==================== pipe_stage_skid_flat
pipe_stage_skid_flat, routing congestion map:
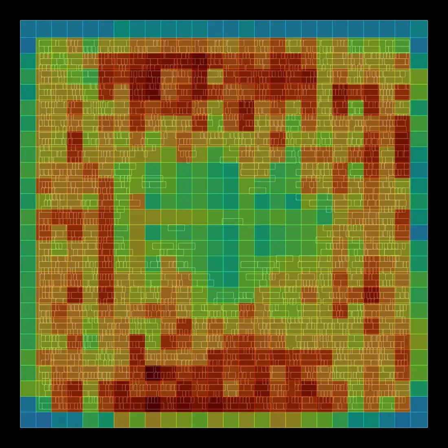
pipe_stage_skid_flat, the metal 1 layer:
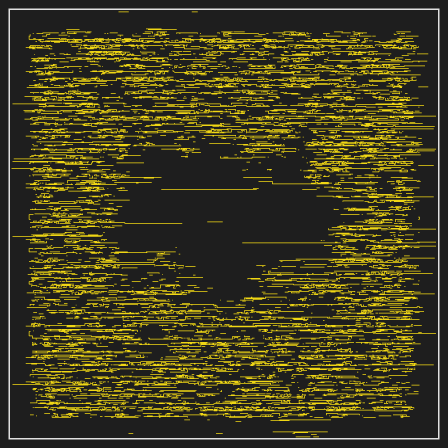
pipe_stage_skid_flat, where the registers sit:
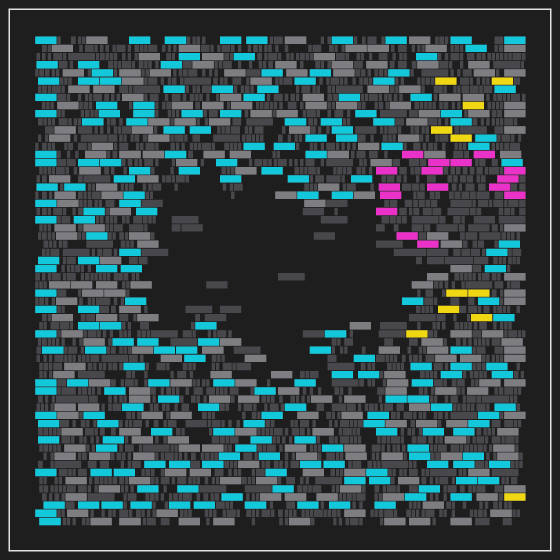
<file path="src/rtl/pipe_stage_skid_if.sv">
// Handshake bundle for the EX/MEM pipeline stage.
//   invalid/inready/inctrl/indata     : upstream (EX) side
//   outvalid/outready/outctrl/outdata : downstream (MEM) side
// The stage itself connects through the slave modport; the surrounding
// pipeline (or a testbench) uses the master modport.
interface pipe_stage_skid_if #(
  parameter int CWIDTH = 11,
  parameter int PWIDTH = 205
);
  logic              invalid;
  logic              inready;
  logic [CWIDTH-1:0] inctrl;
  logic [PWIDTH-1:0] indata;
  logic              outvalid;
  logic              outready;
  logic [CWIDTH-1:0] outctrl;
  logic [PWIDTH-1:0] outdata;

  modport slave (
    input  invalid, inctrl, indata, outready,
    output inready, outvalid, outctrl, outdata
  );

  modport master (
    output invalid, inctrl, indata, outready,
    input  inready, outvalid, outctrl, outdata
  );
endinterface

</file>
<file path="src/rtl/pipe_stage_skid.sv">
// EX/MEM pipeline-stage register with valid/ready handshake and a 2-entry
// skid buffer. inready comes straight from a register (no outready->inready
// path). flush kills all held entries and the current input; outctrl is
// forced to zero on bubbles. stallcnt saturates on backpressure cycles.
// Ports:
//   clk      : rising-edge clock
//   rstn     : synchronous active-low reset (overrides flush/handshake)
//   flush    : synchronous kill of held entries and current input
//   bus      : handshake bundle (slave side)
//   stallcnt : saturating count of cycles with outvalid=1, outready=0
module pipe_stage_skid #(
  parameter int CWIDTH   = 11,
  parameter int PWIDTH   = 205,
  parameter int CNTWIDTH = 16
) (
  input  logic                clk,
  input  logic                rstn,
  input  logic                flush,
  pipe_stage_skid_if.slave    bus,
  output logic [CNTWIDTH-1:0] stallcnt
);

  typedef enum logic [1:0] {
    EMPTY = 2'b00,
    ONE   = 2'b10,
    FULL  = 2'b11
  } state_t;

  logic              main_valid;
  logic [CWIDTH-1:0] main_ctrl;
  logic [PWIDTH-1:0] main_data;
  logic              skid_valid;
  logic [CWIDTH-1:0] skid_ctrl;
  logic [PWIDTH-1:0] skid_data;

  state_t state;
  logic   accept;
  logic   drain;

  // State is carried by the two valid bits; this is only a decoded view.
  always_comb begin
    state = EMPTY;
    if (main_valid) state = skid_valid ? FULL : ONE;
  end

  assign bus.inready  = ~skid_valid;
  assign bus.outvalid = main_valid;
  assign bus.outctrl  = main_valid ? main_ctrl : '0;
  assign bus.outdata  = main_data;

  assign accept = bus.invalid & ~skid_valid;
  assign drain  = main_valid & bus.outready;

  always_ff @(posedge clk) begin
    if (!rstn) begin
      main_valid <= 1'b0;
      main_ctrl  <= '0;
      main_data  <= '0;
      skid_valid <= 1'b0;
      skid_ctrl  <= '0;
      skid_data  <= '0;
      stallcnt   <= '0;
    end else begin
      // Counted independently of flush: a stalled cycle is a stalled cycle.
      if (main_valid && !bus.outready && stallcnt != '1)
        stallcnt <= stallcnt + CNTWIDTH'(1);

      if (flush) begin
        main_valid <= 1'b0;
        skid_valid <= 1'b0;
      end else begin
        case (state)
          EMPTY: begin
            if (accept) begin
              main_valid <= 1'b1;
              main_ctrl  <= bus.inctrl;
              main_data  <= bus.indata;
            end
          end
          ONE: begin
            if (accept && drain) begin
              main_ctrl <= bus.inctrl;
              main_data <= bus.indata;
            end else if (accept) begin
              skid_valid <= 1'b1;
              skid_ctrl  <= bus.inctrl;
              skid_data  <= bus.indata;
            end else if (drain) begin
              main_valid <= 1'b0;
            end
          end
          FULL: begin
            if (drain) begin
              main_ctrl  <= skid_ctrl;
              main_data  <= skid_data;
              skid_valid <= 1'b0;
            end
          end
          default: begin
            main_valid <= 1'b0;
            skid_valid <= 1'b0;
          end
        endcase
      end
    end
  end

endmodule

</file>
<file path="src/flat_wrapper.sv">
// flat-port wrapper written by rule: the top's interface ports become plain ports
module pipe_stage_skid_flat 
#(
  parameter int CWIDTH   = 11,
  parameter int PWIDTH   = 205,
  parameter int CNTWIDTH = 16
)
  (clk, rstn, flush, stallcnt, bus_invalid, bus_inctrl, bus_indata, bus_outready, bus_inready, bus_outvalid, bus_outctrl, bus_outdata);
  pipe_stage_skid_if #(.CWIDTH(CWIDTH), .PWIDTH(PWIDTH)) bus_i ();
  input  logic clk;
  input  logic rstn;
  input  logic flush;
  output logic [CNTWIDTH-1:0] stallcnt;
  input wire logic [$bits(bus_i.invalid)-1:0] bus_invalid;
  input wire logic [$bits(bus_i.inctrl)-1:0] bus_inctrl;
  input wire logic [$bits(bus_i.indata)-1:0] bus_indata;
  input wire logic [$bits(bus_i.outready)-1:0] bus_outready;
  output wire logic [$bits(bus_i.inready)-1:0] bus_inready;
  output wire logic [$bits(bus_i.outvalid)-1:0] bus_outvalid;
  output wire logic [$bits(bus_i.outctrl)-1:0] bus_outctrl;
  output wire logic [$bits(bus_i.outdata)-1:0] bus_outdata;
  assign bus_i.invalid = bus_invalid;
  assign bus_i.inctrl = bus_inctrl;
  assign bus_i.indata = bus_indata;
  assign bus_i.outready = bus_outready;
  assign bus_inready = bus_i.inready;
  assign bus_outvalid = bus_i.outvalid;
  assign bus_outctrl = bus_i.outctrl;
  assign bus_outdata = bus_i.outdata;
  pipe_stage_skid #(.CWIDTH(CWIDTH), .PWIDTH(PWIDTH), .CNTWIDTH(CNTWIDTH)) u_core (.clk(clk), .rstn(rstn), .flush(flush), .bus(bus_i), .stallcnt(stallcnt));
endmodule
</file>
<file path="config.mk">
export PLATFORM = sky130hd
export DESIGN_NAME = pipe_stage_skid_flat
export DESIGN_NICKNAME = d
export VERILOG_FILES = /design/src/rtl/pipe_stage_skid_if.sv /design/src/rtl/pipe_stage_skid.sv /design/src/flat_wrapper.sv
export SDC_FILE = /design/constraint.sdc
export NUM_CORES = 1
export LEC_CHECK = 0
export CAP_MARGIN = 10
export CORE_MARGIN = 8
export CORE_UTILIZATION = 65
export CTS_CLUSTER_SIZE = 14
export DETAILED_ROUTE_END_ITERATION = 8
export DONT_BUFFER_PORTS = 1
export HOLD_SLACK_MARGIN = 0.08
export PLACE_DENSITY = 0.89
export REMOVE_ABC_BUFFERS = 1
export SLEW_MARGIN = 10
export SYNTH_ARGS = -nofsm -noshare
export SYNTH_HDL_FRONTEND = slang
export SYNTH_SLANG_ARGS = --single-unit
</file>
<file path="constraint.sdc">
create_clock -name clk -period 2.7 [get_ports clk]
set_input_delay 0.54 -clock clk [delete_from_list [all_inputs] [get_ports clk]]
set_output_delay 0.54 -clock clk [all_outputs]
set_load 0.02 [all_outputs]
</file>
==> metrics.csv <==
metric;value;unit
status;finished, final reports clean;
hold endpoint;u_core.skid_data[103];
clock transition at the registers of the reported paths;0.06;ns
input/output buffers;0;
H-tree levels;2;
combinational share of power;5.2;%
Yosys reg bits;450;
Lkg Pwr;0.006701;uW
worst path cell trace;nand2b_2 -> a221oi_4 -> buf_12 -> buf_12 -> nor2_1 -> a311oi_1;
Adder Share, Synth;0.07148;%
startpoint types;flip-flop;
Layout clock area frac;7.481;%
Hold Path Stages;2;
mux contribution to synthesized area;0.2859;%
HPWL Detailed;32.79;mm
Notes on 'routing congestion map' of pipe_stage_skid_flat above:
M1 GR Usage: 31.35%
met2 usage: 47.92%

Notes on 'the metal 1 layer' of pipe_stage_skid_flat above:
main direction = horizontal
wire length on this layer = 17200 um
share of all routed wire = 34%
longest straight run = 41.4 um
nets with wire on the layer = 2228
vias: 15.74k
total wire length: 50.41 mm

Notes on 'where the registers sit' of pipe_stage_skid_flat above:
yellow -> u_core.main_ctrl  # flops 11
cyan -> u_core.skid_data  # flops 205, where spread over the die
magenta -> u_core.stallcnt  # flops 16
not colored = 218

-- synth_stat cells --
library cell / count
buf_4: 1
nand4b_1: 1
nand3_1: 5
a311oi_1: 216
a21boi_0: 1
or3_1: 2
nand2b_2: 1
nand2_2: 1
buf_1: 9
clkbuf_1: 127
and4b_1: 2
a21o_1: 1
a211oi_1: 1
and4_1: 2
and2_0: 1
nor4_1: 1
a21oi_1: 230
dfxtp_1: 450
nor2_1: 216
nor3_2: 1
inv_1: 3
inv_2: 1
mux2i_1: 5
a221oi_4: 1
buf_2: 58
o41ai_1: 1
nand2b_1: 6
and2_1: 14
or4_1: 5
o31ai_1: 4
o21ai_0: 3
ha_1: 1
nor3_1: 4
a31oi_1: 1
and3b_1: 1
and3_1: 8
nand2_1: 875
-- per-layer routing --
metal	part of all wire, %	wire length, um	up-vias
li1	-	-	7382
met1	34	17250	7360
met2	47	23660	818
met3	13	6324	176
met4	6.3	3182	0
met5	0	0	-
-- registers in the layout, indices dropped and copies added (netlist names) --
name / cells
u_core.bus.outvalid: 1
u_core.skid_ctrl: 11
u_core.skid_valid: 1
u_core.main_ctrl: 11
u_core.stallcnt: 16
u_core.bus.outdata: 205
u_core.skid_data: 205

==================== pe2ddr_burst_wr
pe2ddr_burst_wr, clock network drawn from the DEF:
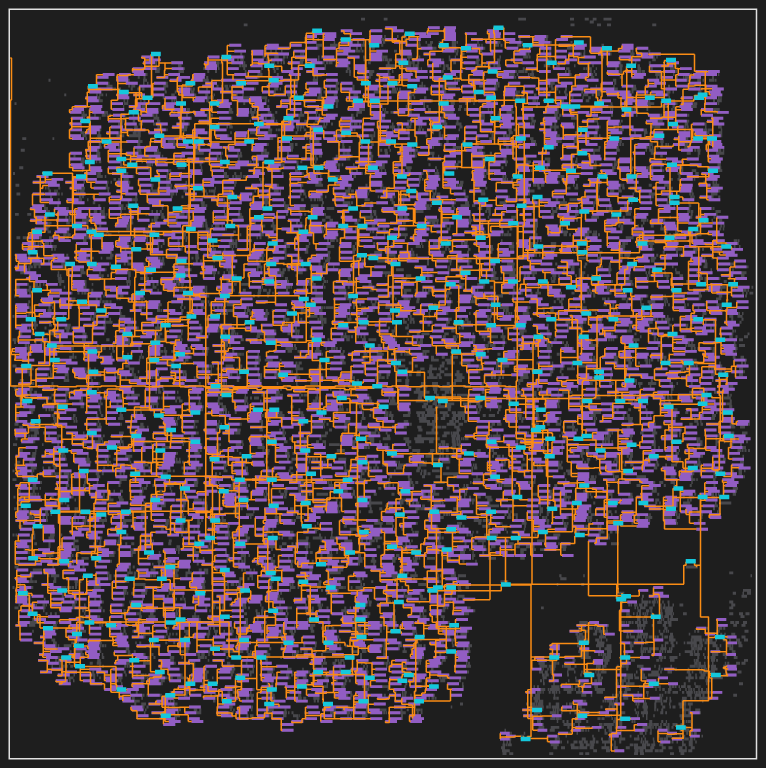
pe2ddr_burst_wr, where the registers sit:
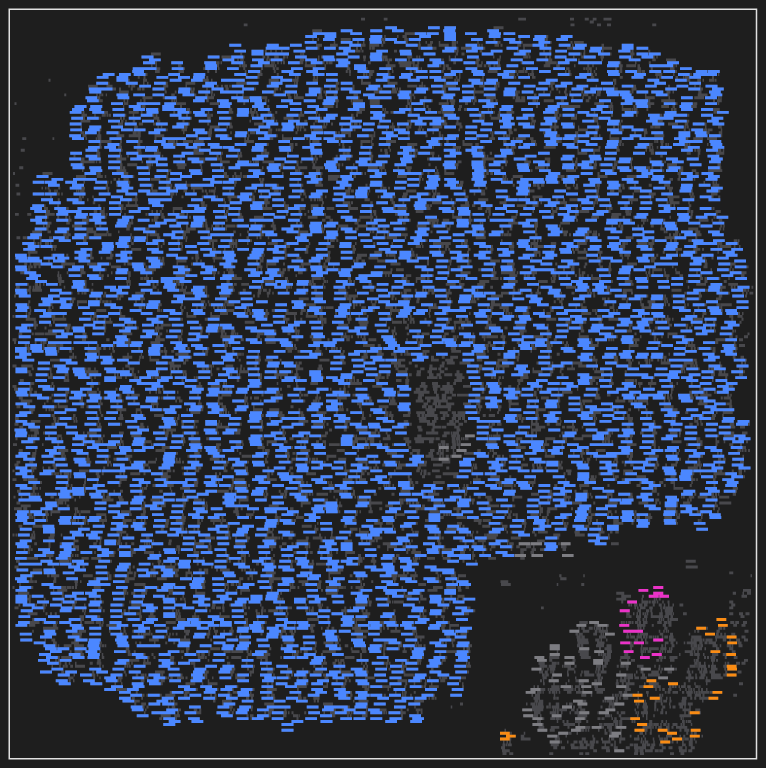
### src/rtl/pe2ddr_burst_wr_pkg.sv
// Shared types and constants for the PE-to-DDR burst writer.
package pe2ddr_burst_wr_pkg;

  // Width of one DDR data beat (bits).
  localparam int DDR_W = 64;

  // AXI write response code for a successful write.
  localparam logic [1:0] AXI_RESP_OKAY = 2'b00;

  // Burst writer control states.
  typedef enum logic [1:0] {
    IDLE = 2'd0,
    ADDR = 2'd1,
    DATA = 2'd2,
    RESP = 2'd3
  } wr_state_t;

endpackage

### src/rtl/pe2ddr_burst_wr_fifo.sv
// ddr_wr_fifo: synchronous first-word-fall-through FIFO with an occupancy count.
// The head entry is visible on 'head' whenever the FIFO is not empty.
module ddr_wr_fifo #(
  parameter int W     = 64,
  parameter int DEPTH = 64
) (
  input  logic                       clk,
  input  logic                       rst,
  input  logic                       push,
  input  logic [W-1:0]               push_data,
  input  logic                       pop,
  output logic [W-1:0]               head,
  output logic [$clog2(DEPTH):0]     count,
  output logic                       full,
  output logic                       empty
);

  localparam int AW = $clog2(DEPTH);

  logic [W-1:0]  mem [DEPTH];
  logic [AW-1:0] wr_ptr_r;
  logic [AW-1:0] rd_ptr_r;
  logic [AW:0]   count_r;
  logic          do_push_s;
  logic          do_pop_s;

  assign full      = (count_r == (AW+1)'(DEPTH));
  assign empty     = (count_r == '0);
  assign do_push_s = push && !full;
  assign do_pop_s  = pop && !empty;
  assign head      = mem[rd_ptr_r];
  assign count     = count_r;

  // Pointer and occupancy bookkeeping; a simultaneous push and pop leaves the count unchanged.
  always_ff @(posedge clk or posedge rst) begin
    if (rst) begin
      wr_ptr_r <= '0;
      rd_ptr_r <= '0;
      count_r  <= '0;
    end else begin
      if (do_push_s) wr_ptr_r <= wr_ptr_r + AW'(1);
      if (do_pop_s)  rd_ptr_r <= rd_ptr_r + AW'(1);
      case ({do_push_s, do_pop_s})
        2'b10:   count_r <= count_r + (AW+1)'(1);
        2'b01:   count_r <= count_r - (AW+1)'(1);
        default: count_r <= count_r;
      endcase
    end
  end

  // Data storage; contents are don't-care until written, so no reset is needed.
  always_ff @(posedge clk) begin
    if (do_push_s) mem[wr_ptr_r] <= push_data;
  end

endmodule

### src/rtl/pe2ddr_burst_wr.sv
// pe2ddr_burst_wr: buffers a valid/ready result stream and writes it to DDR
// as fixed-length AXI4 bursts (AW, then W, then B; no channel overlap).
// Optional feature macro: PE2DDR_WR_ERR_EN enables the sticky bresp error flag.
module pe2ddr_burst_wr
  import pe2ddr_burst_wr_pkg::*;
#(
  parameter int FIFO_DEPTH = 64,
  parameter int BURST_LEN  = 16,
  parameter int AXI_ADDR_W = 32,
  parameter int LEN_W      = 16
) (
  input  logic                  clk,
  input  logic                  rst,
  input  logic                  start,
  output logic                  done,
  output logic                  err,
  input  logic [AXI_ADDR_W-1:0] conf_base_addr,
  input  logic [LEN_W-1:0]      conf_beat_num,
  input  logic [DDR_W-1:0]      in_data,
  input  logic                  in_valid,
  output logic                  in_ready,
  output logic [AXI_ADDR_W-1:0] ddr_awaddr,
  output logic [7:0]            ddr_awlen,
  output logic                  ddr_awvalid,
  input  logic                  ddr_awready,
  output logic [DDR_W-1:0]      ddr_wdata,
  output logic                  ddr_wlast,
  output logic                  ddr_wvalid,
  input  logic                  ddr_wready,
  input  logic [1:0]            ddr_bresp,
  input  logic                  ddr_bvalid,
  output logic                  ddr_bready
);

  localparam int                    CNT_W      = $clog2(FIFO_DEPTH) + 1;
  localparam logic [LEN_W-1:0]      BURST_MAX  = LEN_W'(BURST_LEN);
  localparam logic [AXI_ADDR_W-1:0] BEAT_BYTES = AXI_ADDR_W'(DDR_W / 8);

  wr_state_t             state_r, state_s;
  logic [LEN_W-1:0]      beat_num_r;
  logic [LEN_W-1:0]      rem_r;
  logic [LEN_W-1:0]      acc_r;
  logic [LEN_W-1:0]      beat_r;
  logic [AXI_ADDR_W-1:0] addr_r;
  logic                  done_r;
  logic [LEN_W-1:0]      blen_s;
  logic                  last_beat_s;
  logic                  fifo_ready_s;
  logic                  push_s;
  logic                  pop_s;
  logic                  b_fire_s;
  logic [DDR_W-1:0]      fifo_head_s;
  logic [CNT_W-1:0]      fifo_count_s;
  logic                  fifo_full_s;
  logic                  fifo_empty_s;

  ddr_wr_fifo #(
    .W     (DDR_W),
    .DEPTH (FIFO_DEPTH)
  ) u_fifo (
    .clk       (clk),
    .rst       (rst),
    .push      (push_s),
    .push_data (in_data),
    .pop       (pop_s),
    .head      (fifo_head_s),
    .count     (fifo_count_s),
    .full      (fifo_full_s),
    .empty     (fifo_empty_s)
  );

  // Current burst length: a full burst, or the shorter tail.
  assign blen_s       = (rem_r < BURST_MAX) ? rem_r : BURST_MAX;
  // AW is only offered once the whole burst is buffered, so W never starves mid-burst.
  assign fifo_ready_s = (LEN_W'(fifo_count_s) >= blen_s);
  assign last_beat_s  = (beat_r == (blen_s - LEN_W'(1)));

  assign in_ready   = (state_r != IDLE) && !fifo_full_s && (acc_r < beat_num_r);
  assign push_s     = in_valid && in_ready;
  assign pop_s      = ddr_wvalid && ddr_wready;
  assign b_fire_s   = ddr_bvalid && ddr_bready;
  assign ddr_awaddr = addr_r;
  assign ddr_awlen  = 8'(blen_s - LEN_W'(1));
  assign ddr_wdata  = fifo_head_s;
  assign done       = done_r;

  // State register.
  always_ff @(posedge clk or posedge rst) begin
    if (rst) state_r <= IDLE;
    else     state_r <= state_s;
  end

  // Next-state logic and channel handshake outputs decoded from the current state.
  always_comb begin
    state_s     = state_r;
    ddr_awvalid = 1'b0;
    ddr_wvalid  = 1'b0;
    ddr_wlast   = 1'b0;
    ddr_bready  = 1'b0;
    case (state_r)
      IDLE: begin
        if (start && (conf_beat_num != '0)) state_s = ADDR;
        else                                state_s = IDLE;
      end
      ADDR: begin
        ddr_awvalid = fifo_ready_s;
        if (fifo_ready_s && ddr_awready) state_s = DATA;
        else                             state_s = ADDR;
      end
      DATA: begin
        ddr_wvalid = !fifo_empty_s;
        ddr_wlast  = last_beat_s;
        if (!fifo_empty_s && ddr_wready && last_beat_s) state_s = RESP;
        else                                            state_s = DATA;
      end
      RESP: begin
        ddr_bready = 1'b1;
        if (ddr_bvalid) state_s = (rem_r == blen_s) ? IDLE : ADDR;
        else            state_s = RESP;
      end
      default: state_s = IDLE;
    endcase
  end

  // Job configuration, burst/address progress, input acceptance and completion flag.
  always_ff @(posedge clk or posedge rst) begin
    if (rst) begin
      beat_num_r <= '0;
      rem_r      <= '0;
      acc_r      <= '0;
      beat_r     <= '0;
      addr_r     <= '0;
      done_r     <= 1'b1;
    end else begin
      if (push_s) acc_r <= acc_r + LEN_W'(1);
      case (state_r)
        IDLE: begin
          if (start) begin
            beat_num_r <= conf_beat_num;
            rem_r      <= conf_beat_num;
            addr_r     <= conf_base_addr;
            acc_r      <= '0;
            beat_r     <= '0;
            done_r     <= (conf_beat_num == '0);
          end
        end
        ADDR: begin
          if (ddr_awvalid && ddr_awready) beat_r <= '0;
        end
        DATA: begin
          if (pop_s) beat_r <= beat_r + LEN_W'(1);
        end
        RESP: begin
          if (b_fire_s) begin
            rem_r  <= rem_r - blen_s;
            addr_r <= addr_r + (AXI_ADDR_W'(blen_s) * BEAT_BYTES);
            if (rem_r == blen_s) done_r <= 1'b1;
          end
        end
        default: done_r <= done_r;
      endcase
    end
  end

`ifdef PE2DDR_WR_ERR_EN
  logic err_r;

  // Sticky error on any non-OKAY write response; cleared when a new job is started.
  always_ff @(posedge clk or posedge rst) begin
    if (rst) begin
      err_r <= 1'b0;
    end else if ((state_r == IDLE) && start) begin
      err_r <= 1'b0;
    end else if (b_fire_s && (ddr_bresp != AXI_RESP_OKAY)) begin
      err_r <= 1'b1;
    end
  end

  assign err = err_r;
`else
  logic unused_bresp_s;
  assign unused_bresp_s = ^ddr_bresp;
  assign err            = 1'b0;
`endif

endmodule

### config.mk
export PLATFORM = sky130hd
export DESIGN_NAME = pe2ddr_burst_wr
export DESIGN_NICKNAME = d
export VERILOG_FILES = /design/src/rtl/pe2ddr_burst_wr_pkg.sv /design/src/rtl/pe2ddr_burst_wr_fifo.sv /design/src/rtl/pe2ddr_burst_wr.sv
export SDC_FILE = /design/constraint.sdc
export NUM_CORES = 2
export LEC_CHECK = 0
export ABC_AREA = 1
export CORE_AREA = 2 2 694 696
export DETAILED_ROUTE_END_ITERATION = 7
export DIE_AREA = 0 0 696 698
export PLACE_DENSITY_LB_ADDON = 0.1
export SYNTH_ARGS = -nofsm -noshare
export SYNTH_HDL_FRONTEND = slang
export SYNTH_SLANG_ARGS = --single-unit
### constraint.sdc
create_clock -name clk -period 6.9 [get_ports clk]
set_input_delay 0.69 -clock clk [delete_from_list [all_inputs] [get_ports clk]]
set_output_delay 0.69 -clock clk [all_outputs]
set_load 0.02 [all_outputs]
==> metrics.csv <==
metric;value;unit
crit path max fanout;91;
hold slack;0.2211;ns
Comb/total area;19.32;%
logic area;0.03705;sq mm
initial antenna violation count;79;
Non-Clock Buffer Count;554;
# setup viols final;0;
Worst Tran Pin Value;1.439;ns
most used logic cell in the final layout;edfxtp_1;
WL met1;267.6;mm
met2 wire len;297.1;mm
hold endpoint;ddr_awaddr[2];
top cell class by occupied area;registers;
met3 WL post-DR;43.32;mm
Seq. pwr;29500;uW
post-synth area from yosys stat;0.1666;sq mm
flop count;4214;
status;finished, final reports clean;
## Picture notes: 'clock network drawn from the DEF' of pe2ddr_burst_wr
cyan -> clock-net drivers  # count 459
orange -> clock wires  # length 54.2 mm
purple -> flip-flops  # count 4214
flops lie = spread over the die

## Picture notes: 'where the registers sit' of pe2ddr_burst_wr
magenta -> beat_r  # flops 16, where lower right
orange -> ddr_awaddr  # flops 32, where lower right
blue -> u_fifo.mem  # flops 4096, where spread over the die
not colored = 70

==> cells by family (layout without fill, tap and decap cells) <==
kind of cell	count (synthesis)	count (layout)	share of synthesized area (%)
simple gates	3586	3586	8.754
buf+inv	1063	1559	2.515
xor+xnor	45	45	0.2365
compound gates	3608	3608	12.51
other cells	2	41	0.004507
fa+ha+maj	52	52	0.3994
flops	4214	4214	75.58
==> synthesized netlist by cell type (5+ instances only) <==
library cell     n  area (sq um)
edfxtp_1      4096        123000
nor2_1        2257          8472
o21ai_0       2165         10840
clkbuf_1       714          2680
nand2_1        714          2680
o22ai_1        630          3941
nand3_1        400          2002
o221ai_1       399          3495
a21oi_1        204          1021
inv_1          158         593.1
nand4_1        135         844.6
buf_2          128         640.6
o211ai_1       124         930.9
dfrtp_1        117          2928
ha_1            50         625.6
a31oi_1         47         294.0
buf_1           44         165.2
xor2_1          43         376.6
nor3_1          28         140.1
a22o_1          22         192.7
nor4_1          15         93.84
buf_4            9         67.56
inv_2            9         33.78
nor2_4           8         90.09
or2_2            6         37.54
o211a_1          5         50.05

==================== ps2_char_transmitter
ps2_char_transmitter, nets reached from selected ports:
Scale bar: 20 um.
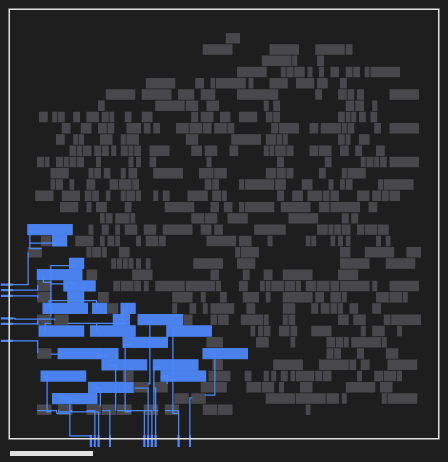
ps2_char_transmitter, routing congestion map:
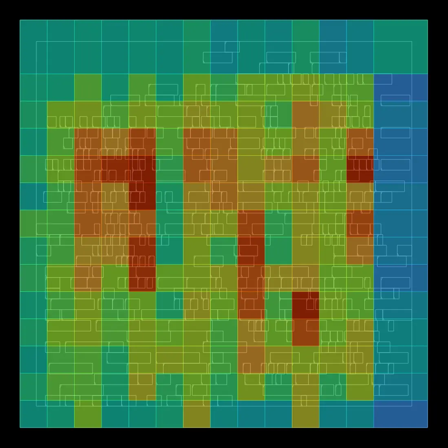
ps2_char_transmitter, clock network drawn from the DEF:
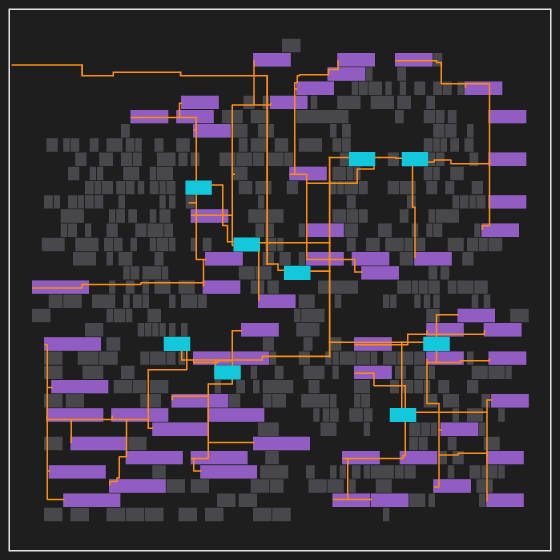
`src/rtl/ps2_char_transmitter.sv`:
```
// Device-side PS/2 keyboard emulator: turns a sprite character code into
// set-2 make (and optionally F0 + break) frames on open-collector style lines.
module ps2_char_transmitter #(
  parameter int HALF_PERIOD = 4000,
  parameter int GAP_CYCLES  = 8000,
  parameter bit SEND_BREAK  = 1'b1
) (
  input  logic        clk_in,
  input  logic        rst_in,
  input  logic [15:0] char_in,
  input  logic        char_valid_in,
  output logic        char_ready_out,
  output logic        ps2_clk_out,
  output logic        ps2_data_out,
  output logic        busy_out,
  output logic        unmapped_out
);

  localparam int BIT_CYC = 2 * HALF_PERIOD;
  localparam int HP_W    = (BIT_CYC > 1) ? $clog2(BIT_CYC) : 1;
  localparam int GAP_W   = (GAP_CYCLES > 1) ? $clog2(GAP_CYCLES) : 1;

  localparam logic [HP_W-1:0]  HP_LAST   = HP_W'(BIT_CYC - 1);
  localparam logic [HP_W-1:0]  HP_FALL   = HP_W'(HALF_PERIOD);
  localparam logic [GAP_W-1:0] GAP_LAST  = GAP_W'(GAP_CYCLES - 1);
  localparam logic [3:0]       BIT_LAST  = 4'd10;
  localparam logic [1:0]       LAST_BYTE = SEND_BREAK ? 2'd2 : 2'd0;

  localparam logic [1:0] S_IDLE  = 2'd0;
  localparam logic [1:0] S_CHECK = 2'd1;
  localparam logic [1:0] S_BIT   = 2'd2;
  localparam logic [1:0] S_GAP   = 2'd3;

  // {mapped, scan code}; zero when the character has no key.
  function automatic logic [8:0] scan_lookup(input logic [15:0] c);
    logic [8:0] r;
    r = 9'h000;
    case (c)
      16'd0:  r = 9'h129;  16'd1:  r = 9'h11C;  16'd2:  r = 9'h132;
      16'd3:  r = 9'h121;  16'd4:  r = 9'h123;  16'd5:  r = 9'h124;
      16'd6:  r = 9'h12B;  16'd7:  r = 9'h134;  16'd8:  r = 9'h133;
      16'd9:  r = 9'h143;  16'd10: r = 9'h13B;  16'd11: r = 9'h142;
      16'd12: r = 9'h14B;  16'd13: r = 9'h13A;  16'd14: r = 9'h131;
      16'd15: r = 9'h144;  16'd16: r = 9'h14D;  16'd17: r = 9'h115;
      16'd18: r = 9'h12D;  16'd19: r = 9'h11B;  16'd20: r = 9'h12C;
      16'd21: r = 9'h13C;  16'd22: r = 9'h12A;  16'd23: r = 9'h11D;
      16'd24: r = 9'h122;  16'd25: r = 9'h135;  16'd26: r = 9'h11A;
      16'd27: r = 9'h166;  16'd32: r = 9'h141;  16'd33: r = 9'h149;
      16'd35: r = 9'h116;  16'd36: r = 9'h11E;  16'd37: r = 9'h126;
      16'd38: r = 9'h125;  16'd39: r = 9'h12E;  16'd40: r = 9'h136;
      16'd41: r = 9'h13D;  16'd42: r = 9'h13E;  16'd43: r = 9'h146;
      16'd44: r = 9'h145;  16'd48: r = 9'h15A;
      default: r = 9'h000;
    endcase
    return r;
  endfunction

  function automatic logic [7:0] byte_value(input logic [1:0] idx, input logic [7:0] scan);
    return (idx == 2'd1) ? 8'hF0 : scan;
  endfunction

  // Frame bit order on the wire: start, data LSB first, odd parity, stop.
  function automatic logic frame_bit(input logic [7:0] b, input logic [3:0] idx);
    logic [10:0] f;
    f = {1'b1, ~^b, b, 1'b0};
    return f[idx];
  endfunction

  logic [1:0]       state_q, state_d;
  logic [HP_W-1:0]  hp_q, hp_d;
  logic [3:0]       bit_q, bit_d;
  logic [1:0]       byte_q, byte_d;
  logic [GAP_W-1:0] gap_q, gap_d;
  logic             clk_q, clk_d;
  logic             data_q, data_d;
  logic [15:0]      char_q;
  logic [8:0]       lookup;
  logic             mapped;
  logic             xfer;

  assign lookup = scan_lookup(char_q);
  assign mapped = lookup[8];

  assign char_ready_out = (state_q == S_IDLE) && !rst_in;
  assign xfer           = char_valid_in && char_ready_out;
  assign busy_out       = ((state_q == S_CHECK) && mapped) || (state_q == S_BIT) || (state_q == S_GAP);
  assign unmapped_out   = (state_q == S_CHECK) && !mapped;
  assign ps2_clk_out    = clk_q;
  assign ps2_data_out   = data_q;

  always_comb begin
    state_d = state_q;
    hp_d    = hp_q;
    bit_d   = bit_q;
    byte_d  = byte_q;
    gap_d   = gap_q;
    case (state_q)
      S_IDLE: begin
        if (xfer) state_d = S_CHECK;
      end
      S_CHECK: begin
        if (mapped) begin
          state_d = S_BIT;
          byte_d  = 2'd0;
          bit_d   = 4'd0;
          hp_d    = '0;
        end else begin
          state_d = S_IDLE;
        end
      end
      S_BIT: begin
        if (hp_q == HP_LAST) begin
          hp_d = '0;
          if (bit_q == BIT_LAST) begin
            bit_d   = 4'd0;
            gap_d   = '0;
            state_d = S_GAP;
          end else begin
            bit_d = bit_q + 4'd1;
          end
        end else begin
          hp_d = hp_q + 1'b1;
        end
      end
      S_GAP: begin
        if (gap_q == GAP_LAST) begin
          gap_d = '0;
          if (byte_q == LAST_BYTE) begin
            state_d = S_IDLE;
          end else begin
            byte_d  = byte_q + 2'd1;
            bit_d   = 4'd0;
            hp_d    = '0;
            state_d = S_BIT;
          end
        end else begin
          gap_d = gap_q + 1'b1;
        end
      end
      default: state_d = S_IDLE;
    endcase
    // Lines are registered from the next state so they change cleanly with it.
    clk_d  = !((state_d == S_BIT) && (hp_d >= HP_FALL));
    data_d = (state_d == S_BIT) ? frame_bit(byte_value(byte_d, lookup[7:0]), bit_d) : 1'b1;
  end

  always_ff @(posedge clk_in) begin
    if (rst_in) begin
      state_q <= S_IDLE;
      hp_q    <= '0;
      bit_q   <= 4'd0;
      byte_q  <= 2'd0;
      gap_q   <= '0;
      clk_q   <= 1'b1;
      data_q  <= 1'b1;
    end else begin
      state_q <= state_d;
      hp_q    <= hp_d;
      bit_q   <= bit_d;
      byte_q  <= byte_d;
      gap_q   <= gap_d;
      clk_q   <= clk_d;
      data_q  <= data_d;
    end
  end

  always_ff @(posedge clk_in) begin
    if (xfer) char_q <= char_in;
  end

endmodule

```
`config.mk`:
```
export PLATFORM = sky130hd
export DESIGN_NAME = ps2_char_transmitter
export DESIGN_NICKNAME = d
export VERILOG_FILES = /design/src/rtl/ps2_char_transmitter.sv
export SDC_FILE = /design/constraint.sdc
export NUM_CORES = 1
export LEC_CHECK = 0
export CAP_MARGIN = 40
export CORE_MARGIN = 4
export CORE_UTILIZATION = 38
export CTS_BUF_LIST = sky130_fd_sc_hd__clkbuf_2 sky130_fd_sc_hd__clkbuf_4 sky130_fd_sc_hd__clkbuf_8
export CTS_CLUSTER_DIAMETER = 80
export DETAILED_ROUTE_END_ITERATION = 8
export PLACE_DENSITY_LB_ADDON = 0.05
export SYNTH_ARGS = -nofsm -noshare
export SYNTH_HDL_FRONTEND = slang
export SYNTH_SLANG_ARGS = --single-unit
```
`constraint.sdc`:
```
create_clock -name clk_in -period 5.2 [get_ports clk_in]
set_input_delay 1.04 -clock clk_in [delete_from_list [all_inputs] [get_ports clk_in]]
set_output_delay 1.04 -clock clk_in [all_outputs]
set_load 0.01 [all_outputs]
```
==> metrics.csv <==
metric;value;unit
status;finished, final reports clean;
CP Class;primary input to flip-flop;
TritonRoute pass-1 iters;5;
largest net degree at the start of global routing;27;
Tool Warnings;32;
clock transition at the registers of the reported paths;0.07;ns
Post-synth seq share;39.39;%
Final min period;3.803;ns
final core occ;45.06;%
worst vdd ir;93.39;uV
syn_nets;437;
synthesized area;0.003456;sq mm
CTS tree;yes;
post-synth area from yosys stat;0.003456;sq mm
Final Hold Fails;0;
met2 wire len;3.871;mm
crit-path leading delay family;buffers and inverters;
fill count;907;
worst r2r path cells;9;
Final Max Slew Viols;0;
Comb gates;323;
About 'nets reached from selected ports' of ps2_char_transmitter:
blue -> char_in  # bits 16, direction input, edge 10 bottom, 6 left, end cells 25, buffers 16, wire 395 um

About 'routing congestion map' of ps2_char_transmitter:
met2 usage: 27.25%
WL per Instance: 14.80 um
total global-route track usage: 16.02%

About 'clock network drawn from the DEF' of ps2_char_transmitter:
purple -> flip-flops  # count 60
orange -> clock wires  # length 933 um
cyan -> clock-net drivers  # count 9
routed clock nets = 10
flops lie = spread over the die

## layout by cell type (no fill, tap or decap), types with 3 or more instances in the layout
master	netlist	layout
nand2_1	43	43
clkinv_2	0	3
a21oi_1	33	33
ha_1	11	11
a221o_1	3	3
o21a_1	4	4
nand3b_1	6	6
nor3_1	9	9
xor2_1	6	6
nand3_1	15	15
nor2_1	53	53
edfxtp_1	16	16
and3_1	5	5
nor2b_1	3	3
clkbuf_8	0	9
dfxtp_1	44	44
inv_1	7	7
or3_1	4	4
o211ai_1	4	4
o21ai_0	27	27
nand4_1	9	9
and2_1	4	4
clkdlybuf4s50_1	0	23
a211oi_1	3	3
a31oi_1	7	7
nand2b_1	3	3
or4_1	3	3
mux2_2	4	4
o2111ai_1	3	3
o22ai_1	6	6
xnor2_1	10	10
buf_4	0	6
o221ai_1	4	4
mux2i_1	7	7
## path summary, 6_finish.rpt
kind / from / to / slack (ns)
min reg2reg: gap_q[1] / gap_q[1] / 0.48
max reg2reg: hp_q[0] / gap_q[9] / 2.03
max: rst_in / flip-flop / 1.40
min: gap_q[1] / gap_q[1] / 0.48
## where the power goes
part           internal (uW)  switching [uW]
logic                   60.1            70.4
clock network            173             187
registers                495            7.76

==================== mlp_layer_sequencer_flat
--- config.mk ---
export PLATFORM = sky130hd
export DESIGN_NAME = mlp_layer_sequencer_flat
export DESIGN_NICKNAME = d
export VERILOG_FILES = /design/src/rtl/mlp_layer_sequencer_if.sv /design/src/rtl/mlp_layer_sequencer.sv /design/src/flat_wrapper.sv
export SDC_FILE = /design/constraint.sdc
export NUM_CORES = 1
export LEC_CHECK = 0
export CAP_MARGIN = 40
export CORE_MARGIN = 8
export CORE_UTILIZATION = 55
export DETAILED_ROUTE_END_ITERATION = 10
export PLACE_DENSITY = 0.87
export SYNTH_ARGS = -nofsm -noshare
export SYNTH_HDL_FRONTEND = slang
export SYNTH_SLANG_ARGS = --single-unit
--- constraint.sdc ---
create_clock -name clk -period 2.9 [get_ports clk]
set_input_delay 0.58 -clock clk [delete_from_list [all_inputs] [get_ports clk]]
set_output_delay 0.58 -clock clk [all_outputs]
set_load 0.03 [all_outputs]
--- src/rtl/mlp_layer_sequencer_if.sv ---
// Host / multiplier-facing signal bundle of the MLP layer sequencer.
// master = host and multiplier side, slave = the sequencer itself.
interface mlp_layer_sequencer_if #(
    parameter int LAYER_BITS = 2
);
    logic                  go;
    logic                  abort;
    logic [LAYER_BITS:0]   num_layers;
    logic                  cfg_we;
    logic [LAYER_BITS-1:0] cfg_addr;
    logic [7:0]            cfg_bias_a;
    logic [7:0]            cfg_bias_b;
    logic                  mm_done;
    logic                  mm_start;
    logic [LAYER_BITS-1:0] layer_sel;
    logic [7:0]            bias_A;
    logic [7:0]            bias_B;
    logic                  busy;
    logic                  run_done;
    logic                  timeout_err;

    modport master (
        output go, abort, num_layers, cfg_we, cfg_addr,
        output cfg_bias_a, cfg_bias_b, mm_done,
        input  mm_start, layer_sel, bias_A, bias_B,
        input  busy, run_done, timeout_err
    );

    modport slave (
        input  go, abort, num_layers, cfg_we, cfg_addr,
        input  cfg_bias_a, cfg_bias_b, mm_done,
        output mm_start, layer_sel, bias_A, bias_B,
        output busy, run_done, timeout_err
    );
endinterface

--- src/rtl/mlp_layer_sequencer.sv ---
// Layer sequencer: one matrix_multiply Start/Done pass per layer with a Start-low gap.
// Optional per-layer watchdog enabled by defining MM_TIMEOUT_EN.
module mlp_layer_sequencer #(
    parameter int MAX_LAYERS     = 4,
    parameter int LAYER_BITS     = 2,
`ifdef MM_TIMEOUT_EN
    parameter int TIMEOUT_CYCLES = 4096,
`endif
    parameter int GAP_CYCLES     = 2
) (
    input logic                  clk,
    input logic                  resetn,
    mlp_layer_sequencer_if.slave bus
);
    typedef enum logic [1:0] {IDLE, RUN, GAP, FIN} state_t;

    localparam int GW = $clog2(GAP_CYCLES + 1);
    localparam logic [GW-1:0] GAP_LAST = GW'(GAP_CYCLES - 1);
    localparam logic [LAYER_BITS:0] MAX_N = (LAYER_BITS + 1)'(MAX_LAYERS);
    localparam logic [LAYER_BITS-1:0] LAST_MAX = LAYER_BITS'(MAX_LAYERS - 1);

    state_t                state_q;
    logic [LAYER_BITS-1:0] layer_q;
    logic [LAYER_BITS-1:0] last_q;
    logic [GW-1:0]         gap_q;
    logic                  mm_start_q;
    logic                  busy_q;
    logic                  run_done_q;
    logic [7:0]            bias_a_q;
    logic [7:0]            bias_b_q;
    logic [7:0]            tbl_a_q [MAX_LAYERS];
    logic [7:0]            tbl_b_q [MAX_LAYERS];

    logic [LAYER_BITS-1:0] last_d;
    logic [LAYER_BITS-1:0] layer_d;
    logic                  cfg_wr;
    logic [7:0]            first_a;
    logic [7:0]            first_b;

`ifdef MM_TIMEOUT_EN
    localparam int TW = $clog2(TIMEOUT_CYCLES + 1);
    localparam logic [TW-1:0] TMO_LAST = TW'(TIMEOUT_CYCLES - 1);
    logic [TW-1:0] tmo_q;
    logic          tmo_err_q;
`endif

    // A write in the go cycle must reach the layer-0 bias register directly.
    always_comb begin
        last_d  = (bus.num_layers > MAX_N) ? LAST_MAX
                : LAYER_BITS'(bus.num_layers - 1'b1);
        layer_d = layer_q + 1'b1;
        cfg_wr  = bus.cfg_we && (state_q == IDLE);
        first_a = tbl_a_q[0];
        first_b = tbl_b_q[0];
        if (cfg_wr && (bus.cfg_addr == '0)) begin
            first_a = bus.cfg_bias_a;
            first_b = bus.cfg_bias_b;
        end
    end

    // Bias table is deliberately outside reset so it survives a mid-run reset.
    always_ff @(posedge clk) begin
        if (cfg_wr) begin
            tbl_a_q[bus.cfg_addr] <= bus.cfg_bias_a;
            tbl_b_q[bus.cfg_addr] <= bus.cfg_bias_b;
        end
    end

    always_ff @(posedge clk) begin
        if (!resetn) begin
            state_q    <= IDLE;
            layer_q    <= '0;
            last_q     <= '0;
            gap_q      <= '0;
            mm_start_q <= 1'b0;
            busy_q     <= 1'b0;
            run_done_q <= 1'b0;
            bias_a_q   <= '0;
            bias_b_q   <= '0;
`ifdef MM_TIMEOUT_EN
            tmo_q      <= '0;
            tmo_err_q  <= 1'b0;
`endif
        end else if (bus.abort) begin
            state_q    <= IDLE;
            layer_q    <= '0;
            gap_q      <= '0;
            mm_start_q <= 1'b0;
            busy_q     <= 1'b0;
            run_done_q <= 1'b0;
        end else begin
            run_done_q <= 1'b0;
            unique case (state_q)
                IDLE: begin
                    if (bus.go) begin
                        if (bus.num_layers == '0) begin
                            run_done_q <= 1'b1;
                        end else begin
                            state_q    <= RUN;
                            last_q     <= last_d;
                            layer_q    <= '0;
                            mm_start_q <= 1'b1;
                            busy_q     <= 1'b1;
                            bias_a_q   <= first_a;
                            bias_b_q   <= first_b;
`ifdef MM_TIMEOUT_EN
                            tmo_q      <= '0;
                            tmo_err_q  <= 1'b0;
`endif
                        end
                    end
                end
                RUN: begin
                    if (bus.mm_done) begin
                        mm_start_q <= 1'b0;
                        if (layer_q == last_q) begin
                            state_q    <= FIN;
                            run_done_q <= 1'b1;
                            busy_q     <= 1'b0;
                        end else begin
                            state_q  <= GAP;
                            gap_q    <= '0;
                            layer_q  <= layer_d;
                            bias_a_q <= tbl_a_q[layer_d];
                            bias_b_q <= tbl_b_q[layer_d];
                        end
                    end
`ifdef MM_TIMEOUT_EN
                    else if (tmo_q == TMO_LAST) begin
                        state_q    <= IDLE;
                        mm_start_q <= 1'b0;
                        busy_q     <= 1'b0;
                        tmo_err_q  <= 1'b1;
                    end else begin
                        tmo_q <= tmo_q + 1'b1;
                    end
`endif
                end
                GAP: begin
                    if (gap_q == GAP_LAST) begin
                        state_q    <= RUN;
                        mm_start_q <= 1'b1;
`ifdef MM_TIMEOUT_EN
                        tmo_q      <= '0;
`endif
                    end else begin
                        gap_q <= gap_q + 1'b1;
                    end
                end
                FIN: state_q <= IDLE;
                default: state_q <= IDLE;
            endcase
        end
    end

    assign bus.mm_start  = mm_start_q;
    assign bus.layer_sel = layer_q;
    assign bus.bias_A    = bias_a_q;
    assign bus.bias_B    = bias_b_q;
    assign bus.busy      = busy_q;
    assign bus.run_done  = run_done_q;
`ifdef MM_TIMEOUT_EN
    assign bus.timeout_err = tmo_err_q;
`else
    assign bus.timeout_err = 1'b0;
`endif
endmodule

--- src/flat_wrapper.sv ---
// flat-port wrapper written by rule: the top's interface ports become plain ports
module mlp_layer_sequencer_flat 
#(
    parameter int MAX_LAYERS     = 4,
    parameter int LAYER_BITS     = 2,

    parameter int GAP_CYCLES     = 2
)
  (clk, resetn, bus_go, bus_abort, bus_num_layers, bus_cfg_we, bus_cfg_addr, bus_cfg_bias_a, bus_cfg_bias_b, bus_mm_done, bus_mm_start, bus_layer_sel, bus_bias_A, bus_bias_B, bus_busy, bus_run_done, bus_timeout_err);
  mlp_layer_sequencer_if #(.LAYER_BITS(LAYER_BITS)) bus_i ();
  input logic clk;
  input logic resetn;
  input wire logic [$bits(bus_i.go)-1:0] bus_go;
  input wire logic [$bits(bus_i.abort)-1:0] bus_abort;
  input wire logic [$bits(bus_i.num_layers)-1:0] bus_num_layers;
  input wire logic [$bits(bus_i.cfg_we)-1:0] bus_cfg_we;
  input wire logic [$bits(bus_i.cfg_addr)-1:0] bus_cfg_addr;
  input wire logic [$bits(bus_i.cfg_bias_a)-1:0] bus_cfg_bias_a;
  input wire logic [$bits(bus_i.cfg_bias_b)-1:0] bus_cfg_bias_b;
  input wire logic [$bits(bus_i.mm_done)-1:0] bus_mm_done;
  output wire logic [$bits(bus_i.mm_start)-1:0] bus_mm_start;
  output wire logic [$bits(bus_i.layer_sel)-1:0] bus_layer_sel;
  output wire logic [$bits(bus_i.bias_A)-1:0] bus_bias_A;
  output wire logic [$bits(bus_i.bias_B)-1:0] bus_bias_B;
  output wire logic [$bits(bus_i.busy)-1:0] bus_busy;
  output wire logic [$bits(bus_i.run_done)-1:0] bus_run_done;
  output wire logic [$bits(bus_i.timeout_err)-1:0] bus_timeout_err;
  assign bus_i.go = bus_go;
  assign bus_i.abort = bus_abort;
  assign bus_i.num_layers = bus_num_layers;
  assign bus_i.cfg_we = bus_cfg_we;
  assign bus_i.cfg_addr = bus_cfg_addr;
  assign bus_i.cfg_bias_a = bus_cfg_bias_a;
  assign bus_i.cfg_bias_b = bus_cfg_bias_b;
  assign bus_i.mm_done = bus_mm_done;
  assign bus_mm_start = bus_i.mm_start;
  assign bus_layer_sel = bus_i.layer_sel;
  assign bus_bias_A = bus_i.bias_A;
  assign bus_bias_B = bus_i.bias_B;
  assign bus_busy = bus_i.busy;
  assign bus_run_done = bus_i.run_done;
  assign bus_timeout_err = bus_i.timeout_err;
  mlp_layer_sequencer #(.MAX_LAYERS(MAX_LAYERS), .LAYER_BITS(LAYER_BITS), .GAP_CYCLES(GAP_CYCLES)) u_core (.clk(clk), .resetn(resetn), .bus(bus_i));
endmodule
==> metrics.csv <==
metric;value;unit
Setup crit end;bus_layer_sel[1];
clock transition at the registers of the reported paths;0.08;ns
Placed Cells;448;
crit path max fanout;20;
number of enable flip-flop cells;64;
Seq. pwr;1470;uW
crit end category;output pin;
Comb gates;172;
status;finished, final reports clean;
Flop area;0.002462;sq mm
Crit path largest cell delay;0.75;ns
Tapcells;99;
Synth Area per Inst;13.18;sq um
Hold Path Stages;2;
grt ovf;0;
CTS root buffer;clkbuf_8;
Starting Density;56.63;%
PostCTS Resize Cnt;0;
met3 WL post-DR;685;um
fill count;515;
First DRT Iteration DRCs;318;
CTS Buf Count;9;
Synth top cell by count;edfxtp_1;
post-synth area from yosys stat;0.004085;sq mm
final worst slack;0.3983;ns
gpl congestion;0.7982;
f_max;399.7;MHz
==> cell families after synthesis <==
logic type	after synthesis	share of synthesized area, %
DFF	91	60.28
AOI/OAI and AO/OA	85	14.64
and+or+nand+nor	66	9.127
buffers and inverters	47	5.268
muxes	16	8.913
adders and majority gates	2	0.6125
xor gates and xnor gates	2	1.072
other	1	0.09180
==> flip-flops by register name, summed over array words and instances, names as in the netlist, 2 cells and up <==
name / count
u_core.tbl_b_q: 32
u_core.state_q: 2
u_core.gap_q: 2
u_core.bus.bias_B: 8
u_core.bus.bias_A: 8
u_core.tbl_a_q: 32
u_core.bus.layer_sel: 2
u_core.last_q: 2
==> placed cells by master (no fill, tap or decap), drive strengths merged, types with 2 or more instances in the layout <==
master and instances:
edfxtp 64, clkdlybuf4s50 47, dfxtp 27, a21oi 23, nand3 21, inv 21, o31ai 18, and2 17
o21ai 17, o311a 16, buf 16, mux4 16, clkbuf 11, nor2 7, nand2b 5, nand2 5
clkinv 5, or3 2, o211a 2, o211ai 2, or2 2, ha 2, nor2b 2, xor2 2
==> layer usage <==
layer,vias up,GRT usage (%)
met5,-,0
met4,0,13.09
met3,35,4.087
met2,168,31.33
met1,1412,22.17
li1,1286,-
mlp_layer_sequencer_flat, nets reached from selected ports:
Scale bar: 20 um.
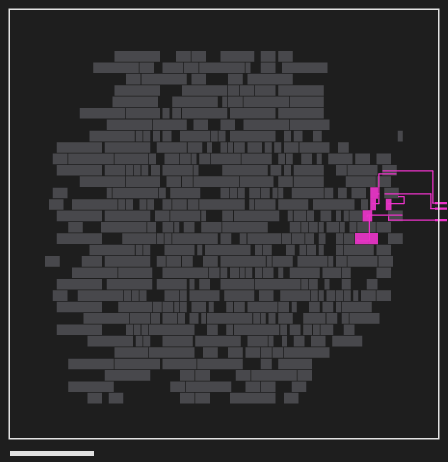
magenta -> bus_num_layers  # bits 3, direction input, edge right, end cells 6, buffers 3, wire 86.3 um
input/output buffers: 47
# IOs: 49

mlp_layer_sequencer_flat, where the registers sit:
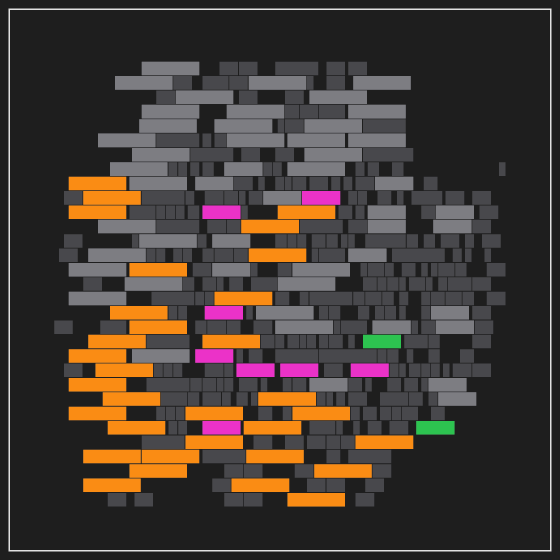
magenta -> u_core.bus.bias_A  # flops 8
orange -> u_core.tbl_a_q  # flops 32
green -> u_core.state_q  # flops 2
not colored = 49


==================== coin_acceptor
coin_acceptor, clock network drawn from the DEF:
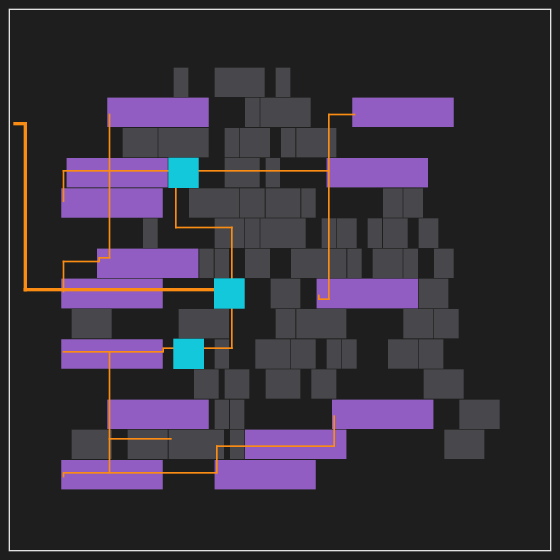
coin_acceptor, nets reached from selected ports:
Scale bar: 10 um.
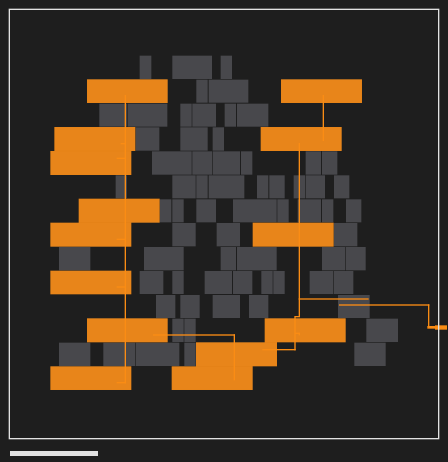
coin_acceptor, the metal 1 layer:
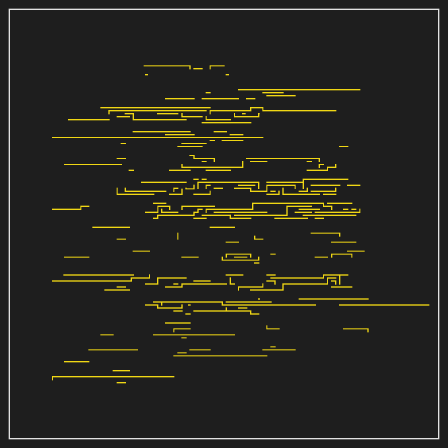
### src/rtl/vending_pkg.sv
// Shared definitions for the vending machine: coin codes seen by the vending FSM
// and the coin acceptor state encoding.
`timescale 1ns/1ps
package vending_pkg;

  typedef logic [1:0] coin_t;

  localparam coin_t COIN_NONE = 2'b00;
  localparam coin_t COIN_05   = 2'b01;
  localparam coin_t COIN_10   = 2'b10;

  // Both sensors qualified high together: forwarded as a reject, never as a coin.
  localparam logic [1:0] PAT_BOTH = 2'b11;

  typedef enum logic [1:0] {
    ACC_IDLE     = 2'd0,
    ACC_DEB      = 2'd1,
    ACC_WAIT_REL = 2'd2,
    ACC_GAP      = 2'd3
  } acc_state_e;

  function automatic int max_int(input int a, input int b);
    return (a > b) ? a : b;
  endfunction

endpackage

### src/rtl/coin_sync.sv
// Two-flop synchronizer for asynchronous sensor lines, reset to 0.
`timescale 1ns/1ps
module coin_sync #(
  parameter int WIDTH = 2
) (
  input  logic             clk,
  input  logic             rstn,
  input  logic [WIDTH-1:0] async_i,
  output logic [WIDTH-1:0] sync_o
);

  logic [WIDTH-1:0] meta_d, meta_q;
  logic [WIDTH-1:0] sync_d, sync_q;

  // Shift the raw lines through two stages.
  always_comb begin
    meta_d = async_i;
    sync_d = meta_q;
  end

  // Synchronizer flops.
  // NOTE: non-blocking assignments let both stages sample the old values at the same edge; blocking here would collapse the chain into one flop.
  always_ff @(posedge clk or negedge rstn) begin
    if (!rstn) begin
      meta_q <= '0;
      sync_q <= '0;
    end else begin
      meta_q <= meta_d;
      sync_q <= sync_d;
    end
  end

  assign sync_o = sync_q;

endmodule

### src/rtl/coin_acceptor.sv
// Coin acceptor front end: synchronizes and debounces the 5-jiao and 1-yuan
// sensors, qualifies each insertion as one coin and emits a one-cycle coin code
// or reject pulse. Define COIN_TALLY_EN to add saturating coin/reject tallies.
`timescale 1ns/1ps
module coin_acceptor
  import vending_pkg::*;
#(
  parameter int DEB_CYCLES = 4,
  parameter int GAP_CYCLES = 2
`ifdef COIN_TALLY_EN
  , parameter int CNT_W    = 8
`endif
) (
  input  logic             clk,
  input  logic             rstn,
  input  logic             sens_05,
  input  logic             sens_10,
  output logic [1:0]       coin,
  output logic             reject
`ifdef COIN_TALLY_EN
  , input  logic             tally_clr
  , output logic [CNT_W-1:0] cnt_05
  , output logic [CNT_W-1:0] cnt_10
  , output logic [CNT_W-1:0] cnt_rej
`endif
);

  localparam int DCNT_W = $clog2(max_int(DEB_CYCLES, GAP_CYCLES) + 1);
  localparam logic [DCNT_W-1:0] DEB_LAST = DCNT_W'(DEB_CYCLES - 1);
  localparam logic [DCNT_W-1:0] GAP_LAST = DCNT_W'(GAP_CYCLES - 1);
  localparam logic [DCNT_W-1:0] DCNT_ONE = DCNT_W'(1);

  logic [1:0] s;  // {s10, s05}

  acc_state_e        state_d, state_q;
  logic [DCNT_W-1:0] dcnt_d, dcnt_q;
  logic [1:0]        pat_d, pat_q;
  coin_t             coin_d, coin_q;
  logic              reject_d, reject_q;

  coin_sync #(.WIDTH(2)) u_sync (
    .clk     (clk),
    .rstn    (rstn),
    .async_i ({sens_10, sens_05}),
    .sync_o  (s)
  );

  // Qualification FSM: next state, counter, captured pattern and output pulse.
  // NOTE: every signal gets its default before the case so no path leaves one unassigned and infers a latch.
  always_comb begin
    state_d  = state_q;
    dcnt_d   = dcnt_q;
    pat_d    = pat_q;
    coin_d   = COIN_NONE;
    reject_d = 1'b0;
    unique case (state_q)
      ACC_IDLE: begin
        if (s != 2'b00) begin
          pat_d   = s;
          dcnt_d  = DCNT_ONE;
          state_d = ACC_DEB;
        end
      end
      ACC_DEB: begin
        if (s == pat_q) begin
          if (dcnt_q == DEB_LAST) begin
            if (pat_q == PAT_BOTH) reject_d = 1'b1;
            else                   coin_d   = pat_q;
            dcnt_d  = '0;
            state_d = ACC_WAIT_REL;
          end else begin
            dcnt_d = dcnt_q + DCNT_ONE;
          end
        end else if (s == 2'b00) begin
          // Glitch: drop the partial qualification silently.
          dcnt_d  = '0;
          state_d = ACC_IDLE;
        end else begin
          // Pattern changed while still nonzero: restart on the new pattern.
          pat_d  = s;
          dcnt_d = DCNT_ONE;
        end
      end
      ACC_WAIT_REL: begin
        if (s != 2'b00) begin
          dcnt_d = '0;
        end else if (dcnt_q == DEB_LAST) begin
          dcnt_d  = '0;
          state_d = ACC_GAP;
        end else begin
          dcnt_d = dcnt_q + DCNT_ONE;
        end
      end
      ACC_GAP: begin
        if (dcnt_q == GAP_LAST) begin
          dcnt_d  = '0;
          state_d = ACC_IDLE;
        end else begin
          dcnt_d = dcnt_q + DCNT_ONE;
        end
      end
      default: state_d = ACC_IDLE;
    endcase
  end

  // FSM state, counter, pattern and registered output pulses.
  always_ff @(posedge clk or negedge rstn) begin
    if (!rstn) begin
      state_q  <= ACC_IDLE;
      dcnt_q   <= '0;
      pat_q    <= 2'b00;
      coin_q   <= COIN_NONE;
      reject_q <= 1'b0;
    end else begin
      state_q  <= state_d;
      dcnt_q   <= dcnt_d;
      pat_q    <= pat_d;
      coin_q   <= coin_d;
      reject_q <= reject_d;
    end
  end

  assign coin   = coin_q;
  assign reject = reject_q;

`ifdef COIN_TALLY_EN
  logic [CNT_W-1:0] cnt_05_d, cnt_05_q;
  logic [CNT_W-1:0] cnt_10_d, cnt_10_q;
  logic [CNT_W-1:0] cnt_rej_d, cnt_rej_q;

  // Saturating tallies driven by the output pulses; a clear beats a same-cycle pulse.
  always_comb begin
    cnt_05_d  = cnt_05_q;
    cnt_10_d  = cnt_10_q;
    cnt_rej_d = cnt_rej_q;
    if (tally_clr) begin
      cnt_05_d  = '0;
      cnt_10_d  = '0;
      cnt_rej_d = '0;
    end else begin
      if (coin_q == COIN_05 && cnt_05_q != '1) cnt_05_d  = cnt_05_q + 1'b1;
      if (coin_q == COIN_10 && cnt_10_q != '1) cnt_10_d  = cnt_10_q + 1'b1;
      if (reject_q && cnt_rej_q != '1)         cnt_rej_d = cnt_rej_q + 1'b1;
    end
  end

  // Tally registers.
  always_ff @(posedge clk or negedge rstn) begin
    if (!rstn) begin
      cnt_05_q  <= '0;
      cnt_10_q  <= '0;
      cnt_rej_q <= '0;
    end else begin
      cnt_05_q  <= cnt_05_d;
      cnt_10_q  <= cnt_10_d;
      cnt_rej_q <= cnt_rej_d;
    end
  end

  assign cnt_05  = cnt_05_q;
  assign cnt_10  = cnt_10_q;
  assign cnt_rej = cnt_rej_q;
`endif

endmodule
### config.mk
export PLATFORM = sky130hd
export DESIGN_NAME = coin_acceptor
export DESIGN_NICKNAME = d
export VERILOG_FILES = /design/src/rtl/vending_pkg.sv /design/src/rtl/coin_sync.sv /design/src/rtl/coin_acceptor.sv
export SDC_FILE = /design/constraint.sdc
export NUM_CORES = 1
export LEC_CHECK = 0
export CAP_MARGIN = 15
export CELL_PAD_IN_SITES_DETAIL_PLACEMENT = 0
export CELL_PAD_IN_SITES_GLOBAL_PLACEMENT = 1
export CORE_MARGIN = 4
export CORE_UTILIZATION = 45
export DETAILED_ROUTE_END_ITERATION = 16
export PLACE_DENSITY_LB_ADDON = 0.05
export SLEW_MARGIN = 20
export SYNTH_ARGS = -nofsm -noshare
export SYNTH_HDL_FRONTEND = slang
export SYNTH_SLANG_ARGS = --single-unit
### constraint.sdc
create_clock -name clk -period 4.31 [get_ports clk]
set_input_delay 0.431 -clock clk [delete_from_list [all_inputs] [get_ports clk]]
set_output_delay 0.431 -clock clk [all_outputs]
set_load 0.01 [all_outputs]
==> metrics.csv <==
metric;value;unit
Adder Share, Synth;6.723;%
gpl congestion;0.7574;
yosys xor share;2.353;%
r2r startpoint;dcnt_q[0];
FF-to-FF setup slack;2.76;ns
Final ANT Viol Nets;0;
crit end category;output pin;
first-pass GRT wire length;2.166;mm
maxcap violations;0;
simple share;28.91;%
# setup viols final;0;
Synth top cell by count;dfrtp_1;
most flop-heavy register;dcnt_q;
status;finished, final reports clean;
worst r2r path cells;4;
final setup TNS;0;ns
Starting Density;48.30;%
number of enable flip-flop cells;0;
crit-path leading delay family;buffers and inverters;
RSZ-0062 raised after global routing;no;
worst vdd ir;286.3;uV
HPWL Detailed;920.5;um
Tool Warnings;28;
Via density;5.454;
Final Max Slew Viols;0;
Largest type area fraction;47.06;%
About 'clock network drawn from the DEF' of coin_acceptor:
purple -> flip-flops  # count 14
orange -> clock wires  # length 185 um
cyan -> clock-net drivers  # count 3
routed clock nets = 4
Latency at later pin: 0.27 ns
skew final: 0.003360 ns

About 'nets reached from selected ports' of coin_acceptor:
orange -> rstn  # bits 1, direction input, edge right, end cells 14, buffers 1, wire 106 um

About 'the metal 1 layer' of coin_acceptor:
nets with wire on the layer = 80
wire length on this layer = 581 um
longest straight run = 23.9 um
share of all routed wire = 48%
vias: 529
M1 GR Usage: 16.50%
total wire length: 1.213 mm

[stage by stage]
stage	hold slack, ns	instances	instance area, sq um	total power [uW]	util, %
global placement	0.3383	93	802.0	328.1	52.03
floorplan	0.1354	73	744.5	306.2	-
finish	0.3590	97	838.3	413.6	54.38
CTS	0.3629	97	838.3	419.2	54.38
detailed placement	0.3426	93	802.0	324.4	52.03
global route	0.3662	97	838.3	450.8	54.38
[layer usage]
layer	wire length, um	up-vias	GRT usage [%]
met2	553	15	16.52
li1	-	266	-
met1	580	246	16.50
met4	14	0	5.381
met3	63	2	1.840
met5	0	-	0
[final cells by class]
class | count | area (sq um)
clock buffer | 4 | 36.28
fill | 154 | 703.2
inverter | 2 | 7.507
multi-input combinational | 55 | 364.1
sequential | 14 | 350.3
tap | 16 | 20.02
timing repair buffer | 6 | 60.06
[cells in the final DEF (no fill, tap or decap), types with 3 or more instances in the layout]
cell,Yosys,routed
clkdlybuf4s50_1,0,6
ha_1,4,4
nand2_1,13,13
nor2_1,6,6
clkbuf_4,0,3
nand3b_1,3,3
dfrtp_1,14,14
nand2b_1,4,4
[power breakdown]
group,internal (uW),switching (uW),total (uW)
clock network,51.3,40.2,91.5
registers,153,40.0,193
logic,62.7,66.4,129

==================== i2s_xmit
i2s_xmit, routing congestion map:
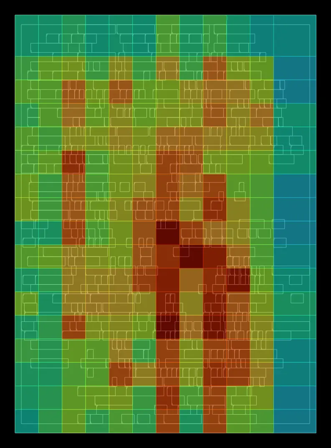
i2s_xmit, nets reached from selected ports:
Scale bar: 20 um.
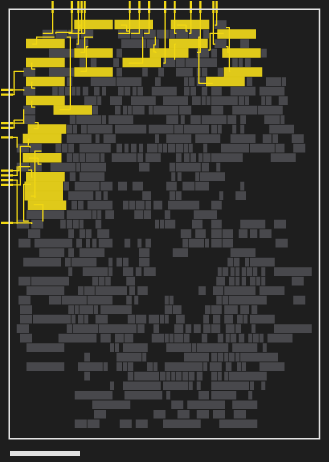
File: config.mk
export PLATFORM = sky130hd
export DESIGN_NAME = i2s_xmit
export DESIGN_NICKNAME = d
export VERILOG_FILES = /design/src/rtl/i2s_xmit.sv
export SDC_FILE = /design/constraint.sdc
export NUM_CORES = 1
export LEC_CHECK = 0
export ABC_AREA = 0
export CAP_MARGIN = 20
export CORE_ASPECT_RATIO = 1.4
export CORE_MARGIN = 1.5
export CORE_UTILIZATION = 45
export CTS_BUF_LIST = sky130_fd_sc_hd__clkbuf_16
export DETAILED_ROUTE_END_ITERATION = 10
export PLACE_DENSITY = 0.76
export SLEW_MARGIN = 40
export SYNTH_ARGS = -nofsm -noshare
export SYNTH_HDL_FRONTEND = slang
export SYNTH_SLANG_ARGS = --single-unit
File: constraint.sdc
create_clock -name mck -period 9.8 [get_ports mck]
set_input_delay 0.98 -clock mck [delete_from_list [all_inputs] [get_ports mck]]
set_output_delay 0.98 -clock mck [all_outputs]
set_load 0.02 [all_outputs]
File: src/rtl/i2s_xmit.sv
// I2S transmitter: divides mck into bck/lrck and shifts buffered stereo pairs out MSB first.
// One pair is held in a pending buffer while the active pair is serialized.
module i2s_xmit #(
  parameter int WIDTH   = 24,
  parameter int SLOT    = 32,
  parameter int BCK_DIV = 4
) (
  input  logic                    mck,
  input  logic                    rst,
  input  logic                    in_valid,
  output logic                    in_ready,
  input  logic signed [WIDTH-1:0] in_left,
  input  logic signed [WIDTH-1:0] in_right,
  output logic                    bck,
  output logic                    lrck,
  output logic                    sdata,
  output logic                    underrun
);

  localparam int FRAME = 2 * SLOT;
  localparam int BW    = $clog2(FRAME);
  localparam int DW    = $clog2(BCK_DIV);

  logic [DW-1:0]           div_cnt_q, div_cnt_d;
  logic [BW-1:0]           bit_cnt_q, bit_cnt_d;
  logic                    bck_q, bck_d;
  logic                    lrck_q, lrck_d;
  logic                    sdata_q, sdata_d;
  logic                    underrun_q, underrun_d;
  logic                    pend_full_q, pend_full_d;
  logic signed [WIDTH-1:0] pend_l_q, pend_l_d, pend_r_q, pend_r_d;
  logic signed [WIDTH-1:0] act_l_q, act_l_d, act_r_q, act_r_d;
  logic                    bit_edge;

  // k is the bit index within the frame of the bit being presented (b-1 mod frame).
  function automatic logic sdata_bit(input logic [BW-1:0] k,
                                     input logic signed [WIDTH-1:0] l,
                                     input logic signed [WIDTH-1:0] r);
    logic [BW-1:0]    j;
    logic [WIDTH-1:0] sh;
    if (k >= BW'(SLOT)) begin
      j  = k - BW'(SLOT);
      sh = r;
    end else begin
      j  = k;
      sh = l;
    end
    sh = sh << j;
    return (j < BW'(WIDTH)) ? sh[WIDTH-1] : 1'b0;
  endfunction

  always_comb begin
    bit_edge    = (div_cnt_q == DW'(BCK_DIV - 1));
    div_cnt_d   = bit_edge ? '0 : div_cnt_q + 1'b1;
    bit_cnt_d   = bit_cnt_q;
    bck_d       = bck_q;
    lrck_d      = lrck_q;
    sdata_d     = sdata_q;
    underrun_d  = 1'b0;
    pend_full_d = pend_full_q;
    pend_l_d    = pend_l_q;
    pend_r_d    = pend_r_q;
    act_l_d     = act_l_q;
    act_r_d     = act_r_q;

    if (div_cnt_d == DW'(BCK_DIV / 2)) bck_d = 1'b1;
    if (bit_edge) bck_d = 1'b0;

    if (bit_edge) begin
      bit_cnt_d = (bit_cnt_q == BW'(FRAME - 1)) ? '0 : bit_cnt_q + 1'b1;
      // Frame load as bit_cnt leaves 0; the new left MSB goes out on this same edge.
      if (bit_cnt_q == '0) begin
        if (pend_full_q) begin
          act_l_d     = pend_l_q;
          act_r_d     = pend_r_q;
          pend_full_d = 1'b0;
        end else begin
          act_l_d    = '0;
          act_r_d    = '0;
          underrun_d = 1'b1;
        end
      end
      lrck_d  = (bit_cnt_d >= BW'(SLOT));
      sdata_d = sdata_bit(bit_cnt_q, act_l_d, act_r_d);
    end

    // Transfer is gated by the registered ready, so it never collides with a full buffer.
    if (in_valid && !pend_full_q) begin
      pend_l_d    = in_left;
      pend_r_d    = in_right;
      pend_full_d = 1'b1;
    end
  end

  always_ff @(posedge mck) begin
    if (rst) begin
      div_cnt_q   <= '0;
      bit_cnt_q   <= '0;
      bck_q       <= 1'b0;
      lrck_q      <= 1'b0;
      sdata_q     <= 1'b0;
      underrun_q  <= 1'b0;
      pend_full_q <= 1'b0;
      act_l_q     <= '0;
      act_r_q     <= '0;
    end else begin
      div_cnt_q   <= div_cnt_d;
      bit_cnt_q   <= bit_cnt_d;
      bck_q       <= bck_d;
      lrck_q      <= lrck_d;
      sdata_q     <= sdata_d;
      underrun_q  <= underrun_d;
      pend_full_q <= pend_full_d;
      act_l_q     <= act_l_d;
      act_r_q     <= act_r_d;
    end
  end

  always_ff @(posedge mck) begin
    pend_l_q <= pend_l_d;
    pend_r_q <= pend_r_d;
  end

  assign in_ready = !pend_full_q;
  assign bck      = bck_q;
  assign lrck     = lrck_q;
  assign sdata    = sdata_q;
  assign underrun = underrun_q;

endmodule

==> metrics.csv <==
metric;value;unit
final setup TNS;0;ns
top comb family, area;simple AND/OR/NAND/NOR gates;
top cell class by occupied area;registers;
CTS root buffer;clkbuf_16;
Comb gates;303;
worst vdd ir;89.65;uV
Lkg Pwr;0.001794;uW
Synth Area per Inst;9.999;sq um
crit-path leading delay family;simple AND/OR/NAND/NOR gates;
Stages on worst setup path;9;
status;finished, final reports clean;
input/output buffers;55;
Async SR Flop Fraction;0;%
CLK BUF;9;
Yosys Instances;459;
Final Hold Fails;0;
RSZ-0062 raised after global routing;no;
worst r2r path cells;9;
remaining routing DRC violations;0;
area grow syn2layout;19.06;%
crit-path most repeated cell;nor2_1;
power share of the clock group;36.3;%
Via density;5.722;
Post-Synth AOI/OAI Area;14.61;%
Final min period;3.422;ns
vias;3622;
maxcap violations;0;
NonClk Buf Share;10.95;%
# Post-CTS Setup Buffers;0;
## Picture notes: 'routing congestion map' of i2s_xmit
final core occ: 55.19%
grt met3 use: 4.237%
M1 GR Usage: 25.65%

## Picture notes: 'nets reached from selected ports' of i2s_xmit
yellow -> in_right  # bits 24, direction input, edge 14 top, 10 left, end cells 24, buffers 24, wire 392 um

kinds of logic (layout without fill, tap and decap cells):
logic type	Yosys count	in the layout
AOI/OAI and AO/OA	106	106
muxes	15	15
buffers and inverters	47	86
xor gates and xnor gates	2	2
adders and majority gates	4	4
and+or+nand+nor	176	176
DFF	109	109
per-layer routing:
| metal | share of wire, % | global-route usage [%] | vias to the layer above |
|---|---|---|---|
| met3 | 4.4 | 4.237 | 28 |
| li1 | - | - | 1726 |
| met1 | 40 | 25.65 | 1744 |
| met2 | 52 | 36.35 | 124 |
| met4 | 3.8 | 11.43 | 0 |
| met5 | 0 | 0 | - |
per-stage QoR:
| stage | std cells | hold WS (ns) | setup slack, ns |
|---|---|---|---|
| after CTS | 633 | 0.4521 | 6.410 |
| after global placement | 617 | 0.4363 | 6.658 |
| after detailed placement | 617 | 0.4415 | 6.431 |
| after global routing | 633 | 0.4708 | 6.077 |
| final | 633 | 0.4486 | 6.378 |
| after floorplan | 459 | 0.4284 | 6.230 |
flip-flops by register name, summed over array words and instances, names as in the netlist:
signal       cells
pend_full_q      1
bck              1
act_l_q         24
div_cnt_q        2
underrun         1
lrck             1
pend_l_q        24
bit_cnt_q        6
pend_r_q        24
act_r_q         24
sdata            1

==================== hazard_control_unit
hazard_control_unit, flops by top-level scope:
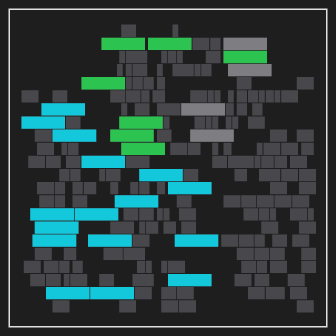
hazard_control_unit, nets reached from selected ports:
Scale bar: 20 um.
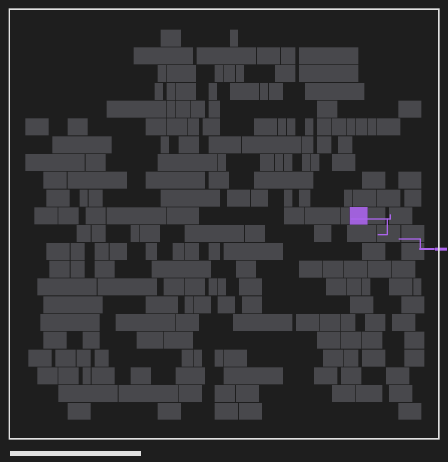
<file path="src/rtl/hazard_control_unit_pkg.sv">
// Shared definitions for the uDLX pipeline hazard controller.
// Holds the sequencing FSM state encoding and the hard-wired zero register
// index, so decode and debug logic can reuse them.
package hazard_control_unit_pkg;

  typedef enum logic [1:0] {
    RUN      = 2'd0,
    MEM_WAIT = 2'd1,
    TIMEOUT  = 2'd2
  } state_e;

  // Register r0 is hard-wired to zero and never creates a hazard.
  localparam int unsigned ZERO_REG = 0;

endpackage

</file>
<file path="src/rtl/hazard_sat_counter.sv">
// Parameterised-width saturating up-counter.
// Ports:
//   clk, rst_n : clock, asynchronous active-low reset
//   clr_i      : synchronous clear (wins over inc_i)
//   inc_i      : increment by one unless already at MAX_VAL
//   cnt_o      : current count
module hazard_sat_counter #(
  parameter int unsigned      WIDTH   = 8,
  parameter logic [WIDTH-1:0] MAX_VAL = '1
) (
  input  logic             clk,
  input  logic             rst_n,
  input  logic             clr_i,
  input  logic             inc_i,
  output logic [WIDTH-1:0] cnt_o
);

  logic [WIDTH-1:0] cnt_q;

  always_ff @(posedge clk or negedge rst_n) begin
    if (!rst_n) begin
      cnt_q <= '0;
    end else if (clr_i) begin
      cnt_q <= '0;
    end else if (inc_i && (cnt_q != MAX_VAL)) begin
      cnt_q <= cnt_q + 1'b1;
    end
  end

  assign cnt_o = cnt_q;

endmodule

</file>
<file path="src/rtl/hazard_control_unit.sv">
// Pipeline sequencing controller for the uDLX core.
// Detects load-use hazards, freezes the pipeline during multi-cycle loads,
// sequences branch flushes (including branches resolved during a memory
// wait), runs a memory-wait watchdog and counts PC stall cycles.
// Ports:
//   clk, rst_n             : clock, asynchronous active-low reset
//   id_*                   : source registers / read enables of the ID instruction
//   ex_*                   : load flag, write enable and destination of the EX instruction
//   mem_load_in/ready_in   : outstanding MEM-stage load and its data-return strobe
//   branch_taken_in        : branch resolved taken in EX
//   *_stall_out            : hold PC, IF/ID, ID/EX, EX/MEM
//   id_ex_bubble_out       : load NOP into ID/EX
//   if_id_flush_out        : clear IF/ID
//   mem_timeout_out        : sticky watchdog error
//   stall_cnt_out          : saturating count of PC stall cycles
// MEM_TIMEOUT must be at least 2.
module hazard_control_unit
  import hazard_control_unit_pkg::*;
#(
  parameter int unsigned REG_ADDR_WIDTH = 5,
  parameter int unsigned MEM_TIMEOUT    = 64,
  parameter int unsigned CNT_WIDTH      = 16
) (
  input  logic                      clk,
  input  logic                      rst_n,
  input  logic [REG_ADDR_WIDTH-1:0] id_addr_a_in,
  input  logic [REG_ADDR_WIDTH-1:0] id_addr_b_in,
  input  logic                      id_rd_a_ena_in,
  input  logic                      id_rd_b_ena_in,
  input  logic                      ex_load_in,
  input  logic                      ex_wr_ena_in,
  input  logic [REG_ADDR_WIDTH-1:0] ex_dst_addr_in,
  input  logic                      mem_load_in,
  input  logic                      mem_ready_in,
  input  logic                      branch_taken_in,
  output logic                      pc_stall_out,
  output logic                      if_id_stall_out,
  output logic                      id_ex_stall_out,
  output logic                      ex_mem_stall_out,
  output logic                      id_ex_bubble_out,
  output logic                      if_id_flush_out,
  output logic                      mem_timeout_out,
  output logic [CNT_WIDTH-1:0]      stall_cnt_out
);

  localparam int unsigned WAIT_W = $clog2(MEM_TIMEOUT + 1);
  localparam logic [WAIT_W-1:0] WAIT_MAX  = WAIT_W'(MEM_TIMEOUT);
  // The cycle whose increment brings wait_cnt to MEM_TIMEOUT fires the watchdog.
  localparam logic [WAIT_W-1:0] WAIT_LAST = WAIT_W'(MEM_TIMEOUT - 1);
  localparam logic [REG_ADDR_WIDTH-1:0] R0 = REG_ADDR_WIDTH'(ZERO_REG);

  state_e            state_q, state_d;
  logic              flush_pend_q, flush_pend_d;
  logic              timeout_q, timeout_d;
  logic [WAIT_W-1:0] wait_cnt;
  logic              wait_inc, wait_clr;
  logic              stall_all, flush_c, lu_c;
  logic              mem_wait, load_use;

  assign mem_wait = mem_load_in & ~mem_ready_in;
  assign load_use = ex_load_in & ex_wr_ena_in & (ex_dst_addr_in != R0) &
                    ((id_rd_a_ena_in & (id_addr_a_in == ex_dst_addr_in)) |
                     (id_rd_b_ena_in & (id_addr_b_in == ex_dst_addr_in)));

  always_comb begin
    state_d      = state_q;
    flush_pend_d = flush_pend_q;
    timeout_d    = timeout_q;
    stall_all    = 1'b0;
    flush_c      = 1'b0;
    lu_c         = 1'b0;
    wait_inc     = 1'b0;
    wait_clr     = 1'b0;
    case (state_q)
      RUN: begin
        if (mem_wait) begin
          stall_all = 1'b1;
          wait_inc  = 1'b1;
          state_d   = MEM_WAIT;
          if (branch_taken_in) flush_pend_d = 1'b1;
        end else if (branch_taken_in || flush_pend_q) begin
          // Flush wins over load-use: the ID instruction is wrong-path.
          flush_c      = 1'b1;
          flush_pend_d = 1'b0;
        end else if (load_use) begin
          lu_c = 1'b1;
        end
      end
      MEM_WAIT: begin
        if (branch_taken_in) flush_pend_d = 1'b1;
        if (mem_ready_in) begin
          wait_clr = 1'b1;
          state_d  = RUN;
        end else begin
          stall_all = 1'b1;
          wait_inc  = 1'b1;
          if (wait_cnt == WAIT_LAST) begin
            timeout_d = 1'b1;
            state_d   = TIMEOUT;
          end
        end
      end
      TIMEOUT: stall_all = 1'b1;
      default: state_d = RUN;
    endcase
  end

  always_ff @(posedge clk or negedge rst_n) begin
    if (!rst_n) begin
      state_q      <= RUN;
      flush_pend_q <= 1'b0;
      timeout_q    <= 1'b0;
    end else begin
      state_q      <= state_d;
      flush_pend_q <= flush_pend_d;
      timeout_q    <= timeout_d;
    end
  end

  hazard_sat_counter #(.WIDTH(WAIT_W), .MAX_VAL(WAIT_MAX)) u_wait_cnt (
    .clk   (clk),
    .rst_n (rst_n),
    .clr_i (wait_clr),
    .inc_i (wait_inc),
    .cnt_o (wait_cnt)
  );

  hazard_sat_counter #(.WIDTH(CNT_WIDTH), .MAX_VAL('1)) u_stall_cnt (
    .clk   (clk),
    .rst_n (rst_n),
    .clr_i (1'b0),
    .inc_i (pc_stall_out),
    .cnt_o (stall_cnt_out)
  );

  // Controls are decoded combinationally from inputs, so gate them with
  // reset to keep them low while rst_n is asserted.
  assign pc_stall_out     = rst_n & (stall_all | lu_c);
  assign if_id_stall_out  = rst_n & (stall_all | lu_c);
  assign id_ex_stall_out  = rst_n & stall_all;
  assign ex_mem_stall_out = rst_n & stall_all;
  assign id_ex_bubble_out = rst_n & (flush_c | lu_c);
  assign if_id_flush_out  = rst_n & flush_c;
  assign mem_timeout_out  = timeout_q;

endmodule

</file>
<file path="config.mk">
export PLATFORM = sky130hd
export DESIGN_NAME = hazard_control_unit
export DESIGN_NICKNAME = d
export VERILOG_FILES = /design/src/rtl/hazard_control_unit_pkg.sv /design/src/rtl/hazard_sat_counter.sv /design/src/rtl/hazard_control_unit.sv
export SDC_FILE = /design/constraint.sdc
export NUM_CORES = 1
export LEC_CHECK = 0
export ABC_AREA = 0
export CORE_MARGIN = 2
export CORE_UTILIZATION = 40
export DETAILED_ROUTE_END_ITERATION = 6
export HOLD_SLACK_MARGIN = 0.08
export PLACE_DENSITY_LB_ADDON = 0.12
export SKIP_LAST_GASP = 1
export SYNTH_ARGS = -nofsm -noshare
export SYNTH_HDL_FRONTEND = slang
export SYNTH_SLANG_ARGS = --single-unit
</file>
<file path="constraint.sdc">
create_clock -name clk -period 4.98 [get_ports clk]
set_input_delay 0.996 -clock clk [delete_from_list [all_inputs] [get_ports clk]]
set_output_delay 0.996 -clock clk [all_outputs]
set_load 0.005 [all_outputs]
</file>
==> metrics.csv <==
metric;value;unit
CP Class;primary input to output pin;
Final Hold Fails;0;
hold buffer count at CTS;0;
FF-to-FF setup slack;2.84;ns
status;finished, final reports clean;
crit end category;output pin;
Primary FF master, synth;dfrtp_1;
Final min period;3.887;ns
largest area contributor in the netlist;dfrtp_1;
Post-synth seq share;44.67;%
worst hold path startpoint;mem_timeout_out;
WL per Instance;13.25;um
Flop pwr share;50.8;%
Hold Path Stages;1;
Critical Path Start;ex_dst_addr_in[1];
Seq/total area;32.91;%
Nets;224;
Tool Warnings;27;
CTS Buf Count;3;
CTS max path bufs;2;
H-tree levels;1;
Sink Count;27;
crit-path leading delay family;buffers and inverters;
Comb gates;112;
syn_nets;176;
combinational share of power;28.4;%
Setup crit end;if_id_stall_out;
Notes on 'flops by top-level scope' of hazard_control_unit above:
cyan -> u_stall_cnt  # flops 16
green -> u_wait_cnt  # flops 7, where top center
die area: 0.004290 sq mm
final core occ: 56.08%
Finished Layout Cells: 244

Notes on 'nets reached from selected ports' of hazard_control_unit above:
purple -> if_id_stall_out  # bits 1, direction output, edge right, end cells 1, buffers 1, wire 17.2 um
input/output buffers: 46
# IOs: 47

-- cells by family after synthesis --
family / count (synthesis) / synth area share [%]
buffers and inverters: 10 / 3.721
and+or+nand+nor: 65 / 24.07
adders and majority gates: 3 / 2.482
muxes: 1 / 0.7444
AOI/OAI and AO/OA: 12 / 6.369
DFF: 27 / 44.67
xor gates and xnor gates: 31 / 17.95
-- layer usage --
layer	vias to the layer above	routed length (um)	global-route usage, %
li1	604	-	-
met1	581	1533	20.75
met2	43	1455	28.32
met3	4	211	3.082
met4	0	34	6.250
met5	-	0	0
-- metrics by stage --
stage                     cells  area, sq um  utilization [%]  hold slack [ns]  worst slack, ns
after floorplan             149         1513                -           0.4590            1.954
after global placement      240         2007            54.82           0.4727            1.122
after detailed placement    240         2007            54.82           0.4727            1.086
after CTS                   244         2053            56.08           0.4997            1.084
after global routing        244         2053            56.08           0.5123            1.010
final                       244         2053            56.08           0.4924            1.093
-- power by group through the flow --
stage / Combinational (uW) / Clock (uW) / Sequential, uW
floorplan: 85.5 / 0 / 297
global placement: 166 / 0 / 301
detailed placement: 169 / 0 / 303
CTS: 170 / 128 / 299
global route: 187 / 136 / 308
finish: 167 / 122 / 299

==================== instr_fetch_unit
instr_fetch_unit, the metal 1 layer:
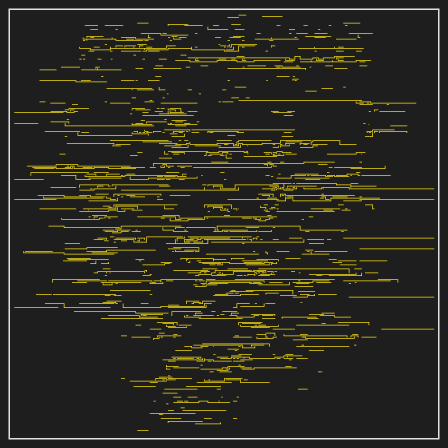
instr_fetch_unit, where the registers sit:
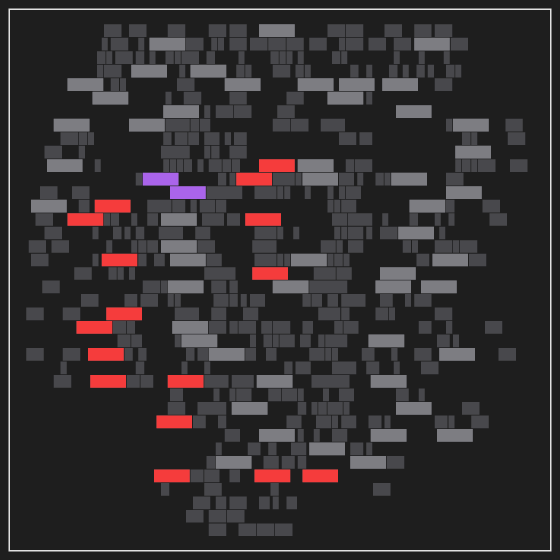
--- config.mk ---
export PLATFORM = sky130hd
export DESIGN_NAME = instr_fetch_unit
export DESIGN_NICKNAME = d
export VERILOG_FILES = /design/src/rtl/fetch_pkg.sv /design/src/rtl/instr_fetch_unit.sv
export SDC_FILE = /design/constraint.sdc
export NUM_CORES = 1
export LEC_CHECK = 0
export CAP_MARGIN = 15
export CORE_MARGIN = 2
export CORE_UTILIZATION = 28
export CTS_CLUSTER_SIZE = 40
export DETAILED_ROUTE_END_ITERATION = 7
export GPL_ROUTABILITY_DRIVEN = 0
export SYNTH_ARGS = -nofsm -noshare
export SYNTH_HDL_FRONTEND = slang
export SYNTH_SLANG_ARGS = --single-unit
--- constraint.sdc ---
create_clock -name clk -period 3.7 [get_ports clk]
set_clock_uncertainty 0.15 [all_clocks]
set_input_delay 0.74 -clock clk [delete_from_list [all_inputs] [get_ports clk]]
set_output_delay 0.74 -clock clk [all_outputs]
set_load 0.02 [all_outputs]
--- src/rtl/fetch_pkg.sv ---
// Shared types and defaults for the instruction fetch stage.
// FETCH_COUNT_EN adds the num_fetch counter to instr_fetch_unit.
package fetch_pkg;

  localparam int WORD_W = 16;

  localparam logic [WORD_W-1:0] RESET_PC_DFLT = 16'h0000;

  typedef enum logic [1:0] {
    ST_IDLE  = 2'd0,
    ST_REQ   = 2'd1,
    ST_HOLD  = 2'd2,
    ST_DRAIN = 2'd3
  } fetch_state_e;

endpackage

--- src/rtl/instr_fetch_unit.sv ---
// Instruction fetch: PC, memory request handshake and IF/ID output hold.
// Define FETCH_COUNT_EN to expose the num_fetch accepted-instruction counter.
module instr_fetch_unit #(
  parameter int WORD_W = fetch_pkg::WORD_W,
  parameter logic [WORD_W-1:0] RESET_PC = fetch_pkg::RESET_PC_DFLT
) (
  input  logic              clk,
  input  logic              reset,
  output logic              i_readM,
  output logic [WORD_W-1:0] i_address,
  input  logic [WORD_W-1:0] i_data,
  input  logic              inputReady,
  input  logic              IFID_WriteEn,
  input  logic              branch_taken,
  input  logic [WORD_W-1:0] branch_target,
  output logic [WORD_W-1:0] IF_PC4,
  output logic [WORD_W-1:0] IF_instruction,
  output logic              IF_valid,
  output logic              IF_flush
`ifdef FETCH_COUNT_EN
  ,
  output logic [15:0]       num_fetch
`endif
);

  import fetch_pkg::*;

  localparam logic [WORD_W-1:0] ONE = WORD_W'(1);

  fetch_state_e state_q, state_d;

  logic [WORD_W-1:0] pc_q, pc_d;
  logic [WORD_W-1:0] pc4_q, pc4_d;
  logic [WORD_W-1:0] ins_q, ins_d;
  logic [WORD_W-1:0] addr_q, addr_d;
  logic              valid_q, valid_d;
  logic              flush_q, flush_d;
  logic              readm_q, readm_d;

  always_comb begin
    state_d = state_q;
    pc_d    = pc_q;
    pc4_d   = pc4_q;
    ins_d   = ins_q;
    addr_d  = addr_q;
    valid_d = valid_q;
    flush_d = 1'b0;
    readm_d = 1'b0;

    unique case (state_q)
      ST_IDLE: begin
        state_d = ST_REQ;
        if (branch_taken) begin
          pc_d    = branch_target;
          flush_d = 1'b1;
        end
      end
      ST_REQ: begin
        if (branch_taken) begin
          pc_d    = branch_target;
          valid_d = 1'b0;
          flush_d = 1'b1;
          // an issued access cannot be cancelled; wait it out
          state_d = inputReady ? ST_REQ : ST_DRAIN;
        end else if (inputReady) begin
          ins_d   = i_data;
          pc4_d   = pc_q + ONE;
          valid_d = 1'b1;
          state_d = ST_HOLD;
        end
      end
      ST_HOLD: begin
        if (branch_taken) begin
          pc_d    = branch_target;
          valid_d = 1'b0;
          flush_d = 1'b1;
          state_d = ST_REQ;
        end else if (IFID_WriteEn) begin
          pc_d    = pc_q + ONE;
          valid_d = 1'b0;
          state_d = ST_REQ;
        end
      end
      ST_DRAIN: begin
        if (branch_taken) begin
          pc_d    = branch_target;
          valid_d = 1'b0;
          flush_d = 1'b1;
        end
        if (inputReady) begin
          state_d = ST_REQ;
        end
      end
      default: begin
        state_d = ST_IDLE;
      end
    endcase

    // DRAIN keeps the old address on the bus until the stale reply lands
    readm_d = (state_d == ST_REQ) || (state_d == ST_DRAIN);
    if (state_d == ST_REQ) begin
      addr_d = pc_d;
    end
  end

  always_ff @(posedge clk) begin
    if (reset) begin
      state_q <= ST_IDLE;
      pc_q    <= RESET_PC;
      pc4_q   <= '0;
      ins_q   <= '0;
      addr_q  <= '0;
      valid_q <= 1'b0;
      flush_q <= 1'b0;
      readm_q <= 1'b0;
    end else begin
      state_q <= state_d;
      pc_q    <= pc_d;
      pc4_q   <= pc4_d;
      ins_q   <= ins_d;
      addr_q  <= addr_d;
      valid_q <= valid_d;
      flush_q <= flush_d;
      readm_q <= readm_d;
    end
  end

  assign i_readM        = readm_q;
  assign i_address      = addr_q;
  assign IF_PC4         = pc4_q;
  assign IF_instruction = ins_q;
  assign IF_valid       = valid_q;
  assign IF_flush       = flush_q;

`ifdef FETCH_COUNT_EN
  logic [15:0] cnt_q;
  logic        accept;

  assign accept = (state_q == ST_HOLD) && IFID_WriteEn && !branch_taken;

  always_ff @(posedge clk) begin
    if (reset) begin
      cnt_q <= '0;
    end else if (accept) begin
      cnt_q <= cnt_q + 16'd1;
    end
  end

  assign num_fetch = cnt_q;
`endif

endmodule
==> metrics.csv <==
metric;value;unit
Post-synth seq share;44.84;%
CTS tree;yes;
Adder Share, Synth;0.4062;%
HPWL Detailed;5.435;mm
ANT cells;0;
CP Data Arrival Time;2.58;ns
Nets;471;
clock transition at the registers of the reported paths;0.07;ns
Worst path slowest cell;clkdlybuf4s50_1;
area grow syn2layout;35.66;%
Via density;4.598;
status;finished, final reports clean;
syn_nets;399;
Final min period;2.471;ns
Worst Tran Pin Value;1.014;ns
total global-route track usage;13.34;%
grt met3 use;3.228;%
net switching power;450.9;uW
WL per Instance;13.36;um
yosys xor share;6.824;%
About 'the metal 1 layer' of instr_fetch_unit:
share of all routed wire = 51%
longest straight run = 38.2 um
wire length on this layer = 3920 um
vias: 2653
total wire length: 7.710 mm
M1 GR Usage: 18.53%

About 'where the registers sit' of instr_fetch_unit:
purple -> state_q  # flops 2
red -> i_address  # flops 16

cell type report:
| class | count | area [sq um] |
|---|---|---|
| sequential | 69 | 1381 |
| clock buffer | 13 | 148.9 |
| multi-input combinational | 257 | 1545 |
| clock inverter | 2 | 10.01 |
| tap | 140 | 175.2 |
| fill | 1103 | 6614 |
| inverter | 4 | 15.01 |
| timing repair buffer | 92 | 903.4 |
tightest hold or removal path, stage by stage (launching register included):
cell	delay [ns]
dfxtp_1	0.31
nand2_1	0.05
a21oi_1	0.05
worst paths after layout:
check / depth (start not counted) / end / slack (ns) / from
max: 6 / i_address[8] / 1.23 / IFID_WriteEn
min: 2 / IF_instruction[5] / 0.31 / IF_instruction[5]
max reg2reg: 6 / i_address[12] / 1.34 / pc_q[0]
min reg2reg: 2 / IF_instruction[5] / 0.31 / IF_instruction[5]
through the flow:
step	util [%]	instance area (sq um)	hold WS [ns]	instances	setup WS, ns
6_report	38.72	4179	0.3068	577	1.229
3_5_place_dp	37.25	4020	0.2967	562	0.9284
2_1_floorplan	-	3080	0.3833	361	1.698
4_1_cts	38.72	4179	0.3069	577	1.261
5_1_grt	38.72	4179	0.3250	577	1.069
3_3_place_gp	37.25	4020	0.2935	562	1.011

==================== seqdiv
--- src/rtl/seqdiv_pkg.sv ---
// Shared definitions for the sequential divider: op encoding, FSM states, iteration count.
package p_hardisc;

    typedef enum logic [1:0] {
        DIV  = 2'b00,
        DIVU = 2'b01,
        REM  = 2'b10,
        REMU = 2'b11
    } div_op_t;

    localparam logic [1:0] SD_IDLE = 2'b00;
    localparam logic [1:0] SD_CALC = 2'b01;
    localparam logic [1:0] SD_DONE = 2'b10;

    localparam int unsigned DIV_ITER = 32;

endpackage

--- src/rtl/seqdiv_step.sv ---
// One radix-2 restoring step: shift in the next dividend bit, subtract the divisor if it fits.
module seqdiv_step (
    input  logic [31:0] rem,
    input  logic        dvd_msb,
    input  logic [31:0] dvs,
    output logic [31:0] rem_next,
    output logic        q_bit
);

    logic [32:0] trial;
    logic [32:0] diff;

    // Partial remainder is always below the divisor, so a 33-bit trial is enough.
    assign trial    = {rem, dvd_msb};
    assign diff     = trial - {1'b0, dvs};
    assign q_bit    = (trial >= {1'b0, dvs});
    assign rem_next = q_bit ? diff[31:0] : trial[31:0];

endmodule

--- src/rtl/seqdiv.sv ---
// Iterative radix-2 restoring divider for RV32M DIV/DIVU/REM/REMU with EX/MA handshake.
module seqdiv
    import p_hardisc::*;
#(
    parameter bit P_FAST_SPECIAL = 1'b1
) (
    input  logic        s_clk_i,
    input  logic        s_resetn_i,
    input  logic        s_stall_i,
    input  logic        s_flush_i,
    input  logic        s_compute_i,
    input  logic [1:0]  s_op_i,
    input  logic [31:0] s_operand1_i,
    input  logic [31:0] s_operand2_i,
    output logic        s_finished_o,
    output logic [31:0] s_result_o
);

    logic [1:0]  state_q, state_d;
    logic [4:0]  cnt_q, cnt_d;
    logic [31:0] dvd_q, dvd_d;
    logic [31:0] dvs_q, dvs_d;
    logic [31:0] rem_q, rem_d;
    logic        sign_q_q, sign_q_d;
    logic        sign_r_q, sign_r_d;
    logic        is_rem_q, is_rem_d;
    logic        special_q, special_d;
    logic [31:0] forced_q, forced_d;
    logic [31:0] result_q, result_d;

    logic [31:0] rem_next;
    logic        q_bit;

    logic        is_signed;
    logic        neg1, neg2;
    logic [31:0] mag1, mag2;
    logic        div_zero, ovf;
    logic [31:0] quot_fin;

    seqdiv_step u_step (
        .rem      (rem_q),
        .dvd_msb  (dvd_q[31]),
        .dvs      (dvs_q),
        .rem_next (rem_next),
        .q_bit    (q_bit)
    );

    assign is_signed = ~s_op_i[0];
    assign neg1      = is_signed & s_operand1_i[31];
    assign neg2      = is_signed & s_operand2_i[31];
    assign mag1      = neg1 ? (~s_operand1_i + 32'd1) : s_operand1_i;
    assign mag2      = neg2 ? (~s_operand2_i + 32'd1) : s_operand2_i;
    assign div_zero  = (s_operand2_i == 32'd0);
    assign ovf       = is_signed & (s_operand1_i == 32'h8000_0000) &
                       (s_operand2_i == 32'hFFFF_FFFF);

    // Quotient bits are shifted into the vacated dividend LSBs.
    assign quot_fin  = {dvd_q[30:0], q_bit};

    always_comb begin
        state_d   = state_q;
        cnt_d     = cnt_q;
        dvd_d     = dvd_q;
        dvs_d     = dvs_q;
        rem_d     = rem_q;
        sign_q_d  = sign_q_q;
        sign_r_d  = sign_r_q;
        is_rem_d  = is_rem_q;
        special_d = special_q;
        forced_d  = forced_q;
        result_d  = result_q;

        case (state_q)
            SD_IDLE: begin
                if (s_compute_i) begin
                    state_d   = SD_CALC;
                    dvd_d     = mag1;
                    dvs_d     = mag2;
                    rem_d     = 32'd0;
                    sign_q_d  = neg1 ^ neg2;
                    sign_r_d  = neg1;
                    is_rem_d  = s_op_i[1];
                    special_d = div_zero | ovf;
                    if (div_zero) begin
                        forced_d = s_op_i[1] ? s_operand1_i : 32'hFFFF_FFFF;
                    end else begin
                        forced_d = s_op_i[1] ? 32'd0 : 32'h8000_0000;
                    end
                    cnt_d = ((div_zero | ovf) && P_FAST_SPECIAL) ? 5'd0 : 5'(DIV_ITER - 1);
                end
            end
            SD_CALC: begin
                dvd_d = quot_fin;
                rem_d = rem_next;
                cnt_d = cnt_q - 5'd1;
                if (cnt_q == 5'd0) begin
                    state_d = SD_DONE;
                    cnt_d   = 5'd0;
                    if (special_q) begin
                        result_d = forced_q;
                    end else if (is_rem_q) begin
                        result_d = sign_r_q ? (~rem_next + 32'd1) : rem_next;
                    end else begin
                        result_d = sign_q_q ? (~quot_fin + 32'd1) : quot_fin;
                    end
                end
            end
            SD_DONE: begin
                if (!s_stall_i) begin
                    state_d = SD_IDLE;
                end
            end
            default: state_d = SD_IDLE;
        endcase

        // Flush wins over acceptance, iteration and result writeback.
        if (s_flush_i) begin
            state_d  = SD_IDLE;
            cnt_d    = 5'd0;
            result_d = result_q;
        end
    end

    always_ff @(posedge s_clk_i or negedge s_resetn_i) begin
        if (!s_resetn_i) begin
            state_q   <= SD_IDLE;
            cnt_q     <= 5'd0;
            dvd_q     <= 32'd0;
            dvs_q     <= 32'd0;
            rem_q     <= 32'd0;
            sign_q_q  <= 1'b0;
            sign_r_q  <= 1'b0;
            is_rem_q  <= 1'b0;
            special_q <= 1'b0;
            forced_q  <= 32'd0;
            result_q  <= 32'd0;
        end else begin
            state_q   <= state_d;
            cnt_q     <= cnt_d;
            dvd_q     <= dvd_d;
            dvs_q     <= dvs_d;
            rem_q     <= rem_d;
            sign_q_q  <= sign_q_d;
            sign_r_q  <= sign_r_d;
            is_rem_q  <= is_rem_d;
            special_q <= special_d;
            forced_q  <= forced_d;
            result_q  <= result_d;
        end
    end

    assign s_finished_o = (state_q == SD_DONE);
    assign s_result_o   = result_q;

endmodule

--- config.mk ---
export PLATFORM = sky130hd
export DESIGN_NAME = seqdiv
export DESIGN_NICKNAME = d
export VERILOG_FILES = /design/src/rtl/seqdiv_pkg.sv /design/src/rtl/seqdiv_step.sv /design/src/rtl/seqdiv.sv
export SDC_FILE = /design/constraint.sdc
export NUM_CORES = 1
export LEC_CHECK = 0
export ABC_AREA = 1
export CORE_MARGIN = 5
export CORE_UTILIZATION = 29
export DETAILED_ROUTE_END_ITERATION = 10
export PLACE_DENSITY = 0.46
export REMOVE_ABC_BUFFERS = 1
export SLEW_MARGIN = 40
export SYNTH_ARGS = -nofsm -noshare
export SYNTH_HDL_FRONTEND = slang
export SYNTH_SLANG_ARGS = --single-unit
--- constraint.sdc ---
create_clock -name s_clk_i -period 4.2 [get_ports s_clk_i]
set_clock_uncertainty 0.1 [all_clocks]
set_input_delay 0.84 -clock s_clk_i [delete_from_list [all_inputs] [get_ports s_clk_i]]
set_output_delay 0.84 -clock s_clk_i [all_outputs]
set_load 0.03 [all_outputs]
seqdiv, cell classes on the final placement:
Fill, decap, tap and diode cells in gray.
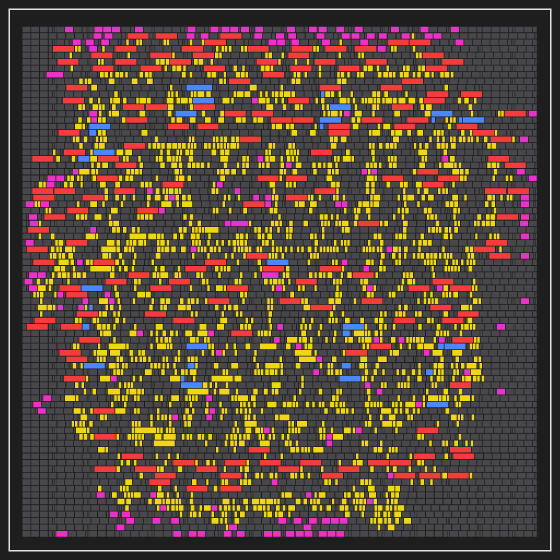
blue -> clock drivers and dummy loads  # cells 32
yellow -> remaining logic cells  # cells 1861
magenta -> remaining buffers and delay cells  # cells 173
red -> registers  # cells 171

seqdiv, nets reached from selected ports:
Scale bar: 50 um.
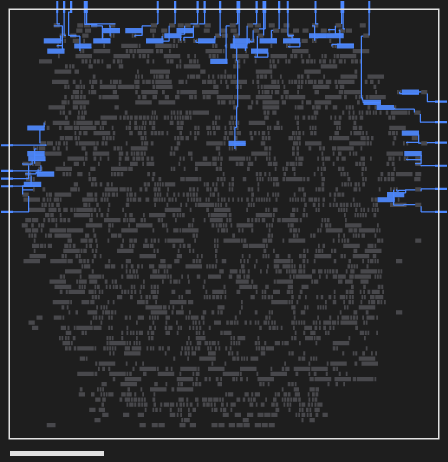
blue -> s_result_o  # bits 32, direction output, edge 21 top, 6 right, 5 left, end cells 32, buffers 32, wire 947 um
# IOs: 104
input/output buffers: 103

==> metrics.csv <==
metric;value;unit
row count;79;
ANT cells;0;
Critical Path RT;4.51;ns
clock transition at the registers of the reported paths;0.08;ns
Synth top cells by count;587 x nand2_1, 268 x inv_1, 199 x nor2_1;
status;finished, final reports clean;
Finished Layout Cells;2844;
die width;227.2;um
most frequent cells in the layout;585 x nand2_1, 266 x inv_1, 191 x nor2_1;
FF-to-FF setup slack;0.28;ns
Tool Warnings;26;
synth top area cells;dfrtp_1 31%, nand2_1 16%, inv_1 7.4%, o21ai_0 6.4%, nand3_1 5.7%;
H-tree levels;4;
synthesized area;0.01368;sq mm
Layout clock area frac;3.427;%
Largest type area fraction;31.29;%
seqdiv, routing congestion map:
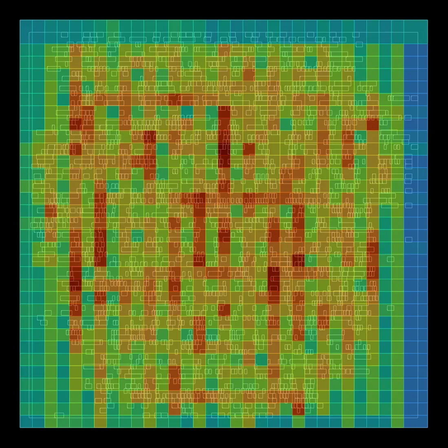
met2 usage: 32.84%
total global-route track usage: 20.18%
WL per Instance: 18.32 um
grt met3 use: 3.017%

[per-layer routing]
layer  vias up  track usage, %  share of wire, %
li1       7130               -                 -
met2       334           32.84                46
met5         -               0                 0
met4         0           3.492               1.4
met3        40           3.017               4.6
met1      6737           28.94                48
[worst max-delay path: cells and delay by family (launching register included)]
kind                       cells  cell delay [ns]
and+or+nand+nor               17             1.83
adders and majority gates      2             0.59
AOI/OAI and AO/OA              3             0.54
DFF                            1             0.44
buffers and inverters          2             0.34
[through the flow]
stage | cell area [sq um] | hold WS [ns] | util, % | setup slack [ns]
2_1_floorplan | 13330 | 0.3478 | - | -2.072
3_3_place_gp | 15690 | 0.3641 | 33.71 | -0.3612
3_5_place_dp | 15690 | 0.3681 | 33.71 | -0.3072
4_1_cts | 16270 | 0.3203 | 34.95 | 0.001368
5_1_grt | 16390 | 0.3364 | 35.21 | -0.02822
6_report | 16390 | 0.2902 | 35.21 | 0.2791
[cell families (layout without fill, tap and decap cells)]
family                     after synthesis  in the layout  synth area share (%)
and+or+nand+nor                       1077           1077                 34.16
AOI/OAI and AO/OA                      405            405                 16.73
buffers and inverters                  355            482                 10.16
DFF                                    171            171                 31.29
xor gates and xnor gates                63             63                 4.034
adders and majority gates               39             39                 3.623

==================== dunc16_sequencer
dunc16_sequencer, nets reached from selected ports:
Scale bar: 20 um.
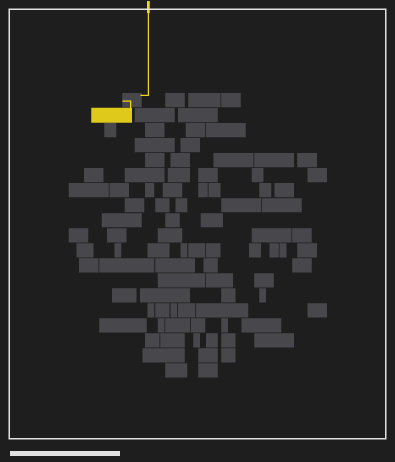
dunc16_sequencer, where the registers sit:
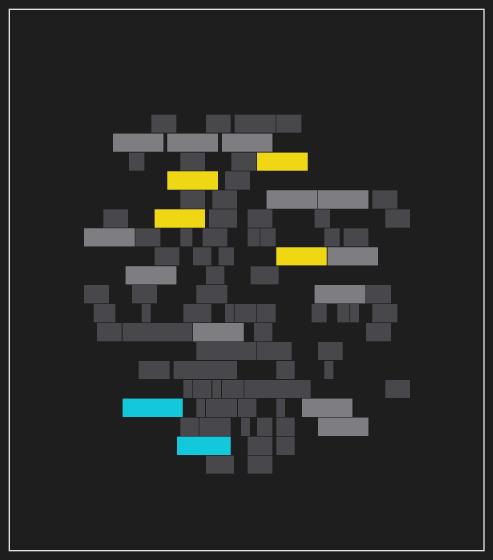
[config.mk]
export PLATFORM = sky130hd
export DESIGN_NAME = dunc16_sequencer
export DESIGN_NICKNAME = d
export VERILOG_FILES = /design/src/rtl/dunc16_seq_pkg.sv /design/src/rtl/dunc16_phase_ring.sv /design/src/rtl/dunc16_sequencer.sv
export SDC_FILE = /design/constraint.sdc
export NUM_CORES = 1
export LEC_CHECK = 0
export ABC_CLOCK_PERIOD_IN_PS = 1550
export CAP_MARGIN = 10
export CELL_PAD_IN_SITES_DETAIL_PLACEMENT = 0
export CELL_PAD_IN_SITES_GLOBAL_PLACEMENT = 1
export CORE_ASPECT_RATIO = 1.2
export CORE_MARGIN = 10
export CORE_UTILIZATION = 25
export CTS_CLUSTER_DIAMETER = 120
export DETAILED_ROUTE_END_ITERATION = 16
export GPL_ROUTABILITY_DRIVEN = 0
export GPL_TIMING_DRIVEN = 0
export MAX_ROUTING_LAYER = met4
export PLACE_DENSITY = 0.57
export SYNTH_ARGS = -nofsm -noshare
export SYNTH_HDL_FRONTEND = slang
export SYNTH_SLANG_ARGS = --single-unit
[constraint.sdc]
create_clock -name CLK -period 1.55 [get_ports CLK]
set_input_delay 0.155 -clock CLK [delete_from_list [all_inputs] [get_ports CLK]]
set_output_delay 0.155 -clock CLK [all_outputs]
set_load 0.02 [all_outputs]
[src/rtl/dunc16_seq_pkg.sv]
// Shared types and constants for the DUNC16 instruction sequencer.
// Holds the run-state and major-state encodings plus the phase-ring helper.
package dunc16_seq_pkg;

    localparam int PHASES = 4;
    localparam logic [PHASES-1:0] PHASE_T0 = 4'b0001;

    typedef enum logic [1:0] {
        RS_HALT = 2'd0,
        RS_RUN  = 2'd1,
        RS_STEP = 2'd2
    } run_state_t;

    typedef enum logic [0:0] {
        MS_FETCH   = 1'b0,
        MS_EXECUTE = 1'b1
    } major_state_t;

    function automatic logic [PHASES-1:0] rotate_phase(input logic [PHASES-1:0] p);
        return {p[PHASES-2:0], p[PHASES-1]};
    endfunction

endpackage

[src/rtl/dunc16_phase_ring.sv]
// One-hot timing-phase ring; the synchronous clear parks it on T0.
// phase_next is exposed so the parent can register decoded outputs.
module dunc16_phase_ring
    import dunc16_seq_pkg::*;
(
    input  logic              clk,
    input  logic              clr,
    input  logic              en,
    output logic [PHASES-1:0] phase,
    output logic [PHASES-1:0] phase_next
);

    // next-phase selection: clear beats advance
    always_comb begin
        phase_next = phase;
        if (clr) begin
            phase_next = PHASE_T0;
        end else if (en) begin
            phase_next = rotate_phase(phase);
        end else begin
            phase_next = phase;
        end
    end

    // phase register
    always_ff @(posedge clk) begin
        phase <= phase_next;
    end

endmodule

[src/rtl/dunc16_sequencer.sv]
// DUNC16 major-state / timing sequencer with run, step and stop control.
// Every output is a flop loaded from the next-state decode.
module dunc16_sequencer
    import dunc16_seq_pkg::*;
#(
    parameter bit START_RUNNING = 1'b0
) (
    input  logic CLK,
    input  logic RESET,
    input  logic RUN,
    input  logic STOP,
    input  logic STEP,
    input  logic I_STA,
    input  logic I_HLT,
    output logic FETCH,
    output logic EXECUTE,
    output logic T0,
    output logic T1,
    output logic T2,
    output logic T3,
    output logic SETWRITE,
    output logic CLRWRITE,
    output logic WRITE,
    output logic RUNNING,
    output logic INSTR_DONE
);

    run_state_t        run_state_r;
    run_state_t        run_next_s;
    major_state_t      major_r;
    major_state_t      major_next_s;
    logic [PHASES-1:0] phase_s;
    logic [PHASES-1:0] phase_next_s;
    logic [PHASES-1:0] t_r;
    logic              stop_pending_r;
    logic              fetch_r, execute_r, running_r;
    logic              setwrite_r, clrwrite_r, write_r, instr_done_r;
    logic              active_s, exec_s, end_of_instr_s, halt_req_s;
    logic              going_halt_s, ring_clr_s;

    assign active_s       = (run_state_r != RS_HALT);
    assign exec_s         = active_s && (major_r == MS_EXECUTE);
    assign end_of_instr_s = exec_s && phase_s[PHASES-1];
    // A STOP arriving in E-T3 itself counts as well as one latched earlier
    assign halt_req_s     = stop_pending_r || STOP || (run_state_r == RS_STEP) || I_HLT;
    assign going_halt_s   = (run_next_s == RS_HALT);
    assign ring_clr_s     = RESET || going_halt_s;

    dunc16_phase_ring u_ring (
        .clk        (CLK),
        .clr        (ring_clr_s),
        .en         (active_s),
        .phase      (phase_s),
        .phase_next (phase_next_s)
    );

    // run-state transitions: STOP beats RUN beats STEP when starting
    always_comb begin
        run_next_s = run_state_r;
        case (run_state_r)
            RS_HALT: begin
                if (STOP) begin
                    run_next_s = RS_HALT;
                end else if (RUN) begin
                    run_next_s = RS_RUN;
                end else if (STEP) begin
                    run_next_s = RS_STEP;
                end else begin
                    run_next_s = RS_HALT;
                end
            end
            RS_RUN, RS_STEP: begin
                if (end_of_instr_s && halt_req_s) begin
                    run_next_s = RS_HALT;
                end else begin
                    run_next_s = run_state_r;
                end
            end
            default: run_next_s = RS_HALT;
        endcase
    end

    // major state flips after every T3 and parks on FETCH while halted
    always_comb begin
        major_next_s = major_r;
        if (going_halt_s) begin
            major_next_s = MS_FETCH;
        end else if (active_s && phase_s[PHASES-1]) begin
            major_next_s = (major_r == MS_FETCH) ? MS_EXECUTE : MS_FETCH;
        end else begin
            major_next_s = major_r;
        end
    end

    // state, write flip-flop and registered outputs
    always_ff @(posedge CLK) begin
        if (RESET) begin
            run_state_r    <= START_RUNNING ? RS_RUN : RS_HALT;
            major_r        <= MS_FETCH;
            stop_pending_r <= 1'b0;
            running_r      <= START_RUNNING;
            fetch_r        <= START_RUNNING;
            execute_r      <= 1'b0;
            t_r            <= START_RUNNING ? PHASE_T0 : 4'b0000;
            setwrite_r     <= 1'b0;
            clrwrite_r     <= 1'b0;
            write_r        <= 1'b0;
            instr_done_r   <= 1'b0;
        end else begin
            run_state_r    <= run_next_s;
            major_r        <= major_next_s;
            stop_pending_r <= going_halt_s ? 1'b0 : (stop_pending_r || STOP);
            running_r      <= !going_halt_s;
            fetch_r        <= !going_halt_s && (major_next_s == MS_FETCH);
            execute_r      <= !going_halt_s && (major_next_s == MS_EXECUTE);
            t_r            <= going_halt_s ? 4'b0000 : phase_next_s;
            // strobes are decoded one phase early so they land in E-T1 / E-T3
            setwrite_r     <= exec_s && phase_s[0] && I_STA;
            clrwrite_r     <= exec_s && phase_s[2] && write_r;
            instr_done_r   <= exec_s && phase_s[2];
            write_r        <= setwrite_r ? 1'b1 : (clrwrite_r ? 1'b0 : write_r);
        end
    end

    assign FETCH      = fetch_r;
    assign EXECUTE    = execute_r;
    assign T0         = t_r[0];
    assign T1         = t_r[1];
    assign T2         = t_r[2];
    assign T3         = t_r[3];
    assign SETWRITE   = setwrite_r;
    assign CLRWRITE   = clrwrite_r;
    assign WRITE      = write_r;
    assign RUNNING    = running_r;
    assign INSTR_DONE = instr_done_r;

endmodule
==> metrics.csv <==
metric;value;unit
Critical Path Start;run_state_r[1];
most frequent cells in the layout;16 x dfxtp_1, 16 x clkdlybuf4s50_1, 7 x nor3_2;
CTS max path bufs;2;
CTS Buf Count;3;
TritonRoute pass-1 iters;4;
met3 WL post-DR;104;um
Comb gates;41;
# setup viols final;3;
r2r endpoint;FETCH;
Yosys reg bits;18;
status;finished, violations left;
hold buffer count at CTS;0;
WL per Instance;12.77;um
final worst slack;-0.08044;ns
syn_nets;75;
total wire length;1.571;mm
Via density;4.439;
vias in the first global route;557;
Post-Place Worst Slack;-0.1666;ns
met2 wire len;718;um
row count;20;
switching part of the total;23.08;%
violated checks;setup timing;
Synth top cell by count;dfxtp_1;
skew final;0.002085;ns
About 'nets reached from selected ports' of dunc16_sequencer:
yellow -> RUNNING  # bits 1, direction output, edge top, end cells 1, buffers 1, wire 19.6 um
# IOs: 18
input/output buffers: 17

About 'where the registers sit' of dunc16_sequencer:
yellow -> u_ring.phase  # flops 4
cyan -> run_state_r  # flops 2
not colored = 12

worst max-delay path, cell delays in order, from the launching register on:
cell and delay [ns]:
dfxtp_4 0.38, inv_2 0.05, ha_4 0.25, or3b_4 0.40, or3b_1 0.37, a21boi_1 0.13
per-stage QoR:
| step | instance area (sq um) | power (uW) | hold WS, ns | TNS [ns] |
|---|---|---|---|---|
| 5_1_grt | 1089 | 933.6 | 0.4391 | -0.8656 |
| 3_5_place_dp | 903.4 | 578.1 | 0.4897 | -1.530 |
| 3_3_place_gp | 903.4 | 578.1 | 0.4685 | -1.650 |
| 4_1_cts | 1002 | 886.1 | 0.4358 | -0.3745 |
| 6_report | 1089 | 885.7 | 0.4499 | -0.1328 |
| 2_1_floorplan | 691.9 | 538.5 | 0.2274 | 0 |
worst max-delay path by stage:
stage	end	slack, ns
final	FETCH	-0.08
after global routing	FETCH	-0.16
after CTS	FETCH	-0.06
after detailed placement	t_r[3]	-0.17
after global placement	t_r[3]	-0.18
after floorplan	FETCH	0.01
power groups by stage:
stage                     Clock, uW  Sequential [uW]  Combinational, uW
after floorplan                   0              498               40.7
after global placement            0              490               88.1
after detailed placement          0              491               87.5
after CTS                       302              480                104
after global routing            321              481                132
final                           285              479                121

==================== axi4lite_slave_fifo
axi4lite_slave_fifo, clock network drawn from the DEF:
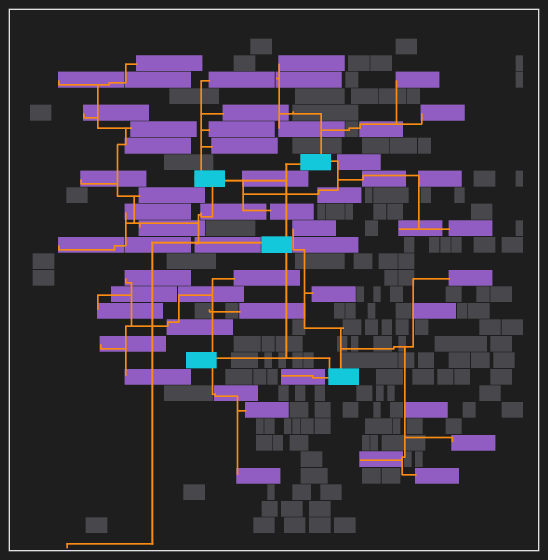
[config.mk]
export PLATFORM = sky130hd
export DESIGN_NAME = axi4lite_slave_fifo
export DESIGN_NICKNAME = d
export VERILOG_FILES = /design/src/rtl/axi4lite_slave_fifo.sv
export SDC_FILE = /design/constraint.sdc
export NUM_CORES = 1
export LEC_CHECK = 0
export CORE_AREA = 2 2 85 87
export CTS_CLUSTER_DIAMETER = 80
export DETAILED_ROUTE_END_ITERATION = 6
export DIE_AREA = 0 0 87 89
export SKIP_CTS_REPAIR_TIMING = 1
export SYNTH_ARGS = -nofsm -noshare
export SYNTH_HDL_FRONTEND = slang
export SYNTH_SLANG_ARGS = --single-unit
export TNS_END_PERCENT = 20
[constraint.sdc]
create_clock -name s_axi_aclk -period 2.8 [get_ports s_axi_aclk]
set_input_delay 0.28 -clock s_axi_aclk [delete_from_list [all_inputs] [get_ports s_axi_aclk]]
set_output_delay 0.28 -clock s_axi_aclk [all_outputs]
set_load 0.02 [all_outputs]
[src/rtl/axi4lite_slave_fifo.sv]
// rtl/axi4lite_slave_fifo.sv - AXI4-Lite slave exposing a byte FIFO (DATA/STATUS/CTRL/COUNT).
// Optional AXIL_FIFO_SLVERR_EN: push-to-full and pop-from-empty answer SLVERR.
module axi4lite_slave_fifo #(
  parameter int C_S_AXI_ADDR_WIDTH = 2,
  parameter int C_S_AXI_DATA_WIDTH = 8,
  parameter int DEPTH              = 4
) (
  input  logic                          s_axi_aclk,
  input  logic                          s_axi_aresetn,
  input  logic [C_S_AXI_ADDR_WIDTH-1:0] s_axi_awaddr,
  input  logic                          s_axi_awvalid,
  output logic                          s_axi_awready,
  input  logic [C_S_AXI_DATA_WIDTH-1:0] s_axi_wdata,
  input  logic                          s_axi_wstrb,
  input  logic                          s_axi_wvalid,
  output logic                          s_axi_wready,
  output logic [1:0]                    s_axi_bresp,
  output logic                          s_axi_bvalid,
  input  logic                          s_axi_bready,
  input  logic [C_S_AXI_ADDR_WIDTH-1:0] s_axi_araddr,
  input  logic                          s_axi_arvalid,
  output logic                          s_axi_arready,
  output logic [C_S_AXI_DATA_WIDTH-1:0] s_axi_rdata,
  output logic [1:0]                    s_axi_rresp,
  output logic                          s_axi_rvalid,
  input  logic                          s_axi_rready
);

  localparam int PW = $clog2(DEPTH);
  localparam int CW = PW + 1;

  typedef enum logic {W_IDLE, W_RESP} w_state_t;
  typedef enum logic {R_IDLE, R_DATA} r_state_t;

  w_state_t w_state, w_next;
  r_state_t r_state, r_next;

  logic          active, act;
  logic [7:0]    mem [DEPTH];
  logic [PW-1:0] wptr, rptr;
  logic [CW-1:0] count;
  logic          ovf, und, full, empty;
  logic          wr_hs, rd_hs, push, pop, push_ok, pop_ok, ovf_evt, und_evt;
  logic          ctrl_wr, flush, clr;
  logic [7:0]    status, rd_mux;

  // Readies are held low in reset and for the first cycle after release.
  always_ff @(posedge s_axi_aclk) begin
    if (!s_axi_aresetn) active <= 1'b0;
    else                active <= 1'b1;
  end
  assign act = active & s_axi_aresetn;

  always_ff @(posedge s_axi_aclk) begin
    if (!s_axi_aresetn) begin
      w_state <= W_IDLE;
      r_state <= R_IDLE;
    end else begin
      w_state <= w_next;
      r_state <= r_next;
    end
  end

  always_comb begin
    w_next = w_state;
    case (w_state)
      W_IDLE:  if (wr_hs) w_next = W_RESP;
      W_RESP:  if (s_axi_bready) w_next = W_IDLE;
      default: w_next = W_IDLE;
    endcase
  end

  always_comb begin
    r_next = r_state;
    case (r_state)
      R_IDLE:  if (rd_hs) r_next = R_DATA;
      R_DATA:  if (s_axi_rready) r_next = R_IDLE;
      default: r_next = R_IDLE;
    endcase
  end

  always_comb begin
    s_axi_awready = 1'b0;
    s_axi_wready  = 1'b0;
    s_axi_bvalid  = 1'b0;
    s_axi_arready = 1'b0;
    s_axi_rvalid  = 1'b0;
    if (w_state == W_IDLE) begin
      s_axi_awready = act & s_axi_awvalid & s_axi_wvalid;
      s_axi_wready  = act & s_axi_awvalid & s_axi_wvalid;
    end else begin
      s_axi_bvalid  = 1'b1;
    end
    if (r_state == R_IDLE) s_axi_arready = act;
    else                   s_axi_rvalid  = 1'b1;
  end

  assign wr_hs   = s_axi_awready;
  assign rd_hs   = s_axi_arready & s_axi_arvalid;
  assign push    = wr_hs & s_axi_wstrb & (s_axi_awaddr[1:0] == 2'd0);
  assign ctrl_wr = wr_hs & s_axi_wstrb & (s_axi_awaddr[1:0] == 2'd2);
  assign flush   = ctrl_wr & s_axi_wdata[0];
  assign clr     = ctrl_wr & s_axi_wdata[1];
  assign pop     = rd_hs & (s_axi_araddr[1:0] == 2'd0);

  assign full    = (count == CW'(DEPTH));
  assign empty   = (count == '0);
  // Same-edge push and pop both see pre-edge state, so a pop frees room for a push to full.
  assign push_ok = push & (~full | pop);
  assign pop_ok  = pop & ~empty;
  assign ovf_evt = push & full & ~pop;
  assign und_evt = pop & empty;

  assign status = {4'b0000, und, ovf, full, empty};

  always_comb begin
    rd_mux = 8'h00;
    case (s_axi_araddr[1:0])
      2'd0:    rd_mux = empty ? 8'h00 : mem[rptr];
      2'd1:    rd_mux = status;
      2'd3:    rd_mux = 8'(count);
      default: rd_mux = 8'h00;
    endcase
  end

  always_ff @(posedge s_axi_aclk) begin
    if (push_ok) mem[wptr] <= s_axi_wdata[7:0];
  end

  always_ff @(posedge s_axi_aclk) begin
    if (!s_axi_aresetn) begin
      wptr  <= '0;
      rptr  <= '0;
      count <= '0;
      ovf   <= 1'b0;
      und   <= 1'b0;
    end else begin
      if (flush) begin
        wptr  <= '0;
        rptr  <= '0;
        count <= '0;
      end else begin
        if (push_ok) wptr <= wptr + 1'b1;
        if (pop_ok)  rptr <= rptr + 1'b1;
        count <= count + CW'(push_ok) - CW'(pop_ok);
      end
      // A new event on the clearing edge keeps its flag set.
      ovf <= (ovf & ~clr) | ovf_evt;
      und <= (und & ~clr) | und_evt;
    end
  end

  always_ff @(posedge s_axi_aclk) begin
    if (!s_axi_aresetn) begin
      s_axi_bresp <= 2'b00;
      s_axi_rresp <= 2'b00;
      s_axi_rdata <= '0;
    end else begin
      if (wr_hs) begin
`ifdef AXIL_FIFO_SLVERR_EN
        s_axi_bresp <= ovf_evt ? 2'b10 : 2'b00;
`else
        s_axi_bresp <= 2'b00;
`endif
      end
      if (rd_hs) begin
        s_axi_rdata <= C_S_AXI_DATA_WIDTH'(rd_mux);
`ifdef AXIL_FIFO_SLVERR_EN
        s_axi_rresp <= und_evt ? 2'b10 : 2'b00;
`else
        s_axi_rresp <= 2'b00;
`endif
      end
    end
  end

endmodule

==> metrics.csv <==
metric;value;unit
hold slack;0.4967;ns
final worst slack;0.2905;ns
Distinct lib cells used;43;
status;finished, final reports clean;
# IOs;37;
simple share;11.53;%
input/output buffers;32;
Core Box Area;0.006719;sq mm
synth top area cells;edfxtp_1 41%, dfxtp_1 19%, mux4_2 7.7%, ha_1 3.2%, a22oi_2 2.1%;
RSZ-0062 raised after global routing;no;
Setup crit end;count[2];
combinational share of power;6.5;%
Placed Cells;282;
crit-path most repeated cell;inv_1;
Nets;236;
slew margin rel.;58.82;%
remaining routing DRC violations;0;
total global-route track usage;12.11;%
die width;87;um
CP Class;primary input to flip-flop;
About 'clock network drawn from the DEF' of axi4lite_slave_fifo:
purple -> flip-flops  # count 54
orange -> clock wires  # length 620 um
cyan -> clock-net drivers  # count 5
routed clock nets = 6
Clk power: 532 uW
skew final: 0.01080 ns

==> synth_stat cells (all sizes together), types with 2 or more instances <==
master and number:
a21oi 5, a22oi 4, a31oi 3, a32oi 2, and3 6, and3b 3
buf 10, clkbuf 2, dfxtp 22, edfxtp 32, ha 6, inv 7
mux4 8, nand2 6, nand3 4, nand4 2, nor2 10, nor2b 5
o21ai 9, xnor2 2, xor2 2
==> routing by layer <==
| layer | share of wire (%) | vias to the layer above | GRT usage, % |
|---|---|---|---|
| met4 | 1.9 | 0 | 5.114 |
| met1 | 47 | 676 | 15.34 |
| li1 | - | 697 | - |
| met2 | 48 | 30 | 20.06 |
| met5 | 0 | - | 0 |
| met3 | 3.5 | 6 | 2.770 |
==> metrics by stage <==
| stage | utilization [%] | total power [uW] |
|---|---|---|
| floorplan | - | 906.8 |
| global placement | 41.27 | 962.6 |
| detailed placement | 41.27 | 963.2 |
| CTS | 43.00 | 1496 |
| global route | 43.00 | 1528 |
| finish | 43.00 | 1476 |
==> registers in the layout (all words and copies together) (netlist names), named ones only <==
name	flops
rptr	2
und	1
count	3
active	1
ovf	1
mem	32
wptr	2
r_state	1
s_axi_rdata	8
w_state	1

==================== aes_spi_link_master
$ cat src/rtl/aes_spi_link_master.sv
// SPI mode-0 master that ships one AES job (data block, key) to the AES slave,
// waits a turnaround gap, then reads back the 128-bit result.
module aes_spi_link_master #(
  parameter int CLK_DIV     = 50,
  parameter int TURN_CYCLES = 16,
  parameter bit LSB_FIRST   = 1'b1
) (
  input  logic         clk,
  input  logic         reset,
  input  logic         start,
  input  logic         mode_in,
  input  logic [1:0]   key_size,
  input  logic [127:0] data_in,
  input  logic [255:0] key_in,
  output logic         busy,
  output logic         done,
  output logic         err,
  output logic [127:0] data_out,
  output logic         sclk,
  output logic         cs_n,
  output logic         mosi,
  input  logic         miso,
  output logic         mode_out,
  output logic [1:0]   size_out
);

  localparam int DW = (CLK_DIV > 1) ? $clog2(CLK_DIV) : 1;
  localparam int CW = $clog2(512 + TURN_CYCLES + 1);

  typedef enum logic [1:0] {IDLE, SETUP, XFER, DONE} state_t;
  state_t state, state_next;

  logic [DW-1:0]  div_cnt;
  logic [CW-1:0]  edge_cnt;
  logic [383:0]   tx_sr;
  logic [383:0]   tx_load;
  logic [127:0]   rx_sr;
  logic [CW-1:0]  key_bits;
  logic [CW-1:0]  recv_start;
  logic [CW-1:0]  total_edges;
  logic           accept;
  logic           tick;
  logic           rise_tick;
  logic           fall_tick;
  logic           last_edge;
  logic           recv_edge;

  // Edge boundaries follow the latched key size, so inputs may change while busy.
  always_comb begin
    key_bits = CW'(256);
    case (size_out)
      2'b00:   key_bits = CW'(128);
      2'b01:   key_bits = CW'(192);
      default: key_bits = CW'(256);
    endcase
    recv_start  = CW'(128) + key_bits + CW'(TURN_CYCLES);
    total_edges = recv_start + CW'(128);
  end

  assign accept    = (state == IDLE) && start && (key_size != 2'b11);
  assign tick      = ((state == SETUP) || (state == XFER)) && (div_cnt == DW'(CLK_DIV - 1));
  assign rise_tick = tick && (state == XFER) && !sclk;
  assign fall_tick = tick && (state == XFER) && sclk;
  assign last_edge = (edge_cnt == total_edges);
  // edge_cnt holds edges already made; the rising edge in progress is edge_cnt+1
  assign recv_edge = (edge_cnt >= recv_start);

  // Send image: bit 0 (LSB-first) or bit 383 (MSB-first) goes out first; unused key bits are zero.
  always_comb begin
    tx_load = '0;
    if (LSB_FIRST) begin
      case (key_size)
        2'b00:   tx_load = {128'b0, key_in[255:128], data_in};
        2'b01:   tx_load = {64'b0, key_in[255:64], data_in};
        default: tx_load = {key_in, data_in};
      endcase
    end else begin
      case (key_size)
        2'b00:   tx_load = {data_in, key_in[255:128], 128'b0};
        2'b01:   tx_load = {data_in, key_in[255:64], 64'b0};
        default: tx_load = {data_in, key_in};
      endcase
    end
  end

  always_ff @(posedge clk) begin
    if (reset) state <= IDLE;
    else       state <= state_next;
  end

  always_comb begin
    state_next = state;
    busy       = 1'b1;
    done       = 1'b0;
    cs_n       = 1'b0;
    case (state)
      IDLE: begin
        busy = 1'b0;
        cs_n = 1'b1;
        if (accept) state_next = SETUP;
      end
      SETUP: begin
        if (tick) state_next = XFER;
      end
      XFER: begin
        if (fall_tick && last_edge) state_next = DONE;
      end
      DONE: begin
        done       = 1'b1;
        cs_n       = 1'b1;
        state_next = IDLE;
      end
      default: state_next = IDLE;
    endcase
  end

  always_ff @(posedge clk) begin
    if (reset) begin
      div_cnt  <= '0;
      edge_cnt <= '0;
      tx_sr    <= '0;
      rx_sr    <= '0;
      sclk     <= 1'b0;
      mosi     <= 1'b0;
      err      <= 1'b0;
      data_out <= '0;
      mode_out <= 1'b0;
      size_out <= 2'b00;
    end else begin
      err     <= (state == IDLE) && start && (key_size == 2'b11);
      div_cnt <= (tick || (state == IDLE) || (state == DONE)) ? '0 : div_cnt + 1'b1;
      case (state)
        IDLE: begin
          sclk     <= 1'b0;
          mosi     <= 1'b0;
          edge_cnt <= '0;
          if (accept) begin
            mode_out <= mode_in;
            size_out <= key_size;
            mosi     <= LSB_FIRST ? tx_load[0] : tx_load[383];
            tx_sr    <= LSB_FIRST ? (tx_load >> 1) : (tx_load << 1);
          end
        end
        SETUP: begin
          if (tick) begin
            sclk     <= 1'b1;
            edge_cnt <= CW'(1);
          end
        end
        XFER: begin
          if (rise_tick) begin
            sclk     <= 1'b1;
            edge_cnt <= edge_cnt + 1'b1;
            if (recv_edge)
              rx_sr <= LSB_FIRST ? {miso, rx_sr[127:1]} : {rx_sr[126:0], miso};
          end else if (fall_tick) begin
            sclk <= 1'b0;
            if (last_edge) begin
              mosi     <= 1'b0;
              data_out <= rx_sr;
            end else begin
              mosi  <= LSB_FIRST ? tx_sr[0] : tx_sr[383];
              tx_sr <= LSB_FIRST ? (tx_sr >> 1) : (tx_sr << 1);
            end
          end
        end
        DONE: begin
          sclk <= 1'b0;
          mosi <= 1'b0;
        end
        default: ;
      endcase
    end
  end

endmodule

$ cat config.mk
export PLATFORM = sky130hd
export DESIGN_NAME = aes_spi_link_master
export DESIGN_NICKNAME = d
export VERILOG_FILES = /design/src/rtl/aes_spi_link_master.sv
export SDC_FILE = /design/constraint.sdc
export NUM_CORES = 2
export LEC_CHECK = 0
export CAP_MARGIN = 10
export CELL_PAD_IN_SITES_DETAIL_PLACEMENT = 0
export CELL_PAD_IN_SITES_GLOBAL_PLACEMENT = 2
export CORE_MARGIN = 2
export CORE_UTILIZATION = 31
export CTS_CLUSTER_SIZE = 14
export DETAILED_ROUTE_END_ITERATION = 7
export GPL_TIMING_DRIVEN = 0
export PLACE_DENSITY_LB_ADDON = 0.2
export SYNTH_ARGS = -nofsm -noshare
export SYNTH_HDL_FRONTEND = slang
export SYNTH_SLANG_ARGS = --single-unit
$ cat constraint.sdc
create_clock -name clk -period 3.3 [get_ports clk]
set_input_delay 0.33 -clock clk [delete_from_list [all_inputs] [get_ports clk]]
set_output_delay 0.33 -clock clk [all_outputs]
set_load 0.03 [all_outputs]
aes_spi_link_master, where the registers sit:
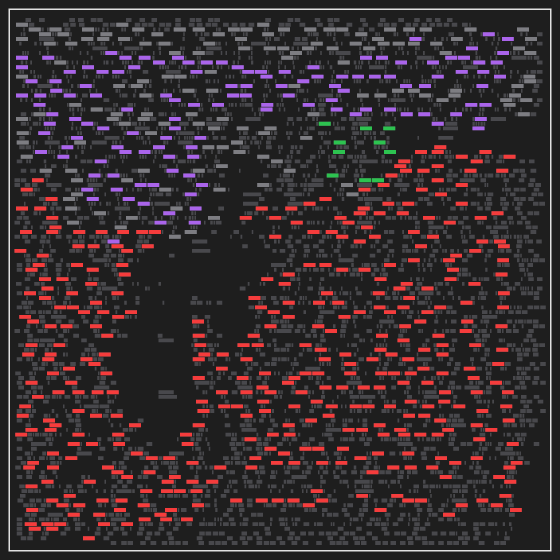
green -> edge_cnt  # flops 10
purple -> rx_sr  # flops 128, where a horizontal strip, top
red -> tx_sr  # flops 383
not colored = 142
Flop area: 0.01327 sq mm
Seq. pwr: 10500 uW

aes_spi_link_master, routing congestion map:
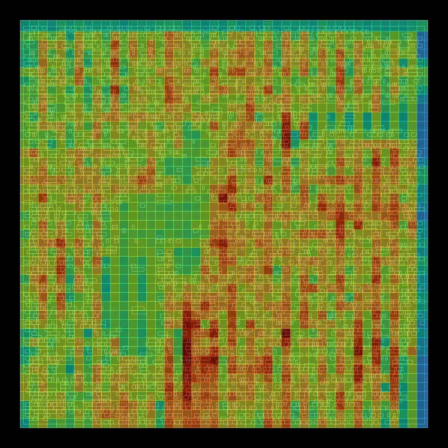
met2 usage: 35.52%
WL per Instance: 20.47 um
grt met3 use: 6.895%
M1 GR Usage: 29.43%

aes_spi_link_master, nets reached from selected ports:
Scale bar: 100 um.
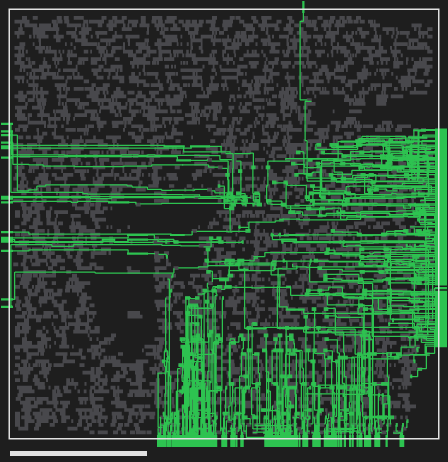
green -> key_in  # bits 256, direction input, edge 123 bottom, 115 right, 17 left, 1 top, end cells 384, buffers 256, wire 21.4 mm

==> per-stage QoR <==
step           setup slack, ns  hold WS (ns)
4_1_cts                0.04563        0.2710
3_5_place_dp           -0.9123        0.4426
6_report                0.1334        0.2772
3_3_place_gp           -0.9317        0.4388
5_1_grt               0.003807        0.2892
2_1_floorplan           0.8297        0.4320
==> state kept, by name (all words and copies together), names as in the netlist <==
register	count
state	2
mosi	1
rx_sr	128
err	1
edge_cnt	10
data_out	128
mode_out	1
sclk	1
div_cnt	6
size_out	2
tx_sr	383
==> where the power goes <==
part | switching (uW) | internal (uW) | total, uW
Clock | 3700 | 5300 | 9000
Combinational | 5050 | 3380 | 8430
Sequential | 862 | 9690 | 10500
Total | 9610 | 18400 | 28000
==> cell type report <==
| cell class | instances | area (sq um) |
|---|---|---|
| multi-input cells | 2501 | 14730 |
| inverters | 10 | 37.54 |
| diodes | 5 | 12.51 |
| clock buffers | 119 | 2287 |
| clock inverters | 24 | 374.1 |
| flip-flops and latches | 663 | 13270 |
| repair buffers | 526 | 5273 |
| well taps | 1254 | 1569 |
| fillers | 9737 | 54680 |
| plain buffers | 331 | 1368 |
==> metrics.csv <==
metric;value;unit
status;finished, final reports clean;
FF-to-FF setup slack;0.19;ns
worst hold path startpoint;key_size[0];
remaining routing DRC violations;0;
pwr/cell area;718.8;mW/mm^2
CTS max path bufs;3;
total global-route track usage;22.31;%
max layer used;met5;
# IOs;528;
CTS Buf Count;79;
First DRT Iteration DRCs;1685;
Adder Share, Synth;0.4686;%
Worst Tran Pin Value;1.065;ns
TritonRoute pass-1 iters;5;
Hold Path Stages;3;
Final Max Slew Viols;0;
Worst path slowest cell;clkbuf_1;
top comb family, area;AND-OR/OR-AND gates;
Nets;4514;

==================== kbd_playback_ctrl
===== src/rtl/kbd_playback_ctrl.sv =====
// kbd_playback_ctrl: decodes keyboard ASCII strokes into music player controls
// (direction, pause, restart) and generates the adjustable sample-rate strobe.
module kbd_playback_ctrl #(
  parameter int unsigned DIV_DEFAULT = 2272,
  parameter int unsigned DIV_STEP    = 64,
  parameter int unsigned DIV_MIN     = 256,
  parameter int unsigned DIV_MAX     = 8192
) (
  input  logic        clk,
  input  logic        rst_n,
  input  logic [7:0]  key_ascii,
  input  logic        key_valid,
  output logic        kybrd_forward,
  output logic        kybrd_pause,
  output logic        kybrd_reset,
  output logic        startsamplenow,
  output logic [15:0] divisor
);

  localparam int unsigned DW = 16;
  localparam int unsigned CW = DW + 1;

  logic          fwd, fwd_nxt;
  logic          pause, pause_nxt;
  logic          rst_p, rst_p_nxt;
  logic          strobe, strobe_nxt;
  logic [DW-1:0] div, div_nxt;
  logic [DW-1:0] cnt, cnt_nxt;
  logic [CW-1:0] div_dec, div_inc;
  logic          cnt_last;

  logic key_e, key_d, key_f, key_b, key_r, key_plus, key_minus, key_zero;

  // Qualified key decode; letters accept either case
  always_comb begin
    key_e     = key_valid && (key_ascii == 8'h45 || key_ascii == 8'h65);
    key_d     = key_valid && (key_ascii == 8'h44 || key_ascii == 8'h64);
    key_f     = key_valid && (key_ascii == 8'h46 || key_ascii == 8'h66);
    key_b     = key_valid && (key_ascii == 8'h42 || key_ascii == 8'h62);
    key_r     = key_valid && (key_ascii == 8'h52 || key_ascii == 8'h72);
    key_plus  = key_valid && (key_ascii == 8'h2B);
    key_minus = key_valid && (key_ascii == 8'h2D);
    key_zero  = key_valid && (key_ascii == 8'h30);
  end

  // Saturating divisor step in 17 bits so neither direction can wrap
  always_comb begin
    div_dec = CW'(DIV_MIN);
    if ({1'b0, div} >= CW'(DIV_MIN + DIV_STEP)) begin
      div_dec = {1'b0, div} - CW'(DIV_STEP);
    end
    div_inc = {1'b0, div} + CW'(DIV_STEP);
    if (div_inc > CW'(DIV_MAX)) begin
      div_inc = CW'(DIV_MAX);
    end
  end

  // Terminal count; >= lets a shrunken divisor wrap on the next edge
  assign cnt_last = (cnt >= (div - DW'(1)));

  // Next-state for playback controls and the strobe generator
  always_comb begin
    fwd_nxt    = fwd;
    pause_nxt  = pause;
    div_nxt    = div;
    rst_p_nxt  = 1'b0;
    cnt_nxt    = cnt;
    strobe_nxt = 1'b0;

    if (key_e)     pause_nxt = 1'b0;
    if (key_d)     pause_nxt = 1'b1;
    if (key_f)     fwd_nxt   = 1'b1;
    if (key_b)     fwd_nxt   = 1'b0;
    if (key_r)     rst_p_nxt = 1'b1;
    if (key_plus)  div_nxt   = DW'(div_dec);
    if (key_minus) div_nxt   = DW'(div_inc);
    if (key_zero)  div_nxt   = DW'(DIV_DEFAULT);

    // Restart wins over the strobe; pause is the value before this edge
    if (key_r) begin
      cnt_nxt    = '0;
      strobe_nxt = 1'b0;
    end else if (pause) begin
      cnt_nxt    = '0;
      strobe_nxt = 1'b0;
    end else if (cnt_last) begin
      cnt_nxt    = '0;
      strobe_nxt = 1'b1;
    end else begin
      cnt_nxt    = cnt + DW'(1);
      strobe_nxt = 1'b0;
    end
  end

  // State and output registers
  always_ff @(posedge clk or negedge rst_n) begin
    if (!rst_n) begin
      fwd    <= 1'b1;
      pause  <= 1'b1;
      rst_p  <= 1'b0;
      strobe <= 1'b0;
      div    <= DW'(DIV_DEFAULT);
      cnt    <= '0;
    end else begin
      fwd    <= fwd_nxt;
      pause  <= pause_nxt;
      rst_p  <= rst_p_nxt;
      strobe <= strobe_nxt;
      div    <= div_nxt;
      cnt    <= cnt_nxt;
    end
  end

  assign kybrd_forward  = fwd;
  assign kybrd_pause    = pause;
  assign kybrd_reset    = rst_p;
  assign startsamplenow = strobe;
  assign divisor        = div;

endmodule


===== config.mk =====
export PLATFORM = sky130hd
export DESIGN_NAME = kbd_playback_ctrl
export DESIGN_NICKNAME = d
export VERILOG_FILES = /design/src/rtl/kbd_playback_ctrl.sv
export SDC_FILE = /design/constraint.sdc
export NUM_CORES = 1
export LEC_CHECK = 0
export ABC_CLOCK_PERIOD_IN_PS = 4500
export CAP_MARGIN = 20
export CORE_MARGIN = 4
export CORE_UTILIZATION = 55
export CTS_CLUSTER_DIAMETER = 30
export DETAILED_ROUTE_END_ITERATION = 10
export GPL_TIMING_DRIVEN = 1
export PLACE_DENSITY = 0.78
export SLEW_MARGIN = 20
export SYNTH_ARGS = -nofsm -noshare
export SYNTH_HDL_FRONTEND = slang
export SYNTH_SLANG_ARGS = --single-unit

===== constraint.sdc =====
create_clock -name clk -period 4.5 [get_ports clk]
set_input_delay 0.675 -clock clk [delete_from_list [all_inputs] [get_ports clk]]
set_output_delay 0.675 -clock clk [all_outputs]
set_load 0.01 [all_outputs]

kbd_playback_ctrl, where the registers sit:
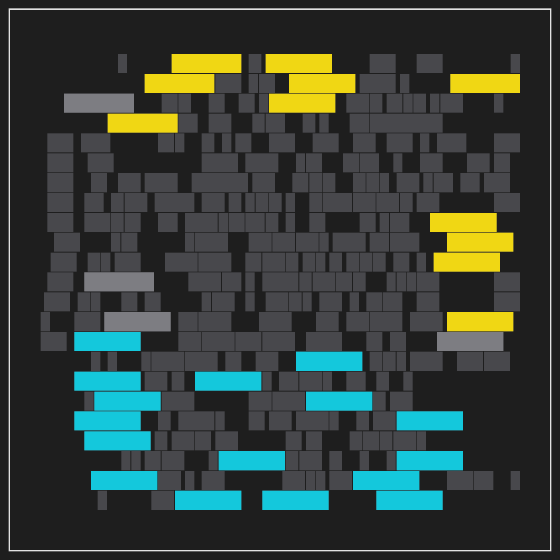
cyan -> cnt  # flops 16
yellow -> divisor  # flops 11
not colored = 4

kbd_playback_ctrl, the metal 1 layer:
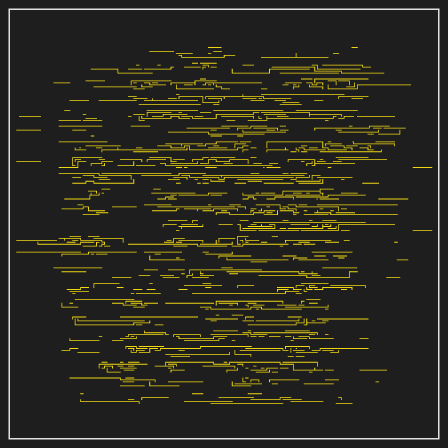
wire length on this layer = 2360 um
longest straight run = 19.3 um

kbd_playback_ctrl, nets reached from selected ports:
Scale bar: 20 um.
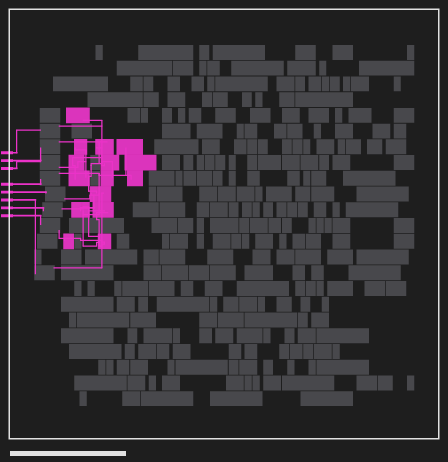
magenta -> key_ascii  # bits 8, direction input, edge left, end cells 17, buffers 8, wire 236 um
# IOs: 31
input/output buffers: 25

==> metrics.csv <==
metric;value;unit
flop count;31;
status;finished, final reports clean;
Largest type area fraction;26.14;%
CP Data Arrival Time;3.36;ns
Synth top cell by count;nor2_1;
Synth top cells by count;31 x nor2_1, 25 x dfrtp_1, 19 x ha_1;
hold buffer count at CTS;0;
slew margin rel.;32.76;%
Yosys reg bits;31;
Sink Count;31;
f_max;319.0;MHz
synth top area cells;dfrtp_1 26%, ha_1 9.9%, dfstp_2 6.6%, xor2_1 6.6%, xnor2_1 5.1%;
Seq. pwr;382;uW
total wire length;5.171;mm
synthesized netlist cell count;260;
==> worst min-delay path by stage <==
stage	startpoint	endpoint	depth (start not counted)
after detailed placement	kybrd_pause	kybrd_pause	2
final	kybrd_pause	kybrd_pause	2
after floorplan	rst_n	cnt[0]	0
after global placement	kybrd_pause	kybrd_pause	2
after CTS	kybrd_pause	kybrd_pause	2
after global routing	kybrd_pause	kybrd_pause	2
==> sequential cells by signal, summed over array words and instances, names as in the netlist <==
| name | cells |
|---|---|
| divisor | 11 |
| kybrd_pause | 1 |
| cnt | 16 |
| kybrd_reset | 1 |
| kybrd_forward | 1 |
| startsamplenow | 1 |
==> critical path, cell delays in order (launching register included) <==
cell and delay (ns):
dfstp_2 0.42, inv_1 0.13, ha_1 0.22, or3b_2 0.53, a21oi_1 0.18, xnor2_1 0.15
ha_1 0.28, a21o_1 0.17, a221o_1 0.34, a31oi_1 0.22, o21ai_1 0.09, buf_4 0.20
nor2_1 0.13
==> layer usage <==
metal  share of wire (%)  global-route usage [%]  wire [um]  vias to the layer above
met5                   0                       0          0                        -
met4                 1.4                   9.256         73                        0
met3                 6.5                   4.595        335                        7
met2                  47                   33.96       2406                       70
met1                  46                   28.57       2356                      911
li1                    -                       -          -                      964

==================== data_mem_arbiter
==> src/rtl/data_mem_arbiter.sv <==
// data_mem_arbiter: two-port req/ack arbiter and access sequencer for a
// single-port data memory. Each transaction runs IDLE -> ACCESS -> RESP.
// Port 0 (core load/store) and port 1 (init/DMA loader) share the memory.
// Optional feature macro: ARB_ROUND_ROBIN_EN. When it is defined, contention
// goes to the port that did not win last time. When it is undefined, port 0
// always wins contention.
`timescale 1ns/1ps

module data_mem_arbiter #(
    parameter int AW = 8,
    parameter int DW = 8
) (
    input  logic          clk,
    input  logic          reset,
    input  logic          req0,
    input  logic          req1,
    input  logic          we0,
    input  logic          we1,
    input  logic [AW-1:0] addr0,
    input  logic [AW-1:0] addr1,
    input  logic [DW-1:0] wdata0,
    input  logic [DW-1:0] wdata1,
    output logic          ack0,
    output logic          ack1,
    output logic [DW-1:0] rdata0,
    output logic [DW-1:0] rdata1,
    output logic          busy,
    output logic [AW-1:0] ram_address,
    output logic          ram_write_mem,
    output logic [DW-1:0] ram_data_in,
    input  logic [DW-1:0] ram_data_out
);

    typedef enum logic [1:0] {
        S_IDLE   = 2'd0,
        S_ACCESS = 2'd1,
        S_RESP   = 2'd2
    } state_e;

    state_e        state_q;
    logic          we_q;
    logic [AW-1:0] addr_q;
    logic [DW-1:0] wdata_q;
    logic          win_q;
    logic          last_grant_q;
    logic          last_grant_d;
    logic          ack0_q;
    logic          ack1_q;
    logic [DW-1:0] rdata0_q;
    logic [DW-1:0] rdata1_q;
    logic          busy_q;
    logic          wr_q;

    logic          any_req_s;
    logic          win_d;
    logic          we_d;
    logic [AW-1:0] addr_d;
    logic [DW-1:0] wdata_d;

    assign any_req_s = req0 | req1;

    // Pick the winning port from the current requests (a single request always wins).
    always_comb begin
        win_d = 1'b0;
        if (req0 && req1) begin
`ifdef ARB_ROUND_ROBIN_EN
            win_d = ~last_grant_q;
`else
            win_d = 1'b0;
`endif
        end else if (req1) begin
            win_d = 1'b1;
        end else begin
            win_d = 1'b0;
        end
    end

    // Steer the winner's command fields toward the latch registers.
    always_comb begin
        we_d    = we0;
        addr_d  = addr0;
        wdata_d = wdata0;
        if (win_d) begin
            we_d    = we1;
            addr_d  = addr1;
            wdata_d = wdata1;
        end else begin
            we_d    = we0;
            addr_d  = addr0;
            wdata_d = wdata0;
        end
    end

    // Record the winner as last_grant once its response cycle is reached.
    always_comb begin
        last_grant_d = last_grant_q;
        if (state_q == S_RESP) begin
            last_grant_d = win_q;
        end else begin
            last_grant_d = last_grant_q;
        end
    end

    // Transaction sequencer: the state register plus every registered output.
    always_ff @(posedge clk) begin
        if (reset) begin
            state_q      <= S_IDLE;
            we_q         <= 1'b0;
            addr_q       <= {AW{1'b0}};
            wdata_q      <= {DW{1'b0}};
            win_q        <= 1'b0;
            last_grant_q <= 1'b1;
            ack0_q       <= 1'b0;
            ack1_q       <= 1'b0;
            rdata0_q     <= {DW{1'b0}};
            rdata1_q     <= {DW{1'b0}};
            busy_q       <= 1'b0;
            wr_q         <= 1'b0;
        end else begin
            last_grant_q <= last_grant_d;
            case (state_q)
                S_IDLE: begin
                    ack0_q <= 1'b0;
                    ack1_q <= 1'b0;
                    if (any_req_s) begin
                        we_q    <= we_d;
                        addr_q  <= addr_d;
                        wdata_q <= wdata_d;
                        win_q   <= win_d;
                        wr_q    <= we_d;
                        busy_q  <= 1'b1;
                        state_q <= S_ACCESS;
                    end else begin
                        wr_q    <= 1'b0;
                        busy_q  <= 1'b0;
                        state_q <= S_IDLE;
                    end
                end
                S_ACCESS: begin
                    // The memory read is combinational, so capture it here.
                    if (!we_q) begin
                        if (win_q) begin
                            rdata1_q <= ram_data_out;
                        end else begin
                            rdata0_q <= ram_data_out;
                        end
                    end else begin
                        rdata0_q <= rdata0_q;
                    end
                    wr_q    <= 1'b0;
                    ack0_q  <= ~win_q;
                    ack1_q  <= win_q;
                    busy_q  <= 1'b1;
                    state_q <= S_RESP;
                end
                S_RESP: begin
                    ack0_q  <= 1'b0;
                    ack1_q  <= 1'b0;
                    wr_q    <= 1'b0;
                    busy_q  <= 1'b0;
                    state_q <= S_IDLE;
                end
                default: begin
                    ack0_q  <= 1'b0;
                    ack1_q  <= 1'b0;
                    wr_q    <= 1'b0;
                    busy_q  <= 1'b0;
                    state_q <= S_IDLE;
                end
            endcase
        end
    end

    assign ack0          = ack0_q;
    assign ack1          = ack1_q;
    assign rdata0        = rdata0_q;
    assign rdata1        = rdata1_q;
    assign busy          = busy_q;
    assign ram_address   = addr_q;
    assign ram_write_mem = wr_q;
    assign ram_data_in   = wdata_q;

endmodule

==> config.mk <==
export PLATFORM = sky130hd
export DESIGN_NAME = data_mem_arbiter
export DESIGN_NICKNAME = d
export VERILOG_FILES = /design/src/rtl/data_mem_arbiter.sv
export SDC_FILE = /design/constraint.sdc
export NUM_CORES = 1
export LEC_CHECK = 0
export CAP_MARGIN = 20
export CORE_ASPECT_RATIO = 0.6
export CORE_MARGIN = 2
export CORE_UTILIZATION = 36
export CTS_CLUSTER_DIAMETER = 50
export DETAILED_ROUTE_END_ITERATION = 8
export HOLD_SLACK_MARGIN = 0.15
export PLACE_DENSITY = 0.76
export SLEW_MARGIN = 5
export SYNTH_ARGS = -nofsm -noshare
export SYNTH_HDL_FRONTEND = slang
export SYNTH_SLANG_ARGS = --single-unit
export TNS_END_PERCENT = 30
==> constraint.sdc <==
create_clock -name clk -period 1.4 [get_ports clk]
set_clock_uncertainty 0.1 [all_clocks]
set_input_delay 0.35 -clock clk [delete_from_list [all_inputs] [get_ports clk]]
set_output_delay 0.35 -clock clk [all_outputs]
set_load 0.05 [all_outputs]
data_mem_arbiter, nets reached from selected ports:
Scale bar: 20 um.
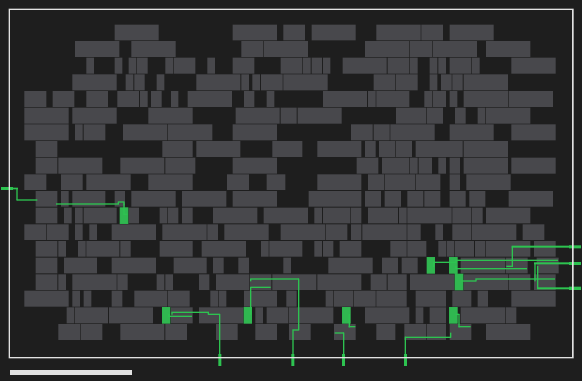
green -> wdata0  # bits 8, direction input, edge 4 bottom, 3 right, 1 left, end cells 8, buffers 8, wire 171 um

data_mem_arbiter, where the registers sit:
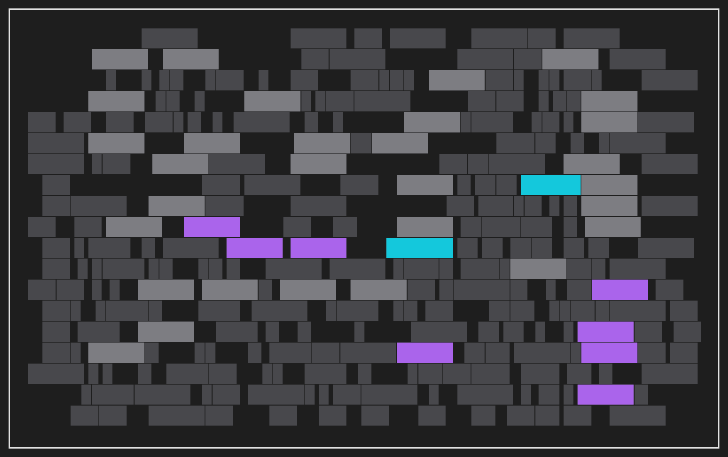
cyan -> state_q  # flops 2
purple -> ram_data_in  # flops 8
not colored = 30
final core occ: 70.30%
Seq/total area: 25.37%

==> metrics.csv <==
metric;value;unit
Distinct lib cells used;25;
Largest type area fraction;48.05;%
Core Box Area;0.004517;sq mm
First DRT Iteration DRCs;41;
Final min period;1.357;ns
CP Data Arrival Time;1.43;ns
crit path max fanout;8;
worst vdd ir;643.2;uV
P_int;2132;uW
row count;19;
synthesized area;0.001667;sq mm
slew margin rel.;85.35;%
total power draw;3110;uW
layout cells sized above 1;31.65;%
status;finished, final reports clean;
-- Yosys cell counts (2+ instances only) --
library cell,n
nand2b_1,2
a311oi_1,7
buf_6,2
dfxtp_1,40
nor3_1,3
mux2i_1,9
nand2_1,49
buf_4,3
buf_2,5
clkbuf_1,5
nor2_1,12
a21oi_1,25
a311oi_2,9
-- cell type report --
type | count | area (sq um)
clock inverters | 1 | 5.005
well taps | 63 | 78.83
fillers | 338 | 1341
clock buffers | 6 | 72.57
flip-flops and latches | 40 | 805.8
multi-input cells | 128 | 819.5
repair buffers | 103 | 1394
-- per-stage QoR --
stage / util, % / worst slack [ns] / TNS [ns]
finish: 70.30 / 0.04288 / 0
global route: 70.30 / -0.005239 / -0.007970
CTS: 70.08 / 0.009839 / 0
detailed placement: 67.37 / -0.4234 / -7.390
global placement: 67.37 / -0.3411 / -6.424
floorplan: - / 0.06327 / 0
-- cell families (layout without fill, tap and decap cells) --
logic type | after synthesis | after routing | share of synthesized area [%]
buf+inv | 16 | 110 | 5.630
mux | 9 | 9 | 5.406
simple gates | 74 | 75 | 19.82
compound gates | 44 | 44 | 21.10
flops | 40 | 40 | 48.05

==================== fixed_point_divider
fixed_point_divider, routing congestion map:
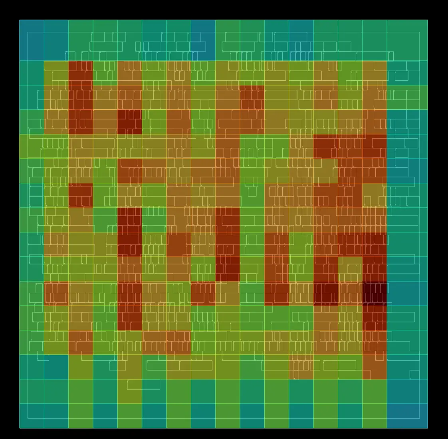
fixed_point_divider, clock network drawn from the DEF:
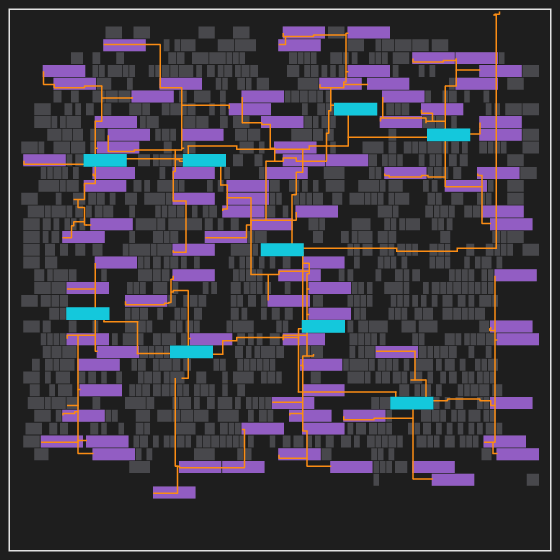
`config.mk`:
```
export PLATFORM = sky130hd
export DESIGN_NAME = fixed_point_divider
export DESIGN_NICKNAME = d
export VERILOG_FILES = /design/src/rtl/fixed_point_divider.sv
export SDC_FILE = /design/constraint.sdc
export NUM_CORES = 1
export LEC_CHECK = 0
export ABC_AREA = 1
export CAP_MARGIN = 20
export CORE_MARGIN = 2
export CORE_UTILIZATION = 48
export CTS_BUF_LIST = sky130_fd_sc_hd__clkbuf_4 sky130_fd_sc_hd__clkbuf_8 sky130_fd_sc_hd__clkbuf_16
export DETAILED_ROUTE_END_ITERATION = 10
export GPL_TIMING_DRIVEN = 1
export HOLD_SLACK_MARGIN = 0.03
export PLACE_DENSITY = 0.7
export REMOVE_ABC_BUFFERS = 1
export SYNTH_ARGS = -nofsm -noshare
export SYNTH_HDL_FRONTEND = slang
export SYNTH_SLANG_ARGS = --single-unit
```
`constraint.sdc`:
```
create_clock -name clk -period 5.15 [get_ports clk]
set_input_delay 0.7725 -clock clk [delete_from_list [all_inputs] [get_ports clk]]
set_output_delay 0.7725 -clock clk [all_outputs]
set_load 0.1 [all_outputs]
```
`src/rtl/fixed_point_divider.sv`:
```
// Sequential signed fixed-point divider: restoring radix-2 on magnitudes,
// one quotient bit per clock, round-to-nearest-even, saturated result.
module fixed_point_divider #(
    parameter int bitsize   = 14,
    parameter int FRAC_BITS = 7
) (
    input  logic               clk,
    input  logic               rst,
    input  logic               start_flag,
    input  logic [bitsize-1:0] a,
    input  logic [bitsize-1:0] b,
    output logic [bitsize-1:0] Div_result,
    output logic               valid,
    output logic               busy,
    output logic               div_by_zero
);
    localparam int ITER = bitsize + FRAC_BITS + 1;
    localparam int CW   = $clog2(ITER + 1);

    localparam logic [1:0] IDLE   = 2'd0;
    localparam logic [1:0] DIVIDE = 2'd1;
    localparam logic [1:0] ROUND  = 2'd2;

    localparam logic [bitsize-1:0] MAX_POS = {1'b0, {(bitsize-1){1'b1}}};
    localparam logic [bitsize-1:0] MIN_NEG = {1'b1, {(bitsize-1){1'b0}}};
    localparam logic [ITER-1:0]    MAG_MAX_POS = {{(ITER-bitsize){1'b0}}, MAX_POS};
    localparam logic [ITER-1:0]    MAG_MAX_NEG = {{(ITER-bitsize){1'b0}}, MIN_NEG};
    localparam logic [CW-1:0]      CNT_LOAD = CW'(ITER - 1);

    logic [1:0]         state_reg;
    logic [CW-1:0]      cnt_reg;
    logic [ITER-1:0]    n_reg;
    logic [ITER-1:0]    q_reg;
    logic [bitsize:0]   rem_reg;
    logic [bitsize-1:0] divisor_reg;
    logic               sign_reg;
    logic               zero_reg;

    logic [bitsize-1:0] a_mag;
    logic [bitsize-1:0] b_mag;
    logic [bitsize:0]   rem_shift;
    logic               rem_ge;
    logic [bitsize:0]   rem_next;
    logic [ITER-2:0]    base;
    logic               round_up;
    logic [ITER-1:0]    mag;
    logic [bitsize-1:0] result_next;

    // Negating the most negative value wraps to 2^(bitsize-1), which is exact as unsigned.
    assign a_mag = a[bitsize-1] ? (~a + 1'b1) : a;
    assign b_mag = b[bitsize-1] ? (~b + 1'b1) : b;

    assign rem_shift = {rem_reg[bitsize-1:0], n_reg[ITER-1]};
    assign rem_ge    = rem_shift >= {1'b0, divisor_reg};
    assign rem_next  = rem_ge ? (rem_shift - {1'b0, divisor_reg}) : rem_shift;

    // Q carries one extra fractional bit, used as the guard bit for rounding.
    assign base     = q_reg[ITER-1:1];
    assign round_up = q_reg[0] & ((|rem_reg) | base[0]);
    assign mag      = {1'b0, base} + {{(ITER-1){1'b0}}, round_up};

    always_comb begin
        result_next = '0;
        if (zero_reg) begin
            result_next = sign_reg ? MIN_NEG : MAX_POS;
        end else if (!sign_reg && (mag > MAG_MAX_POS)) begin
            result_next = MAX_POS;
        end else if (sign_reg && (mag > MAG_MAX_NEG)) begin
            result_next = MIN_NEG;
        end else if (sign_reg) begin
            result_next = ~mag[bitsize-1:0] + 1'b1;
        end else begin
            result_next = mag[bitsize-1:0];
        end
    end

    assign busy = (state_reg != IDLE);

    always_ff @(posedge clk or negedge rst) begin
        if (!rst) begin
            state_reg   <= IDLE;
            cnt_reg     <= '0;
            n_reg       <= '0;
            q_reg       <= '0;
            rem_reg     <= '0;
            divisor_reg <= '0;
            sign_reg    <= 1'b0;
            zero_reg    <= 1'b0;
            Div_result  <= '0;
            valid       <= 1'b0;
            div_by_zero <= 1'b0;
        end else begin
            valid <= 1'b0;
            case (state_reg)
                IDLE: begin
                    if (start_flag) begin
                        n_reg       <= {a_mag, {(FRAC_BITS+1){1'b0}}};
                        q_reg       <= '0;
                        rem_reg     <= '0;
                        divisor_reg <= b_mag;
                        sign_reg    <= a[bitsize-1] ^ b[bitsize-1];
                        zero_reg    <= (b == '0);
                        cnt_reg     <= CNT_LOAD;
                        state_reg   <= DIVIDE;
                    end
                end
                DIVIDE: begin
                    rem_reg <= rem_next;
                    q_reg   <= {q_reg[ITER-2:0], rem_ge};
                    n_reg   <= {n_reg[ITER-2:0], 1'b0};
                    if (cnt_reg == '0) begin
                        state_reg <= ROUND;
                    end else begin
                        cnt_reg <= cnt_reg - 1'b1;
                    end
                end
                ROUND: begin
                    Div_result  <= result_next;
                    div_by_zero <= zero_reg;
                    valid       <= 1'b1;
                    state_reg   <= IDLE;
                end
                default: state_reg <= IDLE;
            endcase
        end
    end
endmodule
```
==> metrics.csv <==
metric;value;unit
Core Box Area;0.01201;sq mm
die width;115.0;um
synthesized netlist cell count;826;
H-tree levels;3;
most used logic cell in the final layout;nand2_1;
final worst slack;1.862;ns
die height;115.0;um
CP Data Arrival Time;3.52;ns
status;finished, final reports clean;
Crit path largest cell delay;0.69;ns
Starting Density;49.21;%
Primary FF master, synth;dfrtp_1;
clock transition at the registers of the reported paths;0.07;ns
WL met1;6.241;mm
grt ovf;0;
gpl congestion;0.9012;
Notes on 'routing congestion map' of fixed_point_divider above:
total global-route track usage: 22.84%
WL per Instance: 13.83 um

Notes on 'clock network drawn from the DEF' of fixed_point_divider above:
orange -> clock wires  # length 1220 um
cyan -> clock-net drivers  # count 9
purple -> flip-flops  # count 90
flops lie = spread over the die

-- cells in the mapped netlist, types with 3 or more instances --
cell | instances | area share (%)
xor2_1 | 22 | 3.3
nor2_1 | 69 | 4.4
a21oi_1 | 28 | 2.4
or2_2 | 6 | 0.64
buf_1 | 3 | 0.19
nor2_4 | 6 | 1.1
clkinv_1 | 4 | 0.25
xnor2_1 | 9 | 1.3
a22oi_1 | 11 | 1.4
clkbuf_1 | 15 | 0.95
nor3_1 | 11 | 0.93
inv_1 | 108 | 6.9
dfrtp_1 | 90 | 38
nand4_1 | 12 | 1.3
ha_1 | 21 | 4.4
inv_2 | 3 | 0.19
nand2_1 | 215 | 14
nor2_2 | 3 | 0.32
nand3_1 | 74 | 6.3
nand2_2 | 8 | 0.85
o31ai_1 | 3 | 0.38
o21ai_0 | 56 | 4.7
o22ai_1 | 26 | 2.8
-- kinds of logic (layout without fill, tap and decap cells) --
kind of cell	after synthesis	after routing
AOI/OAI and AO/OA	136	136
DFF	90	90
xor gates and xnor gates	31	31
and+or+nand+nor	411	411
buffers and inverters	136	182
adders and majority gates	22	22
-- power by group --
group	switching [uW]	internal (uW)
Clock	286	340
Combinational	1970	977
Sequential	262	1040

==================== mem_port_arbiter
`src/rtl/mem_port_arbiter.sv`:
```
// Arbitrates the single unified memory port between instruction fetch and the MA load/store path.
// MA has priority over IF, and a starvation counter eventually forces IF through.
// Defining MEM_ARB_TIMEOUT_EN adds a per-transaction watchdog that aborts the access and pulses o_err.
module mem_port_arbiter #(
  parameter int ADDR_W      = 32,
  parameter int DATA_W      = 32,
  parameter int STARVE_MAX  = 4,
  parameter int TIMEOUT_CYC = 255
) (
  input  logic              i_clk,
  input  logic              i_rst,
  input  logic              i_if_req,
  input  logic [ADDR_W-1:0] i_if_addr,
  output logic [DATA_W-1:0] o_if_rdata,
  output logic              o_if_ready,
  input  logic              i_ma_req,
  input  logic              i_ma_we,
  input  logic [ADDR_W-1:0] i_ma_addr,
  input  logic [DATA_W-1:0] i_ma_wdata,
  output logic [DATA_W-1:0] o_ma_rdata,
  output logic              o_ma_ready,
  output logic              o_mem_req,
  output logic              o_mem_we,
  output logic [ADDR_W-1:0] o_mem_addr,
  output logic [DATA_W-1:0] o_mem_wdata,
  input  logic [DATA_W-1:0] i_mem_rdata,
  input  logic              i_mem_ready,
  output logic              o_stall_if,
  output logic              o_err
);

  typedef enum logic [1:0] {
    IDLE   = 2'd0,
    GNT_IF = 2'd1,
    GNT_MA = 2'd2
  } state_t;

  localparam logic [3:0] STARVE_LIM = 4'(STARVE_MAX);

  if (STARVE_MAX < 1 || STARVE_MAX > 15 || TIMEOUT_CYC < 1) begin : g_bad_param
    $error("mem_port_arbiter: STARVE_MAX must be 1..15 and TIMEOUT_CYC >= 1");
  end

  state_t              r_state;
  state_t              w_state_nxt;
  logic [3:0]          r_starve_cnt;
  logic [3:0]          w_starve_nxt;
  logic [ADDR_W-1:0]   r_addr;
  logic                r_we;
  logic [DATA_W-1:0]   r_wdata;
  logic [DATA_W-1:0]   r_if_rdata_q;
  logic [DATA_W-1:0]   r_ma_rdata_q;

  logic                w_timeout;
  logic                w_done;
  logic                w_arb;
  logic                w_if_done;
  logic                w_ma_done;
  logic                w_if_cand;
  logic                w_ma_cand;
  logic                w_gnt_if;
  logic                w_gnt_ma;
  logic [DATA_W-1:0]   w_rdata_now;

`ifdef MEM_ARB_TIMEOUT_EN
  localparam int WD_W = ($clog2(TIMEOUT_CYC + 1) > 8) ? $clog2(TIMEOUT_CYC + 1) : 8;
  localparam logic [WD_W-1:0] WD_LIM = WD_W'(TIMEOUT_CYC);

  logic [WD_W-1:0] r_wdog;

  // A real completion in the same cycle as the limit wins over the abort.
  assign w_timeout = (r_state != IDLE) && !i_mem_ready && (r_wdog == WD_LIM);

  always_ff @(posedge i_clk) begin
    if (i_rst || w_arb) begin
      r_wdog <= '0;
    end else if (r_state != IDLE && r_wdog != WD_LIM) begin
      r_wdog <= r_wdog + 1'b1;
    end
  end
`else
  assign w_timeout = 1'b0;
`endif

  assign w_done    = (r_state != IDLE) && (i_mem_ready || w_timeout);
  assign w_arb     = (r_state == IDLE) || w_done;
  assign w_if_done = (r_state == GNT_IF) && w_done;
  assign w_ma_done = (r_state == GNT_MA) && w_done;

  // The finishing owner still shows req this cycle; it drops it next cycle.
  assign w_if_cand = i_if_req && !w_if_done;
  assign w_ma_cand = i_ma_req && !w_ma_done;

  assign w_gnt_if = w_arb && w_if_cand && (!w_ma_cand || r_starve_cnt == STARVE_LIM);
  assign w_gnt_ma = w_arb && w_ma_cand && !w_gnt_if;

  always_comb begin
    w_state_nxt  = r_state;
    w_starve_nxt = r_starve_cnt;
    if (w_arb) begin
      if (w_gnt_if) begin
        w_state_nxt  = GNT_IF;
        w_starve_nxt = 4'd0;
      end else if (w_gnt_ma) begin
        w_state_nxt = GNT_MA;
        if (i_if_req && r_starve_cnt != STARVE_LIM) begin
          w_starve_nxt = r_starve_cnt + 4'd1;
        end
      end else begin
        w_state_nxt = IDLE;
      end
    end
  end

  always_ff @(posedge i_clk) begin
    if (i_rst) begin
      r_state      <= IDLE;
      r_starve_cnt <= 4'd0;
      r_addr       <= '0;
      r_we         <= 1'b0;
      r_wdata      <= '0;
      r_if_rdata_q <= '0;
      r_ma_rdata_q <= '0;
    end else begin
      r_state      <= w_state_nxt;
      r_starve_cnt <= w_starve_nxt;
      if (w_gnt_if) begin
        r_addr <= i_if_addr;
        r_we   <= 1'b0;
      end else if (w_gnt_ma) begin
        r_addr  <= i_ma_addr;
        r_we    <= i_ma_we;
        r_wdata <= i_ma_wdata;
      end
      if (o_if_ready) r_if_rdata_q <= w_rdata_now;
      if (o_ma_ready) r_ma_rdata_q <= w_rdata_now;
    end
  end

  // An aborted access returns zero data.
  assign w_rdata_now = w_timeout ? '0 : i_mem_rdata;

  assign o_if_ready  = w_if_done && !i_rst;
  assign o_ma_ready  = w_ma_done && !i_rst;
  assign o_if_rdata  = o_if_ready ? w_rdata_now : r_if_rdata_q;
  assign o_ma_rdata  = o_ma_ready ? w_rdata_now : r_ma_rdata_q;

  assign o_mem_req   = (r_state != IDLE) && !w_timeout;
  assign o_mem_we    = r_we && (r_state == GNT_MA);
  assign o_mem_addr  = r_addr;
  assign o_mem_wdata = r_wdata;

  assign o_stall_if  = i_if_req && !o_if_ready;
  assign o_err       = w_timeout && !i_rst;

endmodule

```
`config.mk`:
```
export PLATFORM = sky130hd
export DESIGN_NAME = mem_port_arbiter
export DESIGN_NICKNAME = d
export VERILOG_FILES = /design/src/rtl/mem_port_arbiter.sv
export SDC_FILE = /design/constraint.sdc
export NUM_CORES = 1
export LEC_CHECK = 0
export CAP_MARGIN = 20
export CORE_AREA = 4 4 110 112
export CTS_CLUSTER_SIZE = 40
export DETAILED_ROUTE_END_ITERATION = 10
export DIE_AREA = 0 0 114 116
export DONT_BUFFER_PORTS = 1
export HOLD_SLACK_MARGIN = 0.06
export PLACE_DENSITY = 0.76
export SLEW_MARGIN = 15
export SYNTH_ARGS = -nofsm -noshare
export SYNTH_HDL_FRONTEND = slang
export SYNTH_SLANG_ARGS = --single-unit
```
`constraint.sdc`:
```
create_clock -name i_clk -period 2.2 [get_ports i_clk]
set_clock_uncertainty 0.05 [all_clocks]
set_input_delay 0.22 -clock i_clk [delete_from_list [all_inputs] [get_ports i_clk]]
set_output_delay 0.22 -clock i_clk [all_outputs]
set_load 0.02 [all_outputs]
```
mem_port_arbiter, clock network drawn from the DEF:
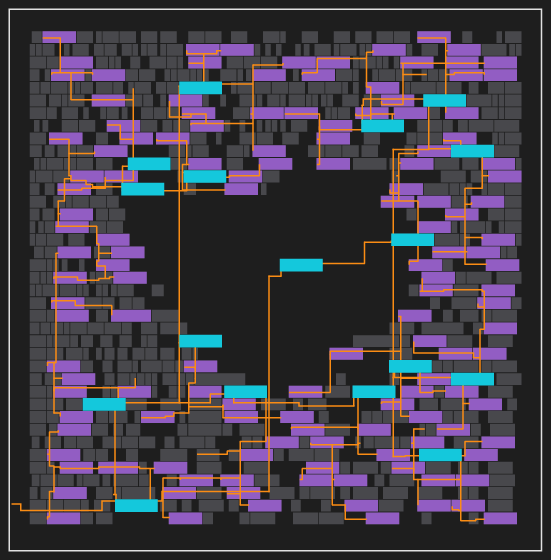
orange -> clock wires  # length 1590 um
cyan -> clock-net drivers  # count 17
purple -> flip-flops  # count 135
routed clock nets = 18
flops lie = spread over the die

==> metrics.csv <==
metric;value;unit
status;finished, final reports clean;
Starting Density;53.11;%
die width;114;um
initial antenna violation count;0;
slew margin rel.;54.99;%
ANT cells;0;
top cell class by occupied area;multi-input combinational cells;
gpl congestion;0.7831;
Worst Tran Pin Value;0.6680;ns
grt met3 use;11.33;%
met2 usage;41.96;%
synthesized area;0.005961;sq mm
r2r endpoint;o_mem_wdata[7];
# IOs;268;
post-synth area from yosys stat;0.005961;sq mm
First DRT Iteration DRCs;383;
synth top area cells;dfxtp_1 45%, mux2_4 14%, nand2_1 7.3%, mux2i_1 6.9%, and2_1 6.7%;
power share of the clock group;39.9;%
Seq/total area;35.46;%
number of enable flip-flop cells;0;
per-stage QoR:
step / cell area [sq um] / power [uW] / util (%) / cells / setup slack, ns
global placement: 6033 / 3658 / 53.76 / 692 / 0.2628
detailed placement: 6033 / 3695 / 53.76 / 692 / 0.1839
floorplan: 5961 / 3548 / - / 579 / 0.4249
finish: 7642 / 6402 / 68.09 / 823 / 0.03851
CTS: 7592 / 6374 / 67.65 / 821 / 0.004983
global route: 7642 / 6611 / 68.09 / 823 / -0.01823
power groups by stage:
stage                     clock (uW)  combinational [uW]  sequential [uW]
after global routing            2680                 993             2940
after floorplan                    0                 628             2920
after global placement             0                 695             2960
after CTS                       2580                 879             2920
after detailed placement           0                 729             2970
final                           2550                 920             2930
critical path, cell delays in order (launching register included):
cell,delay [ns]
dfxtp_4,0.35
buf_4,0.16
and3b_2,0.30
buf_12,0.13
buf_16,0.16
mux2_4,0.36
routing by layer:
metal	routed length (um)	vias to the layer above
met1	5972	2167
met3	2024	49
met4	502	0
met5	0	-
li1	-	2160
met2	8272	292
flip-flops by register name, summed over array words and instances, names as in the netlist:
signal        flops
o_mem_wdata      32
r_ma_rdata_q     32
r_starve_cnt      4
r_state           2
r_we              1
r_if_rdata_q     32
o_mem_addr       32

==================== dm_load_unit
dm_load_unit, routing congestion map:
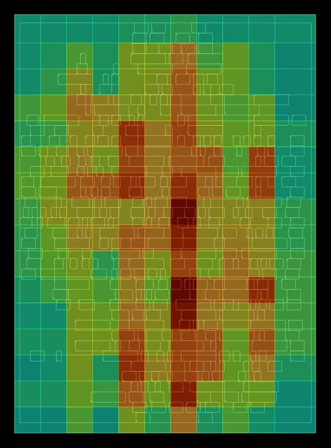
dm_load_unit, where the registers sit:
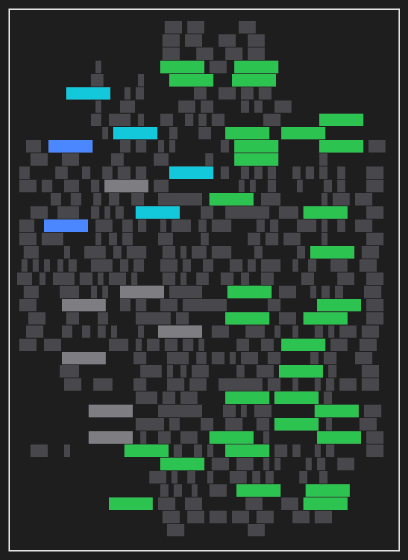
dm_load_unit, clock network drawn from the DEF:
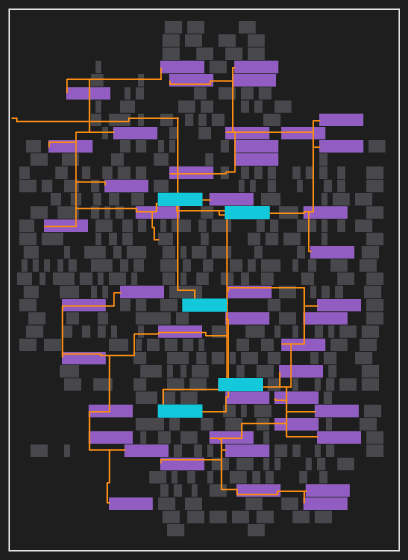
<file path="src/rtl/dm_load_unit_pkg.sv">
// rtl/dm_load_unit_pkg.sv - shared DMop, state, error encodings and lane-enable helper
package dm_load_unit_pkg;

   typedef logic [1:0] dm_op_t;
   typedef logic [1:0] dm_err_t;

   // DMop encodings, identical to the store path
   localparam dm_op_t DM_BYTE = 2'b00;
   localparam dm_op_t DM_HALF = 2'b01;
   localparam dm_op_t DM_ILL  = 2'b10;
   localparam dm_op_t DM_WORD = 2'b11;

   // Load FSM state encoding
   localparam logic [1:0] ST_IDLE = 2'b00;
   localparam logic [1:0] ST_REQ  = 2'b01;
   localparam logic [1:0] ST_WAIT = 2'b10;
   localparam logic [1:0] ST_DONE = 2'b11;

   // Error codes reported with ld_done
   localparam dm_err_t ERR_NONE     = 2'b00;
   localparam dm_err_t ERR_MISALIGN = 2'b01;
   localparam dm_err_t ERR_ILLOP    = 2'b10;
   localparam dm_err_t ERR_TIMEOUT  = 2'b11;

   // Byte-lane enables for an access; lane0 = bits[7:0]. Shared with the store side.
   function automatic logic [3:0] dm_lane_be(input dm_op_t op, input logic [1:0] addr);
      logic [3:0] be;
      case (op)
         DM_WORD: be = 4'b1111;
         DM_HALF: be = addr[1] ? 4'b1100 : 4'b0011;
         DM_BYTE: be = 4'b0001 << addr;
         default: be = 4'b0000;
      endcase
      return be;
   endfunction

   // Halfwords need addr[0]=0, words need addr=00
   function automatic logic dm_misaligned(input dm_op_t op, input logic [1:0] addr);
      return ((op == DM_HALF) && addr[0]) || ((op == DM_WORD) && (addr != 2'b00));
   endfunction

endpackage

</file>
<file path="src/rtl/dm_lane_extract.sv">
// rtl/dm_lane_extract.sv - selects the addressed byte/halfword and sign/zero-extends it
module dm_lane_extract
   import dm_load_unit_pkg::*;
(
   input  logic [31:0] rdata,
   input  logic [1:0]  addr,
   input  dm_op_t      op,
   input  logic        uns,
   output logic [31:0] result
);

   logic [7:0]  byte_v;
   logic [15:0] half_v;

   // Pick the lane and extend; unsigned loads fill with zeros, signed with the field MSB
   always_comb begin
      byte_v = rdata[{addr, 3'b000} +: 8];
      half_v = addr[1] ? rdata[31:16] : rdata[15:0];
      case (op)
         DM_BYTE: result = {{24{~uns & byte_v[7]}}, byte_v};
         DM_HALF: result = {{16{~uns & half_v[15]}}, half_v};
         DM_WORD: result = rdata;
         default: result = 32'h0;
      endcase
   end

endmodule

</file>
<file path="src/rtl/dm_load_unit.sv">
// rtl/dm_load_unit.sv - load FSM: one memory read, lane extract, MDR capture, error report
module dm_load_unit
   import dm_load_unit_pkg::*;
#(
   parameter int TIMEOUT = 16,
   parameter int DW      = 32
)(
   input  logic          clk,
   input  logic          rst,
   input  logic          ld_start,
   input  logic [1:0]    ld_addr,
   input  logic [1:0]    ld_op,
   input  logic          ld_unsigned,
   output logic          mem_req,
   output logic [3:0]    mem_be,
   input  logic [DW-1:0] mem_rdata,
   input  logic          mem_rvalid,
   output logic [DW-1:0] mdr_out,
   output logic          ld_done,
   output logic          ld_err,
   output logic [1:0]    ld_err_code,
   output logic          busy
);

   localparam int CW = (TIMEOUT > 1) ? $clog2(TIMEOUT) : 1;

   generate
      if (DW != 32) begin : g_dw_check
         $error("dm_load_unit supports only DW=32");
      end
      if (TIMEOUT < 1) begin : g_to_check
         $error("dm_load_unit requires TIMEOUT >= 1");
      end
   endgenerate

   logic [1:0]    state;
   logic [1:0]    addr_q;
   dm_op_t        op_q;
   logic          uns_q;
   dm_err_t       err_q;
   logic [CW-1:0] cnt;
   logic [DW-1:0] mdr_q;
   logic [31:0]   ext;

   dm_lane_extract u_extract (
      .rdata  (mem_rdata),
      .addr   (addr_q),
      .op     (op_q),
      .uns    (uns_q),
      .result (ext)
   );

   // Command sequencing, timeout counting and MDR capture
   always_ff @(posedge clk or posedge rst) begin
      if (rst) begin
         state  <= ST_IDLE;
         addr_q <= 2'b00;
         op_q   <= DM_BYTE;
         uns_q  <= 1'b0;
         err_q  <= ERR_NONE;
         cnt    <= '0;
         mdr_q  <= '0;
      end else begin
         case (state)
            ST_IDLE: begin
               if (ld_start) begin
                  addr_q <= ld_addr;
                  op_q   <= ld_op;
                  uns_q  <= ld_unsigned;
                  if (ld_op == DM_ILL) begin
                     err_q <= ERR_ILLOP;
                     state <= ST_DONE;
                  end else if (dm_misaligned(ld_op, ld_addr)) begin
                     err_q <= ERR_MISALIGN;
                     state <= ST_DONE;
                  end else begin
                     err_q <= ERR_NONE;
                     state <= ST_REQ;
                  end
               end
            end
            ST_REQ: begin
               cnt   <= '0;
               state <= ST_WAIT;
            end
            ST_WAIT: begin
               if (mem_rvalid) begin
                  mdr_q <= ext;
                  err_q <= ERR_NONE;
                  state <= ST_DONE;
               end else if (cnt == CW'(TIMEOUT - 1)) begin
                  err_q <= ERR_TIMEOUT;
                  state <= ST_DONE;
               end else begin
                  cnt <= cnt + CW'(1);
               end
            end
            default: state <= ST_IDLE;
         endcase
      end
   end

   // Outputs decode straight from the state register so reset clears them at once
   always_comb begin
      mem_req     = (state == ST_REQ);
      mem_be      = ((state == ST_REQ) || (state == ST_WAIT)) ? dm_lane_be(op_q, addr_q) : 4'b0000;
      ld_done     = (state == ST_DONE);
      ld_err      = (state == ST_DONE) && (err_q != ERR_NONE);
      ld_err_code = (state == ST_DONE) ? err_q : ERR_NONE;
      busy        = (state != ST_IDLE);
      mdr_out     = mdr_q;
   end

endmodule

</file>
<file path="config.mk">
export PLATFORM = sky130hd
export DESIGN_NAME = dm_load_unit
export DESIGN_NICKNAME = d
export VERILOG_FILES = /design/src/rtl/dm_load_unit_pkg.sv /design/src/rtl/dm_lane_extract.sv /design/src/rtl/dm_load_unit.sv
export SDC_FILE = /design/constraint.sdc
export NUM_CORES = 1
export LEC_CHECK = 0
export CELL_PAD_IN_SITES_DETAIL_PLACEMENT = 1
export CELL_PAD_IN_SITES_GLOBAL_PLACEMENT = 1
export CORE_ASPECT_RATIO = 1.4
export CORE_MARGIN = 1
export CORE_UTILIZATION = 30
export CTS_CLUSTER_SIZE = 30
export DETAILED_ROUTE_END_ITERATION = 10
export PLACE_DENSITY = 0.79
export SYNTH_ARGS = -nofsm -noshare
export SYNTH_HDL_FRONTEND = slang
export SYNTH_SLANG_ARGS = --single-unit
</file>
<file path="constraint.sdc">
create_clock -name clk -period 2.3 [get_ports clk]
set_clock_uncertainty 0.1 [all_clocks]
set_input_delay 0.345 -clock clk [delete_from_list [all_inputs] [get_ports clk]]
set_output_delay 0.345 -clock clk [all_outputs]
set_load 0.02 [all_outputs]
</file>
==> metrics.csv <==
metric;value;unit
layout cells sized above 1;13.33;%
# Post-CTS Setup Buffers;0;
grt ovf;0;
CP Class;flip-flop to output pin;
input/output buffers;82;
CTS tree;yes;
gpl congestion;0.8654;
die area;0.008861;sq mm
period utilization;96.31;%
Yosys reg bits;45;
number of enable flip-flop cells;0;
status;finished, final reports clean;
WL per Instance;18.45;um
P_int;2923;uW
net switching power;2301;uW
First DRT Iteration DRCs;130;
total power draw;5224;uW
## Picture notes: 'routing congestion map' of dm_load_unit
total global-route track usage: 19.69%
met2 usage: 34.30%
M1 GR Usage: 24.58%

## Picture notes: 'where the registers sit' of dm_load_unit
cyan -> cnt  # flops 4
green -> mdr_out  # flops 32
blue -> state  # flops 2
not colored = 7
final core occ: 44.92%
Seq/total area: 30.58%
Flop area: 0.001126 sq mm
Seq. pwr: 1440 uW

## Picture notes: 'clock network drawn from the DEF' of dm_load_unit
purple -> flip-flops  # count 45
cyan -> clock-net drivers  # count 5
orange -> clock wires  # length 657 um
flops lie = spread over the die
routed clock nets = 6

[area by class of cell]
type | instances | area [sq um] | share of cell area (%)
multi-input combinational | 202 | 1310 | 35.58
sequential | 45 | 1126 | 30.58
timing repair buffer | 97 | 942.2 | 25.59
tap | 102 | 127.6 | 3.466
clock buffer | 5 | 125.1 | 3.398
inverter | 8 | 30.03 | 0.8155
clock inverter | 3 | 21.27 | 0.5776
[logic make-up after synthesis]
logic type,share of synthesized area [%]
AOI/OAI and AO/OA,23.06
DFF,44.25
buffers and inverters,4.277
and+or+nand+nor,16.37
adders and majority gates,2.458
muxes,9.587
[routing by layer]
metal | routed length [um] | track usage [%]
met4 | 159 | 5.714
met2 | 4421 | 34.30
met3 | 411 | 3.128
met1 | 3530 | 24.58
met5 | 0 | 0
[worst max-delay path, cell delays in order, from the launching register on]
cell and delay (ns):
dfrtp_1 0.42, ha_1 0.29, and2_1 0.19, or2_2 0.26, dlygate4sd2_1 0.32
[registers in the layout (all words and copies together), names as in the netlist]
register  count
mdr_out      32
cnt           4
addr_q        2
err_q         2
op_q          2
state         2
uns_q         1

==================== tg_bus_arbiter
tg_bus_arbiter, routing congestion map:
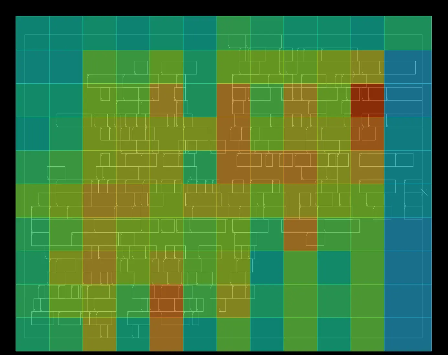
tg_bus_arbiter, clock network drawn from the DEF:
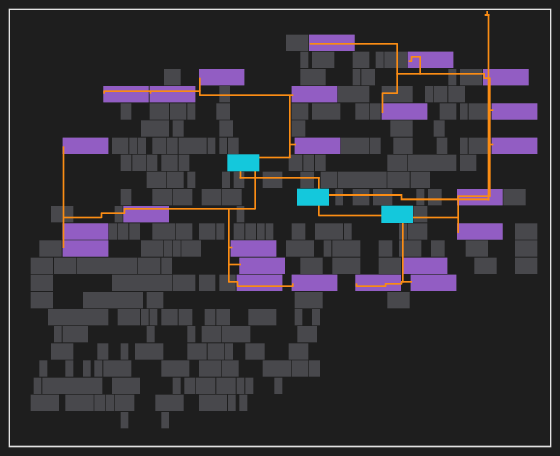
**src/rtl/tg_bus_arbiter_pkg.sv**
```systemverilog
// Shared types and the rotating-priority search used by the TG bus arbiter.
package tg_pkg;

    // Widest supported requester vector and the index width that covers it.
    localparam int MAX_N  = 16;
    localparam int IDX_W  = 4;
    // Hold counter covers HOLD_MAX up to 255, gap counter covers GAP up to 15.
    localparam int HOLD_W = 8;
    localparam int GAP_W  = 4;

    typedef enum logic [1:0] {
        IDLE  = 2'd0,
        GRANT = 2'd1,
        TURN  = 2'd2
    } tg_arb_state_t;

    typedef struct packed {
        logic             valid;
        logic [IDX_W-1:0] idx;
    } rr_pick_t;

    // First set bit of req at or above ptr, wrapping at n. Bits at or above n
    // are never examined, so callers may leave them at any value.
    function automatic rr_pick_t rr_pick(input logic [MAX_N-1:0] req,
                                         input logic [IDX_W-1:0] ptr,
                                         input int n);
        rr_pick_t r;
        int       pos;
        r.valid = 1'b0;
        r.idx   = '0;
        for (int k = 0; k < MAX_N; k++) begin
            pos = int'(ptr) + k;
            if (pos >= n) begin
                pos = pos - n;
            end
            if (k < n && !r.valid && req[pos[IDX_W-1:0]]) begin
                r.valid = 1'b1;
                r.idx   = pos[IDX_W-1:0];
            end
        end
        return r;
    endfunction

endpackage

```
**src/rtl/tg_bus_arbiter_pick.sv**
```systemverilog
// Combinational rotating priority encoder: lowest set request at or above ptr,
// wrapping modulo N. Shared by the IDLE and TURN arbitration paths.
import tg_pkg::*;

module rr_priority_pick #(
    parameter int N = 4
) (
    input  logic [N-1:0]     req,
    input  logic [IDX_W-1:0] ptr,
    output logic             valid,
    output logic [IDX_W-1:0] idx
);

    logic [MAX_N-1:0] req_ext;
    rr_pick_t         pick;

    // Zero-extend the request vector and run the wrap-around search.
    always_comb begin
        req_ext = MAX_N'(req);
        pick    = rr_pick(req_ext, ptr, N);
    end

    assign valid = pick.valid;
    assign idx   = pick.idx;

endmodule

```
**src/rtl/tg_bus_arbiter.sv**
```systemverilog
// Round-robin enable generator for a line shared by N transmission gates.
// At most one enable is high; owners are separated by GAP all-off cycles and
// a single grant is cut off after HOLD_MAX cycles.
import tg_pkg::*;

module tg_bus_arbiter #(
    parameter int N        = 4,
    parameter int HOLD_MAX = 8,
    parameter int GAP      = 1
) (
    input  logic                 clk,
    input  logic                 rst_n,
    input  logic [N-1:0]         req,
    output logic [N-1:0]         en,
    output logic [$clog2(N)-1:0] owner,
    output logic                 busy,
    output logic                 preempt
);

    localparam int W = $clog2(N);

    tg_arb_state_t     state_q, state_d;
    logic [N-1:0]      en_q, en_d;
    logic [W-1:0]      owner_q, owner_d;
    logic [W-1:0]      ptr_q, ptr_d;
    logic [HOLD_W-1:0] hold_q, hold_d;
    logic [GAP_W-1:0]  gap_q, gap_d;
    logic              busy_q, busy_d;
    logic              preempt_q, preempt_d;

    logic              pick_valid;
    logic [IDX_W-1:0]  pick_idx;
    logic [IDX_W-1:0]  ptr_ext;
    logic [W-1:0]      win;
    logic [W-1:0]      win_next;
    logic [N-1:0]      win_onehot;
    logic              unused_pick;

    logic [HOLD_W-1:0] hold_inc;
    logic              owner_drop;
    logic              hold_hit;
    logic              arb_now;

    assign ptr_ext = IDX_W'(ptr_q);

    rr_priority_pick #(
        .N(N)
    ) u_pick (
        .req  (req),
        .ptr  (ptr_ext),
        .valid(pick_valid),
        .idx  (pick_idx)
    );

    // The encoder index is always below N, so only the low W bits carry data.
    assign win         = pick_idx[W-1:0];
    assign unused_pick = ^pick_idx;

    // Winner as a one-hot enable and the pointer value that follows it.
    always_comb begin
        win_onehot = {{(N-1){1'b0}}, 1'b1} << win;
        win_next   = (win == W'(N - 1)) ? '0 : win + 1'b1;
    end

    // Release and arbitration conditions derived from registered state.
    always_comb begin
        hold_inc   = hold_q + 1'b1;
        owner_drop = ~req[owner_q];
        hold_hit   = (hold_inc == HOLD_W'(HOLD_MAX));
        arb_now    = (state_q == IDLE) ||
                     ((state_q == TURN) && (gap_q == GAP_W'(1)));
    end

    // FSM state register.
    always_ff @(posedge clk) begin
        if (!rst_n) begin
            state_q <= IDLE;
        end else begin
            state_q <= state_d;
        end
    end

    // FSM next state: grant on a winner, turn around after every release.
    always_comb begin
        state_d = state_q;
        unique case (state_q)
            IDLE: begin
                if (pick_valid) begin
                    state_d = GRANT;
                end
            end
            GRANT: begin
                if (owner_drop || hold_hit) begin
                    state_d = TURN;
                end
            end
            TURN: begin
                if (gap_q == GAP_W'(1)) begin
                    state_d = pick_valid ? GRANT : IDLE;
                end
            end
            default: state_d = IDLE;
        endcase
    end

    // FSM outputs and datapath: enable, owner, pointer, hold and gap counters.
    // en_d defaults to zero so every path that leaves GRANT drops the enable.
    always_comb begin
        en_d      = '0;
        owner_d   = owner_q;
        ptr_d     = ptr_q;
        hold_d    = hold_q;
        gap_d     = gap_q;
        preempt_d = 1'b0;
        unique case (state_q)
            IDLE, TURN: begin
                if (arb_now && pick_valid) begin
                    en_d    = win_onehot;
                    owner_d = win;
                    ptr_d   = win_next;
                    hold_d  = '0;
                end else if (state_q == TURN) begin
                    gap_d = gap_q - 1'b1;
                end
            end
            GRANT: begin
                if (owner_drop || hold_hit) begin
                    gap_d     = GAP_W'(GAP);
                    // A voluntary release wins over a coincident hold-limit hit.
                    preempt_d = hold_hit && !owner_drop;
                end else begin
                    en_d   = en_q;
                    hold_d = hold_inc;
                end
            end
            default: begin
                en_d = '0;
            end
        endcase
        busy_d = |en_d;
    end

    // Output and datapath registers; reset leaves every enable low.
    always_ff @(posedge clk) begin
        if (!rst_n) begin
            en_q      <= '0;
            owner_q   <= '0;
            ptr_q     <= '0;
            hold_q    <= '0;
            gap_q     <= '0;
            busy_q    <= 1'b0;
            preempt_q <= 1'b0;
        end else begin
            en_q      <= en_d;
            owner_q   <= owner_d;
            ptr_q     <= ptr_d;
            hold_q    <= hold_d;
            gap_q     <= gap_d;
            busy_q    <= busy_d;
            preempt_q <= preempt_d;
        end
    end

    assign en      = en_q;
    assign owner   = owner_q;
    assign busy    = busy_q;
    assign preempt = preempt_q;

endmodule
```
**config.mk**
```make
export PLATFORM = sky130hd
export DESIGN_NAME = tg_bus_arbiter
export DESIGN_NICKNAME = d
export VERILOG_FILES = /design/src/rtl/tg_bus_arbiter_pkg.sv /design/src/rtl/tg_bus_arbiter_pick.sv /design/src/rtl/tg_bus_arbiter.sv
export SDC_FILE = /design/constraint.sdc
export NUM_CORES = 1
export LEC_CHECK = 0
export CAP_MARGIN = 30
export CORE_ASPECT_RATIO = 0.8
export CORE_MARGIN = 1.5
export CORE_UTILIZATION = 35
export CTS_CLUSTER_DIAMETER = 50
export DETAILED_ROUTE_END_ITERATION = 7
export PLACE_DENSITY = 0.59
export SYNTH_ARGS = -nofsm -noshare
export SYNTH_HDL_FRONTEND = slang
export SYNTH_HIERARCHICAL = 1
export SYNTH_SLANG_ARGS = --single-unit
```
**constraint.sdc**
```tcl
create_clock -name clk -period 4.2 [get_ports clk]
set_input_delay 0.84 -clock clk [delete_from_list [all_inputs] [get_ports clk]]
set_output_delay 0.84 -clock clk [all_outputs]
set_load 0.005 [all_outputs]
```
==> metrics.csv <==
metric;value;unit
grt ovf;0;
H-tree levels;1;
worst hold path startpoint;owner[1];
Flop area;480.5;sq um
die area;0.005921;sq mm
Final Hold Fails;0;
crit end category;flip-flop;
remaining routing DRC violations;1;
final setup TNS;0;ns
r2r startpoint;ptr_q[1];
HPWL Detailed;2.779;mm
input/output buffers;13;
violated checks;DRC;
Critical Path Start;ptr_q[1];
Final ANT Viol Nets;0;
Flop pwr share;30.2;%
hold endpoint;owner[1];
Starting Density;37.35;%
TritonRoute pass-1 iters;8;
First DRT Iteration DRCs;77;
net switching power;478.1;uW
clock transition at the registers of the reported paths;0.09;ns
Via density;5.385;
status;finished, violations left;
Worst Tran Pin Value;0.6549;ns
Notes on 'routing congestion map' of tg_bus_arbiter above:
final core occ: 41.96%
grt met3 use: 2.754%

Notes on 'clock network drawn from the DEF' of tg_bus_arbiter above:
cyan -> clock-net drivers  # count 3
purple -> flip-flops  # count 24
orange -> clock wires  # length 332 um
routed clock nets = 4
power share of the clock group: 13.8%
skew final: 0.007019 ns

[critical path, cell delays in order, from the launching register on]
cell	delay, ns
dfxtp_1	0.54
inv_1	0.16
ha_1	0.37
mux4_1	0.56
nor2b_1	0.19
or4b_1	0.53
and2b_2	0.23
o21a_1	0.23
a21oi_1	0.22
o22ai_1	0.11
o21a_1	0.19
[sequential cells by signal, summed over array words and instances (netlist names)]
name,cells
hold_q,8
ptr_q,2
en,4
gap_q,4
preempt,1
owner,2
state_q,2
busy,1
[routing by layer]
layer	wire (um)	vias to the layer above	GRT usage, %
li1	-	803	-
met1	2133	713	20.78
met2	1455	22	18.72
met3	114	2	2.754
met4	29	0	2.688
met5	0	-	0
[cell type report]
type | instances | share of cell area, %
clock buffer | 4 | 2.561
tap | 62 | 3.609
inverter | 14 | 2.445
sequential | 24 | 22.35
timing repair buffer | 15 | 6.752
multi-input combinational | 167 | 62.28
[power groups by stage]
stage                     clock network, uW  registers, uW  logic [uW]
after floorplan                           0            324         510
after global placement                    0            350         633
after detailed placement                  0            350         633
after CTS                               165            344         637
after global routing                    176            356         722
final                                   157            345         638

==================== gpio_port_in
==> config.mk <==
export PLATFORM = sky130hd
export DESIGN_NAME = gpio_port_in
export DESIGN_NICKNAME = d
export VERILOG_FILES = /design/src/rtl/gpio_port_in.sv
export SDC_FILE = /design/constraint.sdc
export NUM_CORES = 1
export LEC_CHECK = 0
export CAP_MARGIN = 10
export CORE_MARGIN = 8
export CORE_UTILIZATION = 42
export DETAILED_ROUTE_END_ITERATION = 12
export GPL_TIMING_DRIVEN = 0
export MAX_ROUTING_LAYER = met4
export PLACE_DENSITY = 0.77
export SETUP_SLACK_MARGIN = 0.15
export SLEW_MARGIN = 15
export SYNTH_ARGS = -nofsm -noshare
export SYNTH_HDL_FRONTEND = slang
export SYNTH_SLANG_ARGS = --single-unit
==> constraint.sdc <==
create_clock -name MCLK -period 1.65 [get_ports MCLK]
set_input_delay 0.33 -clock MCLK [delete_from_list [all_inputs] [get_ports MCLK]]
set_output_delay 0.33 -clock MCLK [all_outputs]
set_load 0.01 [all_outputs]
==> src/rtl/gpio_port_in.sv <==
// gpio_port_in: input half of a GPIO port. Pad levels are synchronized, optionally
// glitch-filtered, edge-detected into sticky flags and presented as a priority vector.
module gpio_port_in #(
    parameter int WIDTH         = 8,
    parameter int SYNC_STAGES   = 2,
    parameter int FILTER_CYCLES = 0
) (
    input  logic             MCLK,
    input  logic             reset,
    input  logic [WIDTH-1:0] PIN,
    input  logic [WIDTH-1:0] IES,
    input  logic [WIDTH-1:0] IE,
    input  logic             IFG_WR,
    input  logic [WIDTH-1:0] IFG_WDATA,
    input  logic             IV_RD,
    output logic [WIDTH-1:0] PIN_IN,
    output logic [WIDTH-1:0] IFG,
    output logic [4:0]       IV,
    output logic             IRQ
);

    localparam int ARM_CYCLES = SYNC_STAGES + FILTER_CYCLES + 1;
    localparam int AW         = $clog2(ARM_CYCLES + 1);

    logic [WIDTH-1:0] sync_q [SYNC_STAGES];
    logic [WIDTH-1:0] s;
    logic [WIDTH-1:0] prev_q;
    logic [WIDTH-1:0] rise;
    logic [WIDTH-1:0] fall;
    logic [WIDTH-1:0] evt;
    logic [WIDTH-1:0] pending;
    logic [WIDTH-1:0] clr_mask;
    logic [WIDTH-1:0] ifg_q;
    logic [WIDTH-1:0] ifg_next;
    logic [AW-1:0]    arm_cnt;
    logic             armed;
    logic [4:0]       iv;

    always_ff @(posedge MCLK or posedge reset) begin
        if (reset) begin
            for (int i = 0; i < SYNC_STAGES; i++) begin
                sync_q[i] <= '0;
            end
        end else begin
            sync_q[0] <= PIN;
            for (int i = 1; i < SYNC_STAGES; i++) begin
                sync_q[i] <= sync_q[i-1];
            end
        end
    end

    assign s = sync_q[SYNC_STAGES-1];

    generate
        if (FILTER_CYCLES == 0) begin : g_nofilt
            assign PIN_IN = s;
        end else begin : g_filt
            localparam int CW = (FILTER_CYCLES > 1) ? $clog2(FILTER_CYCLES) : 1;
            logic [CW-1:0]    cnt [WIDTH];
            logic [WIDTH-1:0] level_q;

            // A bit's new level is accepted only after it has disagreed with the
            // current level for FILTER_CYCLES consecutive cycles.
            always_ff @(posedge MCLK or posedge reset) begin
                if (reset) begin
                    level_q <= '0;
                    for (int b = 0; b < WIDTH; b++) begin
                        cnt[b] <= '0;
                    end
                end else begin
                    for (int b = 0; b < WIDTH; b++) begin
                        if (s[b] == level_q[b]) begin
                            cnt[b] <= '0;
                        end else if (cnt[b] == CW'(FILTER_CYCLES - 1)) begin
                            level_q[b] <= s[b];
                            cnt[b]     <= '0;
                        end else begin
                            cnt[b] <= cnt[b] + 1'b1;
                        end
                    end
                end
            end

            assign PIN_IN = level_q;
        end
    endgenerate

    // Edges are ignored until the pipeline has flushed the reset-time pad levels.
    always_ff @(posedge MCLK or posedge reset) begin
        if (reset) begin
            arm_cnt <= '0;
            prev_q  <= '0;
            ifg_q   <= '0;
        end else begin
            if (!armed) begin
                arm_cnt <= arm_cnt + 1'b1;
            end
            prev_q <= PIN_IN;
            ifg_q  <= ifg_next;
        end
    end

    assign armed   = (arm_cnt == AW'(ARM_CYCLES));
    assign rise    = PIN_IN & ~prev_q;
    assign fall    = ~PIN_IN & prev_q;
    assign evt     = ((IES & fall) | (~IES & rise)) & {WIDTH{armed}};
    assign pending = ifg_q & IE;

    // Scanning from the top down leaves the lowest pending bit as the winner.
    always_comb begin
        iv       = '0;
        clr_mask = '0;
        for (int i = WIDTH - 1; i >= 0; i--) begin
            if (pending[i]) begin
                iv          = 5'(2 * (i + 1));
                clr_mask    = '0;
                clr_mask[i] = 1'b1;
            end
        end
    end

    always_comb begin
        ifg_next = ifg_q;
        if (IFG_WR) begin
            ifg_next = IFG_WDATA;
        end else if (IV_RD && (iv != 5'd0)) begin
            ifg_next = ifg_q & ~clr_mask;
        end
        ifg_next = ifg_next | evt;
    end

    assign IFG = ifg_q;
    assign IV  = iv;
    assign IRQ = |pending;

endmodule

gpio_port_in, nets reached from selected ports:
Scale bar: 20 um.
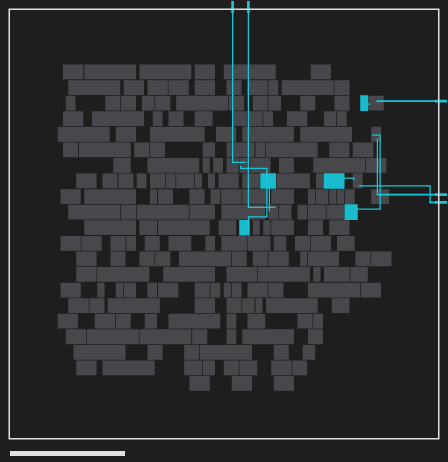
cyan -> IV  # bits 5, direction output, edge 3 right, 2 top, end cells 5, buffers 5, wire 158 um

gpio_port_in, clock network drawn from the DEF:
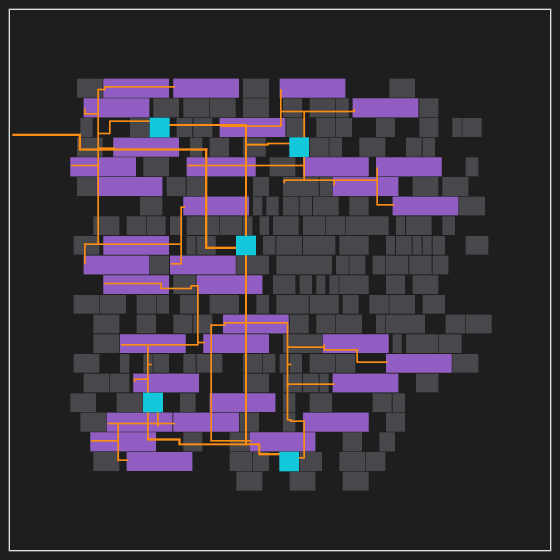
cyan -> clock-net drivers  # count 5
purple -> flip-flops  # count 34
orange -> clock wires  # length 438 um
routed clock nets = 6

==> metrics.csv <==
metric;value;unit
status;finished, violations left;
violated checks;setup timing;
total wire length;4.008;mm
clock transition at the registers of the reported paths;0.10;ns
post-synth area from yosys stat;0.001449;sq mm
met2 usage;25.07;%
first-pass GRT wire length;6.113;mm
Final Hold Fails;0;
skew final;0.004715;ns
die area;0.005585;sq mm
fill count;288;
First DRT Iteration DRCs;40;
# setup viols final;5;
Placed Cells;225;
synth top area cells;dfrtp_1 59%, buf_4 4.7%, nand2b_1 3.9%, nand3b_1 3.6%, o21ai_0 3.1%;
hold buffer count at CTS;0;
layout cells sized above 1;30.77;%
combinational share of power;24.1;%
Core Box Area;0.003337;sq mm
largest area contributor in the netlist;dfrtp_1;
final worst slack;-0.1486;ns
Nets;244;
[power by group through the flow]
| stage | Clock (uW) | Combinational, uW | Sequential (uW) |
|---|---|---|---|
| 2_1_floorplan | 0 | 158 | 949 |
| 3_3_place_gp | 0 | 386 | 941 |
| 5_1_grt | 534 | 484 | 929 |
| 4_1_cts | 500 | 418 | 921 |
| 3_5_place_dp | 0 | 395 | 946 |
| 6_report | 481 | 446 | 923 |
[area by class of cell]
class                      count  area, sq um  share of cell area [%]
tap                           46        57.56                   2.525
multi-input combinational     73        548.0                   24.04
antenna                        1        2.502                  0.1098
inverter                       5        18.77                  0.8233
buffer                        11        76.32                   3.348
sequential                    34        852.1                   37.38
clock inverter                 1        5.005                  0.2195
clock buffer                   7        55.05                   2.415
timing repair buffer          77        664.4                   29.14
[what timing repair did]
action | CTS | global route
pin swaps | 9 | 3
setup buffers | 15 | 6
resized | 51 | 22
endpoints found under the setup margin | 21 | 22
[state kept, by name (all words and copies together) (netlist names)]
register / cells
IFG: 8
PIN_IN: 8
arm_cnt: 2
prev_q: 8
sync_q: 8

==================== pulse_stretch_queue
pulse_stretch_queue, the metal 1 layer:
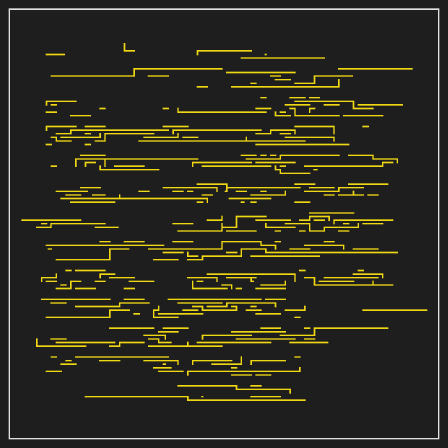
**config.mk**
```make
export PLATFORM = sky130hd
export DESIGN_NAME = pulse_stretch_queue
export DESIGN_NICKNAME = d
export VERILOG_FILES = /design/src/rtl/pulse_stretch_queue.sv
export SDC_FILE = /design/constraint.sdc
export NUM_CORES = 1
export LEC_CHECK = 0
export ABC_AREA = 0
export CORE_MARGIN = 2
export CORE_UTILIZATION = 57
export DETAILED_ROUTE_END_ITERATION = 16
export GPL_TIMING_DRIVEN = 0
export HOLD_SLACK_MARGIN = 0.05
export PLACE_DENSITY_LB_ADDON = 0.12
export SKIP_CTS_REPAIR_TIMING = 1
export SLEW_MARGIN = 20
export SYNTH_ARGS = -nofsm -noshare
export SYNTH_HDL_FRONTEND = slang
export SYNTH_SLANG_ARGS = --single-unit
```
**constraint.sdc**
```tcl
create_clock -name clk -period 5.2 [get_ports clk]
set_input_delay 1.04 -clock clk [delete_from_list [all_inputs] [get_ports clk]]
set_output_delay 1.04 -clock clk [all_outputs]
set_load 0.02 [all_outputs]
```
**src/rtl/pulse_stretch_queue.sv**
```systemverilog
// rtl/pulse_stretch_queue.sv - stretches single-cycle event pulses into fixed-length output windows, with a queue for events that arrive while a window is running
//
// Each accepted event produces one high window on level_out that lasts HOLD_CYCLES.
// A low gap of GAP_CYCLES always follows the window.
// Events that arrive during a window or a gap are counted in a pending counter.
// They are replayed in order, one window per event.
// When the counter is full, a new event is dropped and the sticky overflow flag is set.
//
// Ports:
//   clk        system clock, rising edge
//   rst        synchronous, active-high reset
//   pulse_in   event input
//   level_out  stretched output level (registered)
//   busy       high while in HOLD or GAP (registered)
//   pending    queued events that have not started yet (registered)
//   overflow   sticky: an event was dropped because pending was saturated
//
// Optional feature (macro PULSE_STRETCH_EDGE_EN):
//   When defined, only a rising edge of pulse_in counts as an event.
//   A level held high for several cycles is therefore one event.
//   When undefined, every high cycle of pulse_in counts as an event.

module pulse_stretch_queue #(
  parameter int HOLD_CYCLES = 8,
  parameter int GAP_CYCLES  = 4,
  parameter int PEND_W      = 3
) (
  input  logic              clk,
  input  logic              rst,
  input  logic              pulse_in,
  output logic              level_out,
  output logic              busy,
  output logic [PEND_W-1:0] pending,
  output logic              overflow
);

  localparam int MAX_CYC = (HOLD_CYCLES > GAP_CYCLES) ? HOLD_CYCLES : GAP_CYCLES;
  localparam int CNT_W   = $clog2(MAX_CYC + 1);

  localparam logic [CNT_W-1:0]  HOLD_LOAD = CNT_W'(HOLD_CYCLES - 1);
  localparam logic [CNT_W-1:0]  GAP_LOAD  = CNT_W'(GAP_CYCLES - 1);
  localparam logic [PEND_W-1:0] PEND_MAX  = '1;

  typedef enum logic [1:0] {IDLE, HOLD, GAP} state_t;

  state_t            state, state_next;
  logic [CNT_W-1:0]  cnt, cnt_next;
  logic [PEND_W-1:0] pending_next;
  logic              overflow_next;
  logic              consume;
  logic              direct;
  logic              event_in;

`ifdef PULSE_STRETCH_EDGE_EN
  logic prev;

  always_ff @(posedge clk) begin
    if (rst) prev <= 1'b0;
    else     prev <= pulse_in;
  end

  // The edge is decoded from the registered previous value.
  // Because of this, edge mode adds no latency.
  assign event_in = pulse_in & ~prev;
`else
  assign event_in = pulse_in;
`endif

  always_comb begin
    state_next    = state;
    cnt_next      = cnt;
    pending_next  = pending;
    overflow_next = overflow;
    consume       = 1'b0;
    direct        = 1'b0;

    case (state)
      IDLE: begin
        if (event_in) begin
          state_next = HOLD;
          cnt_next   = HOLD_LOAD;
        end
      end
      HOLD: begin
        if (cnt != '0) begin
          cnt_next = cnt - CNT_W'(1);
        end else begin
          state_next = GAP;
          cnt_next   = GAP_LOAD;
        end
      end
      GAP: begin
        if (cnt != '0) begin
          cnt_next = cnt - CNT_W'(1);
        end else if (pending != '0) begin
          state_next = HOLD;
          cnt_next   = HOLD_LOAD;
          consume    = 1'b1;
        end else if (event_in) begin
          // A pulse in the last gap cycle with an empty queue starts the
          // next window directly and never enters the queue.
          state_next = HOLD;
          cnt_next   = HOLD_LOAD;
          direct     = 1'b1;
        end else begin
          state_next = IDLE;
        end
      end
      default: begin
        state_next = IDLE;
        cnt_next   = '0;
      end
    endcase

    // Queue bookkeeping only happens while a window or a gap is running.
    // In IDLE, an event starts a window immediately.
    // A new event and a consumption in the same cycle cancel each other.
    if (state != IDLE && !direct) begin
      if (event_in && !consume) begin
        if (pending == PEND_MAX) overflow_next = 1'b1;
        else                     pending_next  = pending + PEND_W'(1);
      end else if (!event_in && consume) begin
        pending_next = pending - PEND_W'(1);
      end
    end
  end

  always_ff @(posedge clk) begin
    if (rst) begin
      state     <= IDLE;
      cnt       <= '0;
      pending   <= '0;
      overflow  <= 1'b0;
      level_out <= 1'b0;
      busy      <= 1'b0;
    end else begin
      state     <= state_next;
      cnt       <= cnt_next;
      pending   <= pending_next;
      overflow  <= overflow_next;
      level_out <= (state_next == HOLD);
      busy      <= (state_next != IDLE);
    end
  end

endmodule

```
==> metrics.csv <==
metric;value;unit
initial antenna violation count;0;
first-pass GRT wire length;2.670;mm
power share of the clock group;25.4;%
grt met3 use;5.000;%
met2 usage;46.43;%
Worst Tran Pin Value;0.7223;ns
Post-synth seq share;31.79;%
Via density;6.252;
synthesized area;755.7;sq um
Critical Path RT;5.40;ns
CTS Buf Count;3;
RSZ-0062 raised after global routing;no;
die height;40.41;um
status;finished, final reports clean;
net switching power;101.5;uW
Adder Share, Synth;4.967;%
most used logic cell in the final layout;dfxtp_1;
Final min period;2.579;ns
Nets;107;
die width;40.41;um
Seq. pwr;117;uW
ANT cells;0;
period utilization;49.59;%
Notes on 'the metal 1 layer' of pulse_stretch_queue above:
longest straight run = 15.6 um
wire length on this layer = 796 um
nets with wire on the layer = 98
main direction = horizontal
M1 GR Usage: 26.40%
total wire length: 1.738 mm
vias: 719

## layout make-up
type	count	area share, %
multi-input cells	68	52.98
well taps	15	2.131
clock buffers	4	4.119
plain buffers	5	3.835
flip-flops and latches	12	27.27
repair buffers	7	7.955
inverters	4	1.705
## worst paths after layout
| path | slack (ns) | endpoint | depth (start not counted) |
|---|---|---|---|
| worst max-delay path | 2.62 | pending[1] | 5 |
| worst min-delay path | 0.47 | overflow | 2 |
| worst max register to register | 2.82 | pending[2] | 9 |
| worst min register to register | 0.47 | overflow | 2 |
## critical path, delay by kind of cell
family / cells / cell delay, ns
buf+inv: 2 / 0.78
compound gates: 2 / 0.35
simple gates: 1 / 0.61
## metrics by stage
step / hold slack, ns / worst slack (ns) / power [uW] / instances
finish: 0.4721 / 2.621 / 295.2 / 115
global placement: 0.4650 / 2.379 / 215.4 / 111
detailed placement: 0.4642 / 2.361 / 221.4 / 111
CTS: 0.4817 / 2.645 / 296.6 / 115
global route: 0.5117 / 2.481 / 313.2 / 115
floorplan: 0.4796 / 3.082 / 192.2 / 89
## state kept, by name, indices dropped and copies added (netlist names)
| name | flops |
|---|---|
| pending | 3 |
| state | 2 |
| level_out | 1 |
| busy | 1 |
| overflow | 1 |
| cnt | 4 |

==================== fifo_stream_drain
File: config.mk
export PLATFORM = sky130hd
export DESIGN_NAME = fifo_stream_drain
export DESIGN_NICKNAME = d
export VERILOG_FILES = /design/src/rtl/fifo_stream_drain_pkg.sv /design/src/rtl/fifo_stream_drain_skid_buf2.sv /design/src/rtl/fifo_stream_drain.sv
export SDC_FILE = /design/constraint.sdc
export NUM_CORES = 1
export LEC_CHECK = 0
export ABC_AREA = 1
export ABC_CLOCK_PERIOD_IN_PS = 1700
export CORE_ASPECT_RATIO = 1.5
export CORE_MARGIN = 2
export CORE_UTILIZATION = 41
export CTS_CLUSTER_DIAMETER = 200
export DETAILED_ROUTE_END_ITERATION = 12
export GPL_TIMING_DRIVEN = 0
export PLACE_DENSITY_LB_ADDON = 0.1
export SLEW_MARGIN = 20
export SYNTH_ARGS = -nofsm -noshare
export SYNTH_HDL_FRONTEND = slang
export SYNTH_HIERARCHICAL = 1
export SYNTH_SLANG_ARGS = --single-unit
File: constraint.sdc
create_clock -name clk -period 1.7 [get_ports clk]
set_input_delay 0.17 -clock clk [delete_from_list [all_inputs] [get_ports clk]]
set_output_delay 0.17 -clock clk [all_outputs]
set_load 0.01 [all_outputs]
File: src/rtl/fifo_stream_drain_pkg.sv
// Shared types and constants for the FIFO read-side drain stage.
package fifo_stream_drain_pkg;

  localparam int FIFO_DATA_WIDTH = 16;
  localparam int SKID_DEPTH      = 2;

  typedef logic [FIFO_DATA_WIDTH-1:0] word_t;
  typedef logic [1:0]                 occ_t;

  // True when a new read still fits: occ + inflight < SKID_DEPTH + pop.
  function automatic logic has_credit(input occ_t occ, input logic inflight, input logic pop);
    return ({1'b0, occ} + {2'b00, inflight}) < (3'(SKID_DEPTH) + {2'b00, pop});
  endfunction

endpackage

File: src/rtl/fifo_stream_drain_skid_buf2.sv
// Two-entry in-order register buffer; head_data is always the oldest entry.
module skid_buf2
  import fifo_stream_drain_pkg::*;
#(
  parameter int DATA_WIDTH = FIFO_DATA_WIDTH
) (
  input  logic                  clk,
  input  logic                  rst,
  input  logic                  push,
  input  logic [DATA_WIDTH-1:0] push_data,
  input  logic                  pop,
  output logic [DATA_WIDTH-1:0] head_data,
  output occ_t                  occ
);

  logic [DATA_WIDTH-1:0] head_r, tail_r, head_nxt_s, tail_nxt_s;
  occ_t                  occ_r, occ_nxt_s;

  // Next-state of the two entries and occupancy for every push/pop combination.
  always_comb begin
    head_nxt_s = head_r;
    tail_nxt_s = tail_r;
    occ_nxt_s  = occ_r;
    case ({push, pop})
      2'b10: begin
        if (occ_r == 2'd0) begin
          head_nxt_s = push_data;
          occ_nxt_s  = 2'd1;
        end else if (occ_r == 2'd1) begin
          tail_nxt_s = push_data;
          occ_nxt_s  = 2'd2;
        end else begin
          occ_nxt_s  = occ_r;
        end
      end
      2'b01: begin
        head_nxt_s = tail_r;
        if (occ_r != 2'd0) begin
          occ_nxt_s = occ_r - 2'd1;
        end else begin
          occ_nxt_s = occ_r;
        end
      end
      2'b11: begin
        // Head leaves; the new word lands behind whatever remains.
        if (occ_r == 2'd2) begin
          head_nxt_s = tail_r;
          tail_nxt_s = push_data;
        end else begin
          head_nxt_s = push_data;
        end
      end
      default: begin
        occ_nxt_s = occ_r;
      end
    endcase
  end

  // Entry and occupancy registers.
  always_ff @(posedge clk) begin
    if (rst) begin
      head_r <= {DATA_WIDTH{1'b0}};
      tail_r <= {DATA_WIDTH{1'b0}};
      occ_r  <= 2'd0;
    end else begin
      head_r <= head_nxt_s;
      tail_r <= tail_nxt_s;
      occ_r  <= occ_nxt_s;
    end
  end

  assign head_data = head_r;
  assign occ       = occ_r;

endmodule

File: src/rtl/fifo_stream_drain.sv
// Drains a synchronous FIFO into a zero-bubble valid/ready stream via a 2-entry skid buffer.
// Optional stall counter enabled by defining DRAIN_STALL_CNT_EN.
module fifo_stream_drain
  import fifo_stream_drain_pkg::*;
#(
  parameter int DATA_WIDTH = FIFO_DATA_WIDTH,
  parameter int CNT_WIDTH  = 16
) (
  input  logic                  clk,
  input  logic                  rst,
  input  logic                  fifo_empty,
  input  logic [DATA_WIDTH-1:0] fifo_dout,
  output logic                  fifo_rd_en,
  output logic                  m_valid,
  output logic [DATA_WIDTH-1:0] m_data,
  input  logic                  m_ready,
  output logic [CNT_WIDTH-1:0]  beat_cnt,
  output logic [CNT_WIDTH-1:0]  stall_cnt
);

  logic                 inflight_r, m_valid_r, pop_s, rd_en_s;
  occ_t                 occ_s, occ_nxt_s;
  logic [CNT_WIDTH-1:0] beat_cnt_r;

  assign pop_s     = m_valid_r & m_ready;
  assign occ_nxt_s = occ_s + {1'b0, inflight_r} - {1'b0, pop_s};

  // Read request: only when the FIFO has data and the buffer can absorb the word.
  always_comb begin
    rd_en_s = 1'b0;
    if (rst) begin
      rd_en_s = 1'b0;
    end else if (!fifo_empty && has_credit(occ_s, inflight_r, pop_s)) begin
      rd_en_s = 1'b1;
    end else begin
      rd_en_s = 1'b0;
    end
  end

  skid_buf2 #(.DATA_WIDTH(DATA_WIDTH)) u_skid (
    .clk       (clk),
    .rst       (rst),
    .push      (inflight_r),
    .push_data (fifo_dout),
    .pop       (pop_s),
    .head_data (m_data),
    .occ       (occ_s)
  );

  // In-flight read tracking, registered valid and handshake counter.
  always_ff @(posedge clk) begin
    if (rst) begin
      inflight_r <= 1'b0;
      m_valid_r  <= 1'b0;
      beat_cnt_r <= {CNT_WIDTH{1'b0}};
    end else begin
      inflight_r <= rd_en_s;
      m_valid_r  <= (occ_nxt_s != 2'd0);
      if (pop_s) begin
        beat_cnt_r <= beat_cnt_r + {{(CNT_WIDTH-1){1'b0}}, 1'b1};
      end else begin
        beat_cnt_r <= beat_cnt_r;
      end
    end
  end

`ifdef DRAIN_STALL_CNT_EN
  logic [CNT_WIDTH-1:0] stall_cnt_r;

  // Saturating count of cycles where a word waits on the consumer.
  always_ff @(posedge clk) begin
    if (rst) begin
      stall_cnt_r <= {CNT_WIDTH{1'b0}};
    end else if (m_valid_r && !m_ready && (stall_cnt_r != {CNT_WIDTH{1'b1}})) begin
      stall_cnt_r <= stall_cnt_r + {{(CNT_WIDTH-1){1'b0}}, 1'b1};
    end else begin
      stall_cnt_r <= stall_cnt_r;
    end
  end

  assign stall_cnt = stall_cnt_r;
`else
  assign stall_cnt = {CNT_WIDTH{1'b0}};
`endif

  assign fifo_rd_en = rd_en_s;
  assign m_valid    = m_valid_r;
  assign beat_cnt   = beat_cnt_r;

endmodule
fifo_stream_drain, the metal 1 layer:
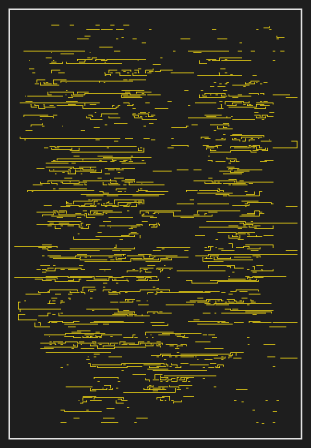
share of all routed wire = 41%
main direction = horizontal
vias: 2821
M1 GR Usage: 20.83%
total wire length: 6.992 mm

==> metrics.csv <==
metric;value;unit
initial antenna violation count;0;
Synth Area per Inst;6.573;sq um
area grow syn2layout;30.25;%
Final min period;1.665;ns
TritonRoute pass-1 iters;4;
Min-Delay Path Class;primary input to flip-flop;
Sink Count;52;
H-tree levels;2;
# setup viols final;0;
synthesized netlist cell count;438;
max layer used;met4;
remaining routing DRC violations;0;
status;finished, final reports clean;
Final ANT Viol Nets;0;
Post-Synth AOI/OAI Area;9.257;%
maxcap violations;0;
vias in the first global route;2532;
post-synth area from yosys stat;0.002879;sq mm
crit path buf inv count;1;
placed inst area;0.003563;sq mm
CTS tree;yes;
final setup TNS;0;ns
First DRT Iteration DRCs;94;
yosys xor share;0.6084;%
fin area;0.003750;sq mm
CTS root buffer;clkbuf_8;
P_int;2337;uW
Pwr top;sequential cells;
final worst slack;0.03468;ns
Adder Share, Synth;3.911;%
worst paths after layout:
path,start,endpoint,cells past startpoint
setup / recovery,u_skid/occ[0],fifo_rd_en,5
hold / removal,fifo_empty,inflight_r,2
setup reg to reg,u_skid/occ[0],u_skid/head_data[13],8
hold reg to reg,beat_cnt[15],beat_cnt[15],2
sequential cells by signal (all words and copies together), names as in the netlist:
signal and cells:
u_skid/occ 2, inflight_r 1, beat_cnt 16, u_skid/head_data 16
u_skid/tail_r 16, m_valid 1
final cells by class:
class,count,area [sq um]
Fill cell,729,3102
Timing Repair Buffer,59,570.5
Clock buffer,5,68.82
Tap cell,78,97.59
Clock inverter,3,22.52
Buffer,34,226.5
Sequential cell,52,1052
Multi-Input combinational cell,290,1419
Inverter,77,292.8
cell usage in the layout (no fill, tap or decap), types with 2 or more instances in the layout:
cell type and instances:
clkdlybuf4s50_1 52, nor3_1 3, buf_2 10, nor2_2 2
ha_1 7, dfxtp_4 3, conb_1 16, o21ai_0 25
clkbuf_8 5, nand3_1 56, nor2_1 55, nand4_1 3
clkbuf_1 3, buf_4 25, a21oi_1 21, dfxtp_1 49
ha_4 2, nand2_2 2, nand2_1 84, o21a_1 2
buf_6 2, inv_1 75


==> screenshots <==
Routing congestion map.
panel A
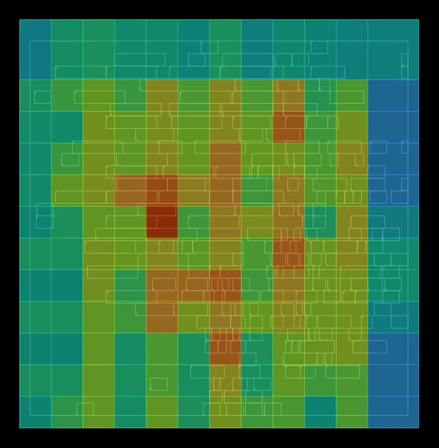
panel B
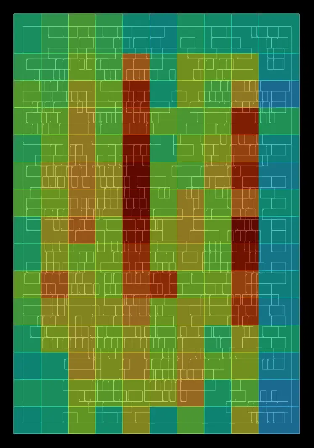
panel C
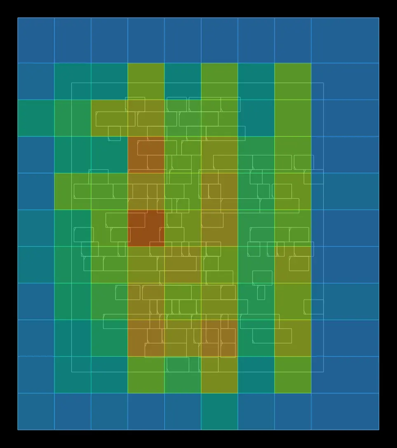
panel D
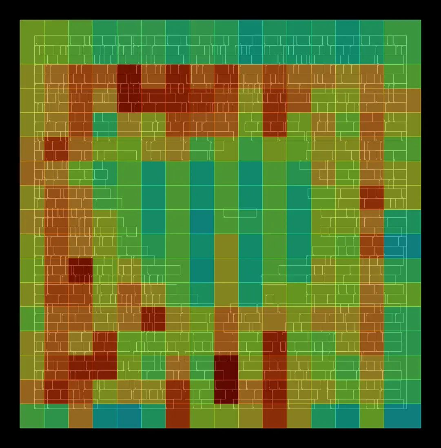
panel E
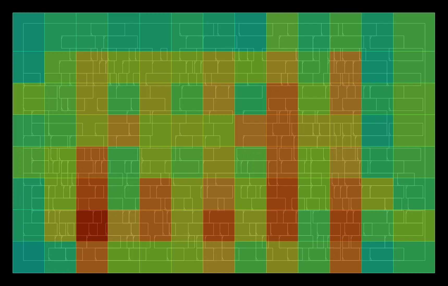
panel F
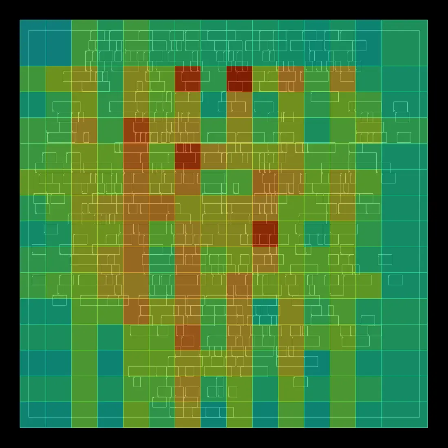
| from | picture |
|---|---|
| axi4lite_slave_fifo | panel A |
| dunc16_sequencer | panel C |
| mem_port_arbiter | panel D |
| fifo_stream_drain | panel B |
| instr_fetch_unit | panel F |
| data_mem_arbiter | panel E |


==> screenshots <==
Nets reached from selected ports.
(a)
Scale bar: 20 um.
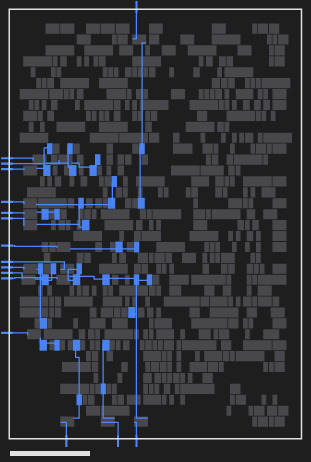
(b)
Scale bar: 200 um.
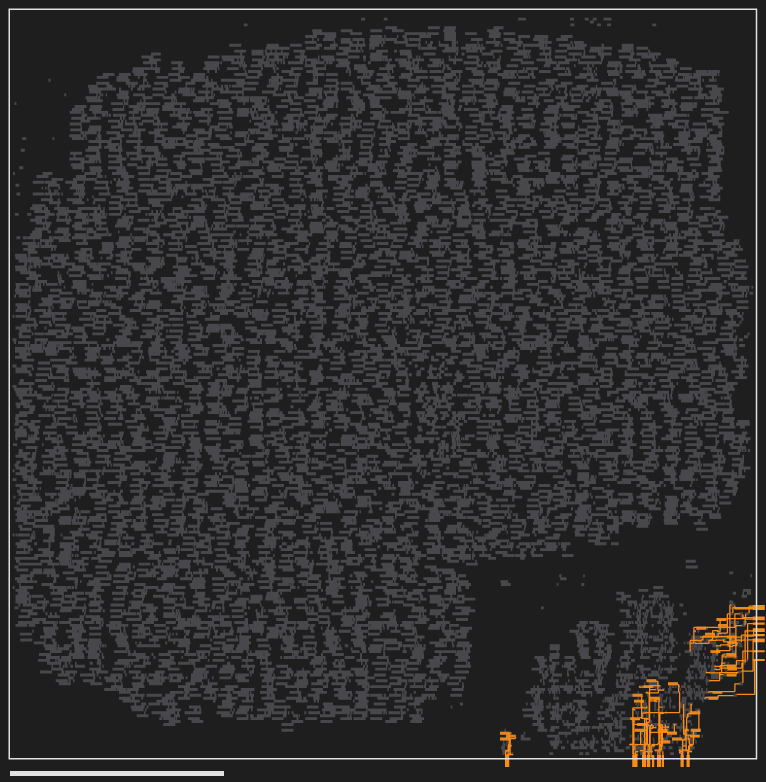
(c)
Scale bar: 20 um.
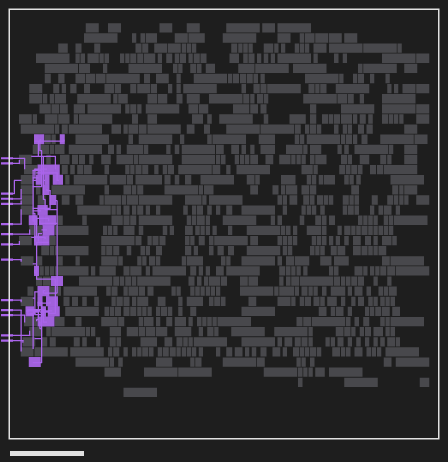
(d)
Scale bar: 20 um.
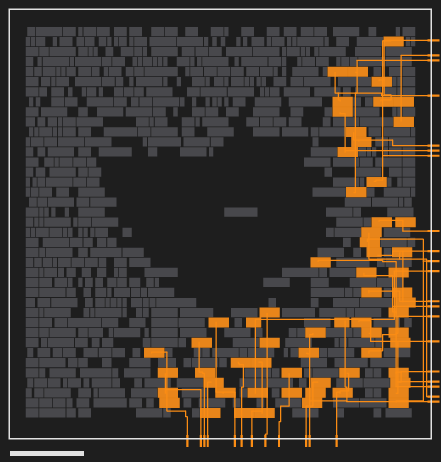
(e)
Scale bar: 10 um.
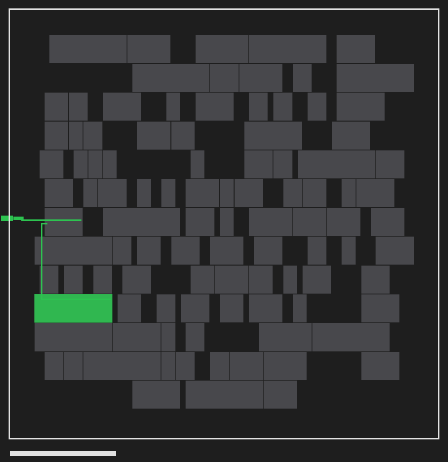
(f)
Scale bar: 50 um.
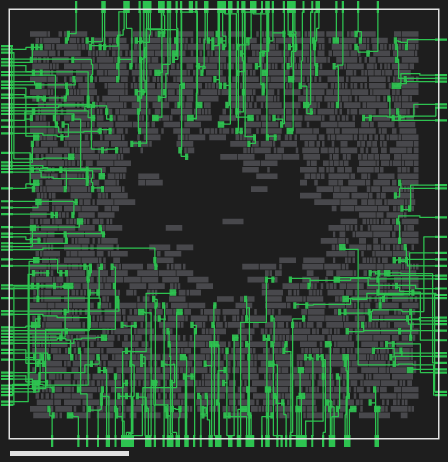
Of these, fewest cells: (e)
(a): fifo_stream_drain
(c): fixed_point_divider
(b): pe2ddr_burst_wr
(e): pulse_stretch_queue
(d): mem_port_arbiter
(f): pipe_stage_skid_flat

Key to (d):
orange -> i_mem_rdata  # bits 32, direction input, edge 20 right, 12 bottom, end cells 64, buffers 0, wire 1090 um

Power is estimated from default activity; no workload was simulated.
